# pkt_loss_scheduler

Fig. 1: pkt_loss_scheduler, M2 wires
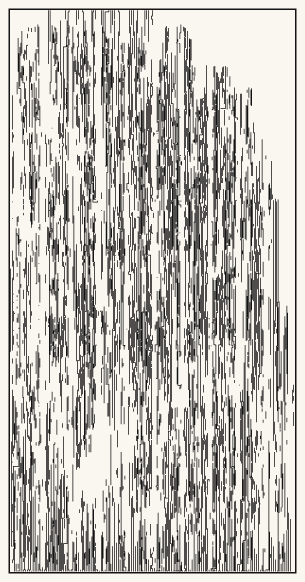

==> src/rtl/pkt_loss_scheduler_pkg.sv <==
`default_nettype none
// ============================================================================
//  Module   : pkt_loss_scheduler_pkg
//  Brief    : Shared encodings, LFSR constants and config record for the
//             packet-loss scheduler.
//  Revision : 1.0 - initial release
// ============================================================================
package pkt_loss_scheduler_pkg;

    localparam int c_ST_W = 2;
    localparam logic [c_ST_W-1:0] c_ST_IDLE = 2'd0;
    localparam logic [c_ST_W-1:0] c_ST_PASS = 2'd1;
    localparam logic [c_ST_W-1:0] c_ST_DROP = 2'd2;

    localparam logic [1:0] c_MODE_OFF      = 2'd0;
    localparam logic [1:0] c_MODE_PERIODIC = 2'd1;
    localparam logic [1:0] c_MODE_BURST    = 2'd2;
    localparam logic [1:0] c_MODE_RANDOM   = 2'd3;

    localparam logic [15:0] c_LFSR_SEED = 16'hACE1;
    // x^16 + x^14 + x^13 + x^11 + 1 -> state bits 15, 13, 12, 10
    localparam logic [15:0] c_LFSR_TAPS = 16'hB400;

    typedef struct packed {
        logic [1:0]  mode;
        logic [15:0] period;
        logic [7:0]  burst;
        logic [15:0] thresh;
    } cfg_t;

    function automatic logic [15:0] lfsr_next(input logic [15:0] s);
        return {s[14:0], ^(s & c_LFSR_TAPS)};
    endfunction

endpackage
`default_nettype wire

==> src/rtl/pkt_loss_scheduler_lfsr16.sv <==
`default_nettype none
// ============================================================================
//  Module   : pkt_loss_scheduler_lfsr16
//  Brief    : 16-bit Fibonacci LFSR with seed load and single-step advance.
//  Revision : 1.0 - initial release
// ============================================================================
module pkt_loss_scheduler_lfsr16
    import pkt_loss_scheduler_pkg::*;
(
    input  logic        clk,
    input  logic        rst,
    input  logic        i_load,
    input  logic [15:0] i_seed,
    input  logic        i_advance,
    output logic [15:0] o_state
);

    logic [15:0] r_state;

    // An all-zero seed would lock the register, so it falls back to the default.
    always_ff @(posedge clk) begin
        if (rst) begin
            r_state <= c_LFSR_SEED;
        end else if (i_load) begin
            r_state <= (i_seed == 16'h0000) ? c_LFSR_SEED : i_seed;
        end else if (i_advance) begin
            r_state <= lfsr_next(r_state);
        end
    end

    assign o_state = r_state;

endmodule
`default_nettype wire

==> src/rtl/pkt_loss_scheduler.sv <==
`default_nettype none
// ============================================================================
//  Module   : pkt_loss_scheduler
//  Brief    : Per-packet forward/drop controller on a valid/ready/start/last
//             stream with off, periodic, burst and pseudo-random policies.
//  Revision : 1.0 - initial release
// ============================================================================
module pkt_loss_scheduler
    import pkt_loss_scheduler_pkg::*;
#(
    parameter int HEAD_W = 32,
    parameter int DATA_W = 64,
    parameter int CNT_W  = 32
)(
    input  logic              clk,
    input  logic              rst,
    input  logic              i_in_valid,
    input  logic [HEAD_W-1:0] iv_in_head,
    input  logic [DATA_W-1:0] iv_in_data,
    input  logic              i_in_start,
    input  logic              i_in_last,
    output logic              o_in_ready,
    output logic              o_out_valid,
    output logic [HEAD_W-1:0] ov_out_head,
    output logic [DATA_W-1:0] ov_out_data,
    output logic              o_out_start,
    output logic              o_out_last,
    input  logic              i_out_ready,
    input  logic              i_cfg_load,
    input  logic [1:0]        iv_cfg_mode,
    input  logic [15:0]       iv_cfg_period,
    input  logic [7:0]        iv_cfg_burst,
    input  logic [15:0]       iv_cfg_thresh,
    input  logic [15:0]       iv_cfg_seed,
    output logic [CNT_W-1:0]  ov_pkt_total,
    output logic [CNT_W-1:0]  ov_pkt_dropped,
    output logic              o_dropping
);

    cfg_t              r_cfg;
    logic [c_ST_W-1:0] r_state;
    logic [c_ST_W-1:0] w_state_nxt;
    logic [15:0]       r_pcnt;
    logic [16:0]       r_phase;
    logic [CNT_W-1:0]  r_total;
    logic [CNT_W-1:0]  r_dropped;
    logic [15:0]       w_lfsr;
    logic [16:0]       w_burst_end;
    logic              w_idle;
    logic              w_sop;
    logic              w_drop_now;
    logic              w_drop;
    logic              w_in_ready;
    logic              w_accept;
    logic              w_lfsr_adv;

    assign w_idle      = (r_state == c_ST_IDLE);
    assign w_sop       = w_idle & i_in_valid & i_in_start;
    assign w_burst_end = {1'b0, r_cfg.period} + {9'd0, r_cfg.burst} - 17'd1;
    assign w_lfsr_adv  = w_accept & ~i_cfg_load & (r_cfg.mode == c_MODE_RANDOM);

    pkt_loss_scheduler_lfsr16 u_lfsr (
        .clk       (clk),
        .rst       (rst),
        .i_load    (i_cfg_load),
        .i_seed    (iv_cfg_seed),
        .i_advance (w_lfsr_adv),
        .o_state   (w_lfsr)
    );

    always_comb begin
        w_drop_now = 1'b0;
        case (r_cfg.mode)
            c_MODE_PERIODIC: w_drop_now = (r_cfg.period != 16'd0) &&
                                          (r_pcnt == r_cfg.period - 16'd1);
            c_MODE_BURST:    w_drop_now = (r_cfg.burst != 8'd0) &&
                                          (r_phase >= {1'b0, r_cfg.period});
            c_MODE_RANDOM:   w_drop_now = (w_lfsr < r_cfg.thresh);
            default:         w_drop_now = 1'b0;
        endcase
    end

    always_ff @(posedge clk) begin
        if (rst) begin
            r_state <= c_ST_IDLE;
        end else begin
            r_state <= w_state_nxt;
        end
    end

    // Beats without a start seen in IDLE are orphans of a cut packet: swallow them.
    always_comb begin
        w_state_nxt = r_state;
        w_drop      = (w_sop & w_drop_now) | (r_state == c_ST_DROP) |
                      (w_idle & i_in_valid & ~i_in_start);
        w_in_ready  = w_drop | i_out_ready;
        w_accept    = w_sop & w_in_ready;
        case (r_state)
            c_ST_IDLE: begin
                if (w_accept && !i_in_last) begin
                    w_state_nxt = w_drop_now ? c_ST_DROP : c_ST_PASS;
                end
            end
            c_ST_PASS, c_ST_DROP: begin
                if (i_in_valid && i_in_last && w_in_ready) begin
                    w_state_nxt = c_ST_IDLE;
                end
            end
            default: w_state_nxt = c_ST_IDLE;
        endcase
    end

    // Load wins over the accept in the same cycle; that packet goes uncounted.
    always_ff @(posedge clk) begin
        if (rst) begin
            r_cfg     <= '{mode: c_MODE_OFF, period: 16'd0, burst: 8'd0, thresh: 16'd0};
            r_pcnt    <= '0;
            r_phase   <= '0;
            r_total   <= '0;
            r_dropped <= '0;
        end else if (i_cfg_load) begin
            r_cfg     <= '{mode: iv_cfg_mode, period: iv_cfg_period,
                           burst: iv_cfg_burst, thresh: iv_cfg_thresh};
            r_pcnt    <= '0;
            r_phase   <= '0;
            r_total   <= '0;
            r_dropped <= '0;
        end else if (w_accept) begin
            r_total <= r_total + {{(CNT_W-1){1'b0}}, ~&r_total};
            if (w_drop_now) begin
                r_dropped <= r_dropped + {{(CNT_W-1){1'b0}}, ~&r_dropped};
            end
            if (r_cfg.mode == c_MODE_PERIODIC) begin
                if (r_cfg.period == 16'd0 || r_pcnt == r_cfg.period - 16'd1) begin
                    r_pcnt <= '0;
                end else begin
                    r_pcnt <= r_pcnt + 16'd1;
                end
            end
            if (r_cfg.mode == c_MODE_BURST) begin
                if (r_cfg.burst == 8'd0 || r_phase >= w_burst_end) begin
                    r_phase <= '0;
                end else begin
                    r_phase <= r_phase + 17'd1;
                end
            end
        end
    end

    assign o_in_ready     = w_in_ready;
    assign o_out_valid    = i_in_valid & ~w_drop;
    assign o_out_start    = i_in_start & ~w_drop;
    assign o_out_last     = i_in_last & ~w_drop;
    assign ov_out_head    = w_drop ? '0 : iv_in_head;
    assign ov_out_data    = w_drop ? '0 : iv_in_data;
    assign o_dropping     = w_drop;
    assign ov_pkt_total   = r_total;
    assign ov_pkt_dropped = r_dropped;

endmodule
`default_nettype wire

==> config.mk <==
export PLATFORM = sky130hd
export DESIGN_NAME = pkt_loss_scheduler
export DESIGN_NICKNAME = d
export VERILOG_FILES = /design/src/rtl/pkt_loss_scheduler_pkg.sv /design/src/rtl/pkt_loss_scheduler_lfsr16.sv /design/src/rtl/pkt_loss_scheduler.sv
export SDC_FILE = /design/constraint.sdc
export NUM_CORES = 1
export LEC_CHECK = 0
export CELL_PAD_IN_SITES_DETAIL_PLACEMENT = 2
export CELL_PAD_IN_SITES_GLOBAL_PLACEMENT = 2
export CORE_ASPECT_RATIO = 2
export CORE_MARGIN = 2
export CORE_UTILIZATION = 29
export CTS_CLUSTER_DIAMETER = 60
export DETAILED_ROUTE_END_ITERATION = 16
export GPL_ROUTABILITY_DRIVEN = 0
export PLACE_DENSITY_LB_ADDON = 0.25
export SLEW_MARGIN = 5
export SYNTH_ARGS = -nofsm -noshare
export SYNTH_HDL_FRONTEND = slang
export SYNTH_SLANG_ARGS = --single-unit
==> constraint.sdc <==
create_clock -name clk -period 7.7 [get_ports clk]
set_input_delay 1.54 -clock clk [delete_from_list [all_inputs] [get_ports clk]]
set_output_delay 1.54 -clock clk [all_outputs]
set_load 0.02 [all_outputs]
# fp_issue_scheduler

===== src/rtl/riscv_types.sv =====
// Shared FP scheduler types: the unit select enum, default unit latencies
// and the writeback reservation slot record.
package riscv_types;

    localparam int FP_ADDR_W = 5;
    localparam int LAT_FADD  = 4;
    localparam int LAT_FMUL  = 3;
    localparam int LAT_R4    = 8;
    localparam int LAT_MISC  = 1;
    localparam int MAX_LAT   = 8;

    typedef enum logic [1:0] {
        FP_FADD = 2'd0,
        FP_FMUL = 2'd1,
        FP_R4   = 2'd2,
        FP_MISC = 2'd3
    } fp_unit_e;

    typedef struct packed {
        logic                 valid;
        fp_unit_e             unit;
        logic [FP_ADDR_W-1:0] rd;
        logic                 fp_wr;
    } fp_wb_slot_t;

endpackage


===== src/rtl/fp_wb_slot_table.sv =====
// Writeback reservation table: shifts one slot toward writeback per enabled
// cycle and inserts a newly issued op at its retire distance.
module fp_wb_slot_table
    import riscv_types::*;
#(
    parameter int DEPTH = 8
) (
    input  logic                          clk,
    input  logic                          rst,
    input  logic                          en,
    input  logic                          flush,
    input  logic                          i_ins,
    input  logic [$clog2(DEPTH)-1:0]      i_ins_idx,
    input  fp_wb_slot_t                   i_ins_slot,
    output fp_wb_slot_t [DEPTH-1:0]       o_slots
);

    fp_wb_slot_t [DEPTH-1:0] r_slots;
    fp_wb_slot_t [DEPTH-1:0] w_shift;
    fp_wb_slot_t [DEPTH-1:0] w_next;

    genvar gi;
    generate
        for (gi = 0; gi < DEPTH; gi++) begin : g_shift
            if (gi == DEPTH - 1) begin : g_top
                assign w_shift[gi] = '0;
            end else begin : g_mid
                assign w_shift[gi] = r_slots[gi+1];
            end
        end
    endgenerate

    // The insert target was checked free (pre-shift slot[L]) before grant.
    always_comb begin
        w_next = w_shift;
        if (i_ins) begin
            w_next[i_ins_idx] = i_ins_slot;
        end
    end

    always_ff @(posedge clk or posedge rst) begin
        if (rst) begin
            r_slots <= '0;
        end else if (flush) begin
            r_slots <= '0;
        end else if (en) begin
            r_slots <= w_next;
        end
    end

    assign o_slots = r_slots;

endmodule


===== src/rtl/fp_issue_scheduler.sv =====
// FP issue scheduler: writeback-slot reservation plus RAW/WAW interlock.
// Define FP_SCHED_PERF_EN to build the stall performance counters.
module fp_issue_scheduler #(
    parameter int ADDR_W   = 5,
    parameter int LAT_FADD = riscv_types::LAT_FADD,
    parameter int LAT_FMUL = riscv_types::LAT_FMUL,
    parameter int LAT_R4   = riscv_types::LAT_R4,
    parameter int LAT_MISC = riscv_types::LAT_MISC,
    parameter int MAX_LAT  = riscv_types::MAX_LAT
) (
    input  logic              clk,
    input  logic              rst,
    input  logic              en,
    input  logic              flush,
    input  logic              req_valid,
    input  logic [1:0]        req_unit,
    input  logic [ADDR_W-1:0] req_rd,
    input  logic              req_fp_wr,
    input  logic [ADDR_W-1:0] req_rs1,
    input  logic [ADDR_W-1:0] req_rs2,
    input  logic [ADDR_W-1:0] req_rs3,
    input  logic [2:0]        req_rs_used,
    output logic              grant,
    output logic              stall,
    output logic [1:0]        stall_cause,
    output logic              wb_valid,
    output logic [1:0]        wb_unit,
    output logic [ADDR_W-1:0] wb_rd,
    output logic              wb_fp_wr,
    output logic [31:0]       fp_pending,
    output logic [31:0]       perf_wb_stall_cnt,
    output logic [31:0]       perf_haz_stall_cnt
);
    import riscv_types::*;

    localparam int IDX_W = $clog2(MAX_LAT);

    fp_wb_slot_t [MAX_LAT-1:0] w_slots;
    fp_wb_slot_t               w_ins_slot;
    logic [IDX_W:0]            w_lat;
    logic [IDX_W-1:0]          w_ins_idx;
    logic                      w_wb_conf;
    logic                      w_raw;
    logic                      w_waw;
    logic                      w_grant;
    logic                      w_stall;
    logic [1:0]                w_cause;
    logic [31:0]               w_pending;
    logic [FP_ADDR_W-1:0]      w_rd;
    logic [FP_ADDR_W-1:0]      w_rs1;
    logic [FP_ADDR_W-1:0]      w_rs2;
    logic [FP_ADDR_W-1:0]      w_rs3;

    assign w_rd  = FP_ADDR_W'(req_rd);
    assign w_rs1 = FP_ADDR_W'(req_rs1);
    assign w_rs2 = FP_ADDR_W'(req_rs2);
    assign w_rs3 = FP_ADDR_W'(req_rs3);

    always_comb begin
        case (req_unit)
            2'd0:    w_lat = (IDX_W+1)'(LAT_FADD);
            2'd1:    w_lat = (IDX_W+1)'(LAT_FMUL);
            2'd2:    w_lat = (IDX_W+1)'(LAT_R4);
            default: w_lat = (IDX_W+1)'(LAT_MISC);
        endcase
    end

    // slot[0] counts as a hazard: results are not forwarded from the wb port.
    always_comb begin
        w_wb_conf = 1'b0;
        w_raw     = 1'b0;
        w_waw     = 1'b0;
        w_pending = '0;
        for (int i = 0; i < MAX_LAT; i++) begin
            if (w_slots[i].valid && (i == int'(w_lat))) begin
                w_wb_conf = 1'b1;
            end
            if (w_slots[i].valid && w_slots[i].fp_wr) begin
                w_pending[w_slots[i].rd] = 1'b1;
                if ((req_rs_used[0] && (w_slots[i].rd == w_rs1)) ||
                    (req_rs_used[1] && (w_slots[i].rd == w_rs2)) ||
                    (req_rs_used[2] && (w_slots[i].rd == w_rs3))) begin
                    w_raw = 1'b1;
                end
                if (req_fp_wr && (w_slots[i].rd == w_rd)) begin
                    w_waw = 1'b1;
                end
            end
        end
    end

    assign w_grant = req_valid & en & ~flush & ~rst & ~(w_wb_conf | w_raw | w_waw);
    assign w_stall = req_valid & ~w_grant & ~flush & ~rst;

    always_comb begin
        w_cause = 2'd0;
        if (w_stall) begin
            if (w_raw) begin
                w_cause = 2'd2;
            end else if (w_waw) begin
                w_cause = 2'd3;
            end else if (w_wb_conf) begin
                w_cause = 2'd1;
            end
        end
    end

    assign w_ins_idx  = IDX_W'(w_lat - 1'b1);
    assign w_ins_slot = '{valid: 1'b1, unit: fp_unit_e'(req_unit), rd: w_rd, fp_wr: req_fp_wr};

    fp_wb_slot_table #(
        .DEPTH (MAX_LAT)
    ) u_table (
        .clk        (clk),
        .rst        (rst),
        .en         (en),
        .flush      (flush),
        .i_ins      (w_grant),
        .i_ins_idx  (w_ins_idx),
        .i_ins_slot (w_ins_slot),
        .o_slots    (w_slots)
    );

    assign grant       = w_grant;
    assign stall       = w_stall;
    assign stall_cause = w_cause;
    assign wb_valid    = w_slots[0].valid;
    assign wb_unit     = w_slots[0].unit;
    assign wb_rd       = ADDR_W'(w_slots[0].rd);
    assign wb_fp_wr    = w_slots[0].fp_wr;
    assign fp_pending  = w_pending;

`ifdef FP_SCHED_PERF_EN
    logic [31:0] r_wb_cnt;
    logic [31:0] r_haz_cnt;

    // Counters survive flush; only reset clears them.
    always_ff @(posedge clk or posedge rst) begin
        if (rst) begin
            r_wb_cnt  <= '0;
            r_haz_cnt <= '0;
        end else if (en && w_stall) begin
            if ((w_cause == 2'd1) && (r_wb_cnt != 32'hFFFF_FFFF)) begin
                r_wb_cnt <= r_wb_cnt + 32'd1;
            end
            if (((w_cause == 2'd2) || (w_cause == 2'd3)) && (r_haz_cnt != 32'hFFFF_FFFF)) begin
                r_haz_cnt <= r_haz_cnt + 32'd1;
            end
        end
    end

    assign perf_wb_stall_cnt  = r_wb_cnt;
    assign perf_haz_stall_cnt = r_haz_cnt;
`else
    assign perf_wb_stall_cnt  = 32'd0;
    assign perf_haz_stall_cnt = 32'd0;
`endif

endmodule


===== config.mk =====
export PLATFORM = sky130hd
export DESIGN_NAME = fp_issue_scheduler
export DESIGN_NICKNAME = d
export VERILOG_FILES = /design/src/rtl/riscv_types.sv /design/src/rtl/fp_wb_slot_table.sv /design/src/rtl/fp_issue_scheduler.sv
export SDC_FILE = /design/constraint.sdc
export NUM_CORES = 1
export LEC_CHECK = 0
export CAP_MARGIN = 20
export CORE_UTILIZATION = 28
export DETAILED_ROUTE_END_ITERATION = 8
export GPL_TIMING_DRIVEN = 0
export PLACE_DENSITY_LB_ADDON = 0.15
export SLEW_MARGIN = 30
export SYNTH_ARGS = -nofsm -noshare
export SYNTH_HDL_FRONTEND = slang
export SYNTH_SLANG_ARGS = --single-unit

===== constraint.sdc =====
create_clock -name clk -period 3.6 [get_ports clk]
set_input_delay 0.72 -clock clk [delete_from_list [all_inputs] [get_ports clk]]
set_output_delay 0.72 -clock clk [all_outputs]
set_load 0.1 [all_outputs]

# branch_redirect_unit

File: config.mk
export PLATFORM = sky130hd
export DESIGN_NAME = branch_redirect_unit
export DESIGN_NICKNAME = d
export VERILOG_FILES = /design/src/rtl/branch_pkg.sv /design/src/rtl/branch_redirect_unit_return_stack.sv /design/src/rtl/branch_redirect_unit.sv
export SDC_FILE = /design/constraint.sdc
export NUM_CORES = 1
export LEC_CHECK = 0
export CAP_MARGIN = 20
export CORE_MARGIN = 2
export CORE_UTILIZATION = 44
export DETAILED_ROUTE_END_ITERATION = 12
export GPL_TIMING_DRIVEN = 0
export PLACE_DENSITY = 0.79
export SLEW_MARGIN = 5
export SYNTH_ARGS = -nofsm -noshare
export SYNTH_HDL_FRONTEND = slang
export SYNTH_SLANG_ARGS = --single-unit
File: constraint.sdc
create_clock -name clk -period 5.25 [get_ports clk]
set_input_delay 1.05 -clock clk [delete_from_list [all_inputs] [get_ports clk]]
set_output_delay 1.05 -clock clk [all_outputs]
set_load 0.03 [all_outputs]
File: src/rtl/branch_pkg.sv
// Shared types and constants for the branch redirect unit.
// Build option: define BRANCH_RAS_EN to include the return-address stack.
package branch_pkg;

  typedef enum logic [1:0] {
    ST_RUN    = 2'd0,
    ST_FLUSH1 = 2'd1,
    ST_FLUSH2 = 2'd2
  } brState_e;

  localparam logic [4:0] OP_JUMP   = 5'b00011;
  localparam logic [4:0] OP_BRANCH = 5'b00100;

  // fC encodings as seen on the execute-stage decision.
  localparam logic LINK_NONE = 1'b0;
  localparam logic LINK_CALL = 1'b1;

endpackage

File: src/rtl/branch_redirect_unit_return_stack.sv
// Circular return-address stack; a push onto a full stack overwrites the oldest entry.
// Only instantiated when BRANCH_RAS_EN is defined.
module return_stack
  import branch_pkg::*;
#(
  parameter int unsigned W     = 32,
  parameter int unsigned DEPTH = 4
) (
  input  logic         clk,
  input  logic         reset,
  input  logic         push_i,
  input  logic         pop_i,
  input  logic [W-1:0] pushData_i,
  output logic [W-1:0] top_o,
  output logic         empty_o,
  output logic         full_o,
  output logic         overflow_o
);

  localparam int unsigned PtrW = (DEPTH > 1) ? $clog2(DEPTH) : 1;
  localparam int unsigned CntW = $clog2(DEPTH + 1);
  localparam logic [CntW-1:0] CntFull = CntW'(DEPTH);

  logic [W-1:0]    entryQ [DEPTH];
  logic [PtrW-1:0] topPtrQ, topPtrD, pushPtr;
  logic [CntW-1:0] countQ, countD;

  assign full_o     = (countQ == CntFull);
  assign empty_o    = (countQ == '0);
  assign overflow_o = push_i && full_o;
  assign pushPtr    = topPtrQ + PtrW'(1);
  assign top_o      = entryQ[topPtrQ];

  // Count saturates at DEPTH; the pointer keeps wrapping so the oldest entry is lost.
  always_comb begin
    topPtrD = topPtrQ;
    countD  = countQ;
    if (push_i) begin
      topPtrD = pushPtr;
      if (!full_o) begin
        countD = countQ + CntW'(1);
      end
    end else if (pop_i && !empty_o) begin
      topPtrD = topPtrQ - PtrW'(1);
      countD  = countQ - CntW'(1);
    end
  end

  always_ff @(posedge clk) begin
    if (reset) begin
      topPtrQ <= '0;
      countQ  <= '0;
    end else begin
      topPtrQ <= topPtrD;
      countQ  <= countD;
    end
  end

  always_ff @(posedge clk) begin
    if (push_i) begin
      entryQ[pushPtr] <= pushData_i;
    end
  end

endmodule

File: src/rtl/branch_redirect_unit.sv
// Owns the fetch PC, redirects on resolved branches/returns and squashes two wrong-path cycles.
// Build option: BRANCH_RAS_EN adds the return-address stack; otherwise returns use brTarget.
module branch_redirect_unit
  import branch_pkg::*;
#(
  parameter int unsigned     PC_W      = 32,
  parameter logic [PC_W-1:0] RESET_PC  = '0,
  parameter int unsigned     RAS_DEPTH = 4
) (
  input  logic            clk,
  input  logic            reset,
  input  logic            stall,
  input  logic            brValid,
  input  logic            branchIdea,
  input  logic            fC,
  input  logic            retValid,
  input  logic [PC_W-1:0] brPc,
  input  logic [PC_W-1:0] brTarget,
  output logic [PC_W-1:0] pc,
  output logic            flush,
  output logic [PC_W-1:0] linkAddr,
  output logic            linkValid,
  output logic            rasOverflow,
  output logic            rasUnderflow
);

  localparam logic [PC_W-1:0] PcOne = PC_W'(1);

  brState_e        stateQ, stateD;
  logic [PC_W-1:0] pcQ, pcD;
  logic [PC_W-1:0] linkAddrQ, linkAddrD;
  logic            linkValidQ, linkValidD;
  logic            takenBranch;
  logic            acceptEvent;

  assign takenBranch = brValid && branchIdea;
  assign acceptEvent = !stall && (stateQ == ST_RUN);

`ifdef BRANCH_RAS_EN
  logic            rasPush, rasPop;
  logic [PC_W-1:0] rasTop;
  logic            rasEmpty, rasFull, rasOverflowNow;
  logic            rasOverflowQ, rasUnderflowQ, rasUnderflowD;

  assign rasPush = acceptEvent && takenBranch && (fC == LINK_CALL);
  assign rasPop  = acceptEvent && !takenBranch && retValid && !rasEmpty;

  return_stack #(
    .W    (PC_W),
    .DEPTH(RAS_DEPTH)
  ) u_returnStack (
    .clk       (clk),
    .reset     (reset),
    .push_i    (rasPush),
    .pop_i     (rasPop),
    .pushData_i(brPc + PcOne),
    .top_o     (rasTop),
    .empty_o   (rasEmpty),
    .full_o    (rasFull),
    .overflow_o(rasOverflowNow)
  );

  assign rasOverflow  = rasOverflowQ;
  assign rasUnderflow = rasUnderflowQ;
`else
  assign rasOverflow  = 1'b0;
  assign rasUnderflow = 1'b0;
`endif

  // Events are only honoured in RUN; flush states just advance past the wrong path.
  always_comb begin
    stateD     = stateQ;
    pcD        = pcQ;
    linkAddrD  = linkAddrQ;
    linkValidD = 1'b0;
`ifdef BRANCH_RAS_EN
    rasUnderflowD = 1'b0;
`endif
    if (!stall) begin
      pcD = pcQ + PcOne;
      unique case (stateQ)
        ST_RUN: begin
          if (takenBranch) begin
            pcD    = brTarget;
            stateD = ST_FLUSH1;
            if (fC == LINK_CALL) begin
              linkAddrD  = brPc + PcOne;
              linkValidD = 1'b1;
            end
          end else if (retValid) begin
            stateD = ST_FLUSH1;
`ifdef BRANCH_RAS_EN
            if (!rasEmpty) begin
              pcD = rasTop;
            end else begin
              pcD           = brTarget;
              rasUnderflowD = 1'b1;
            end
`else
            pcD = brTarget;
`endif
          end
        end
        ST_FLUSH1: stateD = ST_FLUSH2;
        ST_FLUSH2: stateD = ST_RUN;
        default:   stateD = ST_RUN;
      endcase
    end
  end

  always_ff @(posedge clk) begin
    if (reset) begin
      stateQ     <= ST_RUN;
      pcQ        <= RESET_PC;
      linkAddrQ  <= '0;
      linkValidQ <= 1'b0;
    end else begin
      stateQ     <= stateD;
      pcQ        <= pcD;
      linkAddrQ  <= linkAddrD;
      linkValidQ <= linkValidD;
    end
  end

`ifdef BRANCH_RAS_EN
  always_ff @(posedge clk) begin
    if (reset) begin
      rasOverflowQ  <= 1'b0;
      rasUnderflowQ <= 1'b0;
    end else begin
      rasOverflowQ  <= rasOverflowNow && rasFull;
      rasUnderflowQ <= rasUnderflowD;
    end
  end
`endif

  assign pc        = pcQ;
  assign flush     = (stateQ != ST_RUN);
  assign linkAddr  = linkAddrQ;
  assign linkValid = linkValidQ;

endmodule

Fig. 2: branch_redirect_unit, clock wiring as the flow saved it
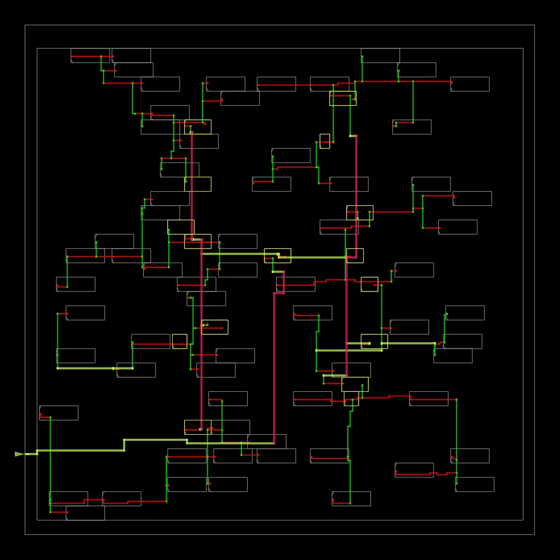
CTS Sinks: 67
flop count: 67
skew final: 0.007393 ns
clock group power: 412 uW

==> flow_summary.yaml, branch_redirect_unit <==
# physical design summary
hold_path:
  hold_end: "stateQ[1]"
synth:
  syn_inst: 491
  ff_type: "dfxtp_1"
  yosysTopAreaCellShare: 0.3530
  synth_flops: 67
worst_setup_path:
  r2r_cells: 6
  worst_ep_required_time_ns: 5.53
  critPathLaunchType: "input port"
timing:
  tns_ns: 0
global_route:
  busiest_layer: "met2"
  grt_use_met1: 0.3420
  use_met3: 0.08454
power_and_ir_drop:
  intPower_uw: 879.8
floorplanning:
  die-width_um: 96.93
  die_h_um: 96.93
  core_area_um2: 8299
  dieArea_um2: 9395
  io_pins: 139
route:
  ant_nets: 0
cells_and_area:
  syn_to_final_growth_pct: 44.09
run:
  warnings: 27
clock_network:
  h-tree-depth: 3
status:
  status: "complete, no violations"
==> branch_redirect_unit: registers in the layout (all words and copies together), names as in the netlist <==
name       cells
linkAddr      32
pc            32
linkValid      1
stateQ         2
==> branch_redirect_unit: worst max-delay path: cells and delay by family <==
kind | cells | cell delay [ns]
AND/OR/NAND/NOR | 1 | 0.11
AND-OR/OR-AND | 1 | 0.19
buffers and inverters | 4 | 1.98
==> branch_redirect_unit: logic make-up (layout without fill, tap and decap cells) <==
family	count (synthesis)	after routing	share of synthesized area
simple gates	209	209	0.2901
compound gates	133	133	0.2114
flops	67	67	0.3530
buf+inv	42	193	0.04972
xor+xnor	31	31	0.07145
mux	6	6	0.01679
fa+ha+maj	2	2	0.006584
other cells	1	2	0.0009869
==> branch_redirect_unit: cell type report <==
cell class / count / area share
repair buffers: 135 / 0.2468
clock buffers: 11 / 0.02765
clock inverters: 5 / 0.006856
plain buffers: 33 / 0.02834
flip-flops and latches: 67 / 0.2450
inverters: 9 / 0.006170
multi-input cells: 383 / 0.4152
well taps: 105 / 0.02399
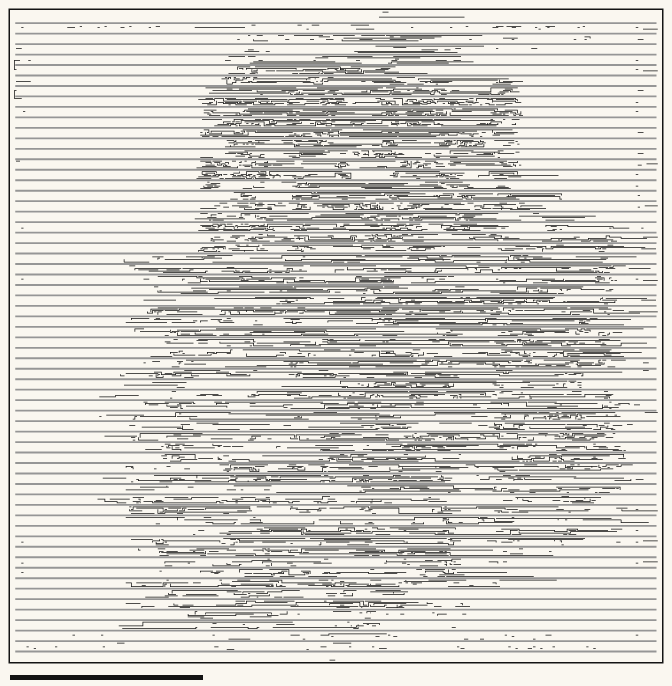
Fig. 3. Metal 1 (fp_issue_scheduler).
Scale bar: 50 um. Supply wires on this layer in gray.
- nets with wire on the layer: 1045
- share of all routed wire: 43%
- wire length on this layer: 14500 um
- main direction: horizontal
- longest straight run: 59.8 um

==> flow_summary.yaml, fp_issue_scheduler <==
# physical design summary
worst_setup_path:
  crit_family: "simple AND/OR/NAND/NOR gates"
  max_stage_delay_ns: 0.48
  worst_ep_required_time_ns: 2.88
  worstReg2RegStart: "u_table.o_slots[62]"
  worstSetupStartpoint: "u_table.o_slots[62]"
  slowest_stage: "or3b_2"
  r2r_cells: 12
  reg2reg_to: "u_table.o_slots[67]"
  worstPathMaxFanout: 8
synth:
  synth-adder-area-share: 0
  ys_cells: 973
  ys_area_um2: 7840
  syn_inst: 973
  synth_flops: 71
  simple_gate_share: 0.2362
  synth.avg_cell_area_um2: 8.058
  ff_type: "dfrtp_1"
  async_reset_ff_frac: 1.000
timing:
  finalSetupViolations: 2
  slew_headroom: 0.3526
  max_freq_ghz: 0.2770
  fin_ws_ns: -0.01032
cells_and_area:
  fill_cells: 2891
  lay_top_cells: "132 x o22ai_1, 110 x buf_4, 96 x xor2_1"
  syn_to_final_growth_pct: 22.77
  finish.utilization: 0.3542
clock_network:
  h-tree-depth: 3
  clkLatencyLatePin_ns: 0.34
  cts_buffers: 9
route:
  firstDrtPassIters: 7
  drt-initial-drc-count: 918
  route.top_layer_used: "met4"
  wl_met1_mm: 14.51
  routed_wl_mm: 33.66
global_route:
  grt_max_degree: 29
  grt_usage: 0.2325
  first_global_vias: 7694
  antenna_found_initial: 0
placed_design:
  gp_congestion: 0.9181
hold_path:
  whs_path_depth: 1
status:
  violations: "setup timing"
  status: "finished, violations left"
run:
  drv_cap: 0
floorplanning:
  die_h_um: 169.3
[fp_issue_scheduler: report_power, final]
part | internal, uW | leakage [uW] | total, uW | switching, uW
Combinational | 224 | 0.00311 | 858 | 634
Sequential | 815 | 0.000972 | 827 | 11.6
Clock | 644 | 0.000158 | 1010 | 369
Total | 1680 | 0.00424 | 2700 | 1010
[fp_issue_scheduler: synth_stat cells, types with 17 or more instances]
cell type,n
nor4_1,24
clkbuf_1,53
a211oi_1,20
nand3_1,27
dfrtp_1,71
buf_4,95
or3b_2,17
nand3b_1,39
or4_1,33
xnor2_1,64
nand4_1,38
nor2_1,81
nand2_1,30
o22ai_1,132
buf_2,37
xor2_1,96
mux2i_1,52
[fp_issue_scheduler: area by class of cell]
class	instances	area, um^2	area share
repair buffers	71	678.2	0.07045
inverters	7	30.03	0.003120
clock inverters	5	80.08	0.008319
plain buffers	183	1150	0.1195
repair inverters	1	5.005	0.0005200
multi-input cells	767	5185	0.5387
well taps	372	465.4	0.04836
flip-flops and latches	71	1779	0.1848
clock buffers	11	252.7	0.02626
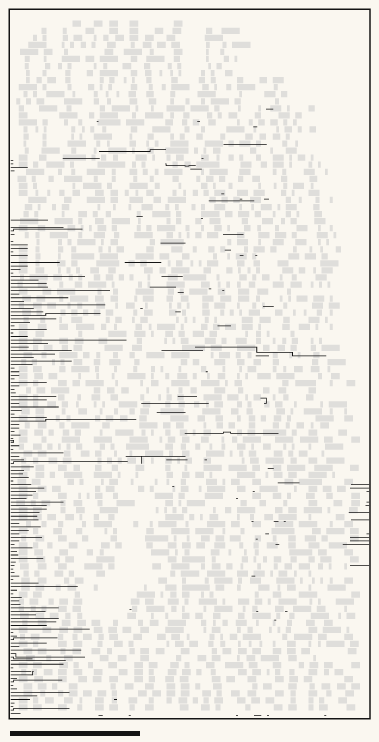
Fig. 4. M3 wires (pkt_loss_scheduler).
Scale bar: 50 um.
- nets with wire on the layer: 184
- longest straight run: 44.4 um
- main direction: horizontal
- share of all routed wire: 4.1%
- wire length on this layer: 1870 um

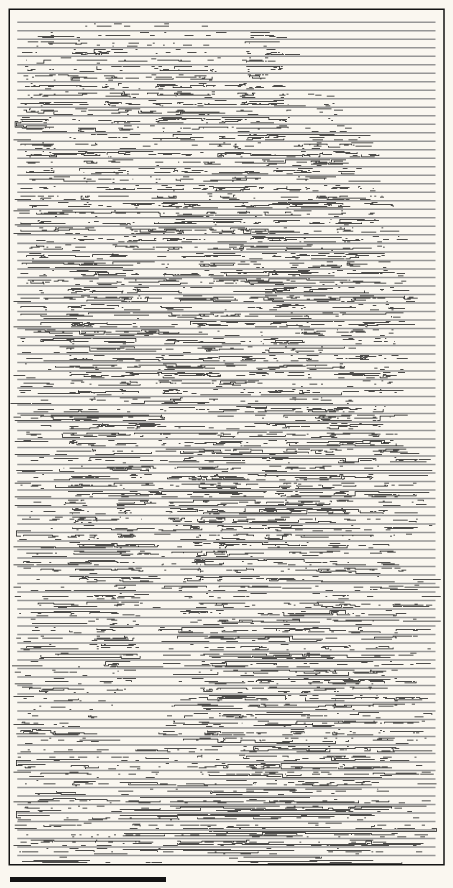
Fig. 5. Metal 1 (pkt_loss_scheduler).
Scale bar: 50 um. Supply wires on this layer in gray.
- nets with wire on the layer: 1715
- share of all routed wire: 35%

Notes on Fig. 1 above:
- wire length on this layer: 26.9 mm
- share of all routed wire: 58%
- nets with wire on the layer: 1742

==> flow_summary.yaml, pkt_loss_scheduler <==
# physical design summary
route:
  ant_nets: 0
  viasPerCell: 5.311
  firstDrtPassIters: 4
placed_design:
  place_ws_ns: 1.106
  dpl.cell_count: 2037
  post-dp-hpwl_mm: 36.90
  numPortBuffers: 325
timing:
  max_freq_ghz: 0.1425
  finalSetupViolations: 0
  hold_ws_ns: 0.4954
  rsz0062_at_grt: "no"
  tns_ns: 0
  finalHoldViolCount: 0
  slew_headroom: 0.1851
  finalClockSkew_ns: 0.01397
  worst_pin_slew_ns: 1.214
  slew_viol_final: 0
worst_setup_path:
  reg2reg_to: "r_phase[14]"
  crit_cells: 13
  worstPathMaxFanout: 64
  max_stage_delay_ns: 0.83
  worst_ep_required_time_ns: 6.16
  r2r_slack_ns: 1.94
  r2r_cells: 21
floorplanning:
  die_h_um: 273.2
  io_pins: 326
hold_path:
  worstHoldStart: "ov_pkt_total[30]"
  hold_end: "ov_pkt_total[30]"
global_route:
  grtUsageMet2: 0.4984
  first_global_vias: 12490
  antenna_found_initial: 5
  grt_max_degree: 69
  grt_pass1_wl_mm: 71.44
  grt_usage: 0.2408
  use_met3: 0.05073
  busiest_layer: "met2"
synth:
  ys_area_um2: 10510
  ys_cells: 1310
  top_cell: "dfxtp_1"
  syn_inst: 1310
  yosys.area.top_type: "dfxtp_1"
  synth_nets: 1562
  synthesis.area_um2: 10510
  synth_cell_types: 64
  yosysWarnings: 0
cells_and_area:
  logic_area_um2: 6798
  finish.utilization: 0.4148
clock_network:
  root_buffer: "clkbuf_16"
  cts-hold-fix-buffers: 0
  clock_path_buffers: 2
  post_cts_buffers: 0
  post_cts_resized: 0
  cts_buffers: 17
  cts_tree: "done"
run:
  warnings: 37
power_and_ir_drop:
  peakVddDrop_mv: 0.1726
  p_per_area_nw_per_um2: 166.3
  power_uw: 2461
status:
  status: "complete, no violations"
## pkt_loss_scheduler: registers in the layout, indices dropped and copies added (netlist names)
register / cells
ov_pkt_dropped: 32
u_lfsr.o_state: 16
r_phase: 17
r_pcnt: 16
r_state: 2
ov_pkt_total: 32
r_cfg: 42
## pkt_loss_scheduler: power breakdown
part / internal, uW / switching, uW / total, uW
combinational: 345 / 389 / 734
sequential: 833 / 22.8 / 856
clock: 483 / 389 / 872
## pkt_loss_scheduler: cell families after synthesis
kind of cell,count (synthesis),synth area share
AND-OR/OR-AND,271,0.1679
XOR/XNOR,66,0.05631
adder cells (fa/ha/maj),91,0.1090
buffers and inverters,155,0.05583
flip-flops,157,0.2990
multiplexers,48,0.04571
AND/OR/NAND/NOR,522,0.2662
## pkt_loss_scheduler: cell type report
| cell class | instances | area share |
|---|---|---|
| diodes | 6 | 0.001015 |
| clock buffers | 17 | 0.02875 |
| flip-flops and latches | 157 | 0.2124 |
| repair buffers | 337 | 0.2254 |
| inverters | 95 | 0.02410 |
| clock inverters | 14 | 0.01099 |
| well taps | 450 | 0.03805 |
| multi-input cells | 998 | 0.4593 |

# lsu_arbiter

Fig. 6: lsu_arbiter, M3 wires
Scale bar: 50 um.
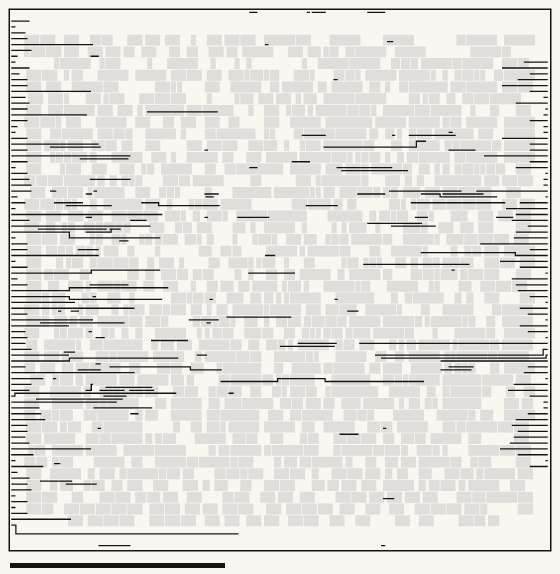

**src/rtl/lsu_arbiter.sv**
```systemverilog
// -----------------------------------------------------------------------------
// lsu_arbiter
//
// Two-lane load/store arbiter and sequencer in front of one shared data-memory
// port. It takes one op at a time from the two VLIW lanes, choosing between them
// round-robin. It drives the memory request/grant handshake. It builds byte
// enables and replicated store data, and aligns and extends load data. Load
// results go back to the owning lane with the destination tag. Misaligned or
// illegal-size ops are flagged and never reach memory.
//
// Optional feature macro: LSU_ARB_STORE_ACK_EN
//   When it is defined, a granted store also produces a one-cycle response:
//   resp_valid=1, resp_store=1, resp_data=0, and resp_rd set to the store's tag.
//   When it is undefined, stores complete silently and resp_store is tied to 0.
//
// Ports:
//   clk, rst      clock; synchronous active-high reset
//   req_*         per-lane decoded memory ops (bit/slice i belongs to lane i)
//   req_ready     per-lane accept, at most one bit high, only while IDLE
//   mem_*         shared memory port: request held until mem_gnt; mem_rvalid
//                 and mem_rdata return load data
//   resp_*        one-cycle result pulse with lane, tag and extended data
//   err_valid/lane one-cycle fault pulse for misaligned or illegal-size ops
// -----------------------------------------------------------------------------
module lsu_arbiter #(
  parameter int ADDR_W = 32
) (
  input  logic                clk,
  input  logic                rst,
  input  logic [1:0]          req_valid,
  output logic [1:0]          req_ready,
  input  logic [1:0]          req_is_load,
  input  logic [1:0]          req_zero_ext,
  input  logic [3:0]          req_size,
  input  logic [2*ADDR_W-1:0] req_addr,
  input  logic [63:0]         req_wdata,
  input  logic [9:0]          req_rd,
  output logic                mem_req,
  output logic                mem_we,
  output logic [ADDR_W-1:0]   mem_addr,
  output logic [3:0]          mem_be,
  output logic [31:0]         mem_wdata,
  input  logic                mem_gnt,
  input  logic                mem_rvalid,
  input  logic [31:0]         mem_rdata,
  output logic                resp_valid,
  output logic                resp_lane,
  output logic [4:0]          resp_rd,
  output logic [31:0]         resp_data,
  output logic                resp_store,
  output logic                err_valid,
  output logic                err_lane
);

  typedef enum logic [2:0] {
    S_IDLE = 3'd0,
    S_REQ  = 3'd1,
    S_WAIT = 3'd2,
    S_RESP = 3'd3,
    S_ERR  = 3'd4
  } state_t;

  localparam logic [1:0] SZ_BYTE = 2'b00;
  localparam logic [1:0] SZ_HALF = 2'b01;
  localparam logic [1:0] SZ_WORD = 2'b10;
  localparam logic [1:0] SZ_ILL  = 2'b11;

  // ---------------------------------------------------------------------------
  // Per-lane views of the packed request buses
  // ---------------------------------------------------------------------------
  logic [ADDR_W-1:0] lane_addr  [2];
  logic [31:0]       lane_wdata [2];
  logic [4:0]        lane_rd    [2];
  logic [1:0]        lane_size  [2];

  for (genvar gi = 0; gi < 2; gi++) begin : g_lane
    assign lane_addr[gi]  = req_addr[gi*ADDR_W +: ADDR_W];
    assign lane_wdata[gi] = req_wdata[gi*32 +: 32];
    assign lane_rd[gi]    = req_rd[gi*5 +: 5];
    assign lane_size[gi]  = req_size[gi*2 +: 2];
  end

  // ---------------------------------------------------------------------------
  // State and captured-op registers
  // ---------------------------------------------------------------------------
  state_t            state_q,     state_d;
  logic              last_lane_q, last_lane_d;
  logic              lane_q,      lane_d;
  logic              is_load_q,   is_load_d;
  logic              zext_q,      zext_d;
  logic [1:0]        size_q,      size_d;
  logic [1:0]        off_q,       off_d;
  logic [4:0]        rd_q,        rd_d;
  logic [ADDR_W-1:0] mem_addr_q,  mem_addr_d;
  logic [3:0]        mem_be_q,    mem_be_d;
  logic [31:0]       mem_wdata_q, mem_wdata_d;
  logic [31:0]       data_q,      data_d;

  // ---------------------------------------------------------------------------
  // Arbitration and decode of the selected lane
  // ---------------------------------------------------------------------------
  logic              sel_lane;
  logic              accept;
  logic [ADDR_W-1:0] sel_addr;
  logic [1:0]        sel_size;
  logic [1:0]        sel_off;
  logic [31:0]       sel_wdata;
  logic              sel_fault;
  logic [3:0]        sel_be;
  logic [31:0]       sel_wdata_rep;

  always_comb begin
    // On a conflict the lane that did not win last time goes first. With only
    // one lane valid, that lane wins.
    sel_lane  = (&req_valid) ? ~last_lane_q : req_valid[1];
    // req_ready is held low throughout reset, even though the state is IDLE.
    accept    = (state_q == S_IDLE) && (|req_valid) && !rst;
    req_ready = accept ? (sel_lane ? 2'b10 : 2'b01) : 2'b00;

    sel_addr  = lane_addr[sel_lane];
    sel_size  = lane_size[sel_lane];
    sel_wdata = lane_wdata[sel_lane];
    sel_off   = sel_addr[1:0];

    sel_fault = (sel_size == SZ_ILL) ||
                ((sel_size == SZ_HALF) && sel_off[0]) ||
                ((sel_size == SZ_WORD) && (sel_off != 2'b00));

    case (sel_size)
      SZ_BYTE: begin
        sel_be        = 4'b0001 << sel_off;
        sel_wdata_rep = {4{sel_wdata[7:0]}};
      end
      SZ_HALF: begin
        sel_be        = sel_off[1] ? 4'b1100 : 4'b0011;
        sel_wdata_rep = {2{sel_wdata[15:0]}};
      end
      default: begin
        sel_be        = 4'b1111;
        sel_wdata_rep = sel_wdata;
      end
    endcase
  end

  // ---------------------------------------------------------------------------
  // Load-data alignment and extension
  // ---------------------------------------------------------------------------
  logic [31:0] rdata_shift;
  logic [31:0] load_ext;

  always_comb begin
    rdata_shift = mem_rdata >> {off_q, 3'b000};
    case (size_q)
      SZ_BYTE: load_ext = {{24{~zext_q & rdata_shift[7]}},  rdata_shift[7:0]};
      SZ_HALF: load_ext = {{16{~zext_q & rdata_shift[15]}}, rdata_shift[15:0]};
      default: load_ext = rdata_shift;
    endcase
  end

  // ---------------------------------------------------------------------------
  // Next-state logic
  // ---------------------------------------------------------------------------
  always_comb begin
    state_d     = state_q;
    last_lane_d = last_lane_q;
    lane_d      = lane_q;
    is_load_d   = is_load_q;
    zext_d      = zext_q;
    size_d      = size_q;
    off_d       = off_q;
    rd_d        = rd_q;
    mem_addr_d  = mem_addr_q;
    mem_be_d    = mem_be_q;
    mem_wdata_d = mem_wdata_q;
    data_d      = data_q;

    case (state_q)
      S_IDLE: begin
        if (accept) begin
          last_lane_d = sel_lane;
          lane_d      = sel_lane;
          is_load_d   = req_is_load[sel_lane];
          zext_d      = req_zero_ext[sel_lane];
          size_d      = sel_size;
          off_d       = sel_off;
          rd_d        = lane_rd[sel_lane];
          if (sel_fault) begin
            // A faulting op never touches the memory-side registers.
            state_d = S_ERR;
          end else begin
            state_d     = S_REQ;
            mem_addr_d  = {sel_addr[ADDR_W-1:2], 2'b00};
            mem_be_d    = sel_be;
            mem_wdata_d = sel_wdata_rep;
          end
        end
      end

      S_REQ: begin
        // mem_rvalid is deliberately not looked at here, even in the grant
        // cycle.
        if (mem_gnt) begin
          if (is_load_q) begin
            state_d = S_WAIT;
          end else begin
`ifdef LSU_ARB_STORE_ACK_EN
            state_d = S_RESP;
            data_d  = 32'd0;
`else
            state_d = S_IDLE;
`endif
          end
        end
      end

      S_WAIT: begin
        if (mem_rvalid) begin
          data_d  = load_ext;
          state_d = S_RESP;
        end
      end

      S_RESP:  state_d = S_IDLE;
      S_ERR:   state_d = S_IDLE;
      default: state_d = S_IDLE;
    endcase
  end

  // ---------------------------------------------------------------------------
  // Registers
  // ---------------------------------------------------------------------------
  always_ff @(posedge clk) begin
    if (rst) begin
      state_q     <= S_IDLE;
      last_lane_q <= 1'b1;  // lane 0 wins the first conflict
      lane_q      <= 1'b0;
      is_load_q   <= 1'b0;
      zext_q      <= 1'b0;
      size_q      <= 2'b00;
      off_q       <= 2'b00;
      rd_q        <= 5'd0;
      mem_addr_q  <= '0;
      mem_be_q    <= 4'd0;
      mem_wdata_q <= 32'd0;
      data_q      <= 32'd0;
    end else begin
      state_q     <= state_d;
      last_lane_q <= last_lane_d;
      lane_q      <= lane_d;
      is_load_q   <= is_load_d;
      zext_q      <= zext_d;
      size_q      <= size_d;
      off_q       <= off_d;
      rd_q        <= rd_d;
      mem_addr_q  <= mem_addr_d;
      mem_be_q    <= mem_be_d;
      mem_wdata_q <= mem_wdata_d;
      data_q      <= data_d;
    end
  end

  // ---------------------------------------------------------------------------
  // Outputs: decoded from registered state only, so none depend on the
  // memory-side inputs in the same cycle.
  // ---------------------------------------------------------------------------
  assign mem_req    = (state_q == S_REQ);
  assign mem_we     = mem_req & ~is_load_q;
  assign mem_addr   = mem_addr_q;
  assign mem_be     = mem_be_q;
  assign mem_wdata  = mem_wdata_q;

  assign resp_valid = (state_q == S_RESP);
  assign resp_lane  = resp_valid & lane_q;
  assign resp_rd    = resp_valid ? rd_q : 5'd0;
  assign resp_data  = resp_valid ? data_q : 32'd0;
`ifdef LSU_ARB_STORE_ACK_EN
  assign resp_store = resp_valid & ~is_load_q;
`else
  assign resp_store = 1'b0;
`endif

  assign err_valid  = (state_q == S_ERR);
  assign err_lane   = err_valid & lane_q;

endmodule

```
**config.mk**
```make
export PLATFORM = sky130hd
export DESIGN_NAME = lsu_arbiter
export DESIGN_NICKNAME = d
export VERILOG_FILES = /design/src/rtl/lsu_arbiter.sv
export SDC_FILE = /design/constraint.sdc
export NUM_CORES = 1
export LEC_CHECK = 0
export CORE_MARGIN = 3
export CORE_UTILIZATION = 46
export CTS_BUF_LIST = sky130_fd_sc_hd__clkbuf_16
export DETAILED_ROUTE_END_ITERATION = 8
export PLACE_DENSITY_LB_ADDON = 0.08
export SLEW_MARGIN = 10
export SYNTH_ARGS = -nofsm -noshare
export SYNTH_HDL_FRONTEND = slang
export SYNTH_SLANG_ARGS = --single-unit
```
**constraint.sdc**
```tcl
create_clock -name clk -period 3.9 [get_ports clk]
set_clock_uncertainty 0.05 [all_clocks]
set_input_delay 1.17 -clock clk [delete_from_list [all_inputs] [get_ports clk]]
set_output_delay 1.17 -clock clk [all_outputs]
set_load 0.1 [all_outputs]
```
# ballot_sequencer

File: config.mk
export PLATFORM = sky130hd
export DESIGN_NAME = ballot_sequencer
export DESIGN_NICKNAME = d
export VERILOG_FILES = /design/src/rtl/ballot_sequencer.sv
export SDC_FILE = /design/constraint.sdc
export NUM_CORES = 1
export LEC_CHECK = 0
export CORE_MARGIN = 4
export CORE_UTILIZATION = 52
export CTS_CLUSTER_DIAMETER = 40
export DETAILED_ROUTE_END_ITERATION = 12
export PLACE_DENSITY = 0.77
export SLEW_MARGIN = 10
export SYNTH_ARGS = -nofsm -noshare
export SYNTH_HDL_FRONTEND = slang
export SYNTH_SLANG_ARGS = --single-unit
File: constraint.sdc
create_clock -name clock -period 2 [get_ports clock]
set_input_delay 0.5 -clock clock [delete_from_list [all_inputs] [get_ports clock]]
set_output_delay 0.5 -clock clock [all_outputs]
set_load 0.005 [all_outputs]
File: src/rtl/ballot_sequencer.sv
// Ballot sequencer: arms one voter, turns a single rising button edge into a one-cycle
// vote strobe, then locks out. Optional ARMED timeout enabled by `define ARM_TIMEOUT_EN.
module ballot_sequencer #(
  parameter int unsigned LOCKOUT_CYCLES = 16,
  parameter int unsigned TIMEOUT_CYCLES = 1024
) (
  input  logic       clock,
  input  logic       reset,
  input  logic       mode_sw,
  input  logic       arm,
  input  logic [4:1] button,
  output logic [4:1] vote_pulse,
  output logic       logger_mode,
  output logic       ready,
  output logic [1:0] display_sel,
  output logic       conflict_pulse,
  output logic       timeout_pulse,
  output logic [7:0] ballots_cast
);

  localparam int unsigned CNT_MAX = (LOCKOUT_CYCLES > TIMEOUT_CYCLES) ? LOCKOUT_CYCLES
                                                                      : TIMEOUT_CYCLES;
  localparam int unsigned CNT_W = $clog2(CNT_MAX + 1);
  localparam logic [CNT_W-1:0] LOCK_LAST = CNT_W'(LOCKOUT_CYCLES - 1);
`ifdef ARM_TIMEOUT_EN
  localparam logic [CNT_W-1:0] TIME_LAST = CNT_W'(TIMEOUT_CYCLES - 1);
`endif

  typedef enum logic [2:0] {
    S_IDLE,
    S_ARMED,
    S_CAST,
    S_LOCKOUT,
    S_RESULT
  } state_e;

  state_e           state_q, state_d;
  logic [CNT_W-1:0] cnt_q, cnt_d;
  logic [4:1]       btn_prev_q;
  logic [1:0]       idx_q, idx_d;
  logic [4:1]       vote_q, vote_d;
  logic             logger_q, logger_d;
  logic             ready_q, ready_d;
  logic [1:0]       disp_q, disp_d;
  logic             conflict_q, conflict_d;
  logic             timeout_q, timeout_d;
  logic [7:0]       ballots_q, ballots_d;

  logic [4:1]       rise;
  logic             any_rise;
  logic             multi_rise;
  logic [1:0]       low_idx;

  assign rise       = button & ~btn_prev_q;
  assign any_rise   = |rise;
  assign multi_rise = |(rise & (rise - 4'd1));

  // Lowest pressed index; scanning downward lets the lowest set bit win.
  always_comb begin
    low_idx = 2'd0;
    for (int k = 4; k >= 1; k--) begin
      if (rise[k]) low_idx = 2'(k - 1);
    end
  end

  always_comb begin
    state_d    = state_q;
    cnt_d      = cnt_q;
    idx_d      = idx_q;
    vote_d     = 4'b0000;
    disp_d     = disp_q;
    conflict_d = 1'b0;
    timeout_d  = 1'b0;
    ballots_d  = ballots_q;
    case (state_q)
      S_IDLE: begin
        if (mode_sw) begin
          state_d = S_RESULT;
        end else if (arm) begin
          state_d = S_ARMED;
          cnt_d   = '0;
        end
      end
      S_ARMED: begin
        if (mode_sw) begin
          state_d = S_RESULT;
        end else if (any_rise && !multi_rise) begin
          idx_d   = low_idx;
          state_d = S_CAST;
        end else begin
          conflict_d = multi_rise;
`ifdef ARM_TIMEOUT_EN
          // Conflicts fall through here, so they keep aging the authorisation.
          if (cnt_q == TIME_LAST) begin
            state_d   = S_IDLE;
            timeout_d = 1'b1;
          end else begin
            cnt_d = cnt_q + CNT_W'(1);
          end
`endif
        end
      end
      S_CAST: begin
        vote_d = 4'(4'b0001 << idx_q);
        if (ballots_q != 8'hFF) ballots_d = ballots_q + 8'd1;
        cnt_d   = '0;
        state_d = S_LOCKOUT;
      end
      S_LOCKOUT: begin
        if (cnt_q == LOCK_LAST) begin
          state_d = mode_sw ? S_RESULT : S_IDLE;
        end else begin
          cnt_d = cnt_q + CNT_W'(1);
        end
      end
      S_RESULT: begin
        if (any_rise) disp_d = low_idx;
        if (!mode_sw) state_d = S_IDLE;
      end
      default: state_d = S_IDLE;
    endcase
    ready_d  = (state_d == S_ARMED);
    logger_d = (state_d == S_RESULT);
  end

  // Previous-button register resets high so buttons held through reset are not presses.
  always_ff @(posedge clock) begin
    if (reset) begin
      state_q    <= S_IDLE;
      cnt_q      <= '0;
      btn_prev_q <= 4'b1111;
      idx_q      <= 2'd0;
      vote_q     <= 4'b0000;
      logger_q   <= 1'b0;
      ready_q    <= 1'b0;
      disp_q     <= 2'd0;
      conflict_q <= 1'b0;
      timeout_q  <= 1'b0;
      ballots_q  <= 8'd0;
    end else begin
      state_q    <= state_d;
      cnt_q      <= cnt_d;
      btn_prev_q <= button;
      idx_q      <= idx_d;
      vote_q     <= vote_d;
      logger_q   <= logger_d;
      ready_q    <= ready_d;
      disp_q     <= disp_d;
      conflict_q <= conflict_d;
      timeout_q  <= timeout_d;
      ballots_q  <= ballots_d;
    end
  end

  assign vote_pulse     = vote_q;
  assign logger_mode    = logger_q;
  assign ready          = ready_q;
  assign display_sel    = disp_q;
  assign conflict_pulse = conflict_q;
  assign timeout_pulse  = timeout_q;
  assign ballots_cast   = ballots_q;

endmodule

# l1_cache

## config.mk

```make
export PLATFORM = sky130hd
export DESIGN_NAME = l1_cache
export DESIGN_NICKNAME = d
export VERILOG_FILES = /design/src/rtl/l1_cache.sv
export SDC_FILE = /design/constraint.sdc
export NUM_CORES = 2
export LEC_CHECK = 0
export CORE_ASPECT_RATIO = 0.5
export CORE_UTILIZATION = 35
export CTS_CLUSTER_DIAMETER = 60
export DETAILED_ROUTE_END_ITERATION = 10
export GPL_TIMING_DRIVEN = 0
export SKIP_LAST_GASP = 1
export SLEW_MARGIN = 20
export SYNTH_ARGS = -nofsm -noshare
export SYNTH_HDL_FRONTEND = slang
export SYNTH_MEMORY_MAX_BITS = 65536
export SYNTH_SLANG_ARGS = --single-unit
```

## constraint.sdc

```tcl
create_clock -name clk -period 18.03 [get_ports clk]
set_input_delay 3.606 -clock clk [delete_from_list [all_inputs] [get_ports clk]]
set_output_delay 3.606 -clock clk [all_outputs]
set_load 0.02 [all_outputs]
```

## src/rtl/l1_cache.sv

```systemverilog
// Direct-mapped, write-back, write-allocate L1 cache between the CPU word port and
// a 256-bit line-granular physical memory port.
module l1_cache #(
    parameter int unsigned S_OFFSET = 5,
    parameter int unsigned S_INDEX  = 4
) (
    input  logic         clk,
    input  logic         rst_n,
    input  logic [31:0]  mem_address,
    input  logic         mem_read,
    input  logic         mem_write,
    input  logic [3:0]   mem_byte_enable,
    input  logic [31:0]  mem_wdata,
    output logic [31:0]  mem_rdata,
    output logic         mem_resp,
    output logic [31:0]  pmem_address,
    output logic         pmem_read,
    output logic         pmem_write,
    output logic [255:0] pmem_wdata,
    input  logic [255:0] pmem_rdata,
    input  logic         pmem_resp
);

    localparam int unsigned NUM_SETS = 1 << S_INDEX;
    localparam int unsigned S_TAG    = 32 - S_OFFSET - S_INDEX;
    localparam int unsigned S_WORD   = S_OFFSET - 2;
    localparam int unsigned WORDS    = 1 << S_WORD;

    typedef logic [WORDS-1:0][31:0] line_t;
    typedef logic [3:0][7:0]        word_t;

    typedef enum logic [1:0] {
        ST_IDLE,
        ST_COMPARE,
        ST_WRITEBACK,
        ST_ALLOCATE
    } state_e;

    state_e state_q, state_d;

    logic          mem_resp_q, mem_resp_d;
    logic [31:0]   mem_rdata_q, mem_rdata_d;
    logic          pmem_read_q, pmem_read_d;
    logic          pmem_write_q, pmem_write_d;
    logic [31:0]   pmem_address_q, pmem_address_d;
    line_t         pmem_wdata_q, pmem_wdata_d;

    line_t         data_q [NUM_SETS];
    logic [S_TAG-1:0] tag_q [NUM_SETS];
    logic [NUM_SETS-1:0] valid_q, valid_d;
    logic [NUM_SETS-1:0] dirty_q, dirty_d;

    logic [S_TAG-1:0]   addr_tag;
    logic [S_INDEX-1:0] addr_idx;
    logic [S_WORD-1:0]  addr_word;
    logic               unused_addr_lsb;

    line_t            cur_line;
    logic [S_TAG-1:0] cur_tag;
    line_t            fill_line;
    word_t            wdata_bytes;
    word_t            merged_word;
    line_t            merged_line;
    logic             hit_c;

    logic             line_we;
    line_t            line_wdata;
    logic             tag_we;

    assign addr_tag        = mem_address[31 -: S_TAG];
    assign addr_idx        = mem_address[S_OFFSET +: S_INDEX];
    assign addr_word       = mem_address[2 +: S_WORD];
    assign unused_addr_lsb = ^mem_address[1:0];

    assign cur_line    = data_q[addr_idx];
    assign cur_tag     = tag_q[addr_idx];
    assign fill_line   = pmem_rdata;
    assign wdata_bytes = mem_wdata;
    assign hit_c       = valid_q[addr_idx] && (cur_tag == addr_tag);

    // Byte-lane merge of the CPU store into the currently indexed line
    always_comb begin
        merged_word = cur_line[addr_word];
        for (int unsigned b = 0; b < 4; b++) begin
            if (mem_byte_enable[2'(b)]) begin
                merged_word[2'(b)] = wdata_bytes[2'(b)];
            end
        end
        merged_line            = cur_line;
        merged_line[addr_word] = merged_word;
    end

    // Next-state, array update and registered output logic
    always_comb begin
        state_d        = state_q;
        mem_resp_d     = 1'b0;
        mem_rdata_d    = mem_rdata_q;
        pmem_read_d    = pmem_read_q;
        pmem_write_d   = pmem_write_q;
        pmem_address_d = pmem_address_q;
        pmem_wdata_d   = pmem_wdata_q;
        valid_d        = valid_q;
        dirty_d        = dirty_q;
        line_we        = 1'b0;
        line_wdata     = cur_line;
        tag_we         = 1'b0;

        case (state_q)
            ST_IDLE: begin
                if (mem_read || mem_write) begin
                    state_d = ST_COMPARE;
                    // Arrays are stable across IDLE, so the lookup result is known a cycle early
                    mem_resp_d  = hit_c;
                    mem_rdata_d = cur_line[addr_word];
                end
            end
            ST_COMPARE: begin
                if (hit_c) begin
                    state_d = ST_IDLE;
                    if (mem_write) begin
                        line_we           = 1'b1;
                        line_wdata        = merged_line;
                        dirty_d[addr_idx] = 1'b1;
                    end
                end else if (dirty_q[addr_idx]) begin
                    state_d        = ST_WRITEBACK;
                    pmem_write_d   = 1'b1;
                    pmem_address_d = {cur_tag, addr_idx, S_OFFSET'(0)};
                    pmem_wdata_d   = cur_line;
                end else begin
                    state_d        = ST_ALLOCATE;
                    pmem_read_d    = 1'b1;
                    pmem_address_d = {mem_address[31:S_OFFSET], S_OFFSET'(0)};
                end
            end
            ST_WRITEBACK: begin
                if (pmem_resp) begin
                    state_d           = ST_ALLOCATE;
                    pmem_write_d      = 1'b0;
                    pmem_read_d       = 1'b1;
                    pmem_address_d    = {mem_address[31:S_OFFSET], S_OFFSET'(0)};
                    dirty_d[addr_idx] = 1'b0;
                end
            end
            ST_ALLOCATE: begin
                if (pmem_resp) begin
                    state_d           = ST_COMPARE;
                    pmem_read_d       = 1'b0;
                    line_we           = 1'b1;
                    line_wdata        = fill_line;
                    tag_we            = 1'b1;
                    valid_d[addr_idx] = 1'b1;
                    dirty_d[addr_idx] = 1'b0;
                    // The refilled line always hits in the following COMPARE
                    mem_resp_d        = 1'b1;
                    mem_rdata_d       = fill_line[addr_word];
                end
            end
            default: state_d = ST_IDLE;
        endcase
    end

    always_ff @(posedge clk or negedge rst_n) begin
        if (!rst_n) begin
            state_q        <= ST_IDLE;
            mem_resp_q     <= 1'b0;
            mem_rdata_q    <= '0;
            pmem_read_q    <= 1'b0;
            pmem_write_q   <= 1'b0;
            pmem_address_q <= '0;
            pmem_wdata_q   <= '0;
            valid_q        <= '0;
            dirty_q        <= '0;
        end else begin
            state_q        <= state_d;
            mem_resp_q     <= mem_resp_d;
            mem_rdata_q    <= mem_rdata_d;
            pmem_read_q    <= pmem_read_d;
            pmem_write_q   <= pmem_write_d;
            pmem_address_q <= pmem_address_d;
            pmem_wdata_q   <= pmem_wdata_d;
            valid_q        <= valid_d;
            dirty_q        <= dirty_d;
        end
    end

    // Data and tag storage carry no reset; valid gates their use
    always_ff @(posedge clk) begin
        if (line_we) begin
            data_q[addr_idx] <= line_wdata;
        end
        if (tag_we) begin
            tag_q[addr_idx] <= addr_tag;
        end
    end

    assign mem_resp     = mem_resp_q;
    assign mem_rdata    = mem_rdata_q;
    assign pmem_read    = pmem_read_q;
    assign pmem_write   = pmem_write_q;
    assign pmem_address = pmem_address_q;
    assign pmem_wdata   = pmem_wdata_q;

endmodule

```

Fig. 7: ballot_sequencer, clock wiring as the flow saved it
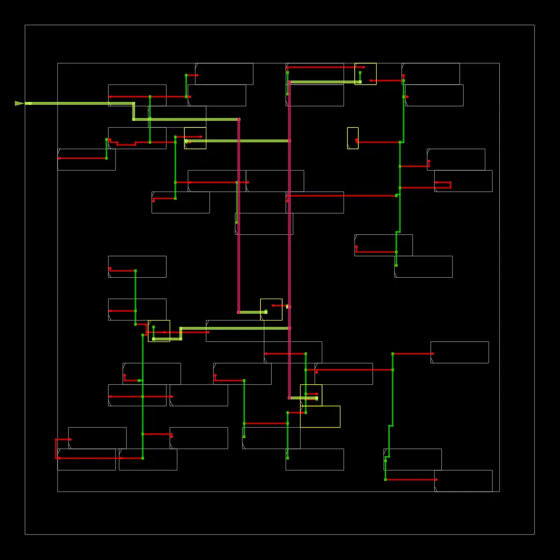
CTS Buf Count: 5
flop count: 37
Clk Latency, worst-skew pair: 0.35 ns

==> flow_summary.yaml, ballot_sequencer <==
# physical design summary
status:
  status: "complete, no violations"
route:
  vias: 1440
  firstDrtPassIters: 4
synth:
  synth-adder-area-share: 0.01497
  synth_cell_types: 48
  ys_area_um2: 1672
  ys_cells: 186
  yosys.area.top_type: "dfxtp_1"
timing:
  finalClockSkew_ns: 0.01191
  slew_headroom: 0.6754
worst_setup_path:
  reg2reg_to: "cnt_q[7]"
  endpoint_kind: "flop"
  slowest_stage: "or4b_4"
  cp-endpoint: "idx_q[1]"
global_route:
  grt_pass1_wl_mm: 6.168
power_and_ir_drop:
  p_sw_uw: 304.5
  pwr-share-seq: 0.591
  peakVddDrop_mv: 0.3283
cells_and_area:
  lay_top_cells: "37 x dfxtp_1, 24 x nor2_1, 24 x clkdlybuf4s50_1"
  finish.utilization: 0.6840
  drive_gt1_frac: 0.1435
  num_antenna_cells: 0
  syn_to_final_growth_pct: 24.92
clock_network:
  root_buffer: "clkbuf_4"
  cts_tree: "done"
  post_cts_buffers: 0
floorplanning:
  core_area_um2: 3053
  die_h_um: 64.70
placed_design:
  place_ws_ns: -0.2335
  placed_area_um2: 2033
hold_path:
  worstHoldStart: "idx_q[0]"
==> ballot_sequencer: sequential cells by signal (all words and copies together), names as in the netlist <==
name,cells
cnt_q,11
vote_pulse,4
display_sel,2
conflict_pulse,1
logger_mode,1
btn_prev_q,4
ready,1
ballots_cast,8
state_q,3
idx_q,2
==> ballot_sequencer: metal layers <==
metal,vias up,part of all wire,global-route usage
met5,-,0,0
met4,0,0.024,0.07388
met3,9,0.055,0.06586
met2,33,0.48,0.3157
met1,669,0.44,0.2225
li1,729,-,-
==> ballot_sequencer: critical path, delay by kind of cell <==
kind / cells / cell delay [ns]
and+or+nand+nor: 2 / 1.07
AOI/OAI and AO/OA: 1 / 0.16
buffers and inverters: 1 / 0.42
==> ballot_sequencer: final cells by class <==
class / count / area (um^2)
fillers: 258 / 964.7
clock buffers: 7 / 55.05
well taps: 44 / 55.05
multi-input cells: 136 / 865.8
inverters: 3 / 11.26
repair buffers: 40 / 360.3
flip-flops and latches: 37 / 740.7
==> ballot_sequencer: power by group through the flow <==
stage	Clock (uW)	Combinational (uW)	Sequential (uW)
after global routing	444	127	756
after global placement	0	113	771
final	405	117	754
after CTS	411	117	754
after detailed placement	0	116	771
after floorplan	0	69.4	767
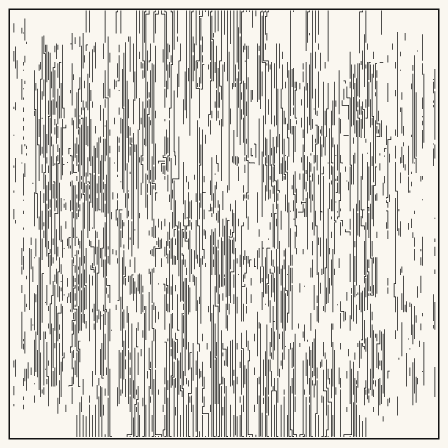
Fig. 8. M2 wires (lsu_arbiter).
- share of all routed wire: 50%
- main direction: vertical

Notes on Fig. 6 above:
- share of all routed wire: 8.7%
- wire length on this layer: 2010 um
- main direction: horizontal
- longest straight run: 51.5 um

==> flow_summary.yaml, lsu_arbiter <==
# physical design summary
status:
  status: "complete, no violations"
hold_path:
  whs_path_depth: 2
  hp-class: "flop to flop"
synth:
  synth-adder-area-share: 0
  yosysWarnings: 0
  synth_seq_share: 0.3485
power_and_ir_drop:
  pg_comb_uw: 1810
  power_clock_uw: 1580
  clockPowerShare: 0.331
cells_and_area:
  inverters: 6
  syn_to_final_growth_pct: 58.25
global_route:
  grtUsageMet2: 0.4941
floorplanning:
  core_area_um2: 13560
  die-width_um: 125.3
  die_h_um: 125.3
worst_setup_path:
  reg2reg_to: "mem_wdata[11]"
  cp_cell_sequence: "clkdlybuf4s50_1 -> o21ba_2 -> nand2_1 -> nor2_2 -> buf_12"
  crit_family: "buffers and inverters"
  worstPathMaxFanout: 4
clock_network:
  root_buffer: "clkbuf_16"
  cts-hold-fix-buffers: 0
route:
  firstDrtPassIters: 5
  wl_met3_mm: 2.011
  ant_nets: 0
timing:
  finalSetupViolations: 0
## lsu_arbiter: per-stage QoR
step,hold slack [ns],total power (uW),cell area [um^2],setup WS (ns)
2_1_floorplan,0.3817,2685,6576,-0.5082
3_3_place_gp,0.3895,3193,9766,0.2434
3_5_place_dp,0.3937,3207,9766,0.2257
4_1_cts,0.4008,4787,10360,0.2190
5_1_grt,0.4158,4943,10360,0.1419
6_report,0.3995,4777,10360,0.2246
## lsu_arbiter: synthesized netlist by cell type (all sizes together), types with 2 or more instances
cell type  instances  share of area
a2bb2oi            8          0.011
a21boi             2         0.0029
nand3             18          0.014
o2bb2ai            7         0.0094
o211ai            11          0.013
a211oi            30          0.034
o21a               2         0.0023
o311ai            49          0.066
buf               32          0.028
a21oi             34          0.026
a32o              16          0.024
mux2i             76           0.12
a311oi            11          0.015
nor2              47          0.027
nand2             87          0.051
inv                6         0.0034
o221ai             2         0.0027
o31ai              2         0.0023
mux4               2         0.0069
mux2              10          0.018
and2              41          0.039
o21ai             87          0.066
nor3b              3         0.0034
nor2b             13          0.012
a31oi              2         0.0029
dfxtp            114           0.35
o221a              3         0.0052
nor3               3         0.0040
clkbuf            54          0.031
nand2b             3         0.0029
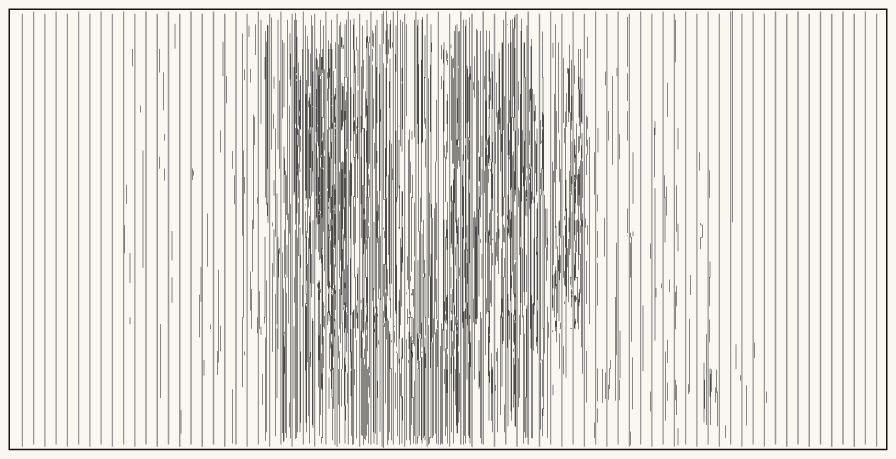
Fig. 9. Met4 routing (l1_cache).
Supply wires on this layer in gray.
- main direction: vertical
- share of all routed wire: 9.9%
- nets with wire on the layer: 701

==> flow_summary.yaml, l1_cache <==
# physical design summary
synth:
  ff_type: "edfxtp_1"
  simple_gate_share: 0.02652
  ys_cells: 9741
  yosys.area.top_type: "edfxtp_1"
  synth_cell_types: 71
  topCombFamilyByArea: "multiplexers"
  yosysWarnings: 0
worst_setup_path:
  cp-endpoint: "data_q[13][234]"
  r2r_cells: 16
  worstSetupStartpoint: "mem_address[5]"
  criticalPathCategory: "input port to flop"
  slowest_stage: "o21ai_1"
  r2r_slack_ns: 11.28
clock_network:
  h-tree-depth: 5
  clock-sinks: 4816
  cts-hold-fix-buffers: 0
cells_and_area:
  lay_top_cells: "4464 x edfxtp_1, 1282 x mux4_2, 659 x nand2_1"
  nClkBuffers: 592
  regArea_um2: 142900
  finish.utilization: 0.4246
  logic_area_um2: 50260
  drive_gt1_frac: 0.2797
  layout_top_cell: "edfxtp_1"
  fill_cells: 47970
  final-clk-cell-share: 0.06163
  ff_count: 4816
  design_area_um2: 235100
power_and_ir_drop:
  seq_power_uw: 13600
  pg_comb_uw: 4770
  pwr-share-seq: 0.487
  power_uw: 27920
hold_path:
  hold_end: "valid_q[4]"
  worstHoldStart: "valid_q[4]"
  hp-class: "flop to flop"
timing:
  timing.final.crit_share: 0.6160
  tns_ns: 0
  rsz0062_at_grt: "no"
  finalHoldViolCount: 0
floorplanning:
  die-width_mm: 1.057
  io_pins: 652
placed_design:
  place_ws_ns: 6.190
  gp_congestion: 1.012
route:
  route.detailed.drc: 0
  firstDrtPassIters: 7
  drt-initial-drc-count: 19540
global_route:
  grt_usage: 0.2851
  grtUsageMet2: 0.4154
  use_met3: 0.09029
status:
  status: "complete, no violations"
run:
  warnings: 34
-- l1_cache: per-layer routing --
metal / vias to the layer above / part of all wire
met5: - / 0.00090
met4: 46 / 0.099
met3: 2376 / 0.12
met2: 9460 / 0.43
met1: 62960 / 0.35
li1: 43770 / -
-- l1_cache: worst reg2reg max path, delay by kind of cell, from the launching register on --
family,cells,cell delay [ns]
AND/OR/NAND/NOR,3,2.08
buffers and inverters,7,1.79
multiplexers,2,0.98
flip-flops,1,0.36
AND-OR/OR-AND,3,1.02
XOR/XNOR,1,0.18
-- l1_cache: Yosys cell counts, drive strengths merged, types with 47 or more instances --
| library cell | count |
|---|---|
| clkbuf | 258 |
| mux2i | 338 |
| buf | 378 |
| nand2 | 659 |
| a21oi | 47 |
| nor2 | 138 |
| mux2 | 346 |
| nor2b | 138 |
| mux4 | 1282 |
| edfxtp | 4464 |
| o22ai | 216 |
| o221ai | 132 |
| dfrtp | 352 |
| o21ai | 488 |
| a221o | 130 |
-- l1_cache: flip-flops by register name (all words and copies together) (netlist names), named ones only --
signal        flops
mem_rdata        32
mem_resp          1
state_q           2
valid_q          16
tag_q           368
pmem_wdata      256
pmem_read         1
pmem_write        1
pmem_address     27
data_q         4096

==> gallery <==
Metal 1.
Plate I
Scale bar: 50 um. Supply wires on this layer in gray.
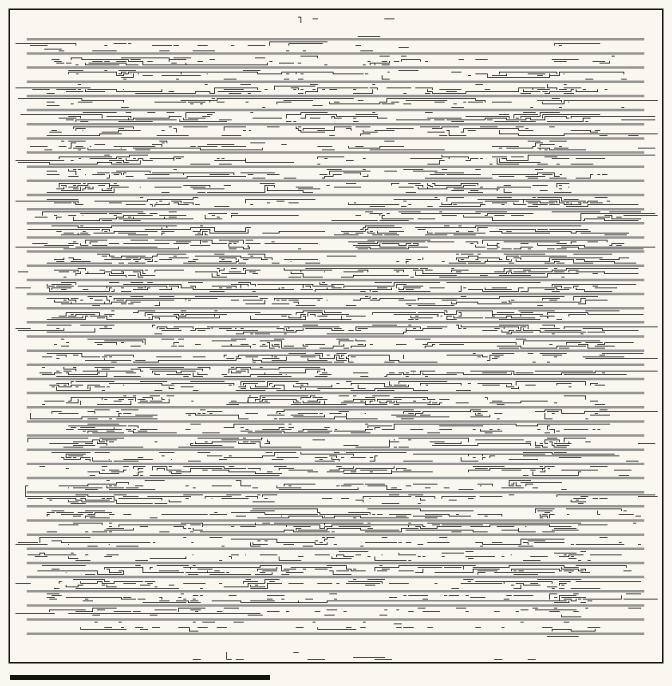
Plate II
Scale bar: 20 um. Supply wires on this layer in gray.
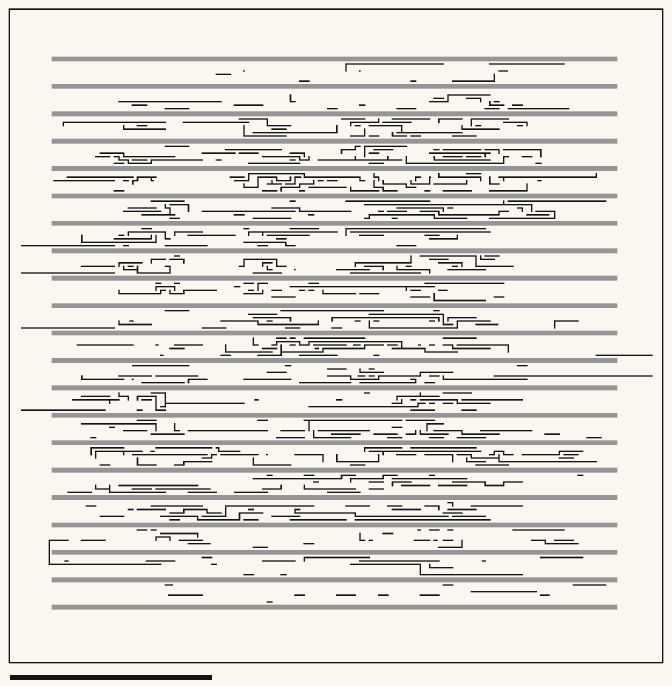
Plate III
Scale bar: 200 um. Supply wires on this layer in gray.
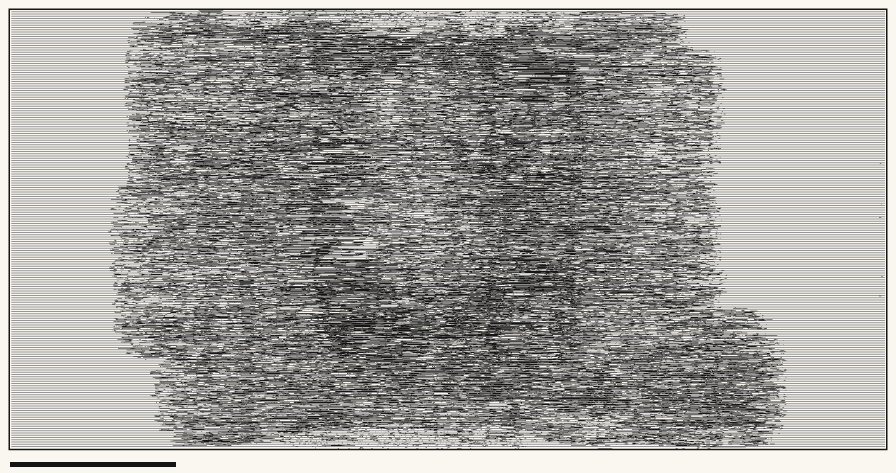
Of these, smallest die: Plate II
Of these, largest die: Plate III
| picture | from |
|---|---|
| Plate III | l1_cache |
| Plate I | lsu_arbiter |
| Plate II | ballot_sequencer |


# alu_share_arbiter

Fig. 10: alu_share_arbiter, clock wiring as the flow saved it
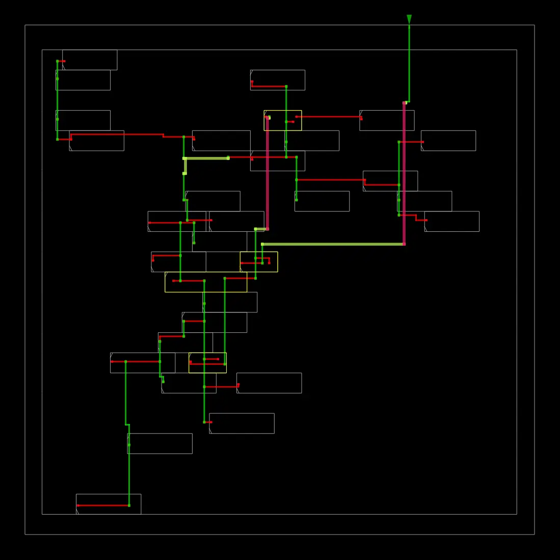

## config.mk

```make
export PLATFORM = sky130hd
export DESIGN_NAME = alu_share_arbiter
export DESIGN_NICKNAME = d
export VERILOG_FILES = /design/src/rtl/alu_share_arbiter.sv
export SDC_FILE = /design/constraint.sdc
export NUM_CORES = 1
export LEC_CHECK = 0
export ABC_AREA = 1
export CAP_MARGIN = 10
export CORE_MARGIN = 2
export CORE_UTILIZATION = 45
export CTS_CLUSTER_SIZE = 40
export DETAILED_ROUTE_END_ITERATION = 8
export GPL_TIMING_DRIVEN = 0
export PLACE_DENSITY = 0.76
export SYNTH_ARGS = -nofsm -noshare
export SYNTH_HDL_FRONTEND = slang
export SYNTH_SLANG_ARGS = --single-unit
```

## constraint.sdc

```tcl
create_clock -name clk -period 2.6 [get_ports clk]
set_input_delay 0.78 -clock clk [delete_from_list [all_inputs] [get_ports clk]]
set_output_delay 0.78 -clock clk [all_outputs]
set_load 0.1 [all_outputs]
```

## src/rtl/alu_share_arbiter.sv

```systemverilog
// Two-port round-robin arbiter in front of a single 4-bit ALU (add, mul, xor, xnor).
// One operation in flight; result is registered and returned with a valid/ready handshake.
module alu_share_arbiter #(
    parameter int W     = 4,
    parameter int CNT_W = 8
) (
    input  logic             clk,
    input  logic             rst_n,
    input  logic             req_valid0,
    output logic             req_ready0,
    input  logic [W-1:0]     a0,
    input  logic [W-1:0]     b0,
    input  logic [1:0]       op0,
    input  logic             req_valid1,
    output logic             req_ready1,
    input  logic [W-1:0]     a1,
    input  logic [W-1:0]     b1,
    input  logic [1:0]       op1,
    output logic             resp_valid,
    input  logic             resp_ready,
    output logic             resp_id,
    output logic [W-1:0]     result,
    output logic             flag,
    output logic             busy,
    output logic [CNT_W-1:0] ops_done,
    output logic [1:0]       fsm_state
);

    // Handshakes: a transfer happens on a rising edge where valid and ready are both high.
    // req_ready* is asserted only in IDLE; resp_valid is high exactly while in RESP.
    typedef enum logic [1:0] {
        IDLE = 2'd0,
        EXEC = 2'd1,
        RESP = 2'd2
    } state_t;

    state_t       state, state_next;
    logic         prio;
    logic [W-1:0] a_q, b_q;
    logic [1:0]   op_q;
    logic         id_q;

    logic [W:0]     sum;
    logic [2*W-1:0] prod;
    logic [W-1:0]   alu_result;
    logic           alu_flag;

    always_comb begin
        req_ready0 = 1'b0;
        req_ready1 = 1'b0;
        if (state == IDLE) begin
            req_ready0 = req_valid0 & (~req_valid1 | ~prio);
            req_ready1 = req_valid1 & (~req_valid0 | prio);
        end
    end

    always_comb begin
        state_next = state;
        case (state)
            IDLE:    if (req_ready0 || req_ready1) state_next = EXEC;
            EXEC:    state_next = RESP;
            RESP:    if (resp_ready) state_next = IDLE;
            default: state_next = IDLE;
        endcase
    end

    always_comb begin
        sum        = {1'b0, a_q} + {1'b0, b_q};
        prod       = {{W{1'b0}}, a_q} * {{W{1'b0}}, b_q};
        alu_result = '0;
        alu_flag   = 1'b0;
        case (op_q)
            2'b00: begin
                alu_result = sum[W-1:0];
                alu_flag   = sum[W];
            end
            2'b01: begin
                alu_result = prod[W-1:0];
                alu_flag   = |prod[2*W-1:W];
            end
            2'b10:   alu_result = a_q ^ b_q;
            default: alu_result = ~(a_q ^ b_q);
        endcase
    end

    always_ff @(posedge clk) begin
        if (!rst_n) begin
            state    <= IDLE;
            prio     <= 1'b0;
            a_q      <= '0;
            b_q      <= '0;
            op_q     <= '0;
            id_q     <= 1'b0;
            result   <= '0;
            flag     <= 1'b0;
            resp_id  <= 1'b0;
            ops_done <= '0;
        end else begin
            state <= state_next;
            case (state)
                IDLE: begin
                    // The winner's operands are latched; priority moves to the other port.
                    if (req_ready0 || req_ready1) begin
                        a_q  <= req_ready1 ? a1 : a0;
                        b_q  <= req_ready1 ? b1 : b0;
                        op_q <= req_ready1 ? op1 : op0;
                        id_q <= req_ready1;
                        prio <= ~req_ready1;
                    end
                end
                EXEC: begin
                    result  <= alu_result;
                    flag    <= alu_flag;
                    resp_id <= id_q;
                end
                RESP: if (resp_ready) ops_done <= ops_done + CNT_W'(1);
                default: ;
            endcase
        end
    end

    assign resp_valid = (state == RESP);
    assign busy       = (state != IDLE);
    assign fsm_state  = state;

endmodule
```

# hazard_unit_p_flat

==> config.mk <==
export PLATFORM = sky130hd
export DESIGN_NAME = hazard_unit_p_flat
export DESIGN_NICKNAME = d
export VERILOG_FILES = /design/src/rtl/hazard_unit_p_if.sv /design/src/rtl/hazard_unit_p.sv /design/src/flat_wrapper.sv
export SDC_FILE = /design/constraint.sdc
export NUM_CORES = 1
export LEC_CHECK = 0
export CAP_MARGIN = 20
export CORE_MARGIN = 2
export CORE_UTILIZATION = 30
export DETAILED_ROUTE_END_ITERATION = 7
export PLACE_DENSITY = 0.78
export SKIP_CTS_REPAIR_TIMING = 1
export SLEW_MARGIN = 25
export SYNTH_ARGS = -nofsm -noshare
export SYNTH_HDL_FRONTEND = slang
export SYNTH_SLANG_ARGS = --single-unit
==> constraint.sdc <==
create_clock -name clk -period 3 [get_ports clk]
set_input_delay 0.3 -clock clk [delete_from_list [all_inputs] [get_ports clk]]
set_output_delay 0.3 -clock clk [all_outputs]
set_load 0.03 [all_outputs]
==> src/rtl/hazard_unit_p_if.sv <==
// rtl/hazard_unit_p_if.sv - pipeline-to-hazard-unit signal bundle
interface hazard_unit_p_if #(
  parameter int REG_ADDR_W = 3,
  parameter int CNT_W      = 16
);
  // decode stage
  logic [REG_ADDR_W-1:0] rs_fd;
  logic [REG_ADDR_W-1:0] rt_fd;
  logic                  rs_used_fd;
  logic                  rt_used_fd;
  logic                  is_branch_fd;
  logic                  branch_taken;
  // ID-EX
  logic [REG_ADDR_W-1:0] rs_dx;
  logic [REG_ADDR_W-1:0] rt_dx;
  logic [REG_ADDR_W-1:0] rd_dx;
  logic                  regwrite_dx;
  logic                  memread_dx;
  logic                  alusrc_dx;
  // EX-MEM
  logic [REG_ADDR_W-1:0] rd_xm;
  logic                  regwrite_xm;
  logic                  memread_xm;
  // MEM-WB
  logic [REG_ADDR_W-1:0] rd_mw;
  logic                  regwrite_mw;
  // hazard unit responses
  logic                  stall;
  logic                  bubble;
  logic                  flush_fd;
  logic [1:0]            frwrd_alu1;
  logic [1:0]            frwrd_alu2;
  logic [2:0]            frwrd_branch;
  logic [CNT_W-1:0]      perf_stall_cycles;
  logic [CNT_W-1:0]      perf_flushes;

  // pipeline side
  modport master (
    output rs_fd, rt_fd, rs_used_fd, rt_used_fd, is_branch_fd, branch_taken,
    output rs_dx, rt_dx, rd_dx, regwrite_dx, memread_dx, alusrc_dx,
    output rd_xm, regwrite_xm, memread_xm, rd_mw, regwrite_mw,
    input  stall, bubble, flush_fd, frwrd_alu1, frwrd_alu2, frwrd_branch,
    input  perf_stall_cycles, perf_flushes
  );

  // hazard unit side
  modport slave (
    input  rs_fd, rt_fd, rs_used_fd, rt_used_fd, is_branch_fd, branch_taken,
    input  rs_dx, rt_dx, rd_dx, regwrite_dx, memread_dx, alusrc_dx,
    input  rd_xm, regwrite_xm, memread_xm, rd_mw, regwrite_mw,
    output stall, bubble, flush_fd, frwrd_alu1, frwrd_alu2, frwrd_branch,
    output perf_stall_cycles, perf_flushes
  );
endinterface

==> src/rtl/hazard_unit_p.sv <==
// rtl/hazard_unit_p.sv - forwarding selects, load hazard stall sequencer, optional perf counters (HAZARD_PERF_CNT_EN)
module hazard_unit_p #(
  parameter int REG_ADDR_W    = 3,
  parameter int R0_HARDWIRED  = 1,
  parameter int BR_LOAD_STALL = 2,   // legal range 1..7 (3-bit hold counter)
  parameter int CNT_W         = 16
) (
  input  logic           clk,
  input  logic           rst,        // asynchronous, active low
  hazard_unit_p_if.slave hz
);

  typedef enum logic {
    IDLE = 1'b0,
    HOLD = 1'b1
  } state_t;

  // Cycles spent in HOLD after the detection cycle of a load-to-branch hazard.
  localparam logic [2:0] HOLD_LEN = 3'(BR_LOAD_STALL - 1);
  localparam bit         LONG_BLD = (BR_LOAD_STALL > 1);

  // A destination feeds a source only if the specifiers agree and the source
  // is not the hardwired zero register.
  function automatic logic srcMatch(input logic [REG_ADDR_W-1:0] dst,
                                    input logic [REG_ADDR_W-1:0] src);
    return (dst == src) && !((R0_HARDWIRED != 0) && (src == '0));
  endfunction

  logic [1:0] frwrdAlu1;
  logic [1:0] frwrdAlu2;
  logic [2:0] frwrdBranch;

  // EX operand A: youngest producer (XM) wins over MW.
  always_comb begin
    frwrdAlu1 = 2'd0;
    if (hz.regwrite_xm && srcMatch(hz.rd_xm, hz.rs_dx)) begin
      frwrdAlu1 = 2'd2;
    end else if (hz.regwrite_mw && srcMatch(hz.rd_mw, hz.rs_dx)) begin
      frwrdAlu1 = 2'd1;
    end
  end

  // EX operand B: immediate operands never forward.
  always_comb begin
    frwrdAlu2 = 2'd0;
    if (!hz.alusrc_dx) begin
      if (hz.regwrite_xm && srcMatch(hz.rd_xm, hz.rt_dx)) begin
        frwrdAlu2 = 2'd2;
      end else if (hz.regwrite_mw && srcMatch(hz.rd_mw, hz.rt_dx)) begin
        frwrdAlu2 = 2'd1;
      end
    end
  end

  // Decode-branch operand: a load in XM has no data yet, so it is skipped here
  // and covered by the stall sequencer instead.
  always_comb begin
    frwrdBranch = 3'd0;
    if (hz.regwrite_xm && !hz.memread_xm && srcMatch(hz.rd_xm, hz.rs_fd)) begin
      frwrdBranch = 3'd2;
    end else if (hz.regwrite_mw && srcMatch(hz.rd_mw, hz.rs_fd)) begin
      frwrdBranch = 3'd1;
    end else if (hz.regwrite_dx && !hz.memread_dx && srcMatch(hz.rd_dx, hz.rs_fd)) begin
      frwrdBranch = 3'd4;
    end
  end

  assign hz.frwrd_alu1   = frwrdAlu1;
  assign hz.frwrd_alu2   = frwrdAlu2;
  assign hz.frwrd_branch = frwrdBranch;

  logic dxLoad;
  logic xmLoad;
  logic luHaz;
  logic bldHaz;
  logic blxHaz;
  logic anyHaz;

  assign dxLoad = hz.memread_dx && hz.regwrite_dx;
  assign xmLoad = hz.memread_xm && hz.regwrite_xm;
  assign luHaz  = dxLoad && ((hz.rs_used_fd && srcMatch(hz.rd_dx, hz.rs_fd)) ||
                             (hz.rt_used_fd && srcMatch(hz.rd_dx, hz.rt_fd)));
  assign bldHaz = hz.is_branch_fd && dxLoad && srcMatch(hz.rd_dx, hz.rs_fd);
  assign blxHaz = hz.is_branch_fd && xmLoad && srcMatch(hz.rd_xm, hz.rs_fd);
  assign anyHaz = luHaz || bldHaz || blxHaz;

  state_t     state;
  state_t     stateNext;
  logic [2:0] cnt;
  logic [2:0] cntNext;
  logic       stallRaw;
  logic       flushRaw;
  logic       stallOut;
  logic       flushOut;

  // Sequencer state and remaining-hold counter.
  always_ff @(posedge clk or negedge rst) begin
    if (!rst) begin
      state <= IDLE;
      cnt   <= 3'd0;
    end else begin
      state <= stateNext;
      cnt   <= cntNext;
    end
  end

  // Only the load-to-branch-in-DX case needs more than one stall cycle, so it
  // is the only detection that enters HOLD; single-cycle stalls stay in IDLE.
  always_comb begin
    stateNext = state;
    cntNext   = cnt;
    stallRaw  = 1'b0;
    case (state)
      IDLE: begin
        stallRaw = anyHaz;
        if (bldHaz && LONG_BLD) begin
          stateNext = HOLD;
          cntNext   = HOLD_LEN;
        end
      end
      HOLD: begin
        stallRaw = 1'b1;
        cntNext  = cnt - 3'd1;
        if (cnt == 3'd1) begin
          stateNext = IDLE;
          cntNext   = 3'd0;
        end
      end
      default: begin
        stateNext = IDLE;
        cntNext   = 3'd0;
      end
    endcase
  end

  // A redirect resolved while stalling used stale operands and is dropped.
  assign flushRaw = hz.branch_taken && !stallRaw;

  assign stallOut    = rst && stallRaw;
  assign flushOut    = rst && flushRaw;
  assign hz.stall    = stallOut;
  assign hz.bubble   = stallOut;
  assign hz.flush_fd = flushOut;

`ifdef HAZARD_PERF_CNT_EN
  logic [CNT_W-1:0] perfStall;
  logic [CNT_W-1:0] perfFlush;

  // Saturating event counters; inside the non-reset branch stallRaw equals stall.
  always_ff @(posedge clk or negedge rst) begin
    if (!rst) begin
      perfStall <= '0;
      perfFlush <= '0;
    end else begin
      if (stallRaw && (perfStall != '1)) begin
        perfStall <= perfStall + CNT_W'(1);
      end
      if (flushRaw && (perfFlush != '1)) begin
        perfFlush <= perfFlush + CNT_W'(1);
      end
    end
  end

  assign hz.perf_stall_cycles = perfStall;
  assign hz.perf_flushes      = perfFlush;
`else
  localparam logic [CNT_W-1:0] CNT_ZERO = '0;

  assign hz.perf_stall_cycles = CNT_ZERO;
  assign hz.perf_flushes      = CNT_ZERO;
`endif

endmodule
==> src/flat_wrapper.sv <==
// flat-port wrapper written by rule: the top's interface ports become plain ports
module hazard_unit_p_flat 
#(
  parameter int REG_ADDR_W    = 3,
  parameter int R0_HARDWIRED  = 1,
  parameter int BR_LOAD_STALL = 2,                                           
  parameter int CNT_W         = 16
)
  (clk, rst, hz_rs_fd, hz_rt_fd, hz_rs_used_fd, hz_rt_used_fd, hz_is_branch_fd, hz_branch_taken, hz_rs_dx, hz_rt_dx, hz_rd_dx, hz_regwrite_dx, hz_memread_dx, hz_alusrc_dx, hz_rd_xm, hz_regwrite_xm, hz_memread_xm, hz_rd_mw, hz_regwrite_mw, hz_stall, hz_bubble, hz_flush_fd, hz_frwrd_alu1, hz_frwrd_alu2, hz_frwrd_branch, hz_perf_stall_cycles, hz_perf_flushes);
  hazard_unit_p_if #(.REG_ADDR_W(REG_ADDR_W), .CNT_W(CNT_W)) hz_i ();
  input  logic clk;
  input  logic rst;
  input wire logic [$bits(hz_i.rs_fd)-1:0] hz_rs_fd;
  input wire logic [$bits(hz_i.rt_fd)-1:0] hz_rt_fd;
  input wire logic [$bits(hz_i.rs_used_fd)-1:0] hz_rs_used_fd;
  input wire logic [$bits(hz_i.rt_used_fd)-1:0] hz_rt_used_fd;
  input wire logic [$bits(hz_i.is_branch_fd)-1:0] hz_is_branch_fd;
  input wire logic [$bits(hz_i.branch_taken)-1:0] hz_branch_taken;
  input wire logic [$bits(hz_i.rs_dx)-1:0] hz_rs_dx;
  input wire logic [$bits(hz_i.rt_dx)-1:0] hz_rt_dx;
  input wire logic [$bits(hz_i.rd_dx)-1:0] hz_rd_dx;
  input wire logic [$bits(hz_i.regwrite_dx)-1:0] hz_regwrite_dx;
  input wire logic [$bits(hz_i.memread_dx)-1:0] hz_memread_dx;
  input wire logic [$bits(hz_i.alusrc_dx)-1:0] hz_alusrc_dx;
  input wire logic [$bits(hz_i.rd_xm)-1:0] hz_rd_xm;
  input wire logic [$bits(hz_i.regwrite_xm)-1:0] hz_regwrite_xm;
  input wire logic [$bits(hz_i.memread_xm)-1:0] hz_memread_xm;
  input wire logic [$bits(hz_i.rd_mw)-1:0] hz_rd_mw;
  input wire logic [$bits(hz_i.regwrite_mw)-1:0] hz_regwrite_mw;
  output wire logic [$bits(hz_i.stall)-1:0] hz_stall;
  output wire logic [$bits(hz_i.bubble)-1:0] hz_bubble;
  output wire logic [$bits(hz_i.flush_fd)-1:0] hz_flush_fd;
  output wire logic [$bits(hz_i.frwrd_alu1)-1:0] hz_frwrd_alu1;
  output wire logic [$bits(hz_i.frwrd_alu2)-1:0] hz_frwrd_alu2;
  output wire logic [$bits(hz_i.frwrd_branch)-1:0] hz_frwrd_branch;
  output wire logic [$bits(hz_i.perf_stall_cycles)-1:0] hz_perf_stall_cycles;
  output wire logic [$bits(hz_i.perf_flushes)-1:0] hz_perf_flushes;
  assign hz_i.rs_fd = hz_rs_fd;
  assign hz_i.rt_fd = hz_rt_fd;
  assign hz_i.rs_used_fd = hz_rs_used_fd;
  assign hz_i.rt_used_fd = hz_rt_used_fd;
  assign hz_i.is_branch_fd = hz_is_branch_fd;
  assign hz_i.branch_taken = hz_branch_taken;
  assign hz_i.rs_dx = hz_rs_dx;
  assign hz_i.rt_dx = hz_rt_dx;
  assign hz_i.rd_dx = hz_rd_dx;
  assign hz_i.regwrite_dx = hz_regwrite_dx;
  assign hz_i.memread_dx = hz_memread_dx;
  assign hz_i.alusrc_dx = hz_alusrc_dx;
  assign hz_i.rd_xm = hz_rd_xm;
  assign hz_i.regwrite_xm = hz_regwrite_xm;
  assign hz_i.memread_xm = hz_memread_xm;
  assign hz_i.rd_mw = hz_rd_mw;
  assign hz_i.regwrite_mw = hz_regwrite_mw;
  assign hz_stall = hz_i.stall;
  assign hz_bubble = hz_i.bubble;
  assign hz_flush_fd = hz_i.flush_fd;
  assign hz_frwrd_alu1 = hz_i.frwrd_alu1;
  assign hz_frwrd_alu2 = hz_i.frwrd_alu2;
  assign hz_frwrd_branch = hz_i.frwrd_branch;
  assign hz_perf_stall_cycles = hz_i.perf_stall_cycles;
  assign hz_perf_flushes = hz_i.perf_flushes;
  hazard_unit_p #(.REG_ADDR_W(REG_ADDR_W), .R0_HARDWIRED(R0_HARDWIRED), .BR_LOAD_STALL(BR_LOAD_STALL), .CNT_W(CNT_W)) u_core (.clk(clk), .rst(rst), .hz(hz_i));
endmodule
# uart_rx_flat

--- src/rtl/uart_pkg.sv ---
// Shared UART definitions: default bit timing and the receiver state encoding.
package uart_pkg;

   localparam int unsigned DEFAULT_CLKS_PER_BIT = 217;

   typedef enum logic [2:0] {
      StIdle    = 3'd0,
      StStart   = 3'd1,
      StData    = 3'd2,
      StStop    = 3'd3,
      StCleanup = 3'd4
   } rx_state_e;

endpackage

--- src/rtl/uart_rx_if.sv ---
// Receiver-side byte handshake: the received byte and status pulses, plus the FIFO full flag.
interface uart_rx_if;

   logic       full;
   logic       o_RX_DV;
   logic [7:0] o_RX_Byte;
   logic       o_RX_Active;
   logic       o_Frame_Err;
   logic       o_Overrun;

   // Receiver drives the byte and status, reads back the FIFO full flag
   modport master (
      input  full,
      output o_RX_DV,
      output o_RX_Byte,
      output o_RX_Active,
      output o_Frame_Err,
      output o_Overrun
   );

   // FIFO side consumes the byte and status, reports full
   modport slave (
      output full,
      input  o_RX_DV,
      input  o_RX_Byte,
      input  o_RX_Active,
      input  o_Frame_Err,
      input  o_Overrun
   );

endinterface

--- src/rtl/uart_sync.sv ---
// Two-flop synchronizer for the asynchronous serial pin; resets to the idle (high) level.
module uart_sync (
   input  logic i_Clock,
   input  logic rst,
   input  logic i_async,
   output logic o_sync
);

   logic r_meta;
   logic r_sync;

   // Two-stage capture of the pin, both stages preset to idle-high on reset
   always_ff @(posedge i_Clock) begin
      if (!rst) begin
         r_meta <= 1'b1;
         r_sync <= 1'b1;
      end else begin
         r_meta <= i_async;
         r_sync <= r_meta;
      end
   end

   assign o_sync = r_sync;

endmodule

--- src/rtl/uart_rx.sv ---
// UART receiver: 8N1 framing, mid-bit sampling, registered DV / overrun / frame-error pulses.
module uart_rx
   import uart_pkg::*;
#(
   parameter int unsigned CLKS_PER_BIT = DEFAULT_CLKS_PER_BIT
) (
   input  logic      i_Clock,
   input  logic      rst,
   input  logic      i_RX_Serial,
   uart_rx_if.master rx_if
);

   localparam int unsigned      CNT_W   = $clog2(CLKS_PER_BIT) + 1;
   localparam logic [CNT_W-1:0] LP_HALF = CNT_W'((CLKS_PER_BIT - 1) / 2);
   localparam logic [CNT_W-1:0] LP_LAST = CNT_W'(CLKS_PER_BIT - 1);
   localparam logic [CNT_W-1:0] LP_ONE  = CNT_W'(1);

   // Fewer than 4 clocks per bit leaves no room for start qualification
   if (CLKS_PER_BIT < 4) begin : g_param_check
      $fatal(1, "uart_rx: CLKS_PER_BIT must be 4 or more");
   end

   logic             w_rx_s;
   rx_state_e        r_state,   w_state_next;
   logic [CNT_W-1:0] r_cnt,     w_cnt_next;
   logic [2:0]       r_bit_idx, w_bit_idx_next;
   logic [7:0]       r_shift,   w_shift_next;
   logic [7:0]       r_byte,    w_byte_next;
   logic             r_dv,      w_dv_next;
   logic             r_ovr,     w_ovr_next;
   logic             r_ferr,    w_ferr_next;
   logic             r_active,  w_active_next;

   uart_sync u_sync (
      .i_Clock (i_Clock),
      .rst     (rst),
      .i_async (i_RX_Serial),
      .o_sync  (w_rx_s)
   );

   // State and datapath registers; pulses are registered so they land one cycle after the sample
   always_ff @(posedge i_Clock) begin
      if (!rst) begin
         r_state   <= StIdle;
         r_cnt     <= '0;
         r_bit_idx <= '0;
         r_shift   <= '0;
         r_byte    <= '0;
         r_dv      <= 1'b0;
         r_ovr     <= 1'b0;
         r_ferr    <= 1'b0;
         r_active  <= 1'b0;
      end else begin
         r_state   <= w_state_next;
         r_cnt     <= w_cnt_next;
         r_bit_idx <= w_bit_idx_next;
         r_shift   <= w_shift_next;
         r_byte    <= w_byte_next;
         r_dv      <= w_dv_next;
         r_ovr     <= w_ovr_next;
         r_ferr    <= w_ferr_next;
         r_active  <= w_active_next;
      end
   end

   // Next-state, bit timing, shifting and stop-bit outcome selection
   always_comb begin
      w_state_next   = r_state;
      w_cnt_next     = r_cnt;
      w_bit_idx_next = r_bit_idx;
      w_shift_next   = r_shift;
      w_byte_next    = r_byte;
      w_dv_next      = 1'b0;
      w_ovr_next     = 1'b0;
      w_ferr_next    = 1'b0;
      w_active_next  = r_active;

      case (r_state)
         StIdle: begin
            w_cnt_next     = '0;
            w_bit_idx_next = '0;
            if (!w_rx_s) begin
               w_state_next  = StStart;
               w_active_next = 1'b1;
            end
         end

         StStart: begin
            if (r_cnt == LP_HALF) begin
               w_cnt_next = '0;
               if (!w_rx_s) begin
                  w_state_next = StData;
               end else begin
                  // Line went back high before mid start bit: glitch
                  w_state_next  = StIdle;
                  w_active_next = 1'b0;
               end
            end else begin
               w_cnt_next = r_cnt + LP_ONE;
            end
         end

         StData: begin
            if (r_cnt == LP_LAST) begin
               w_cnt_next              = '0;
               w_shift_next[r_bit_idx] = w_rx_s;
               if (r_bit_idx == 3'd7) begin
                  w_bit_idx_next = '0;
                  w_state_next   = StStop;
               end else begin
                  w_bit_idx_next = r_bit_idx + 3'd1;
               end
            end else begin
               w_cnt_next = r_cnt + LP_ONE;
            end
         end

         StStop: begin
            if (r_cnt == LP_LAST) begin
               w_cnt_next   = '0;
               w_state_next = StCleanup;
               if (!w_rx_s) begin
                  w_ferr_next = 1'b1;
               end else if (rx_if.full) begin
                  w_ovr_next = 1'b1;
               end else begin
                  w_byte_next = r_shift;
                  w_dv_next   = 1'b1;
               end
            end else begin
               w_cnt_next = r_cnt + LP_ONE;
            end
         end

         StCleanup: begin
            // Wait for the line to return high so a held break cannot retrigger
            if (w_rx_s) begin
               w_state_next  = StIdle;
               w_active_next = 1'b0;
            end
         end

         default: begin
            w_state_next   = StIdle;
            w_cnt_next     = '0;
            w_bit_idx_next = '0;
            w_active_next  = 1'b0;
         end
      endcase
   end

   assign rx_if.o_RX_DV     = r_dv;
   assign rx_if.o_RX_Byte   = r_byte;
   assign rx_if.o_RX_Active = r_active;
   assign rx_if.o_Frame_Err = r_ferr;
   assign rx_if.o_Overrun   = r_ovr;

endmodule

--- src/flat_wrapper.sv ---
// flat-port wrapper written by rule: the top's interface ports become plain ports
module uart_rx_flat import uart_pkg::*;
#(
   parameter int unsigned CLKS_PER_BIT = DEFAULT_CLKS_PER_BIT
)
  (i_Clock, rst, i_RX_Serial, rx_if_full, rx_if_o_RX_DV, rx_if_o_RX_Byte, rx_if_o_RX_Active, rx_if_o_Frame_Err, rx_if_o_Overrun);
  uart_rx_if rx_if_i ();
  input  logic i_Clock;
  input  logic rst;
  input  logic i_RX_Serial;
  input wire logic [$bits(rx_if_i.full)-1:0] rx_if_full;
  output wire logic [$bits(rx_if_i.o_RX_DV)-1:0] rx_if_o_RX_DV;
  output wire logic [$bits(rx_if_i.o_RX_Byte)-1:0] rx_if_o_RX_Byte;
  output wire logic [$bits(rx_if_i.o_RX_Active)-1:0] rx_if_o_RX_Active;
  output wire logic [$bits(rx_if_i.o_Frame_Err)-1:0] rx_if_o_Frame_Err;
  output wire logic [$bits(rx_if_i.o_Overrun)-1:0] rx_if_o_Overrun;
  assign rx_if_i.full = rx_if_full;
  assign rx_if_o_RX_DV = rx_if_i.o_RX_DV;
  assign rx_if_o_RX_Byte = rx_if_i.o_RX_Byte;
  assign rx_if_o_RX_Active = rx_if_i.o_RX_Active;
  assign rx_if_o_Frame_Err = rx_if_i.o_Frame_Err;
  assign rx_if_o_Overrun = rx_if_i.o_Overrun;
  uart_rx #(.CLKS_PER_BIT(CLKS_PER_BIT)) u_core (.i_Clock(i_Clock), .rst(rst), .i_RX_Serial(i_RX_Serial), .rx_if(rx_if_i));
endmodule
--- config.mk ---
export PLATFORM = sky130hd
export DESIGN_NAME = uart_rx_flat
export DESIGN_NICKNAME = d
export VERILOG_FILES = /design/src/rtl/uart_pkg.sv /design/src/rtl/uart_rx_if.sv /design/src/rtl/uart_sync.sv /design/src/rtl/uart_rx.sv /design/src/flat_wrapper.sv
export SDC_FILE = /design/constraint.sdc
export NUM_CORES = 1
export LEC_CHECK = 0
export ABC_AREA = 0
export CAP_MARGIN = 20
export CORE_MARGIN = 3
export CORE_UTILIZATION = 40
export CTS_BUF_LIST = sky130_fd_sc_hd__clkbuf_16
export DETAILED_ROUTE_END_ITERATION = 16
export HOLD_SLACK_MARGIN = 0.15
export PLACE_DENSITY = 0.68
export SYNTH_ARGS = -nofsm -noshare
export SYNTH_HDL_FRONTEND = slang
export SYNTH_SLANG_ARGS = --single-unit
--- constraint.sdc ---
create_clock -name i_Clock -period 4.85 [get_ports i_Clock]
set_input_delay 0.97 -clock i_Clock [delete_from_list [all_inputs] [get_ports i_Clock]]
set_output_delay 0.97 -clock i_Clock [all_outputs]
set_load 0.05 [all_outputs]
# dm_arbiter

`src/rtl/dm_arb_pkg.sv`:
```
// Shared types and constants for the data-memory arbiter.
package dm_arb_pkg;

  typedef enum logic [2:0] {
    IDLE,
    ARB,
    ACCESS,
    RESP,
    DONE
  } state_e;

  localparam logic [1:0] ST_IDLE = 2'b00;
  localparam logic [1:0] ST_RUN  = 2'b01;
  localparam logic [1:0] ST_HOLD = 2'b10;
  localparam logic [1:0] ST_STOP = 2'b11;

  // A core that has just been acked is free to run even if it re-asserts req the same cycle.
  function automatic logic [1:0] status_of(state_e st, logic req, logic acked, logic ended);
    if (st == IDLE) return ST_IDLE;
    if (st == DONE || ended) return ST_STOP;
    if (req && !acked) return ST_HOLD;
    return ST_RUN;
  endfunction

endpackage

```
`src/rtl/rr_picker.sv`:
```
// Combinational round-robin picker: first eligible index at or after ptr, wrapping.
module rr_picker #(
  parameter int unsigned N = 4
) (
  input  logic [N-1:0]         eligible,
  input  logic [$clog2(N)-1:0] ptr,
  output logic [N-1:0]         grant,
  output logic [$clog2(N)-1:0] idx,
  output logic                 any
);
  localparam int unsigned IdxW = $clog2(N);

  logic [IdxW-1:0] j;

  always_comb begin
    grant = '0;
    idx   = '0;
    any   = 1'b0;
    j     = ptr;
    for (int k = 0; k < N; k++) begin
      if (!any && eligible[j]) begin
        any      = 1'b1;
        idx      = j;
        grant[j] = 1'b1;
      end
      j = (j == IdxW'(N - 1)) ? '0 : j + 1'b1;
    end
  end

endmodule

```
`src/rtl/dm_arbiter.sv`:
```
// Round-robin arbiter serialising core accesses onto one shared synchronous data RAM,
// with per-core run/stall/stop status and a global completion flag.
module dm_arbiter
  import dm_arb_pkg::*;
#(
  parameter int unsigned NUM_CORES = 4,
  parameter int unsigned ADDR_W    = 16,
  parameter int unsigned DATA_W    = 16
) (
  input  logic                        clock,
  input  logic                        rst_n,
  input  logic                        start,
  input  logic [NUM_CORES-1:0]        core_req,
  input  logic [NUM_CORES-1:0]        core_we,
  input  logic [NUM_CORES*ADDR_W-1:0] core_addr,
  input  logic [NUM_CORES*DATA_W-1:0] core_wdata,
  input  logic [NUM_CORES-1:0]        core_end,
  output logic [2*NUM_CORES-1:0]      core_status,
  output logic [NUM_CORES-1:0]        core_ack,
  output logic [DATA_W-1:0]           core_rdata,
  output logic                        mem_en,
  output logic                        mem_we,
  output logic [ADDR_W-1:0]           mem_addr,
  output logic [DATA_W-1:0]           mem_wdata,
  input  logic [DATA_W-1:0]           mem_rdata,
  output logic                        all_done
);
  localparam int unsigned IdxW = $clog2(NUM_CORES);

  state_e               state_q;
  logic [IdxW-1:0]      rr_ptr_q;
  logic [IdxW-1:0]      gnt_idx_q;
  logic                 gnt_we_q;
  logic [NUM_CORES-1:0] ended_q;
  logic [NUM_CORES-1:0] ack_q;
  logic [DATA_W-1:0]    rdata_q;
  logic                 mem_en_q;
  logic                 mem_we_q;
  logic [ADDR_W-1:0]    mem_addr_q;
  logic [DATA_W-1:0]    mem_wdata_q;
  logic                 all_done_q;

  logic [ADDR_W-1:0]    addr_arr  [NUM_CORES];
  logic [DATA_W-1:0]    wdata_arr [NUM_CORES];
  logic [NUM_CORES-1:0] eligible;
  logic [NUM_CORES-1:0] pick_grant;
  logic [IdxW-1:0]      pick_idx;
  logic                 pick_any;
  logic                 pick_we;
  logic [IdxW-1:0]      ptr_next;

  for (genvar i = 0; i < NUM_CORES; i++) begin : g_core
    assign addr_arr[i]           = core_addr[i*ADDR_W +: ADDR_W];
    assign wdata_arr[i]          = core_wdata[i*DATA_W +: DATA_W];
    assign core_status[2*i +: 2] = status_of(state_q, core_req[i], ack_q[i], ended_q[i]);
  end

  // The just-acked core sits out one arbitration round.
  assign eligible = core_req & ~ended_q & ~ack_q;
  assign pick_we  = |(pick_grant & core_we);
  assign ptr_next = (pick_idx == IdxW'(NUM_CORES - 1)) ? '0 : pick_idx + 1'b1;

  rr_picker #(
    .N(NUM_CORES)
  ) u_picker (
    .eligible(eligible),
    .ptr     (rr_ptr_q),
    .grant   (pick_grant),
    .idx     (pick_idx),
    .any     (pick_any)
  );

  always_ff @(posedge clock or negedge rst_n) begin
    if (!rst_n) begin
      state_q     <= IDLE;
      rr_ptr_q    <= '0;
      gnt_idx_q   <= '0;
      gnt_we_q    <= 1'b0;
      ended_q     <= '0;
      ack_q       <= '0;
      rdata_q     <= '0;
      mem_en_q    <= 1'b0;
      mem_we_q    <= 1'b0;
      mem_addr_q  <= '0;
      mem_wdata_q <= '0;
      all_done_q  <= 1'b0;
    end else begin
      ack_q <= '0;
      if (state_q != IDLE) ended_q <= ended_q | core_end;
      case (state_q)
        IDLE: begin
          if (start) state_q <= ARB;
        end
        ARB: begin
          if (&ended_q) begin
            state_q    <= DONE;
            all_done_q <= 1'b1;
          end else if (pick_any) begin
            state_q     <= ACCESS;
            gnt_idx_q   <= pick_idx;
            gnt_we_q    <= pick_we;
            rr_ptr_q    <= ptr_next;
            mem_en_q    <= 1'b1;
            mem_we_q    <= pick_we;
            mem_addr_q  <= addr_arr[pick_idx];
            mem_wdata_q <= wdata_arr[pick_idx];
          end
        end
        ACCESS: begin
          state_q  <= RESP;
          mem_en_q <= 1'b0;
          mem_we_q <= 1'b0;
        end
        RESP: begin
          if (!gnt_we_q) rdata_q <= mem_rdata;
          ack_q[gnt_idx_q] <= 1'b1;
          state_q          <= ARB;
        end
        DONE: begin
          if (start) begin
            ended_q    <= '0;
            all_done_q <= 1'b0;
            state_q    <= ARB;
          end
        end
        default: state_q <= IDLE;
      endcase
    end
  end

  assign core_ack   = ack_q;
  assign core_rdata = rdata_q;
  assign mem_en     = mem_en_q;
  assign mem_we     = mem_we_q;
  assign mem_addr   = mem_addr_q;
  assign mem_wdata  = mem_wdata_q;
  assign all_done   = all_done_q;

endmodule

```
`config.mk`:
```
export PLATFORM = sky130hd
export DESIGN_NAME = dm_arbiter
export DESIGN_NICKNAME = d
export VERILOG_FILES = /design/src/rtl/dm_arb_pkg.sv /design/src/rtl/rr_picker.sv /design/src/rtl/dm_arbiter.sv
export SDC_FILE = /design/constraint.sdc
export NUM_CORES = 1
export LEC_CHECK = 0
export CAP_MARGIN = 30
export CORE_UTILIZATION = 43
export CTS_CLUSTER_SIZE = 20
export DETAILED_ROUTE_END_ITERATION = 16
export GPL_TIMING_DRIVEN = 0
export HOLD_SLACK_MARGIN = 0.03
export PLACE_DENSITY = 0.88
export RECOVER_POWER = 50
export SLEW_MARGIN = 25
export SYNTH_ARGS = -nofsm -noshare
export SYNTH_HDL_FRONTEND = slang
export SYNTH_HIERARCHICAL = 1
export SYNTH_SLANG_ARGS = --single-unit
```
`constraint.sdc`:
```
create_clock -name clock -period 9.44 [get_ports clock]
set_input_delay 2.832 -clock clock [delete_from_list [all_inputs] [get_ports clock]]
set_output_delay 2.832 -clock clock [all_outputs]
set_load 0.005 [all_outputs]
```

==> gallery <==
M3 wires.
Scale bar: 20 um.
image #1
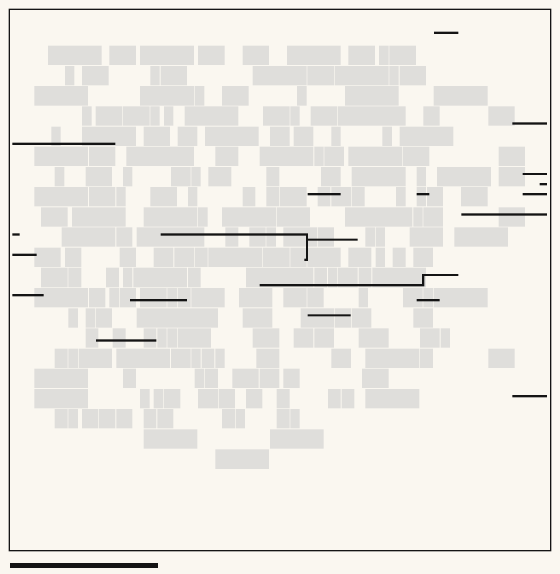
image #2
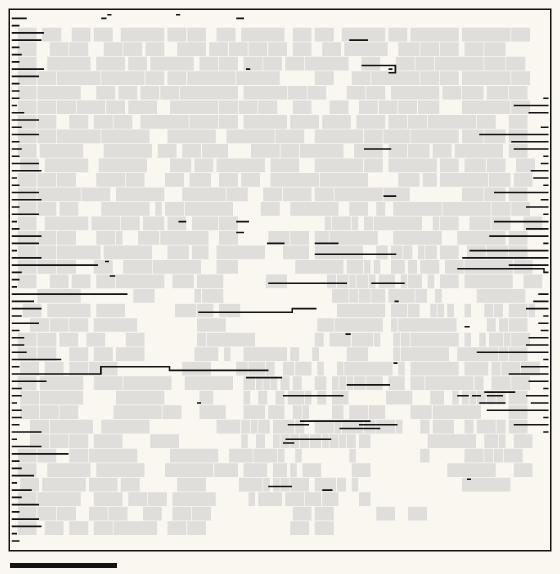
image #3
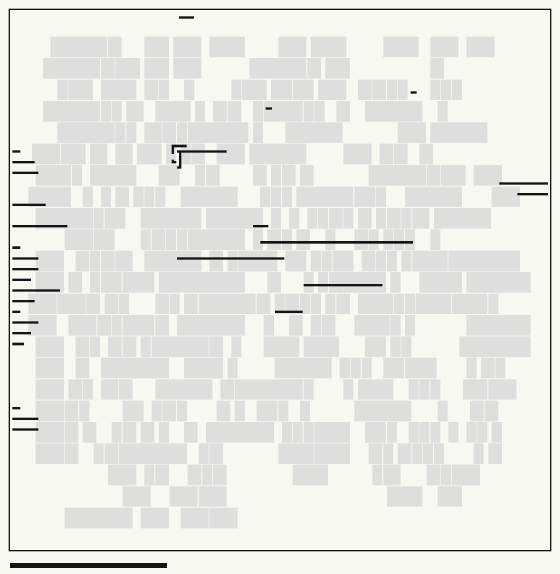
image #4
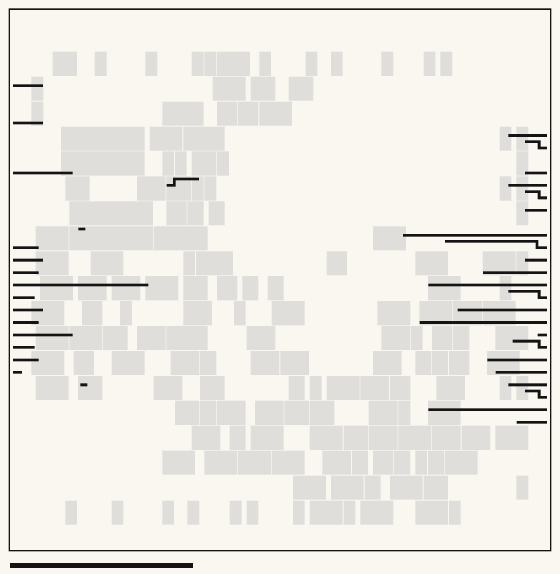
Of these, largest die: image #2
- alu_share_arbiter = image #3
- uart_rx_flat = image #1
- dm_arbiter = image #2
- hazard_unit_p_flat = image #4

Fig. 11: dm_arbiter, clock wiring as the flow saved it
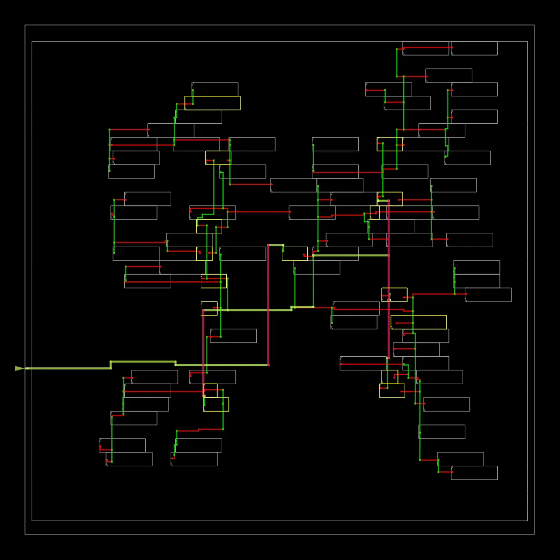
Clk Latency, worst-skew pair: 0.34 ns
clock group power: 265 uW

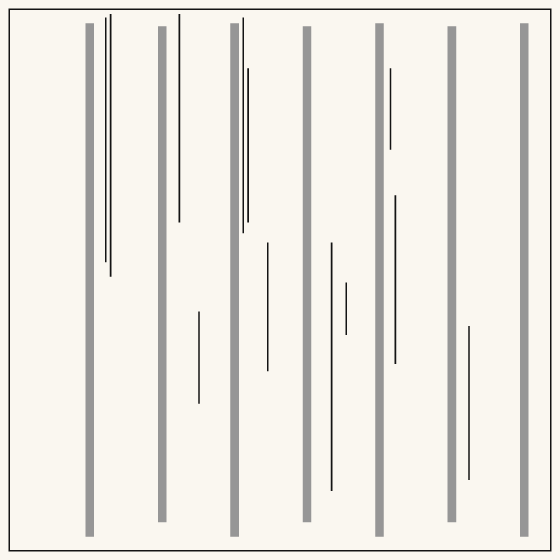
Fig. 12. Met4 routing (dm_arbiter).
Supply wires on this layer in gray.
- longest straight run: 49.0 um
- nets with wire on the layer: 11
- share of all routed wire: 3.1%
- main direction: vertical
- wire length on this layer: 373 um

==> flow_summary.yaml, dm_arbiter <==
# physical design summary
floorplanning:
  die_h_um: 101.2
  rows: 35
status:
  status: "finished, violations left"
  violations: "capacitance limit, slew limit"
synth:
  synth.cells.most_frequent: "67 x dfrtp_1, 33 x mux4_2, 28 x mux2_4"
  synthesis.area_um2: 4230
  synth.avg_cell_area_um2: 12.94
run:
  drv_cap: 2
route:
  firstDrtPassIters: 4
cells_and_area:
  nets: 727
  nNonClkBuffers: 247
timing:
  worst_pin_slew_ns: 1.824
  slew_viol_final: 70
worst_setup_path:
  crit_family: "buffers and inverters"
  endpoint_kind: "primary output"
hold_path:
  whs_path_depth: 1
  worstHoldStart: "core_rdata[9]"
global_route:
  grt_pass1_wl_mm: 18.54
  use_met3: 0.03865
[dm_arbiter: metal layers]
layer	share of wire	up-vias	routed length, um
met5	0	-	0
met4	0.031	0	373
li1	-	1697	-
met2	0.53	181	6385
met3	0.057	26	685
met1	0.38	1807	4631
[dm_arbiter: power breakdown]
group | switching (uW) | leakage (uW) | total, uW | internal [uW]
Combinational | 588 | 0.00182 | 1470 | 879
Clock | 115 | 0.000110 | 265 | 150
Sequential | 93.5 | 0.000814 | 517 | 424
Total | 796 | 0.00275 | 2250 | 1450
[dm_arbiter: logic make-up (layout without fill, tap and decap cells)]
| family | after synthesis | in the layout | share of synthesized area |
|---|---|---|---|
| simple gates | 66 | 66 | 0.08725 |
| mux | 89 | 89 | 0.3490 |
| flops | 67 | 67 | 0.3963 |
| buf+inv | 43 | 281 | 0.06122 |
| fa+ha+maj | 8 | 8 | 0.02366 |
| compound gates | 54 | 54 | 0.08252 |
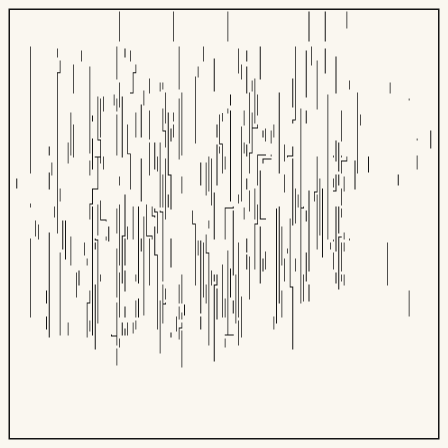
Fig. 13. M2 wires (uart_rx_flat).
- wire length on this layer: 1540 um
- nets with wire on the layer: 170
- share of all routed wire: 43%

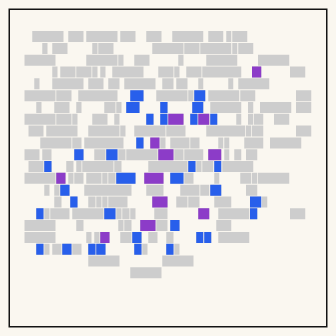
Fig. 14. Logic cells by family (uart_rx_flat).
- blue: inverting AOI/OAI gates (cells 34)
- purple: AND and OR gates (cells 12; where center)

==> flow_summary.yaml, uart_rx_flat <==
# physical design summary
placed_design:
  post-dp-hpwl_mm: 2.323
floorplanning:
  core_area_um2: 4144
  fp_util: 0.4303
  dieArea_um2: 5295
power_and_ir_drop:
  p_sw_uw: 135.6
  intPower_uw: 553.3
  swShare: 0.1968
  peakVddDrop_mv: 0.2057
  power_uw: 688.8
cells_and_area:
  ff_count: 37
  design_area_um2: 2110
  regArea_um2: 740.7
  nNonClkBuffers: 16
  seq_area_frac: 0.3511
  lay_top_cells: "37 x dfxtp_1, 23 x nand2_1, 20 x nor2_1"
  largest_class: "multi-input combinational cells"
  fill_cells: 399
  nClkBuffers: 5
  syn_to_final_growth_pct: 18.32
  drive_gt1_frac: 0.06542
route:
  routed_wl_mm: 3.562
  vias: 1445
  route.detailed.drc: 0
  firstDrtPassIters: 4
  viasPerCell: 5.473
clock_network:
  root_buffer: "clkbuf_16"
  cts_tree: "done"
  cts-hold-fix-buffers: 0
  post_cts_resized: 0
  cts.clk_slew.worst_paths_ns: 0.06
hold_path:
  whs_path_depth: 1
run:
  warnings: 27
worst_setup_path:
  worstSetupStartpoint: "rst"
  cp.arrival_ns: 3.05
  criticalPathCategory: "input port to flop"
synth:
  synth_flops: 37
  ff_type: "dfxtp_1"
  top_cells_by_area: "dfxtp_1 42%, mux2i_1 7.9%, nand2_1 4.8%"
  synthesis.area_um2: 1783
  synth-adder-area-share: 0.02807
  mux_area_frac: 0.07860
  synth_seq_share: 0.4154
global_route:
  grt_pass1_wl_mm: 6.265
  grt_max_degree: 24
  antenna_found_initial: 0
timing:
  slew_headroom: 0.4606
  max_freq_ghz: 0.3531
  hold_ws_ns: 0.4071
status:
  status: "complete, no violations"
uart_rx_flat: metal layers:
metal	global-route usage	share of wire	vias up	wire, um
li1	-	-	750	-
met1	0.2118	0.52	665	1849
met2	0.2184	0.43	28	1542
met3	0.03719	0.038	2	137
met4	0.04918	0.0090	0	32
met5	0	0	-	0
uart_rx_flat: kinds of logic after synthesis:
logic type / Yosys count
buf+inv: 18
simple gates: 91
compound gates: 40
mux: 14
flops: 37
fa+ha+maj: 4
uart_rx_flat: worst max-delay path by stage:
stage / end / slack, ns / cells after the start
global placement: u_core.r_cnt[8] / 1.76 / 5
floorplan: u_core.rx_if.o_RX_Byte[0] / 3.00 / 5
global route: u_core.r_cnt[8] / 1.81 / 5
finish: u_core.r_cnt[5] / 2.02 / 5
detailed placement: u_core.r_cnt[8] / 1.73 / 5
CTS: u_core.r_cnt[8] / 2.01 / 5
uart_rx_flat: critical path, cell delays in order:
cell	delay, ns
clkdlybuf4s50_1	0.91
inv_1	0.58
nor4_1	0.40
o22ai_1	0.11
nand2_1	0.08
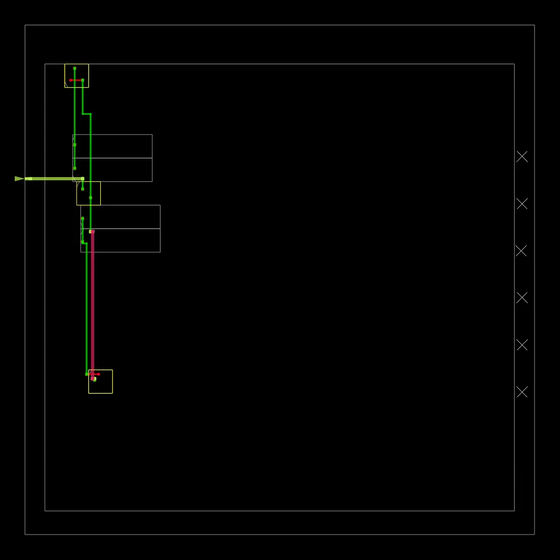
Fig. 15. Clock wiring as the flow saved it (hazard_unit_p_flat).
clock group power: 66.8 uW
Clk Latency, worst-skew pair: 0.24 ns

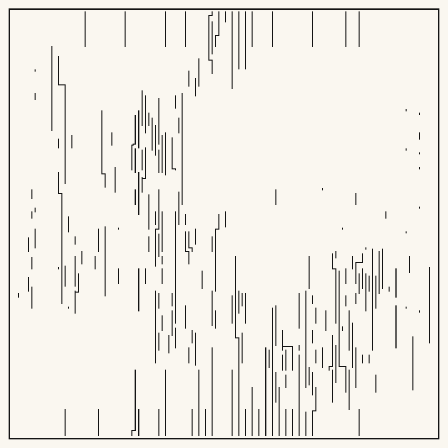
Fig. 16. M2 wires (hazard_unit_p_flat).
- wire length on this layer: 866 um
- share of all routed wire: 46%
- nets with wire on the layer: 172
- main direction: vertical
- longest straight run: 17.5 um

==> flow_summary.yaml, hazard_unit_p_flat <==
# physical design summary
status:
  status: "finished, violations left"
  violations: "DRC"
synth:
  yosysWarnings: 0
  synth_seq_share: 0.1107
  topCombFamilyByArea: "buffers and inverters"
  simple_gate_share: 0.1798
route:
  wl_met2_um: 866
  viasPerCell: 4.363
  route.detailed.drc: 6
  ant_nets: 0
worst_setup_path:
  cp_cell_sequence: "clkdlybuf4s50_1 -> xor2_1 -> nor4_2 -> a41oi_2 -> o221a_2 -> and3_1 -> clkdlybuf4s50_1"
power_and_ir_drop:
  p_per_area_nw_per_um2: 365.1
  leakage_uw: 0.0005322
  combPwrFrac: 0.648
  maxPowerGroup: "combinational cells"
placed_design:
  gp_congestion: 0.8105
cells_and_area:
  finish.utilization: 0.4447
timing:
  slew_viol_final: 0
floorplanning:
  dieArea_um2: 3470
run:
  drv_cap: 0
clock_network:
  clock_path_buffers: 2
hazard_unit_p_flat: worst paths after layout:
kind	startpoint	endpoint	slack [ns]	depth (start not counted)
worst max-delay path	hz_rs_fd[0]	hz_flush_fd	0.13	7
worst min-delay path	rst	u_core.cnt[2]	0.28	1
worst max register to register	u_core.cnt[0]	u_core.cnt[2]	1.75	3
worst min register to register	u_core.cnt[1]	u_core.cnt[1]	0.48	1
max in group asynchronous	rst	u_core.cnt[1]	2.53	1
min in group clk	u_core.cnt[1]	u_core.cnt[1]	0.48	1
hazard_unit_p_flat: cell usage after synthesis (3+ instances only):
| library cell | number | share of area |
|---|---|---|
| dfrtp_1 | 4 | 0.11 |
| buf_4 | 33 | 0.27 |
| xor2_1 | 9 | 0.087 |
| inv_1 | 7 | 0.029 |
| a21oi_1 | 3 | 0.017 |
| xnor2_1 | 10 | 0.097 |
| nand2_1 | 4 | 0.017 |
| o21ai_0 | 3 | 0.017 |
| nor3_1 | 8 | 0.044 |
| o21bai_1 | 3 | 0.025 |
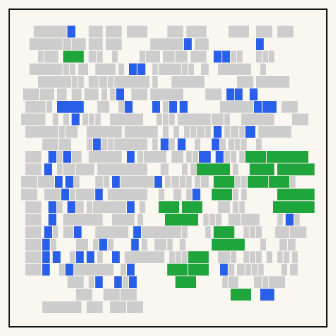
Fig. 17. Logic cells by family (alu_share_arbiter).
- green: adder and majority cells (cells 22)
- blue: inverting AOI/OAI gates (cells 62; where all over the die)

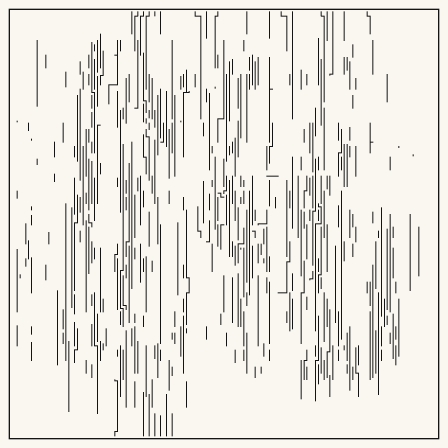
Fig. 18. M2 wires (alu_share_arbiter).
- wire length on this layer: 2170 um
- nets with wire on the layer: 295

About Fig. 10:
clock group power: 341 uW
Clk Latency, worst-skew pair: 0.28 ns
CTS Buf Count: 3

==> flow_summary.yaml, alu_share_arbiter <==
# physical design summary
timing:
  slew_headroom: 0.3465
  finalSetupViolations: 0
  slew_viol_final: 0
  tns_ns: 0
  period_needed_ns: 2.561
  fin_ws_ns: 0.03931
clock_network:
  root_buffer: "clkbuf_8"
  post_cts_buffers: 6
  cts_tree: "done"
  post_cts_resized: 35
synth:
  yosysWarnings: 0
  aoi_share: 0.1818
  synth.cells.most_frequent: "63 x nand2_1, 43 x inv_1, 28 x dfxtp_1"
  async_reset_ff_frac: 0
  synthesis.area_um2: 1879
  synth_cell_types: 26
  topCombFamilyByArea: "simple AND/OR/NAND/NOR gates"
  mux_area_frac: 0
worst_setup_path:
  worstSetupStartpoint: "req_valid0"
  crit_cells: 6
  critPathLaunchType: "input port"
  reg2reg_to: "flag"
power_and_ir_drop:
  peakVddDrop_mv: 0.3626
  power_uw: 1440
  p_per_area_nw_per_um2: 544.1
cells_and_area:
  fin_cells: 382
  lay_top_cells: "61 x nand2_1, 42 x inv_1, 30 x clkdlybuf4s50_1"
  nets: 380
  drive_gt1_frac: 0.1506
  finish.utilization: 0.6619
placed_design:
  post-dp-hpwl_mm: 3.400
  placed_area_um2: 2391
global_route:
  grt_pass1_wl_mm: 7.452
route:
  route.detailed.drc: 0
  drt-initial-drc-count: 93
status:
  status: "complete, no violations"
floorplanning:
  die_h_um: 68.63
==> alu_share_arbiter: flip-flops by register name (all words and copies together) (netlist names) <==
name	flops
ops_done	8
fsm_state	2
op_q	2
resp_id	1
a_q	4
result	4
prio	1
b_q	4
id_q	1
flag	1
==> alu_share_arbiter: final cells by class <==
| type | instances | area, um^2 |
|---|---|---|
| Timing Repair Buffer | 54 | 535.5 |
| Fill cell | 353 | 1353 |
| Clock buffer | 3 | 41.29 |
| Sequential cell | 28 | 585.6 |
| Inverter | 47 | 176.4 |
| Clock inverter | 1 | 30.03 |
| Buffer | 7 | 43.79 |
| Tap cell | 50 | 62.56 |
| Multi-Input combinational cell | 192 | 1172 |
==> alu_share_arbiter: per-layer routing <==
layer,vias up,global-route usage,share of wire
met2,39,0.3558,0.49
met5,-,0,0
met1,853,0.2702,0.48
met4,0,0.06500,0.012
li1,1010,-,-
met3,6,0.02273,0.026
==> alu_share_arbiter: power breakdown <==
group | leakage [uW] | switching (uW) | total (uW) | internal, uW
Combinational | 0.00108 | 377 | 588 | 211
Sequential | 0.000234 | 40.1 | 512 | 471
Clock | 0.0000357 | 135 | 341 | 206
Total | 0.00135 | 552 | 1440 | 889

# agc_io_register_file_flat

Fig. 19: agc_io_register_file_flat, metal 1
Scale bar: 50 um. Supply wires on this layer in gray.
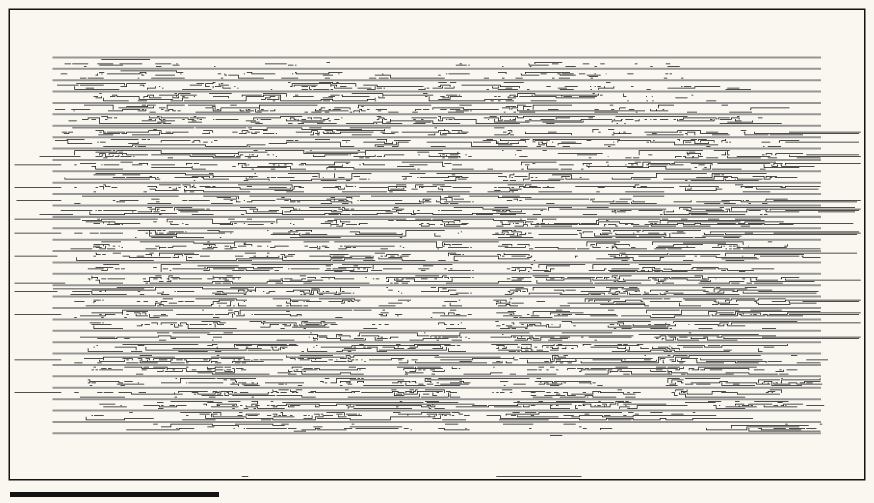

## src/rtl/agc_io_register_file_if.sv

```systemverilog
// agc_io_register_file_if: CPU-side and input-channel signals of the AGC I/O register file.
// Latency: none (wires only).
// Backpressure: none; the register file accepts one write per cycle.
interface agc_io_register_file_if #(
    parameter int WIDTH = 15,
    parameter int SEL_W = 4
);
    logic [WIDTH-1:0] data_write;
    logic [SEL_W-1:0] sel_write;
    logic             en_write;
    logic [SEL_W-1:0] sel_read;
    logic [WIDTH-1:0] data_read;

    logic [WIDTH-1:0] data_DSKY_VERB;
    logic [WIDTH-1:0] data_DSKY_NOUN;
    logic [WIDTH-1:0] data_AXI_MISSION_TIME;
    logic [WIDTH-1:0] data_AXI_APOGEE;
    logic [WIDTH-1:0] data_AXI_PERIGEE;

    // CPU plus external sources drive everything except the read data.
    modport master (
        output data_write, sel_write, en_write, sel_read,
        output data_DSKY_VERB, data_DSKY_NOUN, data_AXI_MISSION_TIME,
        output data_AXI_APOGEE, data_AXI_PERIGEE,
        input  data_read
    );

    // The register file sees the mirror image.
    modport slave (
        input  data_write, sel_write, en_write, sel_read,
        input  data_DSKY_VERB, data_DSKY_NOUN, data_AXI_MISSION_TIME,
        input  data_AXI_APOGEE, data_AXI_PERIGEE,
        output data_read
    );
endinterface

```

## src/rtl/agc_io_register_file.sv

```systemverilog
// agc_io_register_file: AGC I/O channels: ch0 null, ch1-5 sampled input shadows, ch6-15 CPU read/write registers.
// Latency: read is combinational from sel_read; writes and input samples become visible after the next rising edge.
// Backpressure: none, a write is taken every cycle. Macro IO_WRITE_BYPASS_EN forwards a same-cycle write on ch6-15 to the read port.
module agc_io_register_file #(
    parameter int WIDTH = 15,
    parameter int SEL_W = 4
) (
    input  logic                  clock,
    input  logic                  reset,
    agc_io_register_file_if.slave bus
);
    localparam int NUM_CH   = 1 << SEL_W;
    localparam int NUM_SHD  = 5;
    localparam int FIRST_GP = NUM_SHD + 1;

    logic [WIDTH-1:0] src      [1:NUM_SHD];
    logic [WIDTH-1:0] shadow_q [1:NUM_SHD];
    logic [WIDTH-1:0] gp_q     [FIRST_GP:NUM_CH-1];
    logic             gp_wr    [FIRST_GP:NUM_CH-1];
    logic [WIDTH-1:0] stored_rd;

    // Shadow sources in channel order so the sampler is a simple loop.
    assign src[1] = bus.data_DSKY_VERB;
    assign src[2] = bus.data_DSKY_NOUN;
    assign src[3] = bus.data_AXI_MISSION_TIME;
    assign src[4] = bus.data_AXI_APOGEE;
    assign src[5] = bus.data_AXI_PERIGEE;

    // Write decode: only channels 6-15 have write enables, so writes to 0-5 fall on the floor.
    always_comb begin
        for (int i = FIRST_GP; i < NUM_CH; i++) begin
            gp_wr[i] = bus.en_write && (bus.sel_write == SEL_W'(i));
        end
    end

    // Input shadows resample their sources every edge; reset wins over sampling.
    always_ff @(posedge clock) begin
        for (int i = 1; i <= NUM_SHD; i++) begin
            if (reset) begin
                shadow_q[i] <= '0;
            end else begin
                shadow_q[i] <= src[i];
            end
        end
    end

    // General registers load on a decoded write and hold otherwise; reset wins over writes.
    always_ff @(posedge clock) begin
        for (int i = FIRST_GP; i < NUM_CH; i++) begin
            if (reset) begin
                gp_q[i] <= '0;
            end else if (gp_wr[i]) begin
                gp_q[i] <= bus.data_write;
            end
        end
    end

    // Read mux over stored state; channel 0 has no storage and reads zero.
    always_comb begin
        stored_rd = '0;
        for (int i = 1; i <= NUM_SHD; i++) begin
            if (bus.sel_read == SEL_W'(i)) begin
                stored_rd = shadow_q[i];
            end
        end
        for (int i = FIRST_GP; i < NUM_CH; i++) begin
            if (bus.sel_read == SEL_W'(i)) begin
                stored_rd = gp_q[i];
            end
        end
    end

`ifdef IO_WRITE_BYPASS_EN
    // Forward only when the write will really land: general channel, not in reset.
    logic bypass_hit;
    assign bypass_hit = !reset && bus.en_write
                        && (bus.sel_write == bus.sel_read)
                        && (bus.sel_write >= SEL_W'(FIRST_GP));
    assign bus.data_read = bypass_hit ? bus.data_write : stored_rd;
`else
    // Read-during-write returns the pre-write value.
    assign bus.data_read = stored_rd;
`endif

endmodule

```

## src/flat_wrapper.sv

```systemverilog
// flat-port wrapper written by rule: the top's interface ports become plain ports
module agc_io_register_file_flat 
#(
    parameter int WIDTH = 15,
    parameter int SEL_W = 4
)
  (clock, reset, bus_data_write, bus_sel_write, bus_en_write, bus_sel_read, bus_data_DSKY_VERB, bus_data_DSKY_NOUN, bus_data_AXI_MISSION_TIME, bus_data_AXI_APOGEE, bus_data_AXI_PERIGEE, bus_data_read);
  agc_io_register_file_if #(.WIDTH(WIDTH), .SEL_W(SEL_W)) bus_i ();
  input  logic clock;
  input  logic reset;
  input wire logic [$bits(bus_i.data_write)-1:0] bus_data_write;
  input wire logic [$bits(bus_i.sel_write)-1:0] bus_sel_write;
  input wire logic [$bits(bus_i.en_write)-1:0] bus_en_write;
  input wire logic [$bits(bus_i.sel_read)-1:0] bus_sel_read;
  input wire logic [$bits(bus_i.data_DSKY_VERB)-1:0] bus_data_DSKY_VERB;
  input wire logic [$bits(bus_i.data_DSKY_NOUN)-1:0] bus_data_DSKY_NOUN;
  input wire logic [$bits(bus_i.data_AXI_MISSION_TIME)-1:0] bus_data_AXI_MISSION_TIME;
  input wire logic [$bits(bus_i.data_AXI_APOGEE)-1:0] bus_data_AXI_APOGEE;
  input wire logic [$bits(bus_i.data_AXI_PERIGEE)-1:0] bus_data_AXI_PERIGEE;
  output wire logic [$bits(bus_i.data_read)-1:0] bus_data_read;
  assign bus_i.data_write = bus_data_write;
  assign bus_i.sel_write = bus_sel_write;
  assign bus_i.en_write = bus_en_write;
  assign bus_i.sel_read = bus_sel_read;
  assign bus_i.data_DSKY_VERB = bus_data_DSKY_VERB;
  assign bus_i.data_DSKY_NOUN = bus_data_DSKY_NOUN;
  assign bus_i.data_AXI_MISSION_TIME = bus_data_AXI_MISSION_TIME;
  assign bus_i.data_AXI_APOGEE = bus_data_AXI_APOGEE;
  assign bus_i.data_AXI_PERIGEE = bus_data_AXI_PERIGEE;
  assign bus_data_read = bus_i.data_read;
  agc_io_register_file #(.WIDTH(WIDTH), .SEL_W(SEL_W)) u_core (.clock(clock), .reset(reset), .bus(bus_i));
endmodule
```

## config.mk

```make
export PLATFORM = sky130hd
export DESIGN_NAME = agc_io_register_file_flat
export DESIGN_NICKNAME = d
export VERILOG_FILES = /design/src/rtl/agc_io_register_file_if.sv /design/src/rtl/agc_io_register_file.sv /design/src/flat_wrapper.sv
export SDC_FILE = /design/constraint.sdc
export NUM_CORES = 1
export LEC_CHECK = 0
export ABC_AREA = 1
export CAP_MARGIN = 15
export CORE_ASPECT_RATIO = 0.5
export CORE_MARGIN = 10
export CORE_UTILIZATION = 56
export DETAILED_ROUTE_END_ITERATION = 12
export PLACE_DENSITY = 0.8
export SLEW_MARGIN = 0
export SYNTH_ARGS = -nofsm -noshare
export SYNTH_HDL_FRONTEND = slang
export SYNTH_SLANG_ARGS = --single-unit
```

## constraint.sdc

```tcl
create_clock -name clock -period 3.5 [get_ports clock]
set_input_delay 0.7 -clock clock [delete_from_list [all_inputs] [get_ports clock]]
set_output_delay 0.7 -clock clock [all_outputs]
set_load 0.02 [all_outputs]
```

# cram_readback_ser

<file path="config.mk">
export PLATFORM = sky130hd
export DESIGN_NAME = cram_readback_ser
export DESIGN_NICKNAME = d
export VERILOG_FILES = /design/src/rtl/cram_readback_ser.sv
export SDC_FILE = /design/constraint.sdc
export NUM_CORES = 1
export LEC_CHECK = 0
export CAP_MARGIN = 30
export CORE_ASPECT_RATIO = 1.2
export CORE_MARGIN = 2
export CORE_UTILIZATION = 58
export CTS_BUF_LIST = sky130_fd_sc_hd__clkbuf_4 sky130_fd_sc_hd__clkbuf_8
export CTS_CLUSTER_DIAMETER = 200
export DETAILED_ROUTE_END_ITERATION = 7
export PLACE_DENSITY = 0.82
export SLEW_MARGIN = 20
export SYNTH_ARGS = -nofsm -noshare
export SYNTH_HDL_FRONTEND = slang
export SYNTH_SLANG_ARGS = --single-unit
</file>
<file path="constraint.sdc">
create_clock -name clk -period 3.6 [get_ports clk]
set_input_delay 0.54 -clock clk [delete_from_list [all_inputs] [get_ports clk]]
set_output_delay 0.54 -clock clk [all_outputs]
set_load 0.02 [all_outputs]
</file>
<file path="src/rtl/cram_readback_ser.sv">
// cram_readback_ser: reads len CRAM words through a synchronous read port,
// streams them MSB-first on a valid/ready bit interface and appends the
// CRC-16/CCITT (0x1021, non-reflected) of the transmitted data bits.
// All outputs are registered and are computed from the next-state values,
// so each output lines up exactly with the state it belongs to.
module cram_readback_ser #(
  parameter int          DATA_W   = 8,
  parameter int          ADDR_W   = 8,
  parameter logic [15:0] CRC_INIT = 16'hFFFF
) (
  input  logic              clk,
  input  logic              rst,
  input  logic              start,
  input  logic [ADDR_W-1:0] len,
  output logic              rd_en,
  output logic [ADDR_W-1:0] rd_addr,
  input  logic [DATA_W-1:0] rd_data,
  output logic              tx_valid,
  input  logic              tx_ready,
  output logic              tx_bit,
  output logic              busy,
  output logic              done
);

  typedef enum logic [2:0] {
    S_IDLE  = 3'd0,
    S_REQ   = 3'd1,
    S_WAIT  = 3'd2,
    S_SHIFT = 3'd3,
    S_CRC   = 3'd4,
    S_DONE  = 3'd5
  } state_t;

  // One bit-serial CRC-16/CCITT step.
  function automatic logic [15:0] crc_step(input logic [15:0] c, input logic b);
    logic fb;
    fb       = c[15] ^ b;
    crc_step = {c[14:0], 1'b0} ^ (fb ? 16'h1021 : 16'h0000);
  endfunction

  state_t            state_r, state_s;
  logic [ADDR_W-1:0] len_r, len_s;
  logic [ADDR_W-1:0] word_r, word_s;
  logic [5:0]        bit_cnt_r, bit_cnt_s;
  logic [DATA_W-1:0] shift_r, shift_s;
  logic [15:0]       crc_r, crc_s;
  logic [ADDR_W:0]   word_inc_s;

  logic              rd_en_s, tx_valid_s, tx_bit_s, busy_s, done_s;
  logic [ADDR_W-1:0] rd_addr_s;

  // Next-state and datapath update for the readback sequencer.
  always_comb begin
    state_s    = state_r;
    len_s      = len_r;
    word_s     = word_r;
    bit_cnt_s  = bit_cnt_r;
    shift_s    = shift_r;
    crc_s      = crc_r;
    word_inc_s = {1'b0, word_r} + {{ADDR_W{1'b0}}, 1'b1};
    case (state_r)
      S_IDLE: begin
        if (start) begin
          len_s  = len;
          word_s = '0;
          crc_s  = CRC_INIT;
          if (len != '0) begin
            state_s = S_REQ;
          end else begin
            state_s   = S_CRC;
            bit_cnt_s = 6'd16;
          end
        end else begin
          state_s = S_IDLE;
        end
      end
      S_REQ: begin
        state_s = S_WAIT;
      end
      S_WAIT: begin
        shift_s   = rd_data;
        bit_cnt_s = 6'(DATA_W);
        state_s   = S_SHIFT;
      end
      S_SHIFT: begin
        if (tx_ready) begin
          shift_s   = shift_r << 1;
          crc_s     = crc_step(crc_r, shift_r[DATA_W-1]);
          bit_cnt_s = bit_cnt_r - 6'd1;
          if (bit_cnt_r == 6'd1) begin
            word_s = word_inc_s[ADDR_W-1:0];
            if (word_inc_s < {1'b0, len_r}) begin
              state_s = S_REQ;
            end else begin
              state_s   = S_CRC;
              bit_cnt_s = 6'd16;
            end
          end else begin
            state_s = S_SHIFT;
          end
        end else begin
          state_s = S_SHIFT;
        end
      end
      S_CRC: begin
        if (tx_ready) begin
          // Trailer is shifted out as-is; it is not fed back into itself.
          crc_s     = {crc_r[14:0], 1'b0};
          bit_cnt_s = bit_cnt_r - 6'd1;
          if (bit_cnt_r == 6'd1) begin
            state_s = S_DONE;
          end else begin
            state_s = S_CRC;
          end
        end else begin
          state_s = S_CRC;
        end
      end
      S_DONE: begin
        state_s = S_IDLE;
      end
      default: begin
        state_s = S_IDLE;
      end
    endcase
  end

  // Output values derived from the state being entered, registered below.
  always_comb begin
    rd_en_s    = (state_s == S_REQ);
    rd_addr_s  = rd_addr;
    tx_valid_s = 1'b0;
    tx_bit_s   = 1'b0;
    busy_s     = 1'b0;
    done_s     = 1'b0;
    if (state_s == S_REQ) begin
      rd_addr_s = word_s;
    end else begin
      rd_addr_s = rd_addr;
    end
    case (state_s)
      S_REQ, S_WAIT: begin
        busy_s = 1'b1;
      end
      S_SHIFT: begin
        busy_s     = 1'b1;
        tx_valid_s = 1'b1;
        tx_bit_s   = shift_s[DATA_W-1];
      end
      S_CRC: begin
        busy_s     = 1'b1;
        tx_valid_s = 1'b1;
        tx_bit_s   = crc_s[15];
      end
      S_DONE: begin
        done_s = 1'b1;
      end
      default: begin
        busy_s = 1'b0;
      end
    endcase
  end

  // State, datapath and output registers with synchronous reset.
  always_ff @(posedge clk) begin
    if (rst) begin
      state_r   <= S_IDLE;
      len_r     <= '0;
      word_r    <= '0;
      bit_cnt_r <= 6'd0;
      shift_r   <= '0;
      crc_r     <= CRC_INIT;
      rd_en     <= 1'b0;
      rd_addr   <= '0;
      tx_valid  <= 1'b0;
      tx_bit    <= 1'b0;
      busy      <= 1'b0;
      done      <= 1'b0;
    end else begin
      state_r   <= state_s;
      len_r     <= len_s;
      word_r    <= word_s;
      bit_cnt_r <= bit_cnt_s;
      shift_r   <= shift_s;
      crc_r     <= crc_s;
      rd_en     <= rd_en_s;
      rd_addr   <= rd_addr_s;
      tx_valid  <= tx_valid_s;
      tx_bit    <= tx_bit_s;
      busy      <= busy_s;
      done      <= done_s;
    end
  end

endmodule

</file>
# pipo_arbiter

--- src/rtl/pipo_pkg.sv ---
// Shared definitions for the pipo_arbiter slice: FSM state encoding and
// the default requester count / register width.
package pipo_pkg;

  localparam int DEF_NREQ  = 4;
  localparam int DEF_WIDTH = 4;

  // One transaction walks IDLE -> GRANT -> ACK -> IDLE (three cycles).
  typedef enum logic [1:0] {
    IDLE  = 2'd0,
    GRANT = 2'd1,
    ACK   = 2'd2
  } state_t;

endpackage

--- src/rtl/pipo_reg.sv ---
// Shared parallel-in/parallel-out storage register.
//   clk     : clock, all updates on posedge
//   clear_n : synchronous active-low reset, zeroes q
//   load    : load d into q at next edge
//   zero    : zero q at next edge (takes priority over load)
//   d       : parallel data in
//   q       : register contents
module pipo_reg
  import pipo_pkg::*;
#(
  parameter int WIDTH = DEF_WIDTH
) (
  input  logic             clk,
  input  logic             clear_n,
  input  logic             load,
  input  logic             zero,
  input  logic [WIDTH-1:0] d,
  output logic [WIDTH-1:0] q
);

  // NOTE: reset is sampled inside the clocked block, so it is synchronous;
  // sequential state uses non-blocking assignments so every flop samples
  // pre-edge values regardless of process evaluation order.
  always_ff @(posedge clk) begin
    if (!clear_n || zero) begin
      q <= '0;
    end else if (load) begin
      q <= d;
    end
  end

endmodule

--- src/rtl/pipo_arbiter.sv ---
// Round-robin arbiter granting NREQ requesters write access to one shared
// WIDTH-bit register.
//   clk     : clock, all updates on posedge
//   clear_n : synchronous active-low reset
//   req     : per-requester write request (level)
//   din     : write data, slice i = din[i*WIDTH +: WIDTH]
//   flush   : zero the shared register (honoured only in IDLE)
//   gnt     : registered one-hot grant
//   ack     : registered one-cycle write-done pulse, one-hot
//   po      : shared register contents
//   owner   : index of the last requester that wrote po
//   busy    : high whenever the FSM is not IDLE
module pipo_arbiter
  import pipo_pkg::*;
#(
  parameter int NREQ  = DEF_NREQ,
  parameter int WIDTH = DEF_WIDTH
) (
  input  logic                     clk,
  input  logic                     clear_n,
  input  logic [NREQ-1:0]          req,
  input  logic [NREQ*WIDTH-1:0]    din,
  input  logic                     flush,
  output logic [NREQ-1:0]          gnt,
  output logic [NREQ-1:0]          ack,
  output logic [WIDTH-1:0]         po,
  output logic [$clog2(NREQ)-1:0]  owner,
  output logic                     busy
);

  localparam int IW = $clog2(NREQ);
  localparam logic [NREQ-1:0] ONE = NREQ'(1);

  state_t          state_q, state_d;
  logic [NREQ-1:0] gnt_q, gnt_d;
  logic [NREQ-1:0] ack_q, ack_d;
  logic [IW-1:0]   ptr_q, ptr_d;
  logic [IW-1:0]   win_q, win_d;
  logic [IW-1:0]   owner_q, owner_d;
  logic            busy_q;
  logic            load, zero;
  logic [WIDTH-1:0] load_data;
  logic            rr_hit;
  logic [IW-1:0]   rr_idx;

  // Round-robin pick: scan upward from ptr, wrapping at NREQ-1 -> 0.
  always_comb begin
    int cand;
    rr_hit = 1'b0;
    rr_idx = '0;
    cand   = 0;
    for (int i = 0; i < NREQ; i++) begin
      cand = int'(ptr_q) + i;
      if (cand >= NREQ) cand = cand - NREQ;
      if (!rr_hit && req[cand]) begin
        rr_hit = 1'b1;
        rr_idx = IW'(cand);
      end
    end
  end

  assign load_data = din[int'(win_q)*WIDTH +: WIDTH];

  // NOTE: every signal written here gets a default first, so no path
  // through the case leaves a value unassigned and no latch is inferred.
  always_comb begin
    state_d = state_q;
    gnt_d   = gnt_q;
    ack_d   = '0;
    ptr_d   = ptr_q;
    win_d   = win_q;
    owner_d = owner_q;
    load    = 1'b0;
    zero    = 1'b0;
    unique case (state_q)
      IDLE: begin
        gnt_d = '0;
        if (flush) begin
          // Flush wins over arbitration for this cycle.
          zero    = 1'b1;
          owner_d = '0;
        end else if (rr_hit) begin
          win_d   = rr_idx;
          gnt_d   = ONE << rr_idx;
          state_d = GRANT;
        end
      end
      GRANT: begin
        gnt_d = '0;
        if (req[win_q]) begin
          load    = 1'b1;
          owner_d = win_q;
          ack_d   = ONE << win_q;
          state_d = ACK;
        end else begin
          // Winner withdrew: abort without touching ptr so it is retried.
          state_d = IDLE;
        end
      end
      ACK: begin
        ptr_d   = (win_q == IW'(NREQ-1)) ? '0 : win_q + 1'b1;
        state_d = IDLE;
      end
      default: begin
        gnt_d   = '0;
        state_d = IDLE;
      end
    endcase
  end

  always_ff @(posedge clk) begin
    if (!clear_n) begin
      state_q <= IDLE;
      gnt_q   <= '0;
      ack_q   <= '0;
      ptr_q   <= '0;
      win_q   <= '0;
      owner_q <= '0;
      busy_q  <= 1'b0;
    end else begin
      state_q <= state_d;
      gnt_q   <= gnt_d;
      ack_q   <= ack_d;
      ptr_q   <= ptr_d;
      win_q   <= win_d;
      owner_q <= owner_d;
      busy_q  <= (state_d != IDLE);
    end
  end

  pipo_reg #(.WIDTH(WIDTH)) u_reg (
    .clk     (clk),
    .clear_n (clear_n),
    .load    (load),
    .zero    (zero),
    .d       (load_data),
    .q       (po)
  );

  assign gnt   = gnt_q;
  assign ack   = ack_q;
  assign owner = owner_q;
  assign busy  = busy_q;

endmodule

--- config.mk ---
export PLATFORM = sky130hd
export DESIGN_NAME = pipo_arbiter
export DESIGN_NICKNAME = d
export VERILOG_FILES = /design/src/rtl/pipo_pkg.sv /design/src/rtl/pipo_reg.sv /design/src/rtl/pipo_arbiter.sv
export SDC_FILE = /design/constraint.sdc
export NUM_CORES = 1
export LEC_CHECK = 0
export CAP_MARGIN = 20
export CORE_MARGIN = 2
export CORE_UTILIZATION = 45
export CTS_CLUSTER_DIAMETER = 60
export CTS_CLUSTER_SIZE = 25
export DETAILED_ROUTE_END_ITERATION = 6
export PLACE_DENSITY = 0.85
export RECOVER_POWER = 25
export SYNTH_ARGS = -nofsm -noshare
export SYNTH_HDL_FRONTEND = slang
export SYNTH_SLANG_ARGS = --single-unit
--- constraint.sdc ---
create_clock -name clk -period 3.3 [get_ports clk]
set_input_delay 0.99 -clock clk [delete_from_list [all_inputs] [get_ports clk]]
set_output_delay 0.99 -clock clk [all_outputs]
set_load 0.005 [all_outputs]
# csr_trap_ctrl

File: src/rtl/csr_trap_ctrl_pkg.sv
// ---------------------------------------------------------------------------
// csr_trap_ctrl_pkg
// Shared definitions for the machine-mode trap sequencer:
//   - CSR addresses written by the trap / mret sequences
//   - interrupt cause codes (interrupt bit set)
//   - mstatus / mie bit positions
//   - sequencer state encoding
//   - helpers computing the mstatus values written on trap entry / mret,
//     and the trap handler target address
// ---------------------------------------------------------------------------
package csr_trap_ctrl_pkg;

    localparam logic [11:0] CSR_MSTATUS = 12'h300;
    localparam logic [11:0] CSR_MEPC    = 12'h341;
    localparam logic [11:0] CSR_MCAUSE  = 12'h342;
    localparam logic [11:0] CSR_MTVAL   = 12'h343;

    localparam logic [31:0] CAUSE_IRQ_SW  = 32'h8000_0003;
    localparam logic [31:0] CAUSE_IRQ_TMR = 32'h8000_0007;
    localparam logic [31:0] CAUSE_IRQ_EXT = 32'h8000_000B;

    localparam int MSTATUS_MIE    = 3;
    localparam int MSTATUS_MPIE   = 7;
    localparam int MSTATUS_MPP_LO = 11;
    localparam int MSTATUS_MPP_HI = 12;

    localparam int MIE_MSIE = 3;
    localparam int MIE_MTIE = 7;
    localparam int MIE_MEIE = 11;

    typedef enum logic [2:0] {
        ST_IDLE      = 3'd0,
        ST_W_MEPC    = 3'd1,
        ST_W_MCAUSE  = 3'd2,
        ST_W_MTVAL   = 3'd3,
        ST_W_MSTATUS = 3'd4,
        ST_MRET      = 3'd5,
        ST_JUMP      = 3'd6
    } trap_state_e;

    // Trap entry: stash MIE in MPIE, disable interrupts, previous mode = M.
    function automatic logic [31:0] mstatus_on_trap(input logic [31:0] m);
        logic [31:0] r;
        r = m;
        r[MSTATUS_MPIE] = m[MSTATUS_MIE];
        r[MSTATUS_MIE]  = 1'b0;
        r[MSTATUS_MPP_HI:MSTATUS_MPP_LO] = 2'b11;
        return r;
    endfunction

    // mret: restore MIE from MPIE, re-arm MPIE, stay in M.
    function automatic logic [31:0] mstatus_on_mret(input logic [31:0] m);
        logic [31:0] r;
        r = m;
        r[MSTATUS_MIE]  = m[MSTATUS_MPIE];
        r[MSTATUS_MPIE] = 1'b1;
        r[MSTATUS_MPP_HI:MSTATUS_MPP_LO] = 2'b11;
        return r;
    endfunction

    // Handler address. Only interrupts are vectored; 4*cause[30:0] modulo
    // 2^32 reduces to cause[29:0] shifted by two.
    function automatic logic [31:0] trap_target(input logic [31:0] mtvec,
                                                input logic [29:0] cause_lo,
                                                input logic        is_irq,
                                                input logic        vec_en);
        logic [31:0] base;
        base = {mtvec[31:2], 2'b00};
        if (vec_en && (mtvec[1:0] == 2'b01) && is_irq)
            return base + {cause_lo, 2'b00};
        return base;
    endfunction

endpackage

File: src/rtl/csr_trap_ctrl_trap_prio.sv
// ---------------------------------------------------------------------------
// trap_prio
// Combinational interrupt priority encoder. An interrupt is eligible when
// global MIE is set, its line is high and its enable bit is set.
// Priority: external > software > timer.
// Ports:
//   irq_ext, irq_sw, irq_tmr   level interrupt lines
//   mstatus_mie                mstatus.MIE
//   mie_meie, mie_msie, mie_mtie  per-source enables from mie
//   irq_valid                  some interrupt is eligible
//   irq_cause                  mcause value of the winning interrupt
// ---------------------------------------------------------------------------
module trap_prio
    import csr_trap_ctrl_pkg::*;
(
    input  logic        irq_ext,
    input  logic        irq_sw,
    input  logic        irq_tmr,
    input  logic        mstatus_mie,
    input  logic        mie_meie,
    input  logic        mie_msie,
    input  logic        mie_mtie,
    output logic        irq_valid,
    output logic [31:0] irq_cause
);

    logic ext_ok;
    logic sw_ok;
    logic tmr_ok;

    assign ext_ok = mstatus_mie && irq_ext && mie_meie;
    assign sw_ok  = mstatus_mie && irq_sw  && mie_msie;
    assign tmr_ok = mstatus_mie && irq_tmr && mie_mtie;

    always_comb begin
        irq_valid = 1'b0;
        irq_cause = '0;
        if (ext_ok) begin
            irq_valid = 1'b1;
            irq_cause = CAUSE_IRQ_EXT;
        end else if (sw_ok) begin
            irq_valid = 1'b1;
            irq_cause = CAUSE_IRQ_SW;
        end else if (tmr_ok) begin
            irq_valid = 1'b1;
            irq_cause = CAUSE_IRQ_TMR;
        end
    end

endmodule

File: src/rtl/csr_trap_ctrl.sv
// ---------------------------------------------------------------------------
// csr_trap_ctrl
// Machine-mode trap sequencer and CSR write-port arbiter in front of csr_reg.
// Accepts exceptions, interrupts and mret in IDLE, then drives the
// mepc/mcause/mtval/mstatus updates one per cycle through the single CSR
// write port and finishes with a one-cycle pipeline redirect. In IDLE with
// nothing accepted the CSR-instruction write port passes straight through.
//
// Ports:
//   clk, rst                      clock, synchronous active-high reset
//   exc_req_i/cause/tval/pc       synchronous exception from execute
//   mret_i                        mret in execute
//   irq_ext_i/sw_i/tmr_i          level interrupt lines
//   next_pc_i                     mepc value for interrupts
//   mstatus_i/mie_i/mtvec_i/mepc_i  current CSR values
//   inst_csr_we/waddr/wdata_i     CSR-instruction write port
//   csr_we/waddr/wdata_o          write port to csr_reg
//   stall_o                       hold the pipeline
//   jump_o, jump_addr_o           one-cycle redirect and its target
//
// state        | meaning
// -------------+---------------------------------------------------------
// ST_IDLE      | passthrough; accept exception > interrupt > mret
// ST_W_MEPC    | write mepc with the latched return PC
// ST_W_MCAUSE  | write mcause
// ST_W_MTVAL   | write mtval (0 for interrupts)
// ST_W_MSTATUS | write trap-entry mstatus
// ST_MRET      | write mret mstatus
// ST_JUMP      | redirect to handler or latched mepc
// ---------------------------------------------------------------------------
module csr_trap_ctrl
    import csr_trap_ctrl_pkg::*;
#(
    parameter bit MTVEC_VEC_EN = 1'b1
) (
    input  logic        clk,
    input  logic        rst,
    input  logic        exc_req_i,
    input  logic [31:0] exc_cause_i,
    input  logic [31:0] exc_tval_i,
    input  logic [31:0] exc_pc_i,
    input  logic        mret_i,
    input  logic        irq_ext_i,
    input  logic        irq_sw_i,
    input  logic        irq_tmr_i,
    input  logic [31:0] next_pc_i,
    input  logic [31:0] mstatus_i,
    input  logic [31:0] mie_i,
    input  logic [31:0] mtvec_i,
    input  logic [31:0] mepc_i,
    input  logic        inst_csr_we_i,
    input  logic [11:0] inst_csr_waddr_i,
    input  logic [31:0] inst_csr_wdata_i,
    output logic        csr_we_o,
    output logic [11:0] csr_waddr_o,
    output logic [31:0] csr_wdata_o,
    output logic        stall_o,
    output logic        jump_o,
    output logic [31:0] jump_addr_o
);

    trap_state_e state_q;
    trap_state_e state_d;

    logic [31:0] cause_q;
    logic [31:0] tval_q;
    logic [31:0] epc_q;
    logic [31:0] mstatus_q;
    logic [31:0] mtvec_q;
    logic [29:0] ret_pc_q;
    logic        is_irq_q;
    logic        is_mret_q;

    logic        irq_valid;
    logic [31:0] irq_cause;
    logic        accept_exc;
    logic        accept_irq;
    logic        accept_mret;

    // Only mie bits 3/7/11 and mepc[31:2] matter here.
    logic unused_inputs;
    assign unused_inputs = ^{mie_i[31:12], mie_i[10:8], mie_i[6:4],
                             mie_i[2:0], mepc_i[1:0]};

    trap_prio u_trap_prio (
        .irq_ext     (irq_ext_i),
        .irq_sw      (irq_sw_i),
        .irq_tmr     (irq_tmr_i),
        .mstatus_mie (mstatus_i[MSTATUS_MIE]),
        .mie_meie    (mie_i[MIE_MEIE]),
        .mie_msie    (mie_i[MIE_MSIE]),
        .mie_mtie    (mie_i[MIE_MTIE]),
        .irq_valid   (irq_valid),
        .irq_cause   (irq_cause)
    );

    always_ff @(posedge clk) begin
        if (rst) begin
            state_q   <= ST_IDLE;
            cause_q   <= '0;
            tval_q    <= '0;
            epc_q     <= '0;
            mstatus_q <= '0;
            mtvec_q   <= '0;
            ret_pc_q  <= '0;
            is_irq_q  <= 1'b0;
            is_mret_q <= 1'b0;
        end else begin
            state_q <= state_d;
            if (accept_exc || accept_irq) begin
                cause_q   <= accept_exc ? exc_cause_i : irq_cause;
                tval_q    <= accept_exc ? exc_tval_i  : '0;
                epc_q     <= accept_exc ? exc_pc_i    : next_pc_i;
                mstatus_q <= mstatus_i;
                mtvec_q   <= mtvec_i;
                ret_pc_q  <= mepc_i[31:2];
                is_irq_q  <= accept_irq;
                is_mret_q <= 1'b0;
            end else if (accept_mret) begin
                mstatus_q <= mstatus_i;
                mtvec_q   <= mtvec_i;
                ret_pc_q  <= mepc_i[31:2];
                is_irq_q  <= 1'b0;
                is_mret_q <= 1'b1;
            end
        end
    end

    // Outputs are decoded from the state so the writes land in the cycles
    // T+1..T+4. While rst is high everything is forced to its reset value,
    // so a reset mid-sequence suppresses the write of that cycle too.
    always_comb begin
        state_d     = state_q;
        accept_exc  = 1'b0;
        accept_irq  = 1'b0;
        accept_mret = 1'b0;
        csr_we_o    = 1'b0;
        csr_waddr_o = '0;
        csr_wdata_o = '0;
        stall_o     = 1'b0;
        jump_o      = 1'b0;
        jump_addr_o = '0;
        if (!rst) begin
            unique case (state_q)
                ST_IDLE: begin
                    if (exc_req_i) begin
                        accept_exc = 1'b1;
                        state_d    = ST_W_MEPC;
                    end else if (irq_valid && !inst_csr_we_i) begin
                        // A pending interrupt waits for the cycle without an
                        // instruction CSR write so that write is not lost.
                        accept_irq = 1'b1;
                        state_d    = ST_W_MEPC;
                    end else if (mret_i) begin
                        accept_mret = 1'b1;
                        state_d     = ST_MRET;
                    end
                    if (state_d != ST_IDLE) begin
                        stall_o = 1'b1;
                    end else begin
                        csr_we_o    = inst_csr_we_i;
                        csr_waddr_o = inst_csr_waddr_i;
                        csr_wdata_o = inst_csr_wdata_i;
                    end
                end
                ST_W_MEPC: begin
                    stall_o     = 1'b1;
                    csr_we_o    = 1'b1;
                    csr_waddr_o = CSR_MEPC;
                    csr_wdata_o = epc_q;
                    state_d     = ST_W_MCAUSE;
                end
                ST_W_MCAUSE: begin
                    stall_o     = 1'b1;
                    csr_we_o    = 1'b1;
                    csr_waddr_o = CSR_MCAUSE;
                    csr_wdata_o = cause_q;
                    state_d     = ST_W_MTVAL;
                end
                ST_W_MTVAL: begin
                    stall_o     = 1'b1;
                    csr_we_o    = 1'b1;
                    csr_waddr_o = CSR_MTVAL;
                    csr_wdata_o = tval_q;
                    state_d     = ST_W_MSTATUS;
                end
                ST_W_MSTATUS: begin
                    stall_o     = 1'b1;
                    csr_we_o    = 1'b1;
                    csr_waddr_o = CSR_MSTATUS;
                    csr_wdata_o = mstatus_on_trap(mstatus_q);
                    state_d     = ST_JUMP;
                end
                ST_MRET: begin
                    stall_o     = 1'b1;
                    csr_we_o    = 1'b1;
                    csr_waddr_o = CSR_MSTATUS;
                    csr_wdata_o = mstatus_on_mret(mstatus_q);
                    state_d     = ST_JUMP;
                end
                ST_JUMP: begin
                    stall_o = 1'b1;
                    jump_o  = 1'b1;
                    if (is_mret_q)
                        jump_addr_o = {ret_pc_q, 2'b00};
                    else
                        jump_addr_o = trap_target(mtvec_q, cause_q[29:0],
                                                  is_irq_q, MTVEC_VEC_EN);
                    state_d = ST_IDLE;
                end
                default: begin
                    state_d = ST_IDLE;
                end
            endcase
        end
    end

endmodule
File: config.mk
export PLATFORM = sky130hd
export DESIGN_NAME = csr_trap_ctrl
export DESIGN_NICKNAME = d
export VERILOG_FILES = /design/src/rtl/csr_trap_ctrl_pkg.sv /design/src/rtl/csr_trap_ctrl_trap_prio.sv /design/src/rtl/csr_trap_ctrl.sv
export SDC_FILE = /design/constraint.sdc
export NUM_CORES = 1
export LEC_CHECK = 0
export CAP_MARGIN = 0
export CORE_AREA = 8 8 174 176
export DETAILED_ROUTE_END_ITERATION = 10
export DIE_AREA = 0 0 182 184
export MAX_ROUTING_LAYER = met4
export PLACE_DENSITY = 0.77
export SETUP_SLACK_MARGIN = 0.2
export SLEW_MARGIN = 20
export SYNTH_ARGS = -nofsm -noshare
export SYNTH_HDL_FRONTEND = slang
export SYNTH_HIERARCHICAL = 1
export SYNTH_SLANG_ARGS = --single-unit
File: constraint.sdc
create_clock -name clk -period 3 [get_ports clk]
set_input_delay 0.75 -clock clk [delete_from_list [all_inputs] [get_ports clk]]
set_output_delay 0.75 -clock clk [all_outputs]
set_load 0.02 [all_outputs]

## Gallery

M3 wires.
picture 1
Scale bar: 50 um.
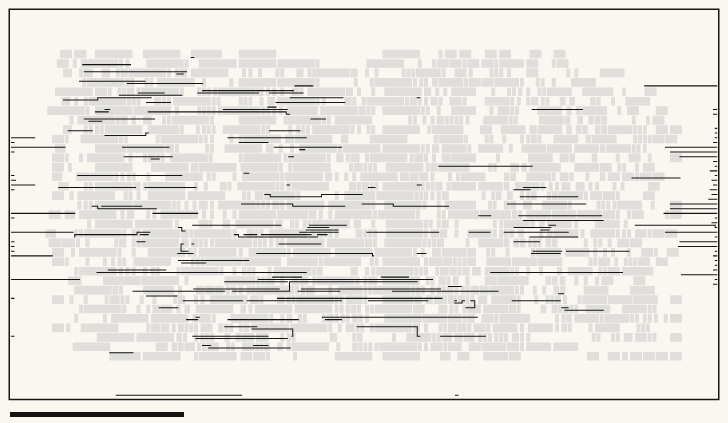
picture 2
Scale bar: 50 um.
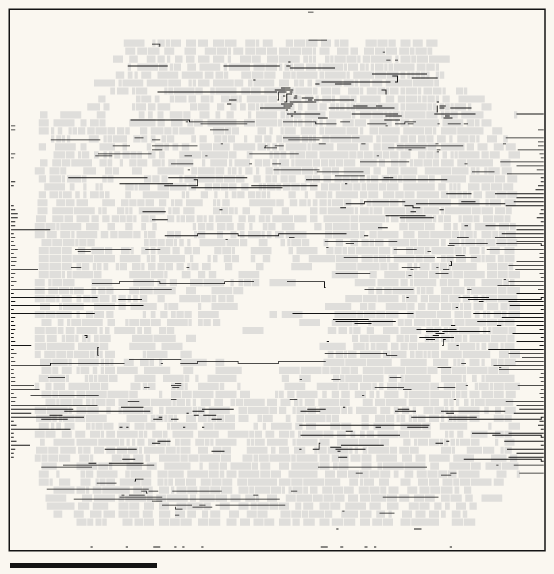
picture 3
Scale bar: 20 um.
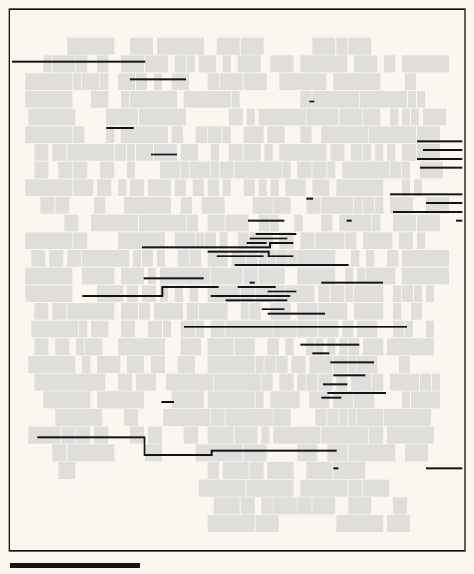
picture 4
Scale bar: 20 um.
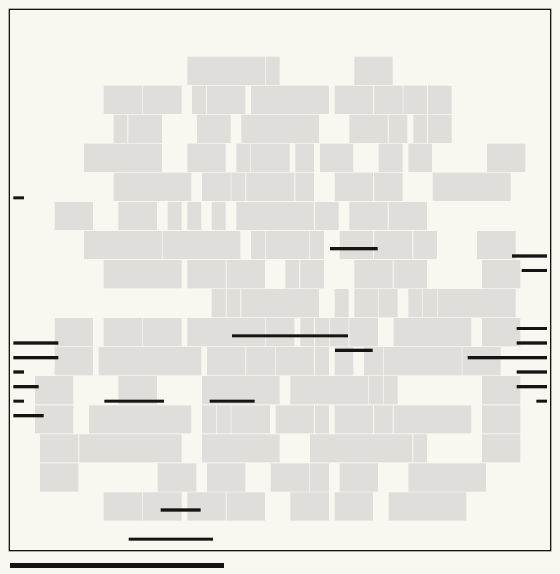
- picture 2 = csr_trap_ctrl
- picture 3 = cram_readback_ser
- picture 4 = pipo_arbiter
- picture 1 = agc_io_register_file_flat

Key to picture 4:
- wire length on this layer: 75.7 um
- share of all routed wire: 3.6%

Fig. 20: csr_trap_ctrl, M2 wires
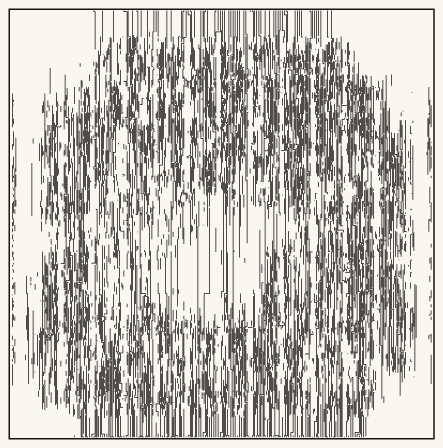
- main direction: vertical
- longest straight run: 59.2 um
- share of all routed wire: 50%

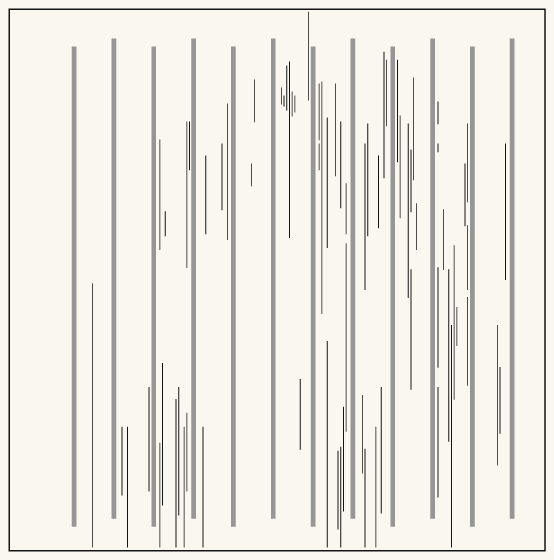
Fig. 21. Met4 routing (csr_trap_ctrl).
Supply wires on this layer in gray.
- main direction: vertical
- longest straight run: 89.8 um
- wire length on this layer: 2390 um
- share of all routed wire: 4.5%

==> flow_summary.yaml, csr_trap_ctrl <==
# physical design summary
floorplanning:
  rows: 61
timing:
  worst_pin_slew_ns: 1.129
  finalHoldViolCount: 0
  finalSetupViolations: 65
  slew_headroom: 0.2473
  fin_ws_ns: -0.6876
synth:
  simple_gate_share: 0.2175
  ys_cells: 1464
  synth.avg_cell_area_um2: 7.726
  synth-adder-area-share: 0.03385
  yosys.area.top_type: "dfxtp_1"
  synthesis.area_um2: 11310
  ff_type: "dfxtp_1"
worst_setup_path:
  critPathLaunchType: "flop"
  worstPathMaxFanout: 4
  max_stage_delay_ns: 0.36
  cp_cell_sequence: "ha_4 -> inv_2 -> fa_2 -> nor2b_2 -> o2111ai_2 -> a21oi_2 -> nor2_2 -> o41ai_2 -> xnor2_1 -> a211oi_2 -> buf_4"
status:
  violations: "setup timing"
  status: "finished, violations left"
clock_network:
  post_cts_resized: 553
run:
  warnings: 62
  drv_cap: 0
route:
  wl_met1_mm: 20.49
  routed_wl_mm: 52.84
power_and_ir_drop:
  p_per_area_nw_per_um2: 449.8
  leakage_uw: 0.008248
global_route:
  overflow: 0
cells_and_area:
  drive_gt1_frac: 0.3500
[csr_trap_ctrl: registers in the layout, indices dropped and copies added, names as in the netlist]
signal / flops
epc_q: 32
is_irq_q: 1
ret_pc_q: 30
tval_q: 32
mstatus_q: 30
mtvec_q: 32
state_q: 3
is_mret_q: 1
cause_q: 32
[csr_trap_ctrl: worst max-delay path, delay by kind of cell, from the launching register on]
family	cells	cell delay [ns]
compound gates	4	1.01
xor+xnor	1	0.13
fa+ha+maj	2	0.49
buf+inv	2	0.23
flops	1	0.36
simple gates	2	0.28
[csr_trap_ctrl: metrics by stage]
stage          setup slack (ns)  setup TNS (ns)    util  instance area, um^2
2_1_floorplan           0.04247               0       -                11860
3_3_place_gp            -0.7879          -43.86  0.6156                16920
3_5_place_dp            -0.9028          -49.37  0.6156                16920
4_1_cts                 -0.6531          -10.85  0.6709                18430
5_1_grt                 -0.7959          -20.90  0.7215                19830
6_report                -0.6876          -15.01  0.7215                19830
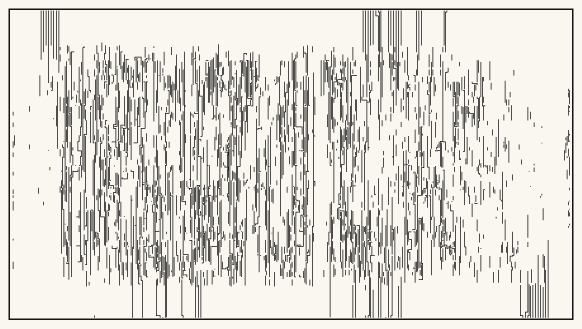
Fig. 22. M2 wires (agc_io_register_file_flat).
- nets with wire on the layer: 988
- longest straight run: 55.8 um

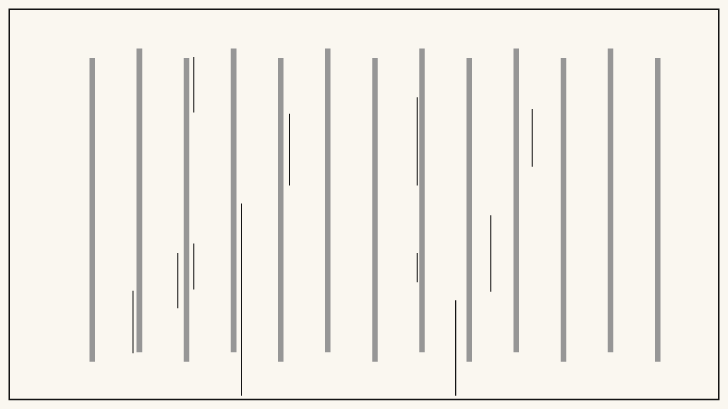
Fig. 23. Met4 routing (agc_io_register_file_flat).
Supply wires on this layer in gray.
- main direction: vertical
- share of all routed wire: 0.98%
- longest straight run: 55.1 um
- wire length on this layer: 236 um
- nets with wire on the layer: 8

## Picture notes: Fig. 19
- share of all routed wire: 47%
- main direction: horizontal
- wire length on this layer: 11300 um
- nets with wire on the layer: 1250

==> flow_summary.yaml, agc_io_register_file_flat <==
# physical design summary
clock_network:
  cts.clk_slew.worst_paths_ns: 0.07
  post_cts_buffers: 1
  cts_tree: "done"
  cts-hold-fix-buffers: 0
  root_buffer: "clkbuf_16"
route:
  firstDrtPassIters: 5
  routed_wl_mm: 24.04
placed_design:
  place_ws_ns: -0.3545
  dpl.cell_count: 1410
synth:
  synth_seq_share: 0.6342
  aoi_share: 0.003699
hold_path:
  worstHoldStart: "bus_data_AXI_PERIGEE[1]"
power_and_ir_drop:
  pg_comb_uw: 551
timing:
  fin_ws_ns: 0.08923
  timing.final.crit_share: 0.9745
worst_setup_path:
  crit_family: "simple AND/OR/NAND/NOR gates"
cells_and_area:
  layout_top_cell: "nor2_1"
  top_register: "u_core.gp_q"
status:
  status: "complete, no violations"
## agc_io_register_file_flat: routing by layer
layer  GRT usage  up-vias  wire length, um
met3     0.04398       23             2239
li1            -     3614                -
met4     0.03755        0              235
met5           0        -                0
met2      0.3070      335            10260
met1      0.3005     3344            11300
## agc_io_register_file_flat: area by class of cell
cell class              count  area, um^2  share of cell area
clock buffers              27       583.1             0.04974
clock inverters             6       32.53            0.002775
inverters                 159       596.8             0.05092
multi-input cells         639        2716              0.2317
flip-flops and latches    225        6006              0.5124
well taps                 227       284.0             0.02423
repair buffers            161        1503              0.1282
## agc_io_register_file_flat: worst min-delay path, cell delays in order
cell and delay [ns]:
clkdlybuf4s50_1 0.39, inv_1 0.05, nor2_1 0.03
## agc_io_register_file_flat: path summary, 6_finish.rpt
kind / endpoint / slack (ns) / cells past startpoint
hold / removal: u_core.shadow_q[0][76] / 0.72 / 3
setup / recovery: bus_data_read[13] / 0.09 / 14
## agc_io_register_file_flat: cell families (layout without fill, tap and decap cells)
family,Yosys count,count (layout)
simple gates,633,633
flops,225,225
buf+inv,199,353
compound gates,6,6
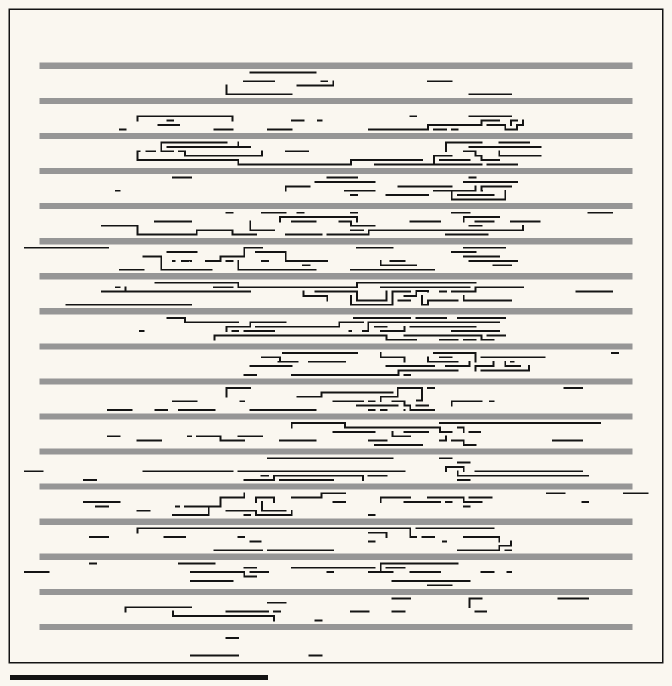
Fig. 24. Metal 1 (pipo_arbiter).
Scale bar: 20 um. Supply wires on this layer in gray.
- main direction: horizontal
- share of all routed wire: 43%
- wire length on this layer: 892 um
- nets with wire on the layer: 136
- longest straight run: 21.2 um

==> flow_summary.yaml, pipo_arbiter <==
# physical design summary
timing:
  slew_headroom: 0.5035
  finalSetupViolations: 0
  max_freq_ghz: 0.3906
  rsz0062_at_grt: "no"
power_and_ir_drop:
  peakVddDrop_mv: 0.2472
  power_uw: 470.1
  power_clock_uw: 122
  p_sw_uw: 114.4
  pwr-share-seq: 0.572
  clockPowerShare: 0.260
  leakage_uw: 0.0005163
clock_network:
  post_cts_resized: 0
  cts-hold-fix-buffers: 0
  h-tree-depth: 1
worst_setup_path:
  max_stage_delay_ns: 0.61
  worstReg2RegStart: "win_q[1]"
  r2r_slack_ns: 1.34
  criticalPathCategory: "input port to flop"
  worst_ep_required_time_ns: 3.50
  reg2reg_to: "u_reg.q[3]"
  cp-endpoint: "u_reg.q[3]"
route:
  vias: 846
  routed_wl_mm: 2.089
  drt-initial-drc-count: 22
cells_and_area:
  layout_top_cell: "clkdlybuf4s50_1"
  fill_cells: 151
  drive_gt1_frac: 0.05344
status:
  status: "complete, no violations"
floorplanning:
  die_h_um: 50.57
  io_pins: 38
synth:
  synth_nets: 117
  yosys.area.top_type: "dfxtp_1"
  synth.cells.most_frequent: "21 x dfxtp_1, 16 x nor2_1, 8 x mux2i_1"
  ff_type: "dfxtp_1"
  synth.avg_cell_area_um2: 10.49
  yosysWarnings: 0
run:
  drv_cap: 0
hold_path:
  worstHoldStart: "owner[0]"
global_route:
  overflow: 0
  grt_max_degree: 13
placed_design:
  numPortBuffers: 37
pipo_arbiter: routing by layer:
metal	wire length [um]	GRT usage
met1	891	0.1963
met2	1098	0.3421
met3	75	0.03869
met4	23	0.07207
met5	0	0
pipo_arbiter: area by class of cell:
type / count / area (um^2) / area share
flip-flops and latches: 21 / 420.4 / 0.3088
clock inverters: 1 / 5.005 / 0.003676
multi-input cells: 64 / 490.5 / 0.3603
inverters: 5 / 18.77 / 0.01379
repair buffers: 37 / 370.4 / 0.2721
clock buffers: 3 / 22.52 / 0.01654
well taps: 27 / 33.78 / 0.02482
pipo_arbiter: kinds of logic after synthesis:
kind of cell | synth area share
AND-OR/OR-AND | 0.08077
adder cells (fa/ha/maj) | 0.01282
buffers and inverters | 0.05385
multiplexers | 0.2013
AND/OR/NAND/NOR | 0.2205
flip-flops | 0.4308
pipo_arbiter: stage by stage:
step	setup slack, ns	cells	util	hold WS, ns
after floorplan	1.353	93	-	0.4525
after global placement	0.6035	154	0.6725	0.4526
after detailed placement	0.5393	154	0.6725	0.4552
after CTS	0.8513	158	0.6863	0.4703
after global routing	0.6009	158	0.6800	0.5152
final	0.7398	158	0.6800	0.4702
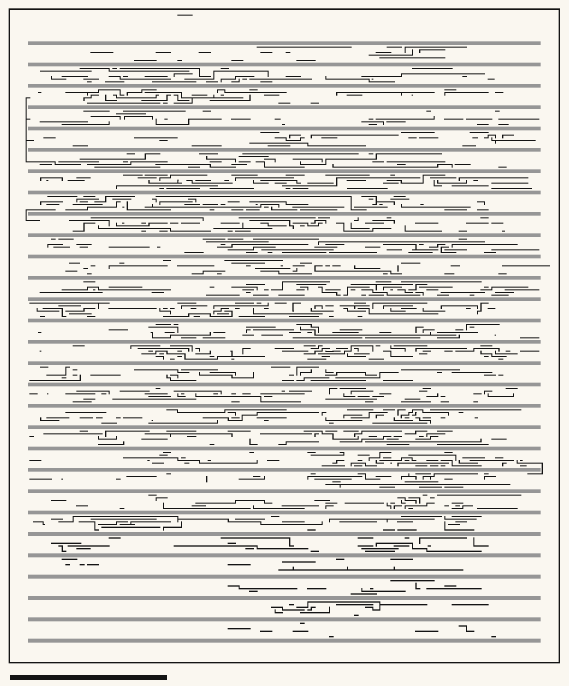
Fig. 25. Metal 1 (cram_readback_ser).
Scale bar: 20 um. Supply wires on this layer in gray.
- share of all routed wire: 42%
- nets with wire on the layer: 385
- main direction: horizontal
- wire length on this layer: 2840 um
- longest straight run: 24.8 um

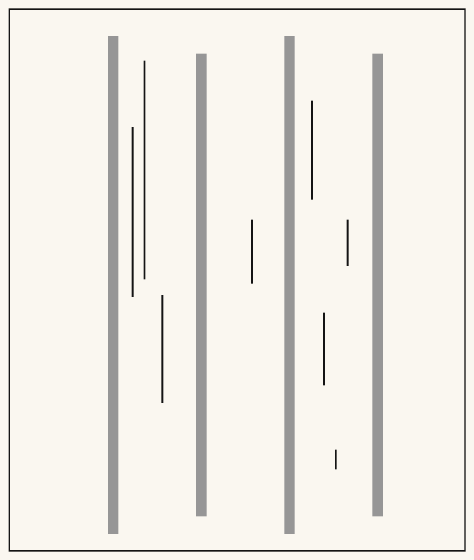
Fig. 26. Met4 routing (cram_readback_ser).
Supply wires on this layer in gray.
- share of all routed wire: 1.8%
- main direction: vertical
- nets with wire on the layer: 5
- longest straight run: 33.3 um

==> flow_summary.yaml, cram_readback_ser <==
# physical design summary
timing:
  hold_ws_ns: 0.4577
  period_needed_ns: 3.316
synth:
  syn_inst: 354
  synth_seq_share: 0.4104
power_and_ir_drop:
  swShare: 0.2768
  pg_comb_uw: 264
  leakage_uw: 0.001389
placed_design:
  dpl.cell_count: 429
worst_setup_path:
  crit_family: "simple AND/OR/NAND/NOR gates"
  r2r_cells: 11
  cp.arrival_ns: 3.54
clock_network:
  post_cts_buffers: 0
  clock_path_buffers: 2
  clock-sinks: 62
cells_and_area:
  largest_reg_flops: 16
  top_register: "crc_r"
hold_path:
  whs_path_depth: 2
route:
  firstDrtPassIters: 5
run:
  warnings: 27
status:
  status: "complete, no violations"
[cram_readback_ser: per-layer routing]
metal / vias to the layer above / track usage / share of wire
met4: 0 / 0.1224 / 0.018
met1: 1240 / 0.2858 / 0.42
li1: 1301 / - / -
met5: - / 0 / 0
met2: 74 / 0.3922 / 0.50
met3: 16 / 0.06432 / 0.057
[cram_readback_ser: area by class of cell]
| cell class | instances | area [um^2] |
|---|---|---|
| well taps | 60 | 75.07 |
| clock inverters | 6 | 61.31 |
| inverters | 12 | 45.04 |
| clock buffers | 10 | 137.6 |
| flip-flops and latches | 62 | 1241 |
| repair buffers | 35 | 337.8 |
| multi-input cells | 260 | 1653 |
| fillers | 416 | 1424 |
[cram_readback_ser: worst max path at each step]
stage,endpoint,cells after the start,slack [ns],from
after floorplan,rd_addr[0],11,0.71,word_r[0]
after global placement,rd_addr[0],11,0.52,word_r[0]
after detailed placement,rd_addr[1],11,0.38,word_r[0]
after CTS,rd_addr[1],11,0.28,word_r[0]
after global routing,rd_addr[5],11,0.02,word_r[0]
final,rd_addr[0],11,0.28,word_r[0]


==> screenshots <==
Met4 routing.
Supply wires on this layer in gray.
(a)
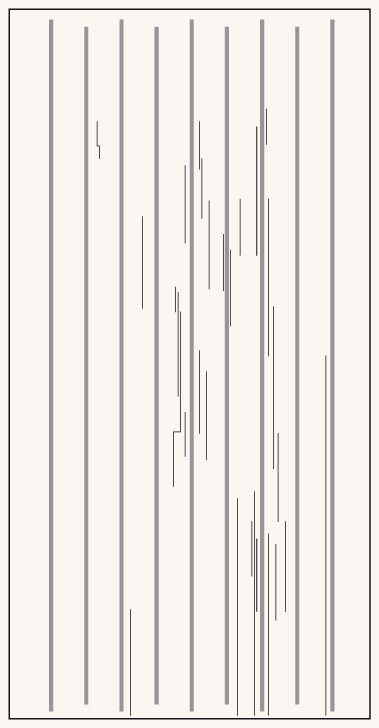
(b)
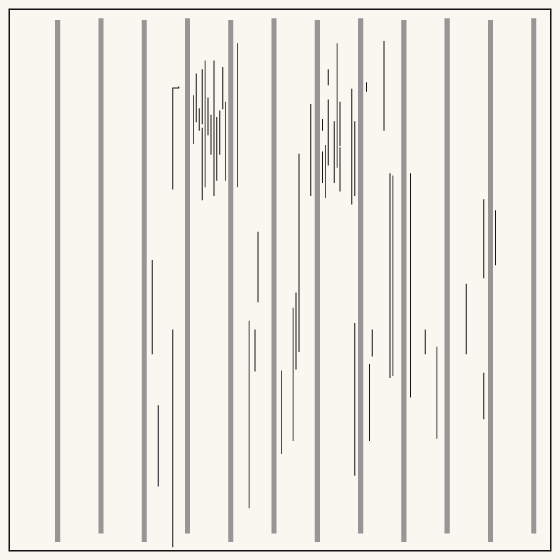
(c)
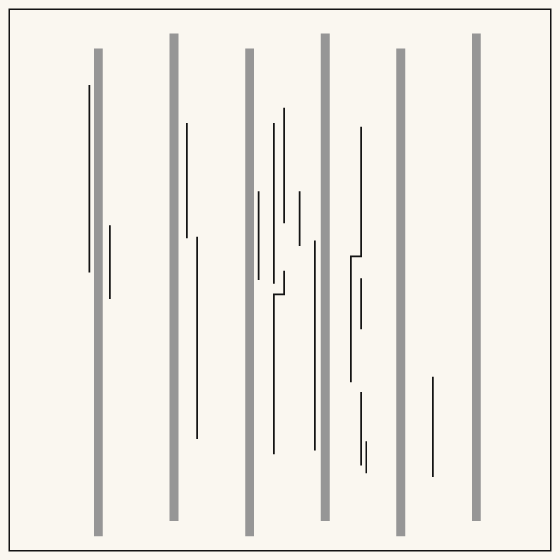
(d)
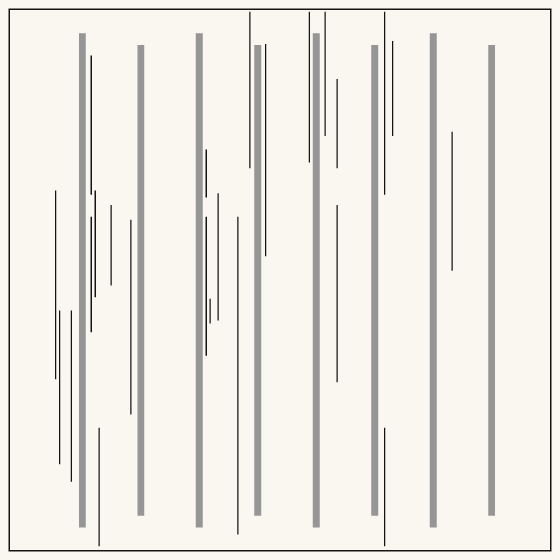
| picture | from |
|---|---|
| (a) | pkt_loss_scheduler |
| (d) | lsu_arbiter |
| (b) | fp_issue_scheduler |
| (c) | branch_redirect_unit |


## Gallery

Metal 1.
shot_01.png
Scale bar: 20 um. Supply wires on this layer in gray.
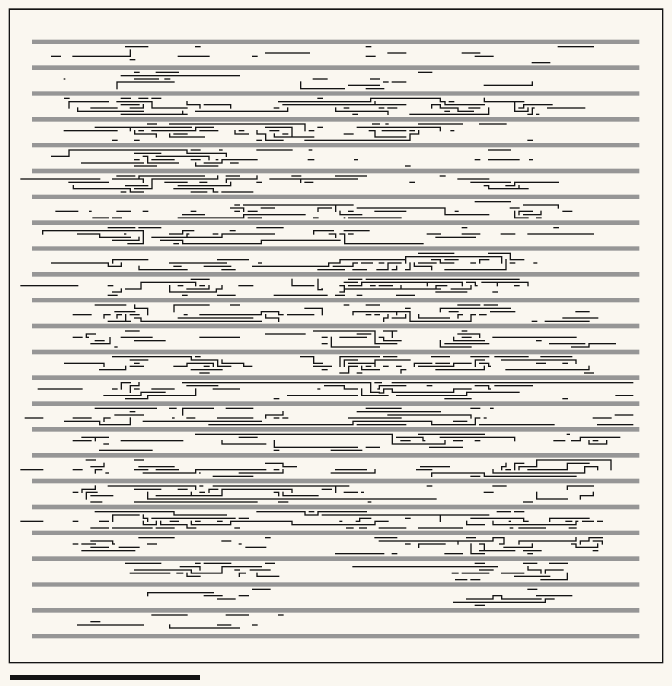
shot_02.png
Scale bar: 50 um. Supply wires on this layer in gray.
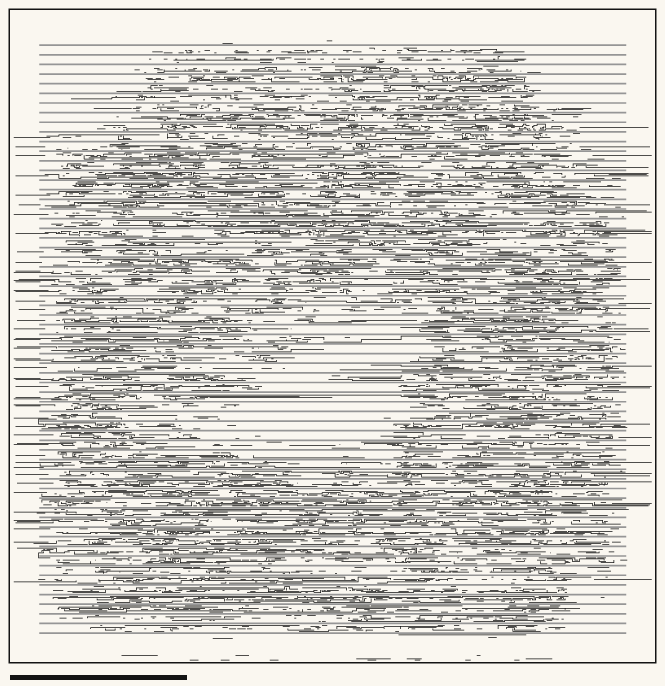
shot_03.png
Scale bar: 20 um. Supply wires on this layer in gray.
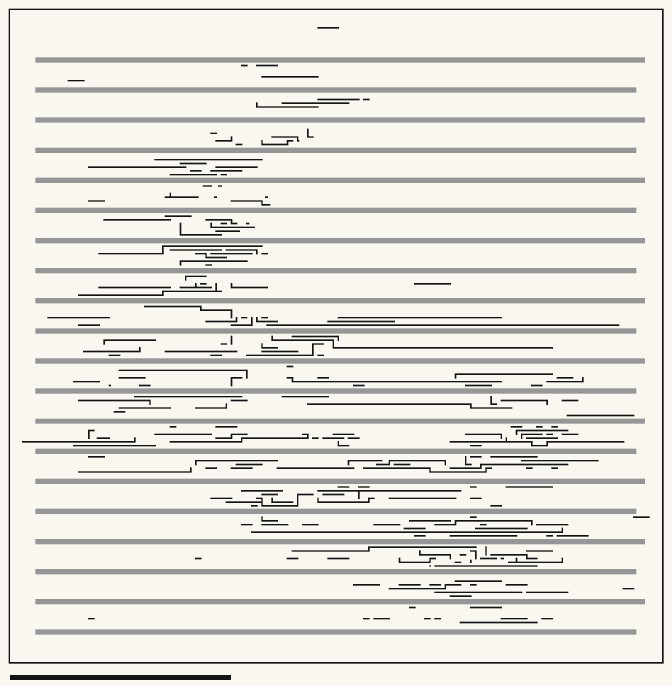
shot_04.png
Scale bar: 20 um. Supply wires on this layer in gray.
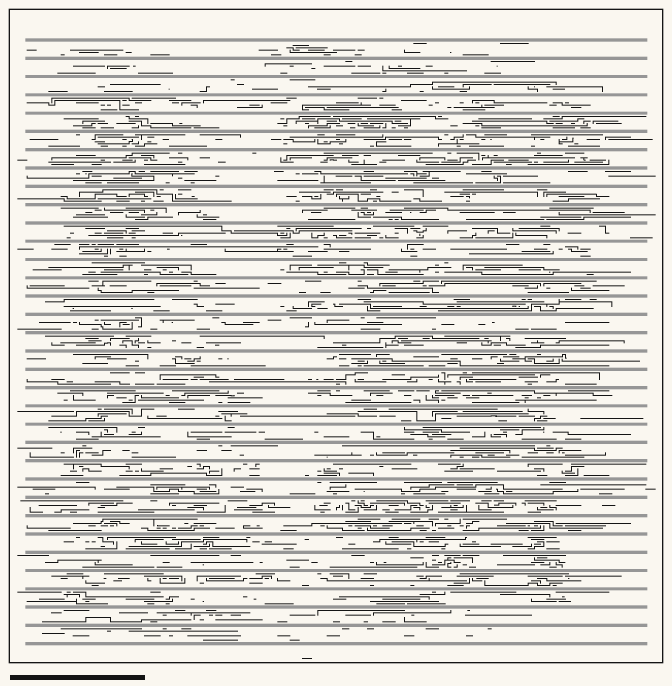
shot_05.png
Scale bar: 20 um. Supply wires on this layer in gray.
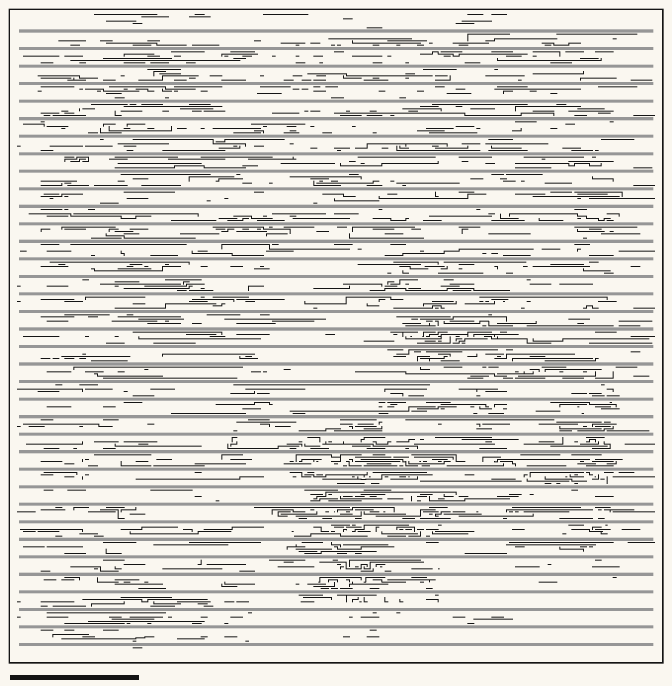
shot_06.png
Scale bar: 20 um. Supply wires on this layer in gray.
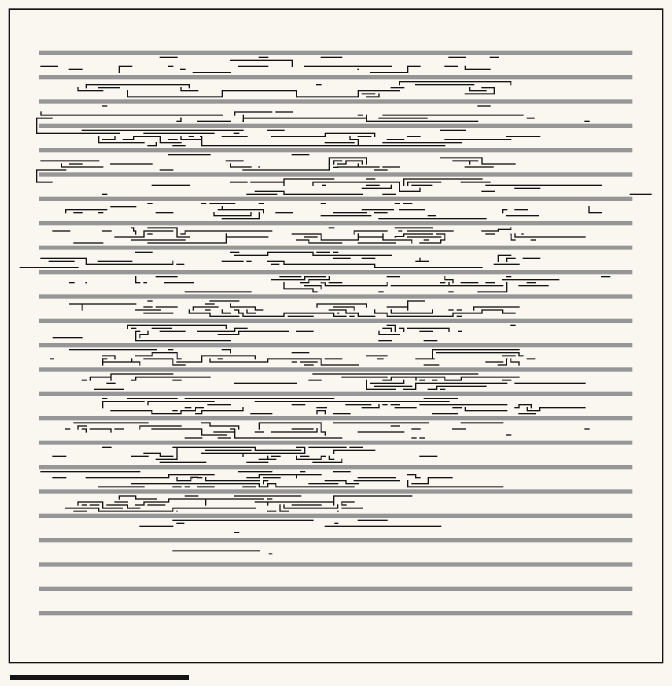
shot_06.png: uart_rx_flat
shot_05.png: dm_arbiter
shot_02.png: csr_trap_ctrl
shot_04.png: branch_redirect_unit
shot_01.png: alu_share_arbiter
shot_03.png: hazard_unit_p_flat

Key to shot_06.png:
- main direction: horizontal
- longest straight run: 27.1 um
- wire length on this layer: 1850 um
- share of all routed wire: 52%
- nets with wire on the layer: 202

No activity file was given, so power comes from the tool's default toggle rates.
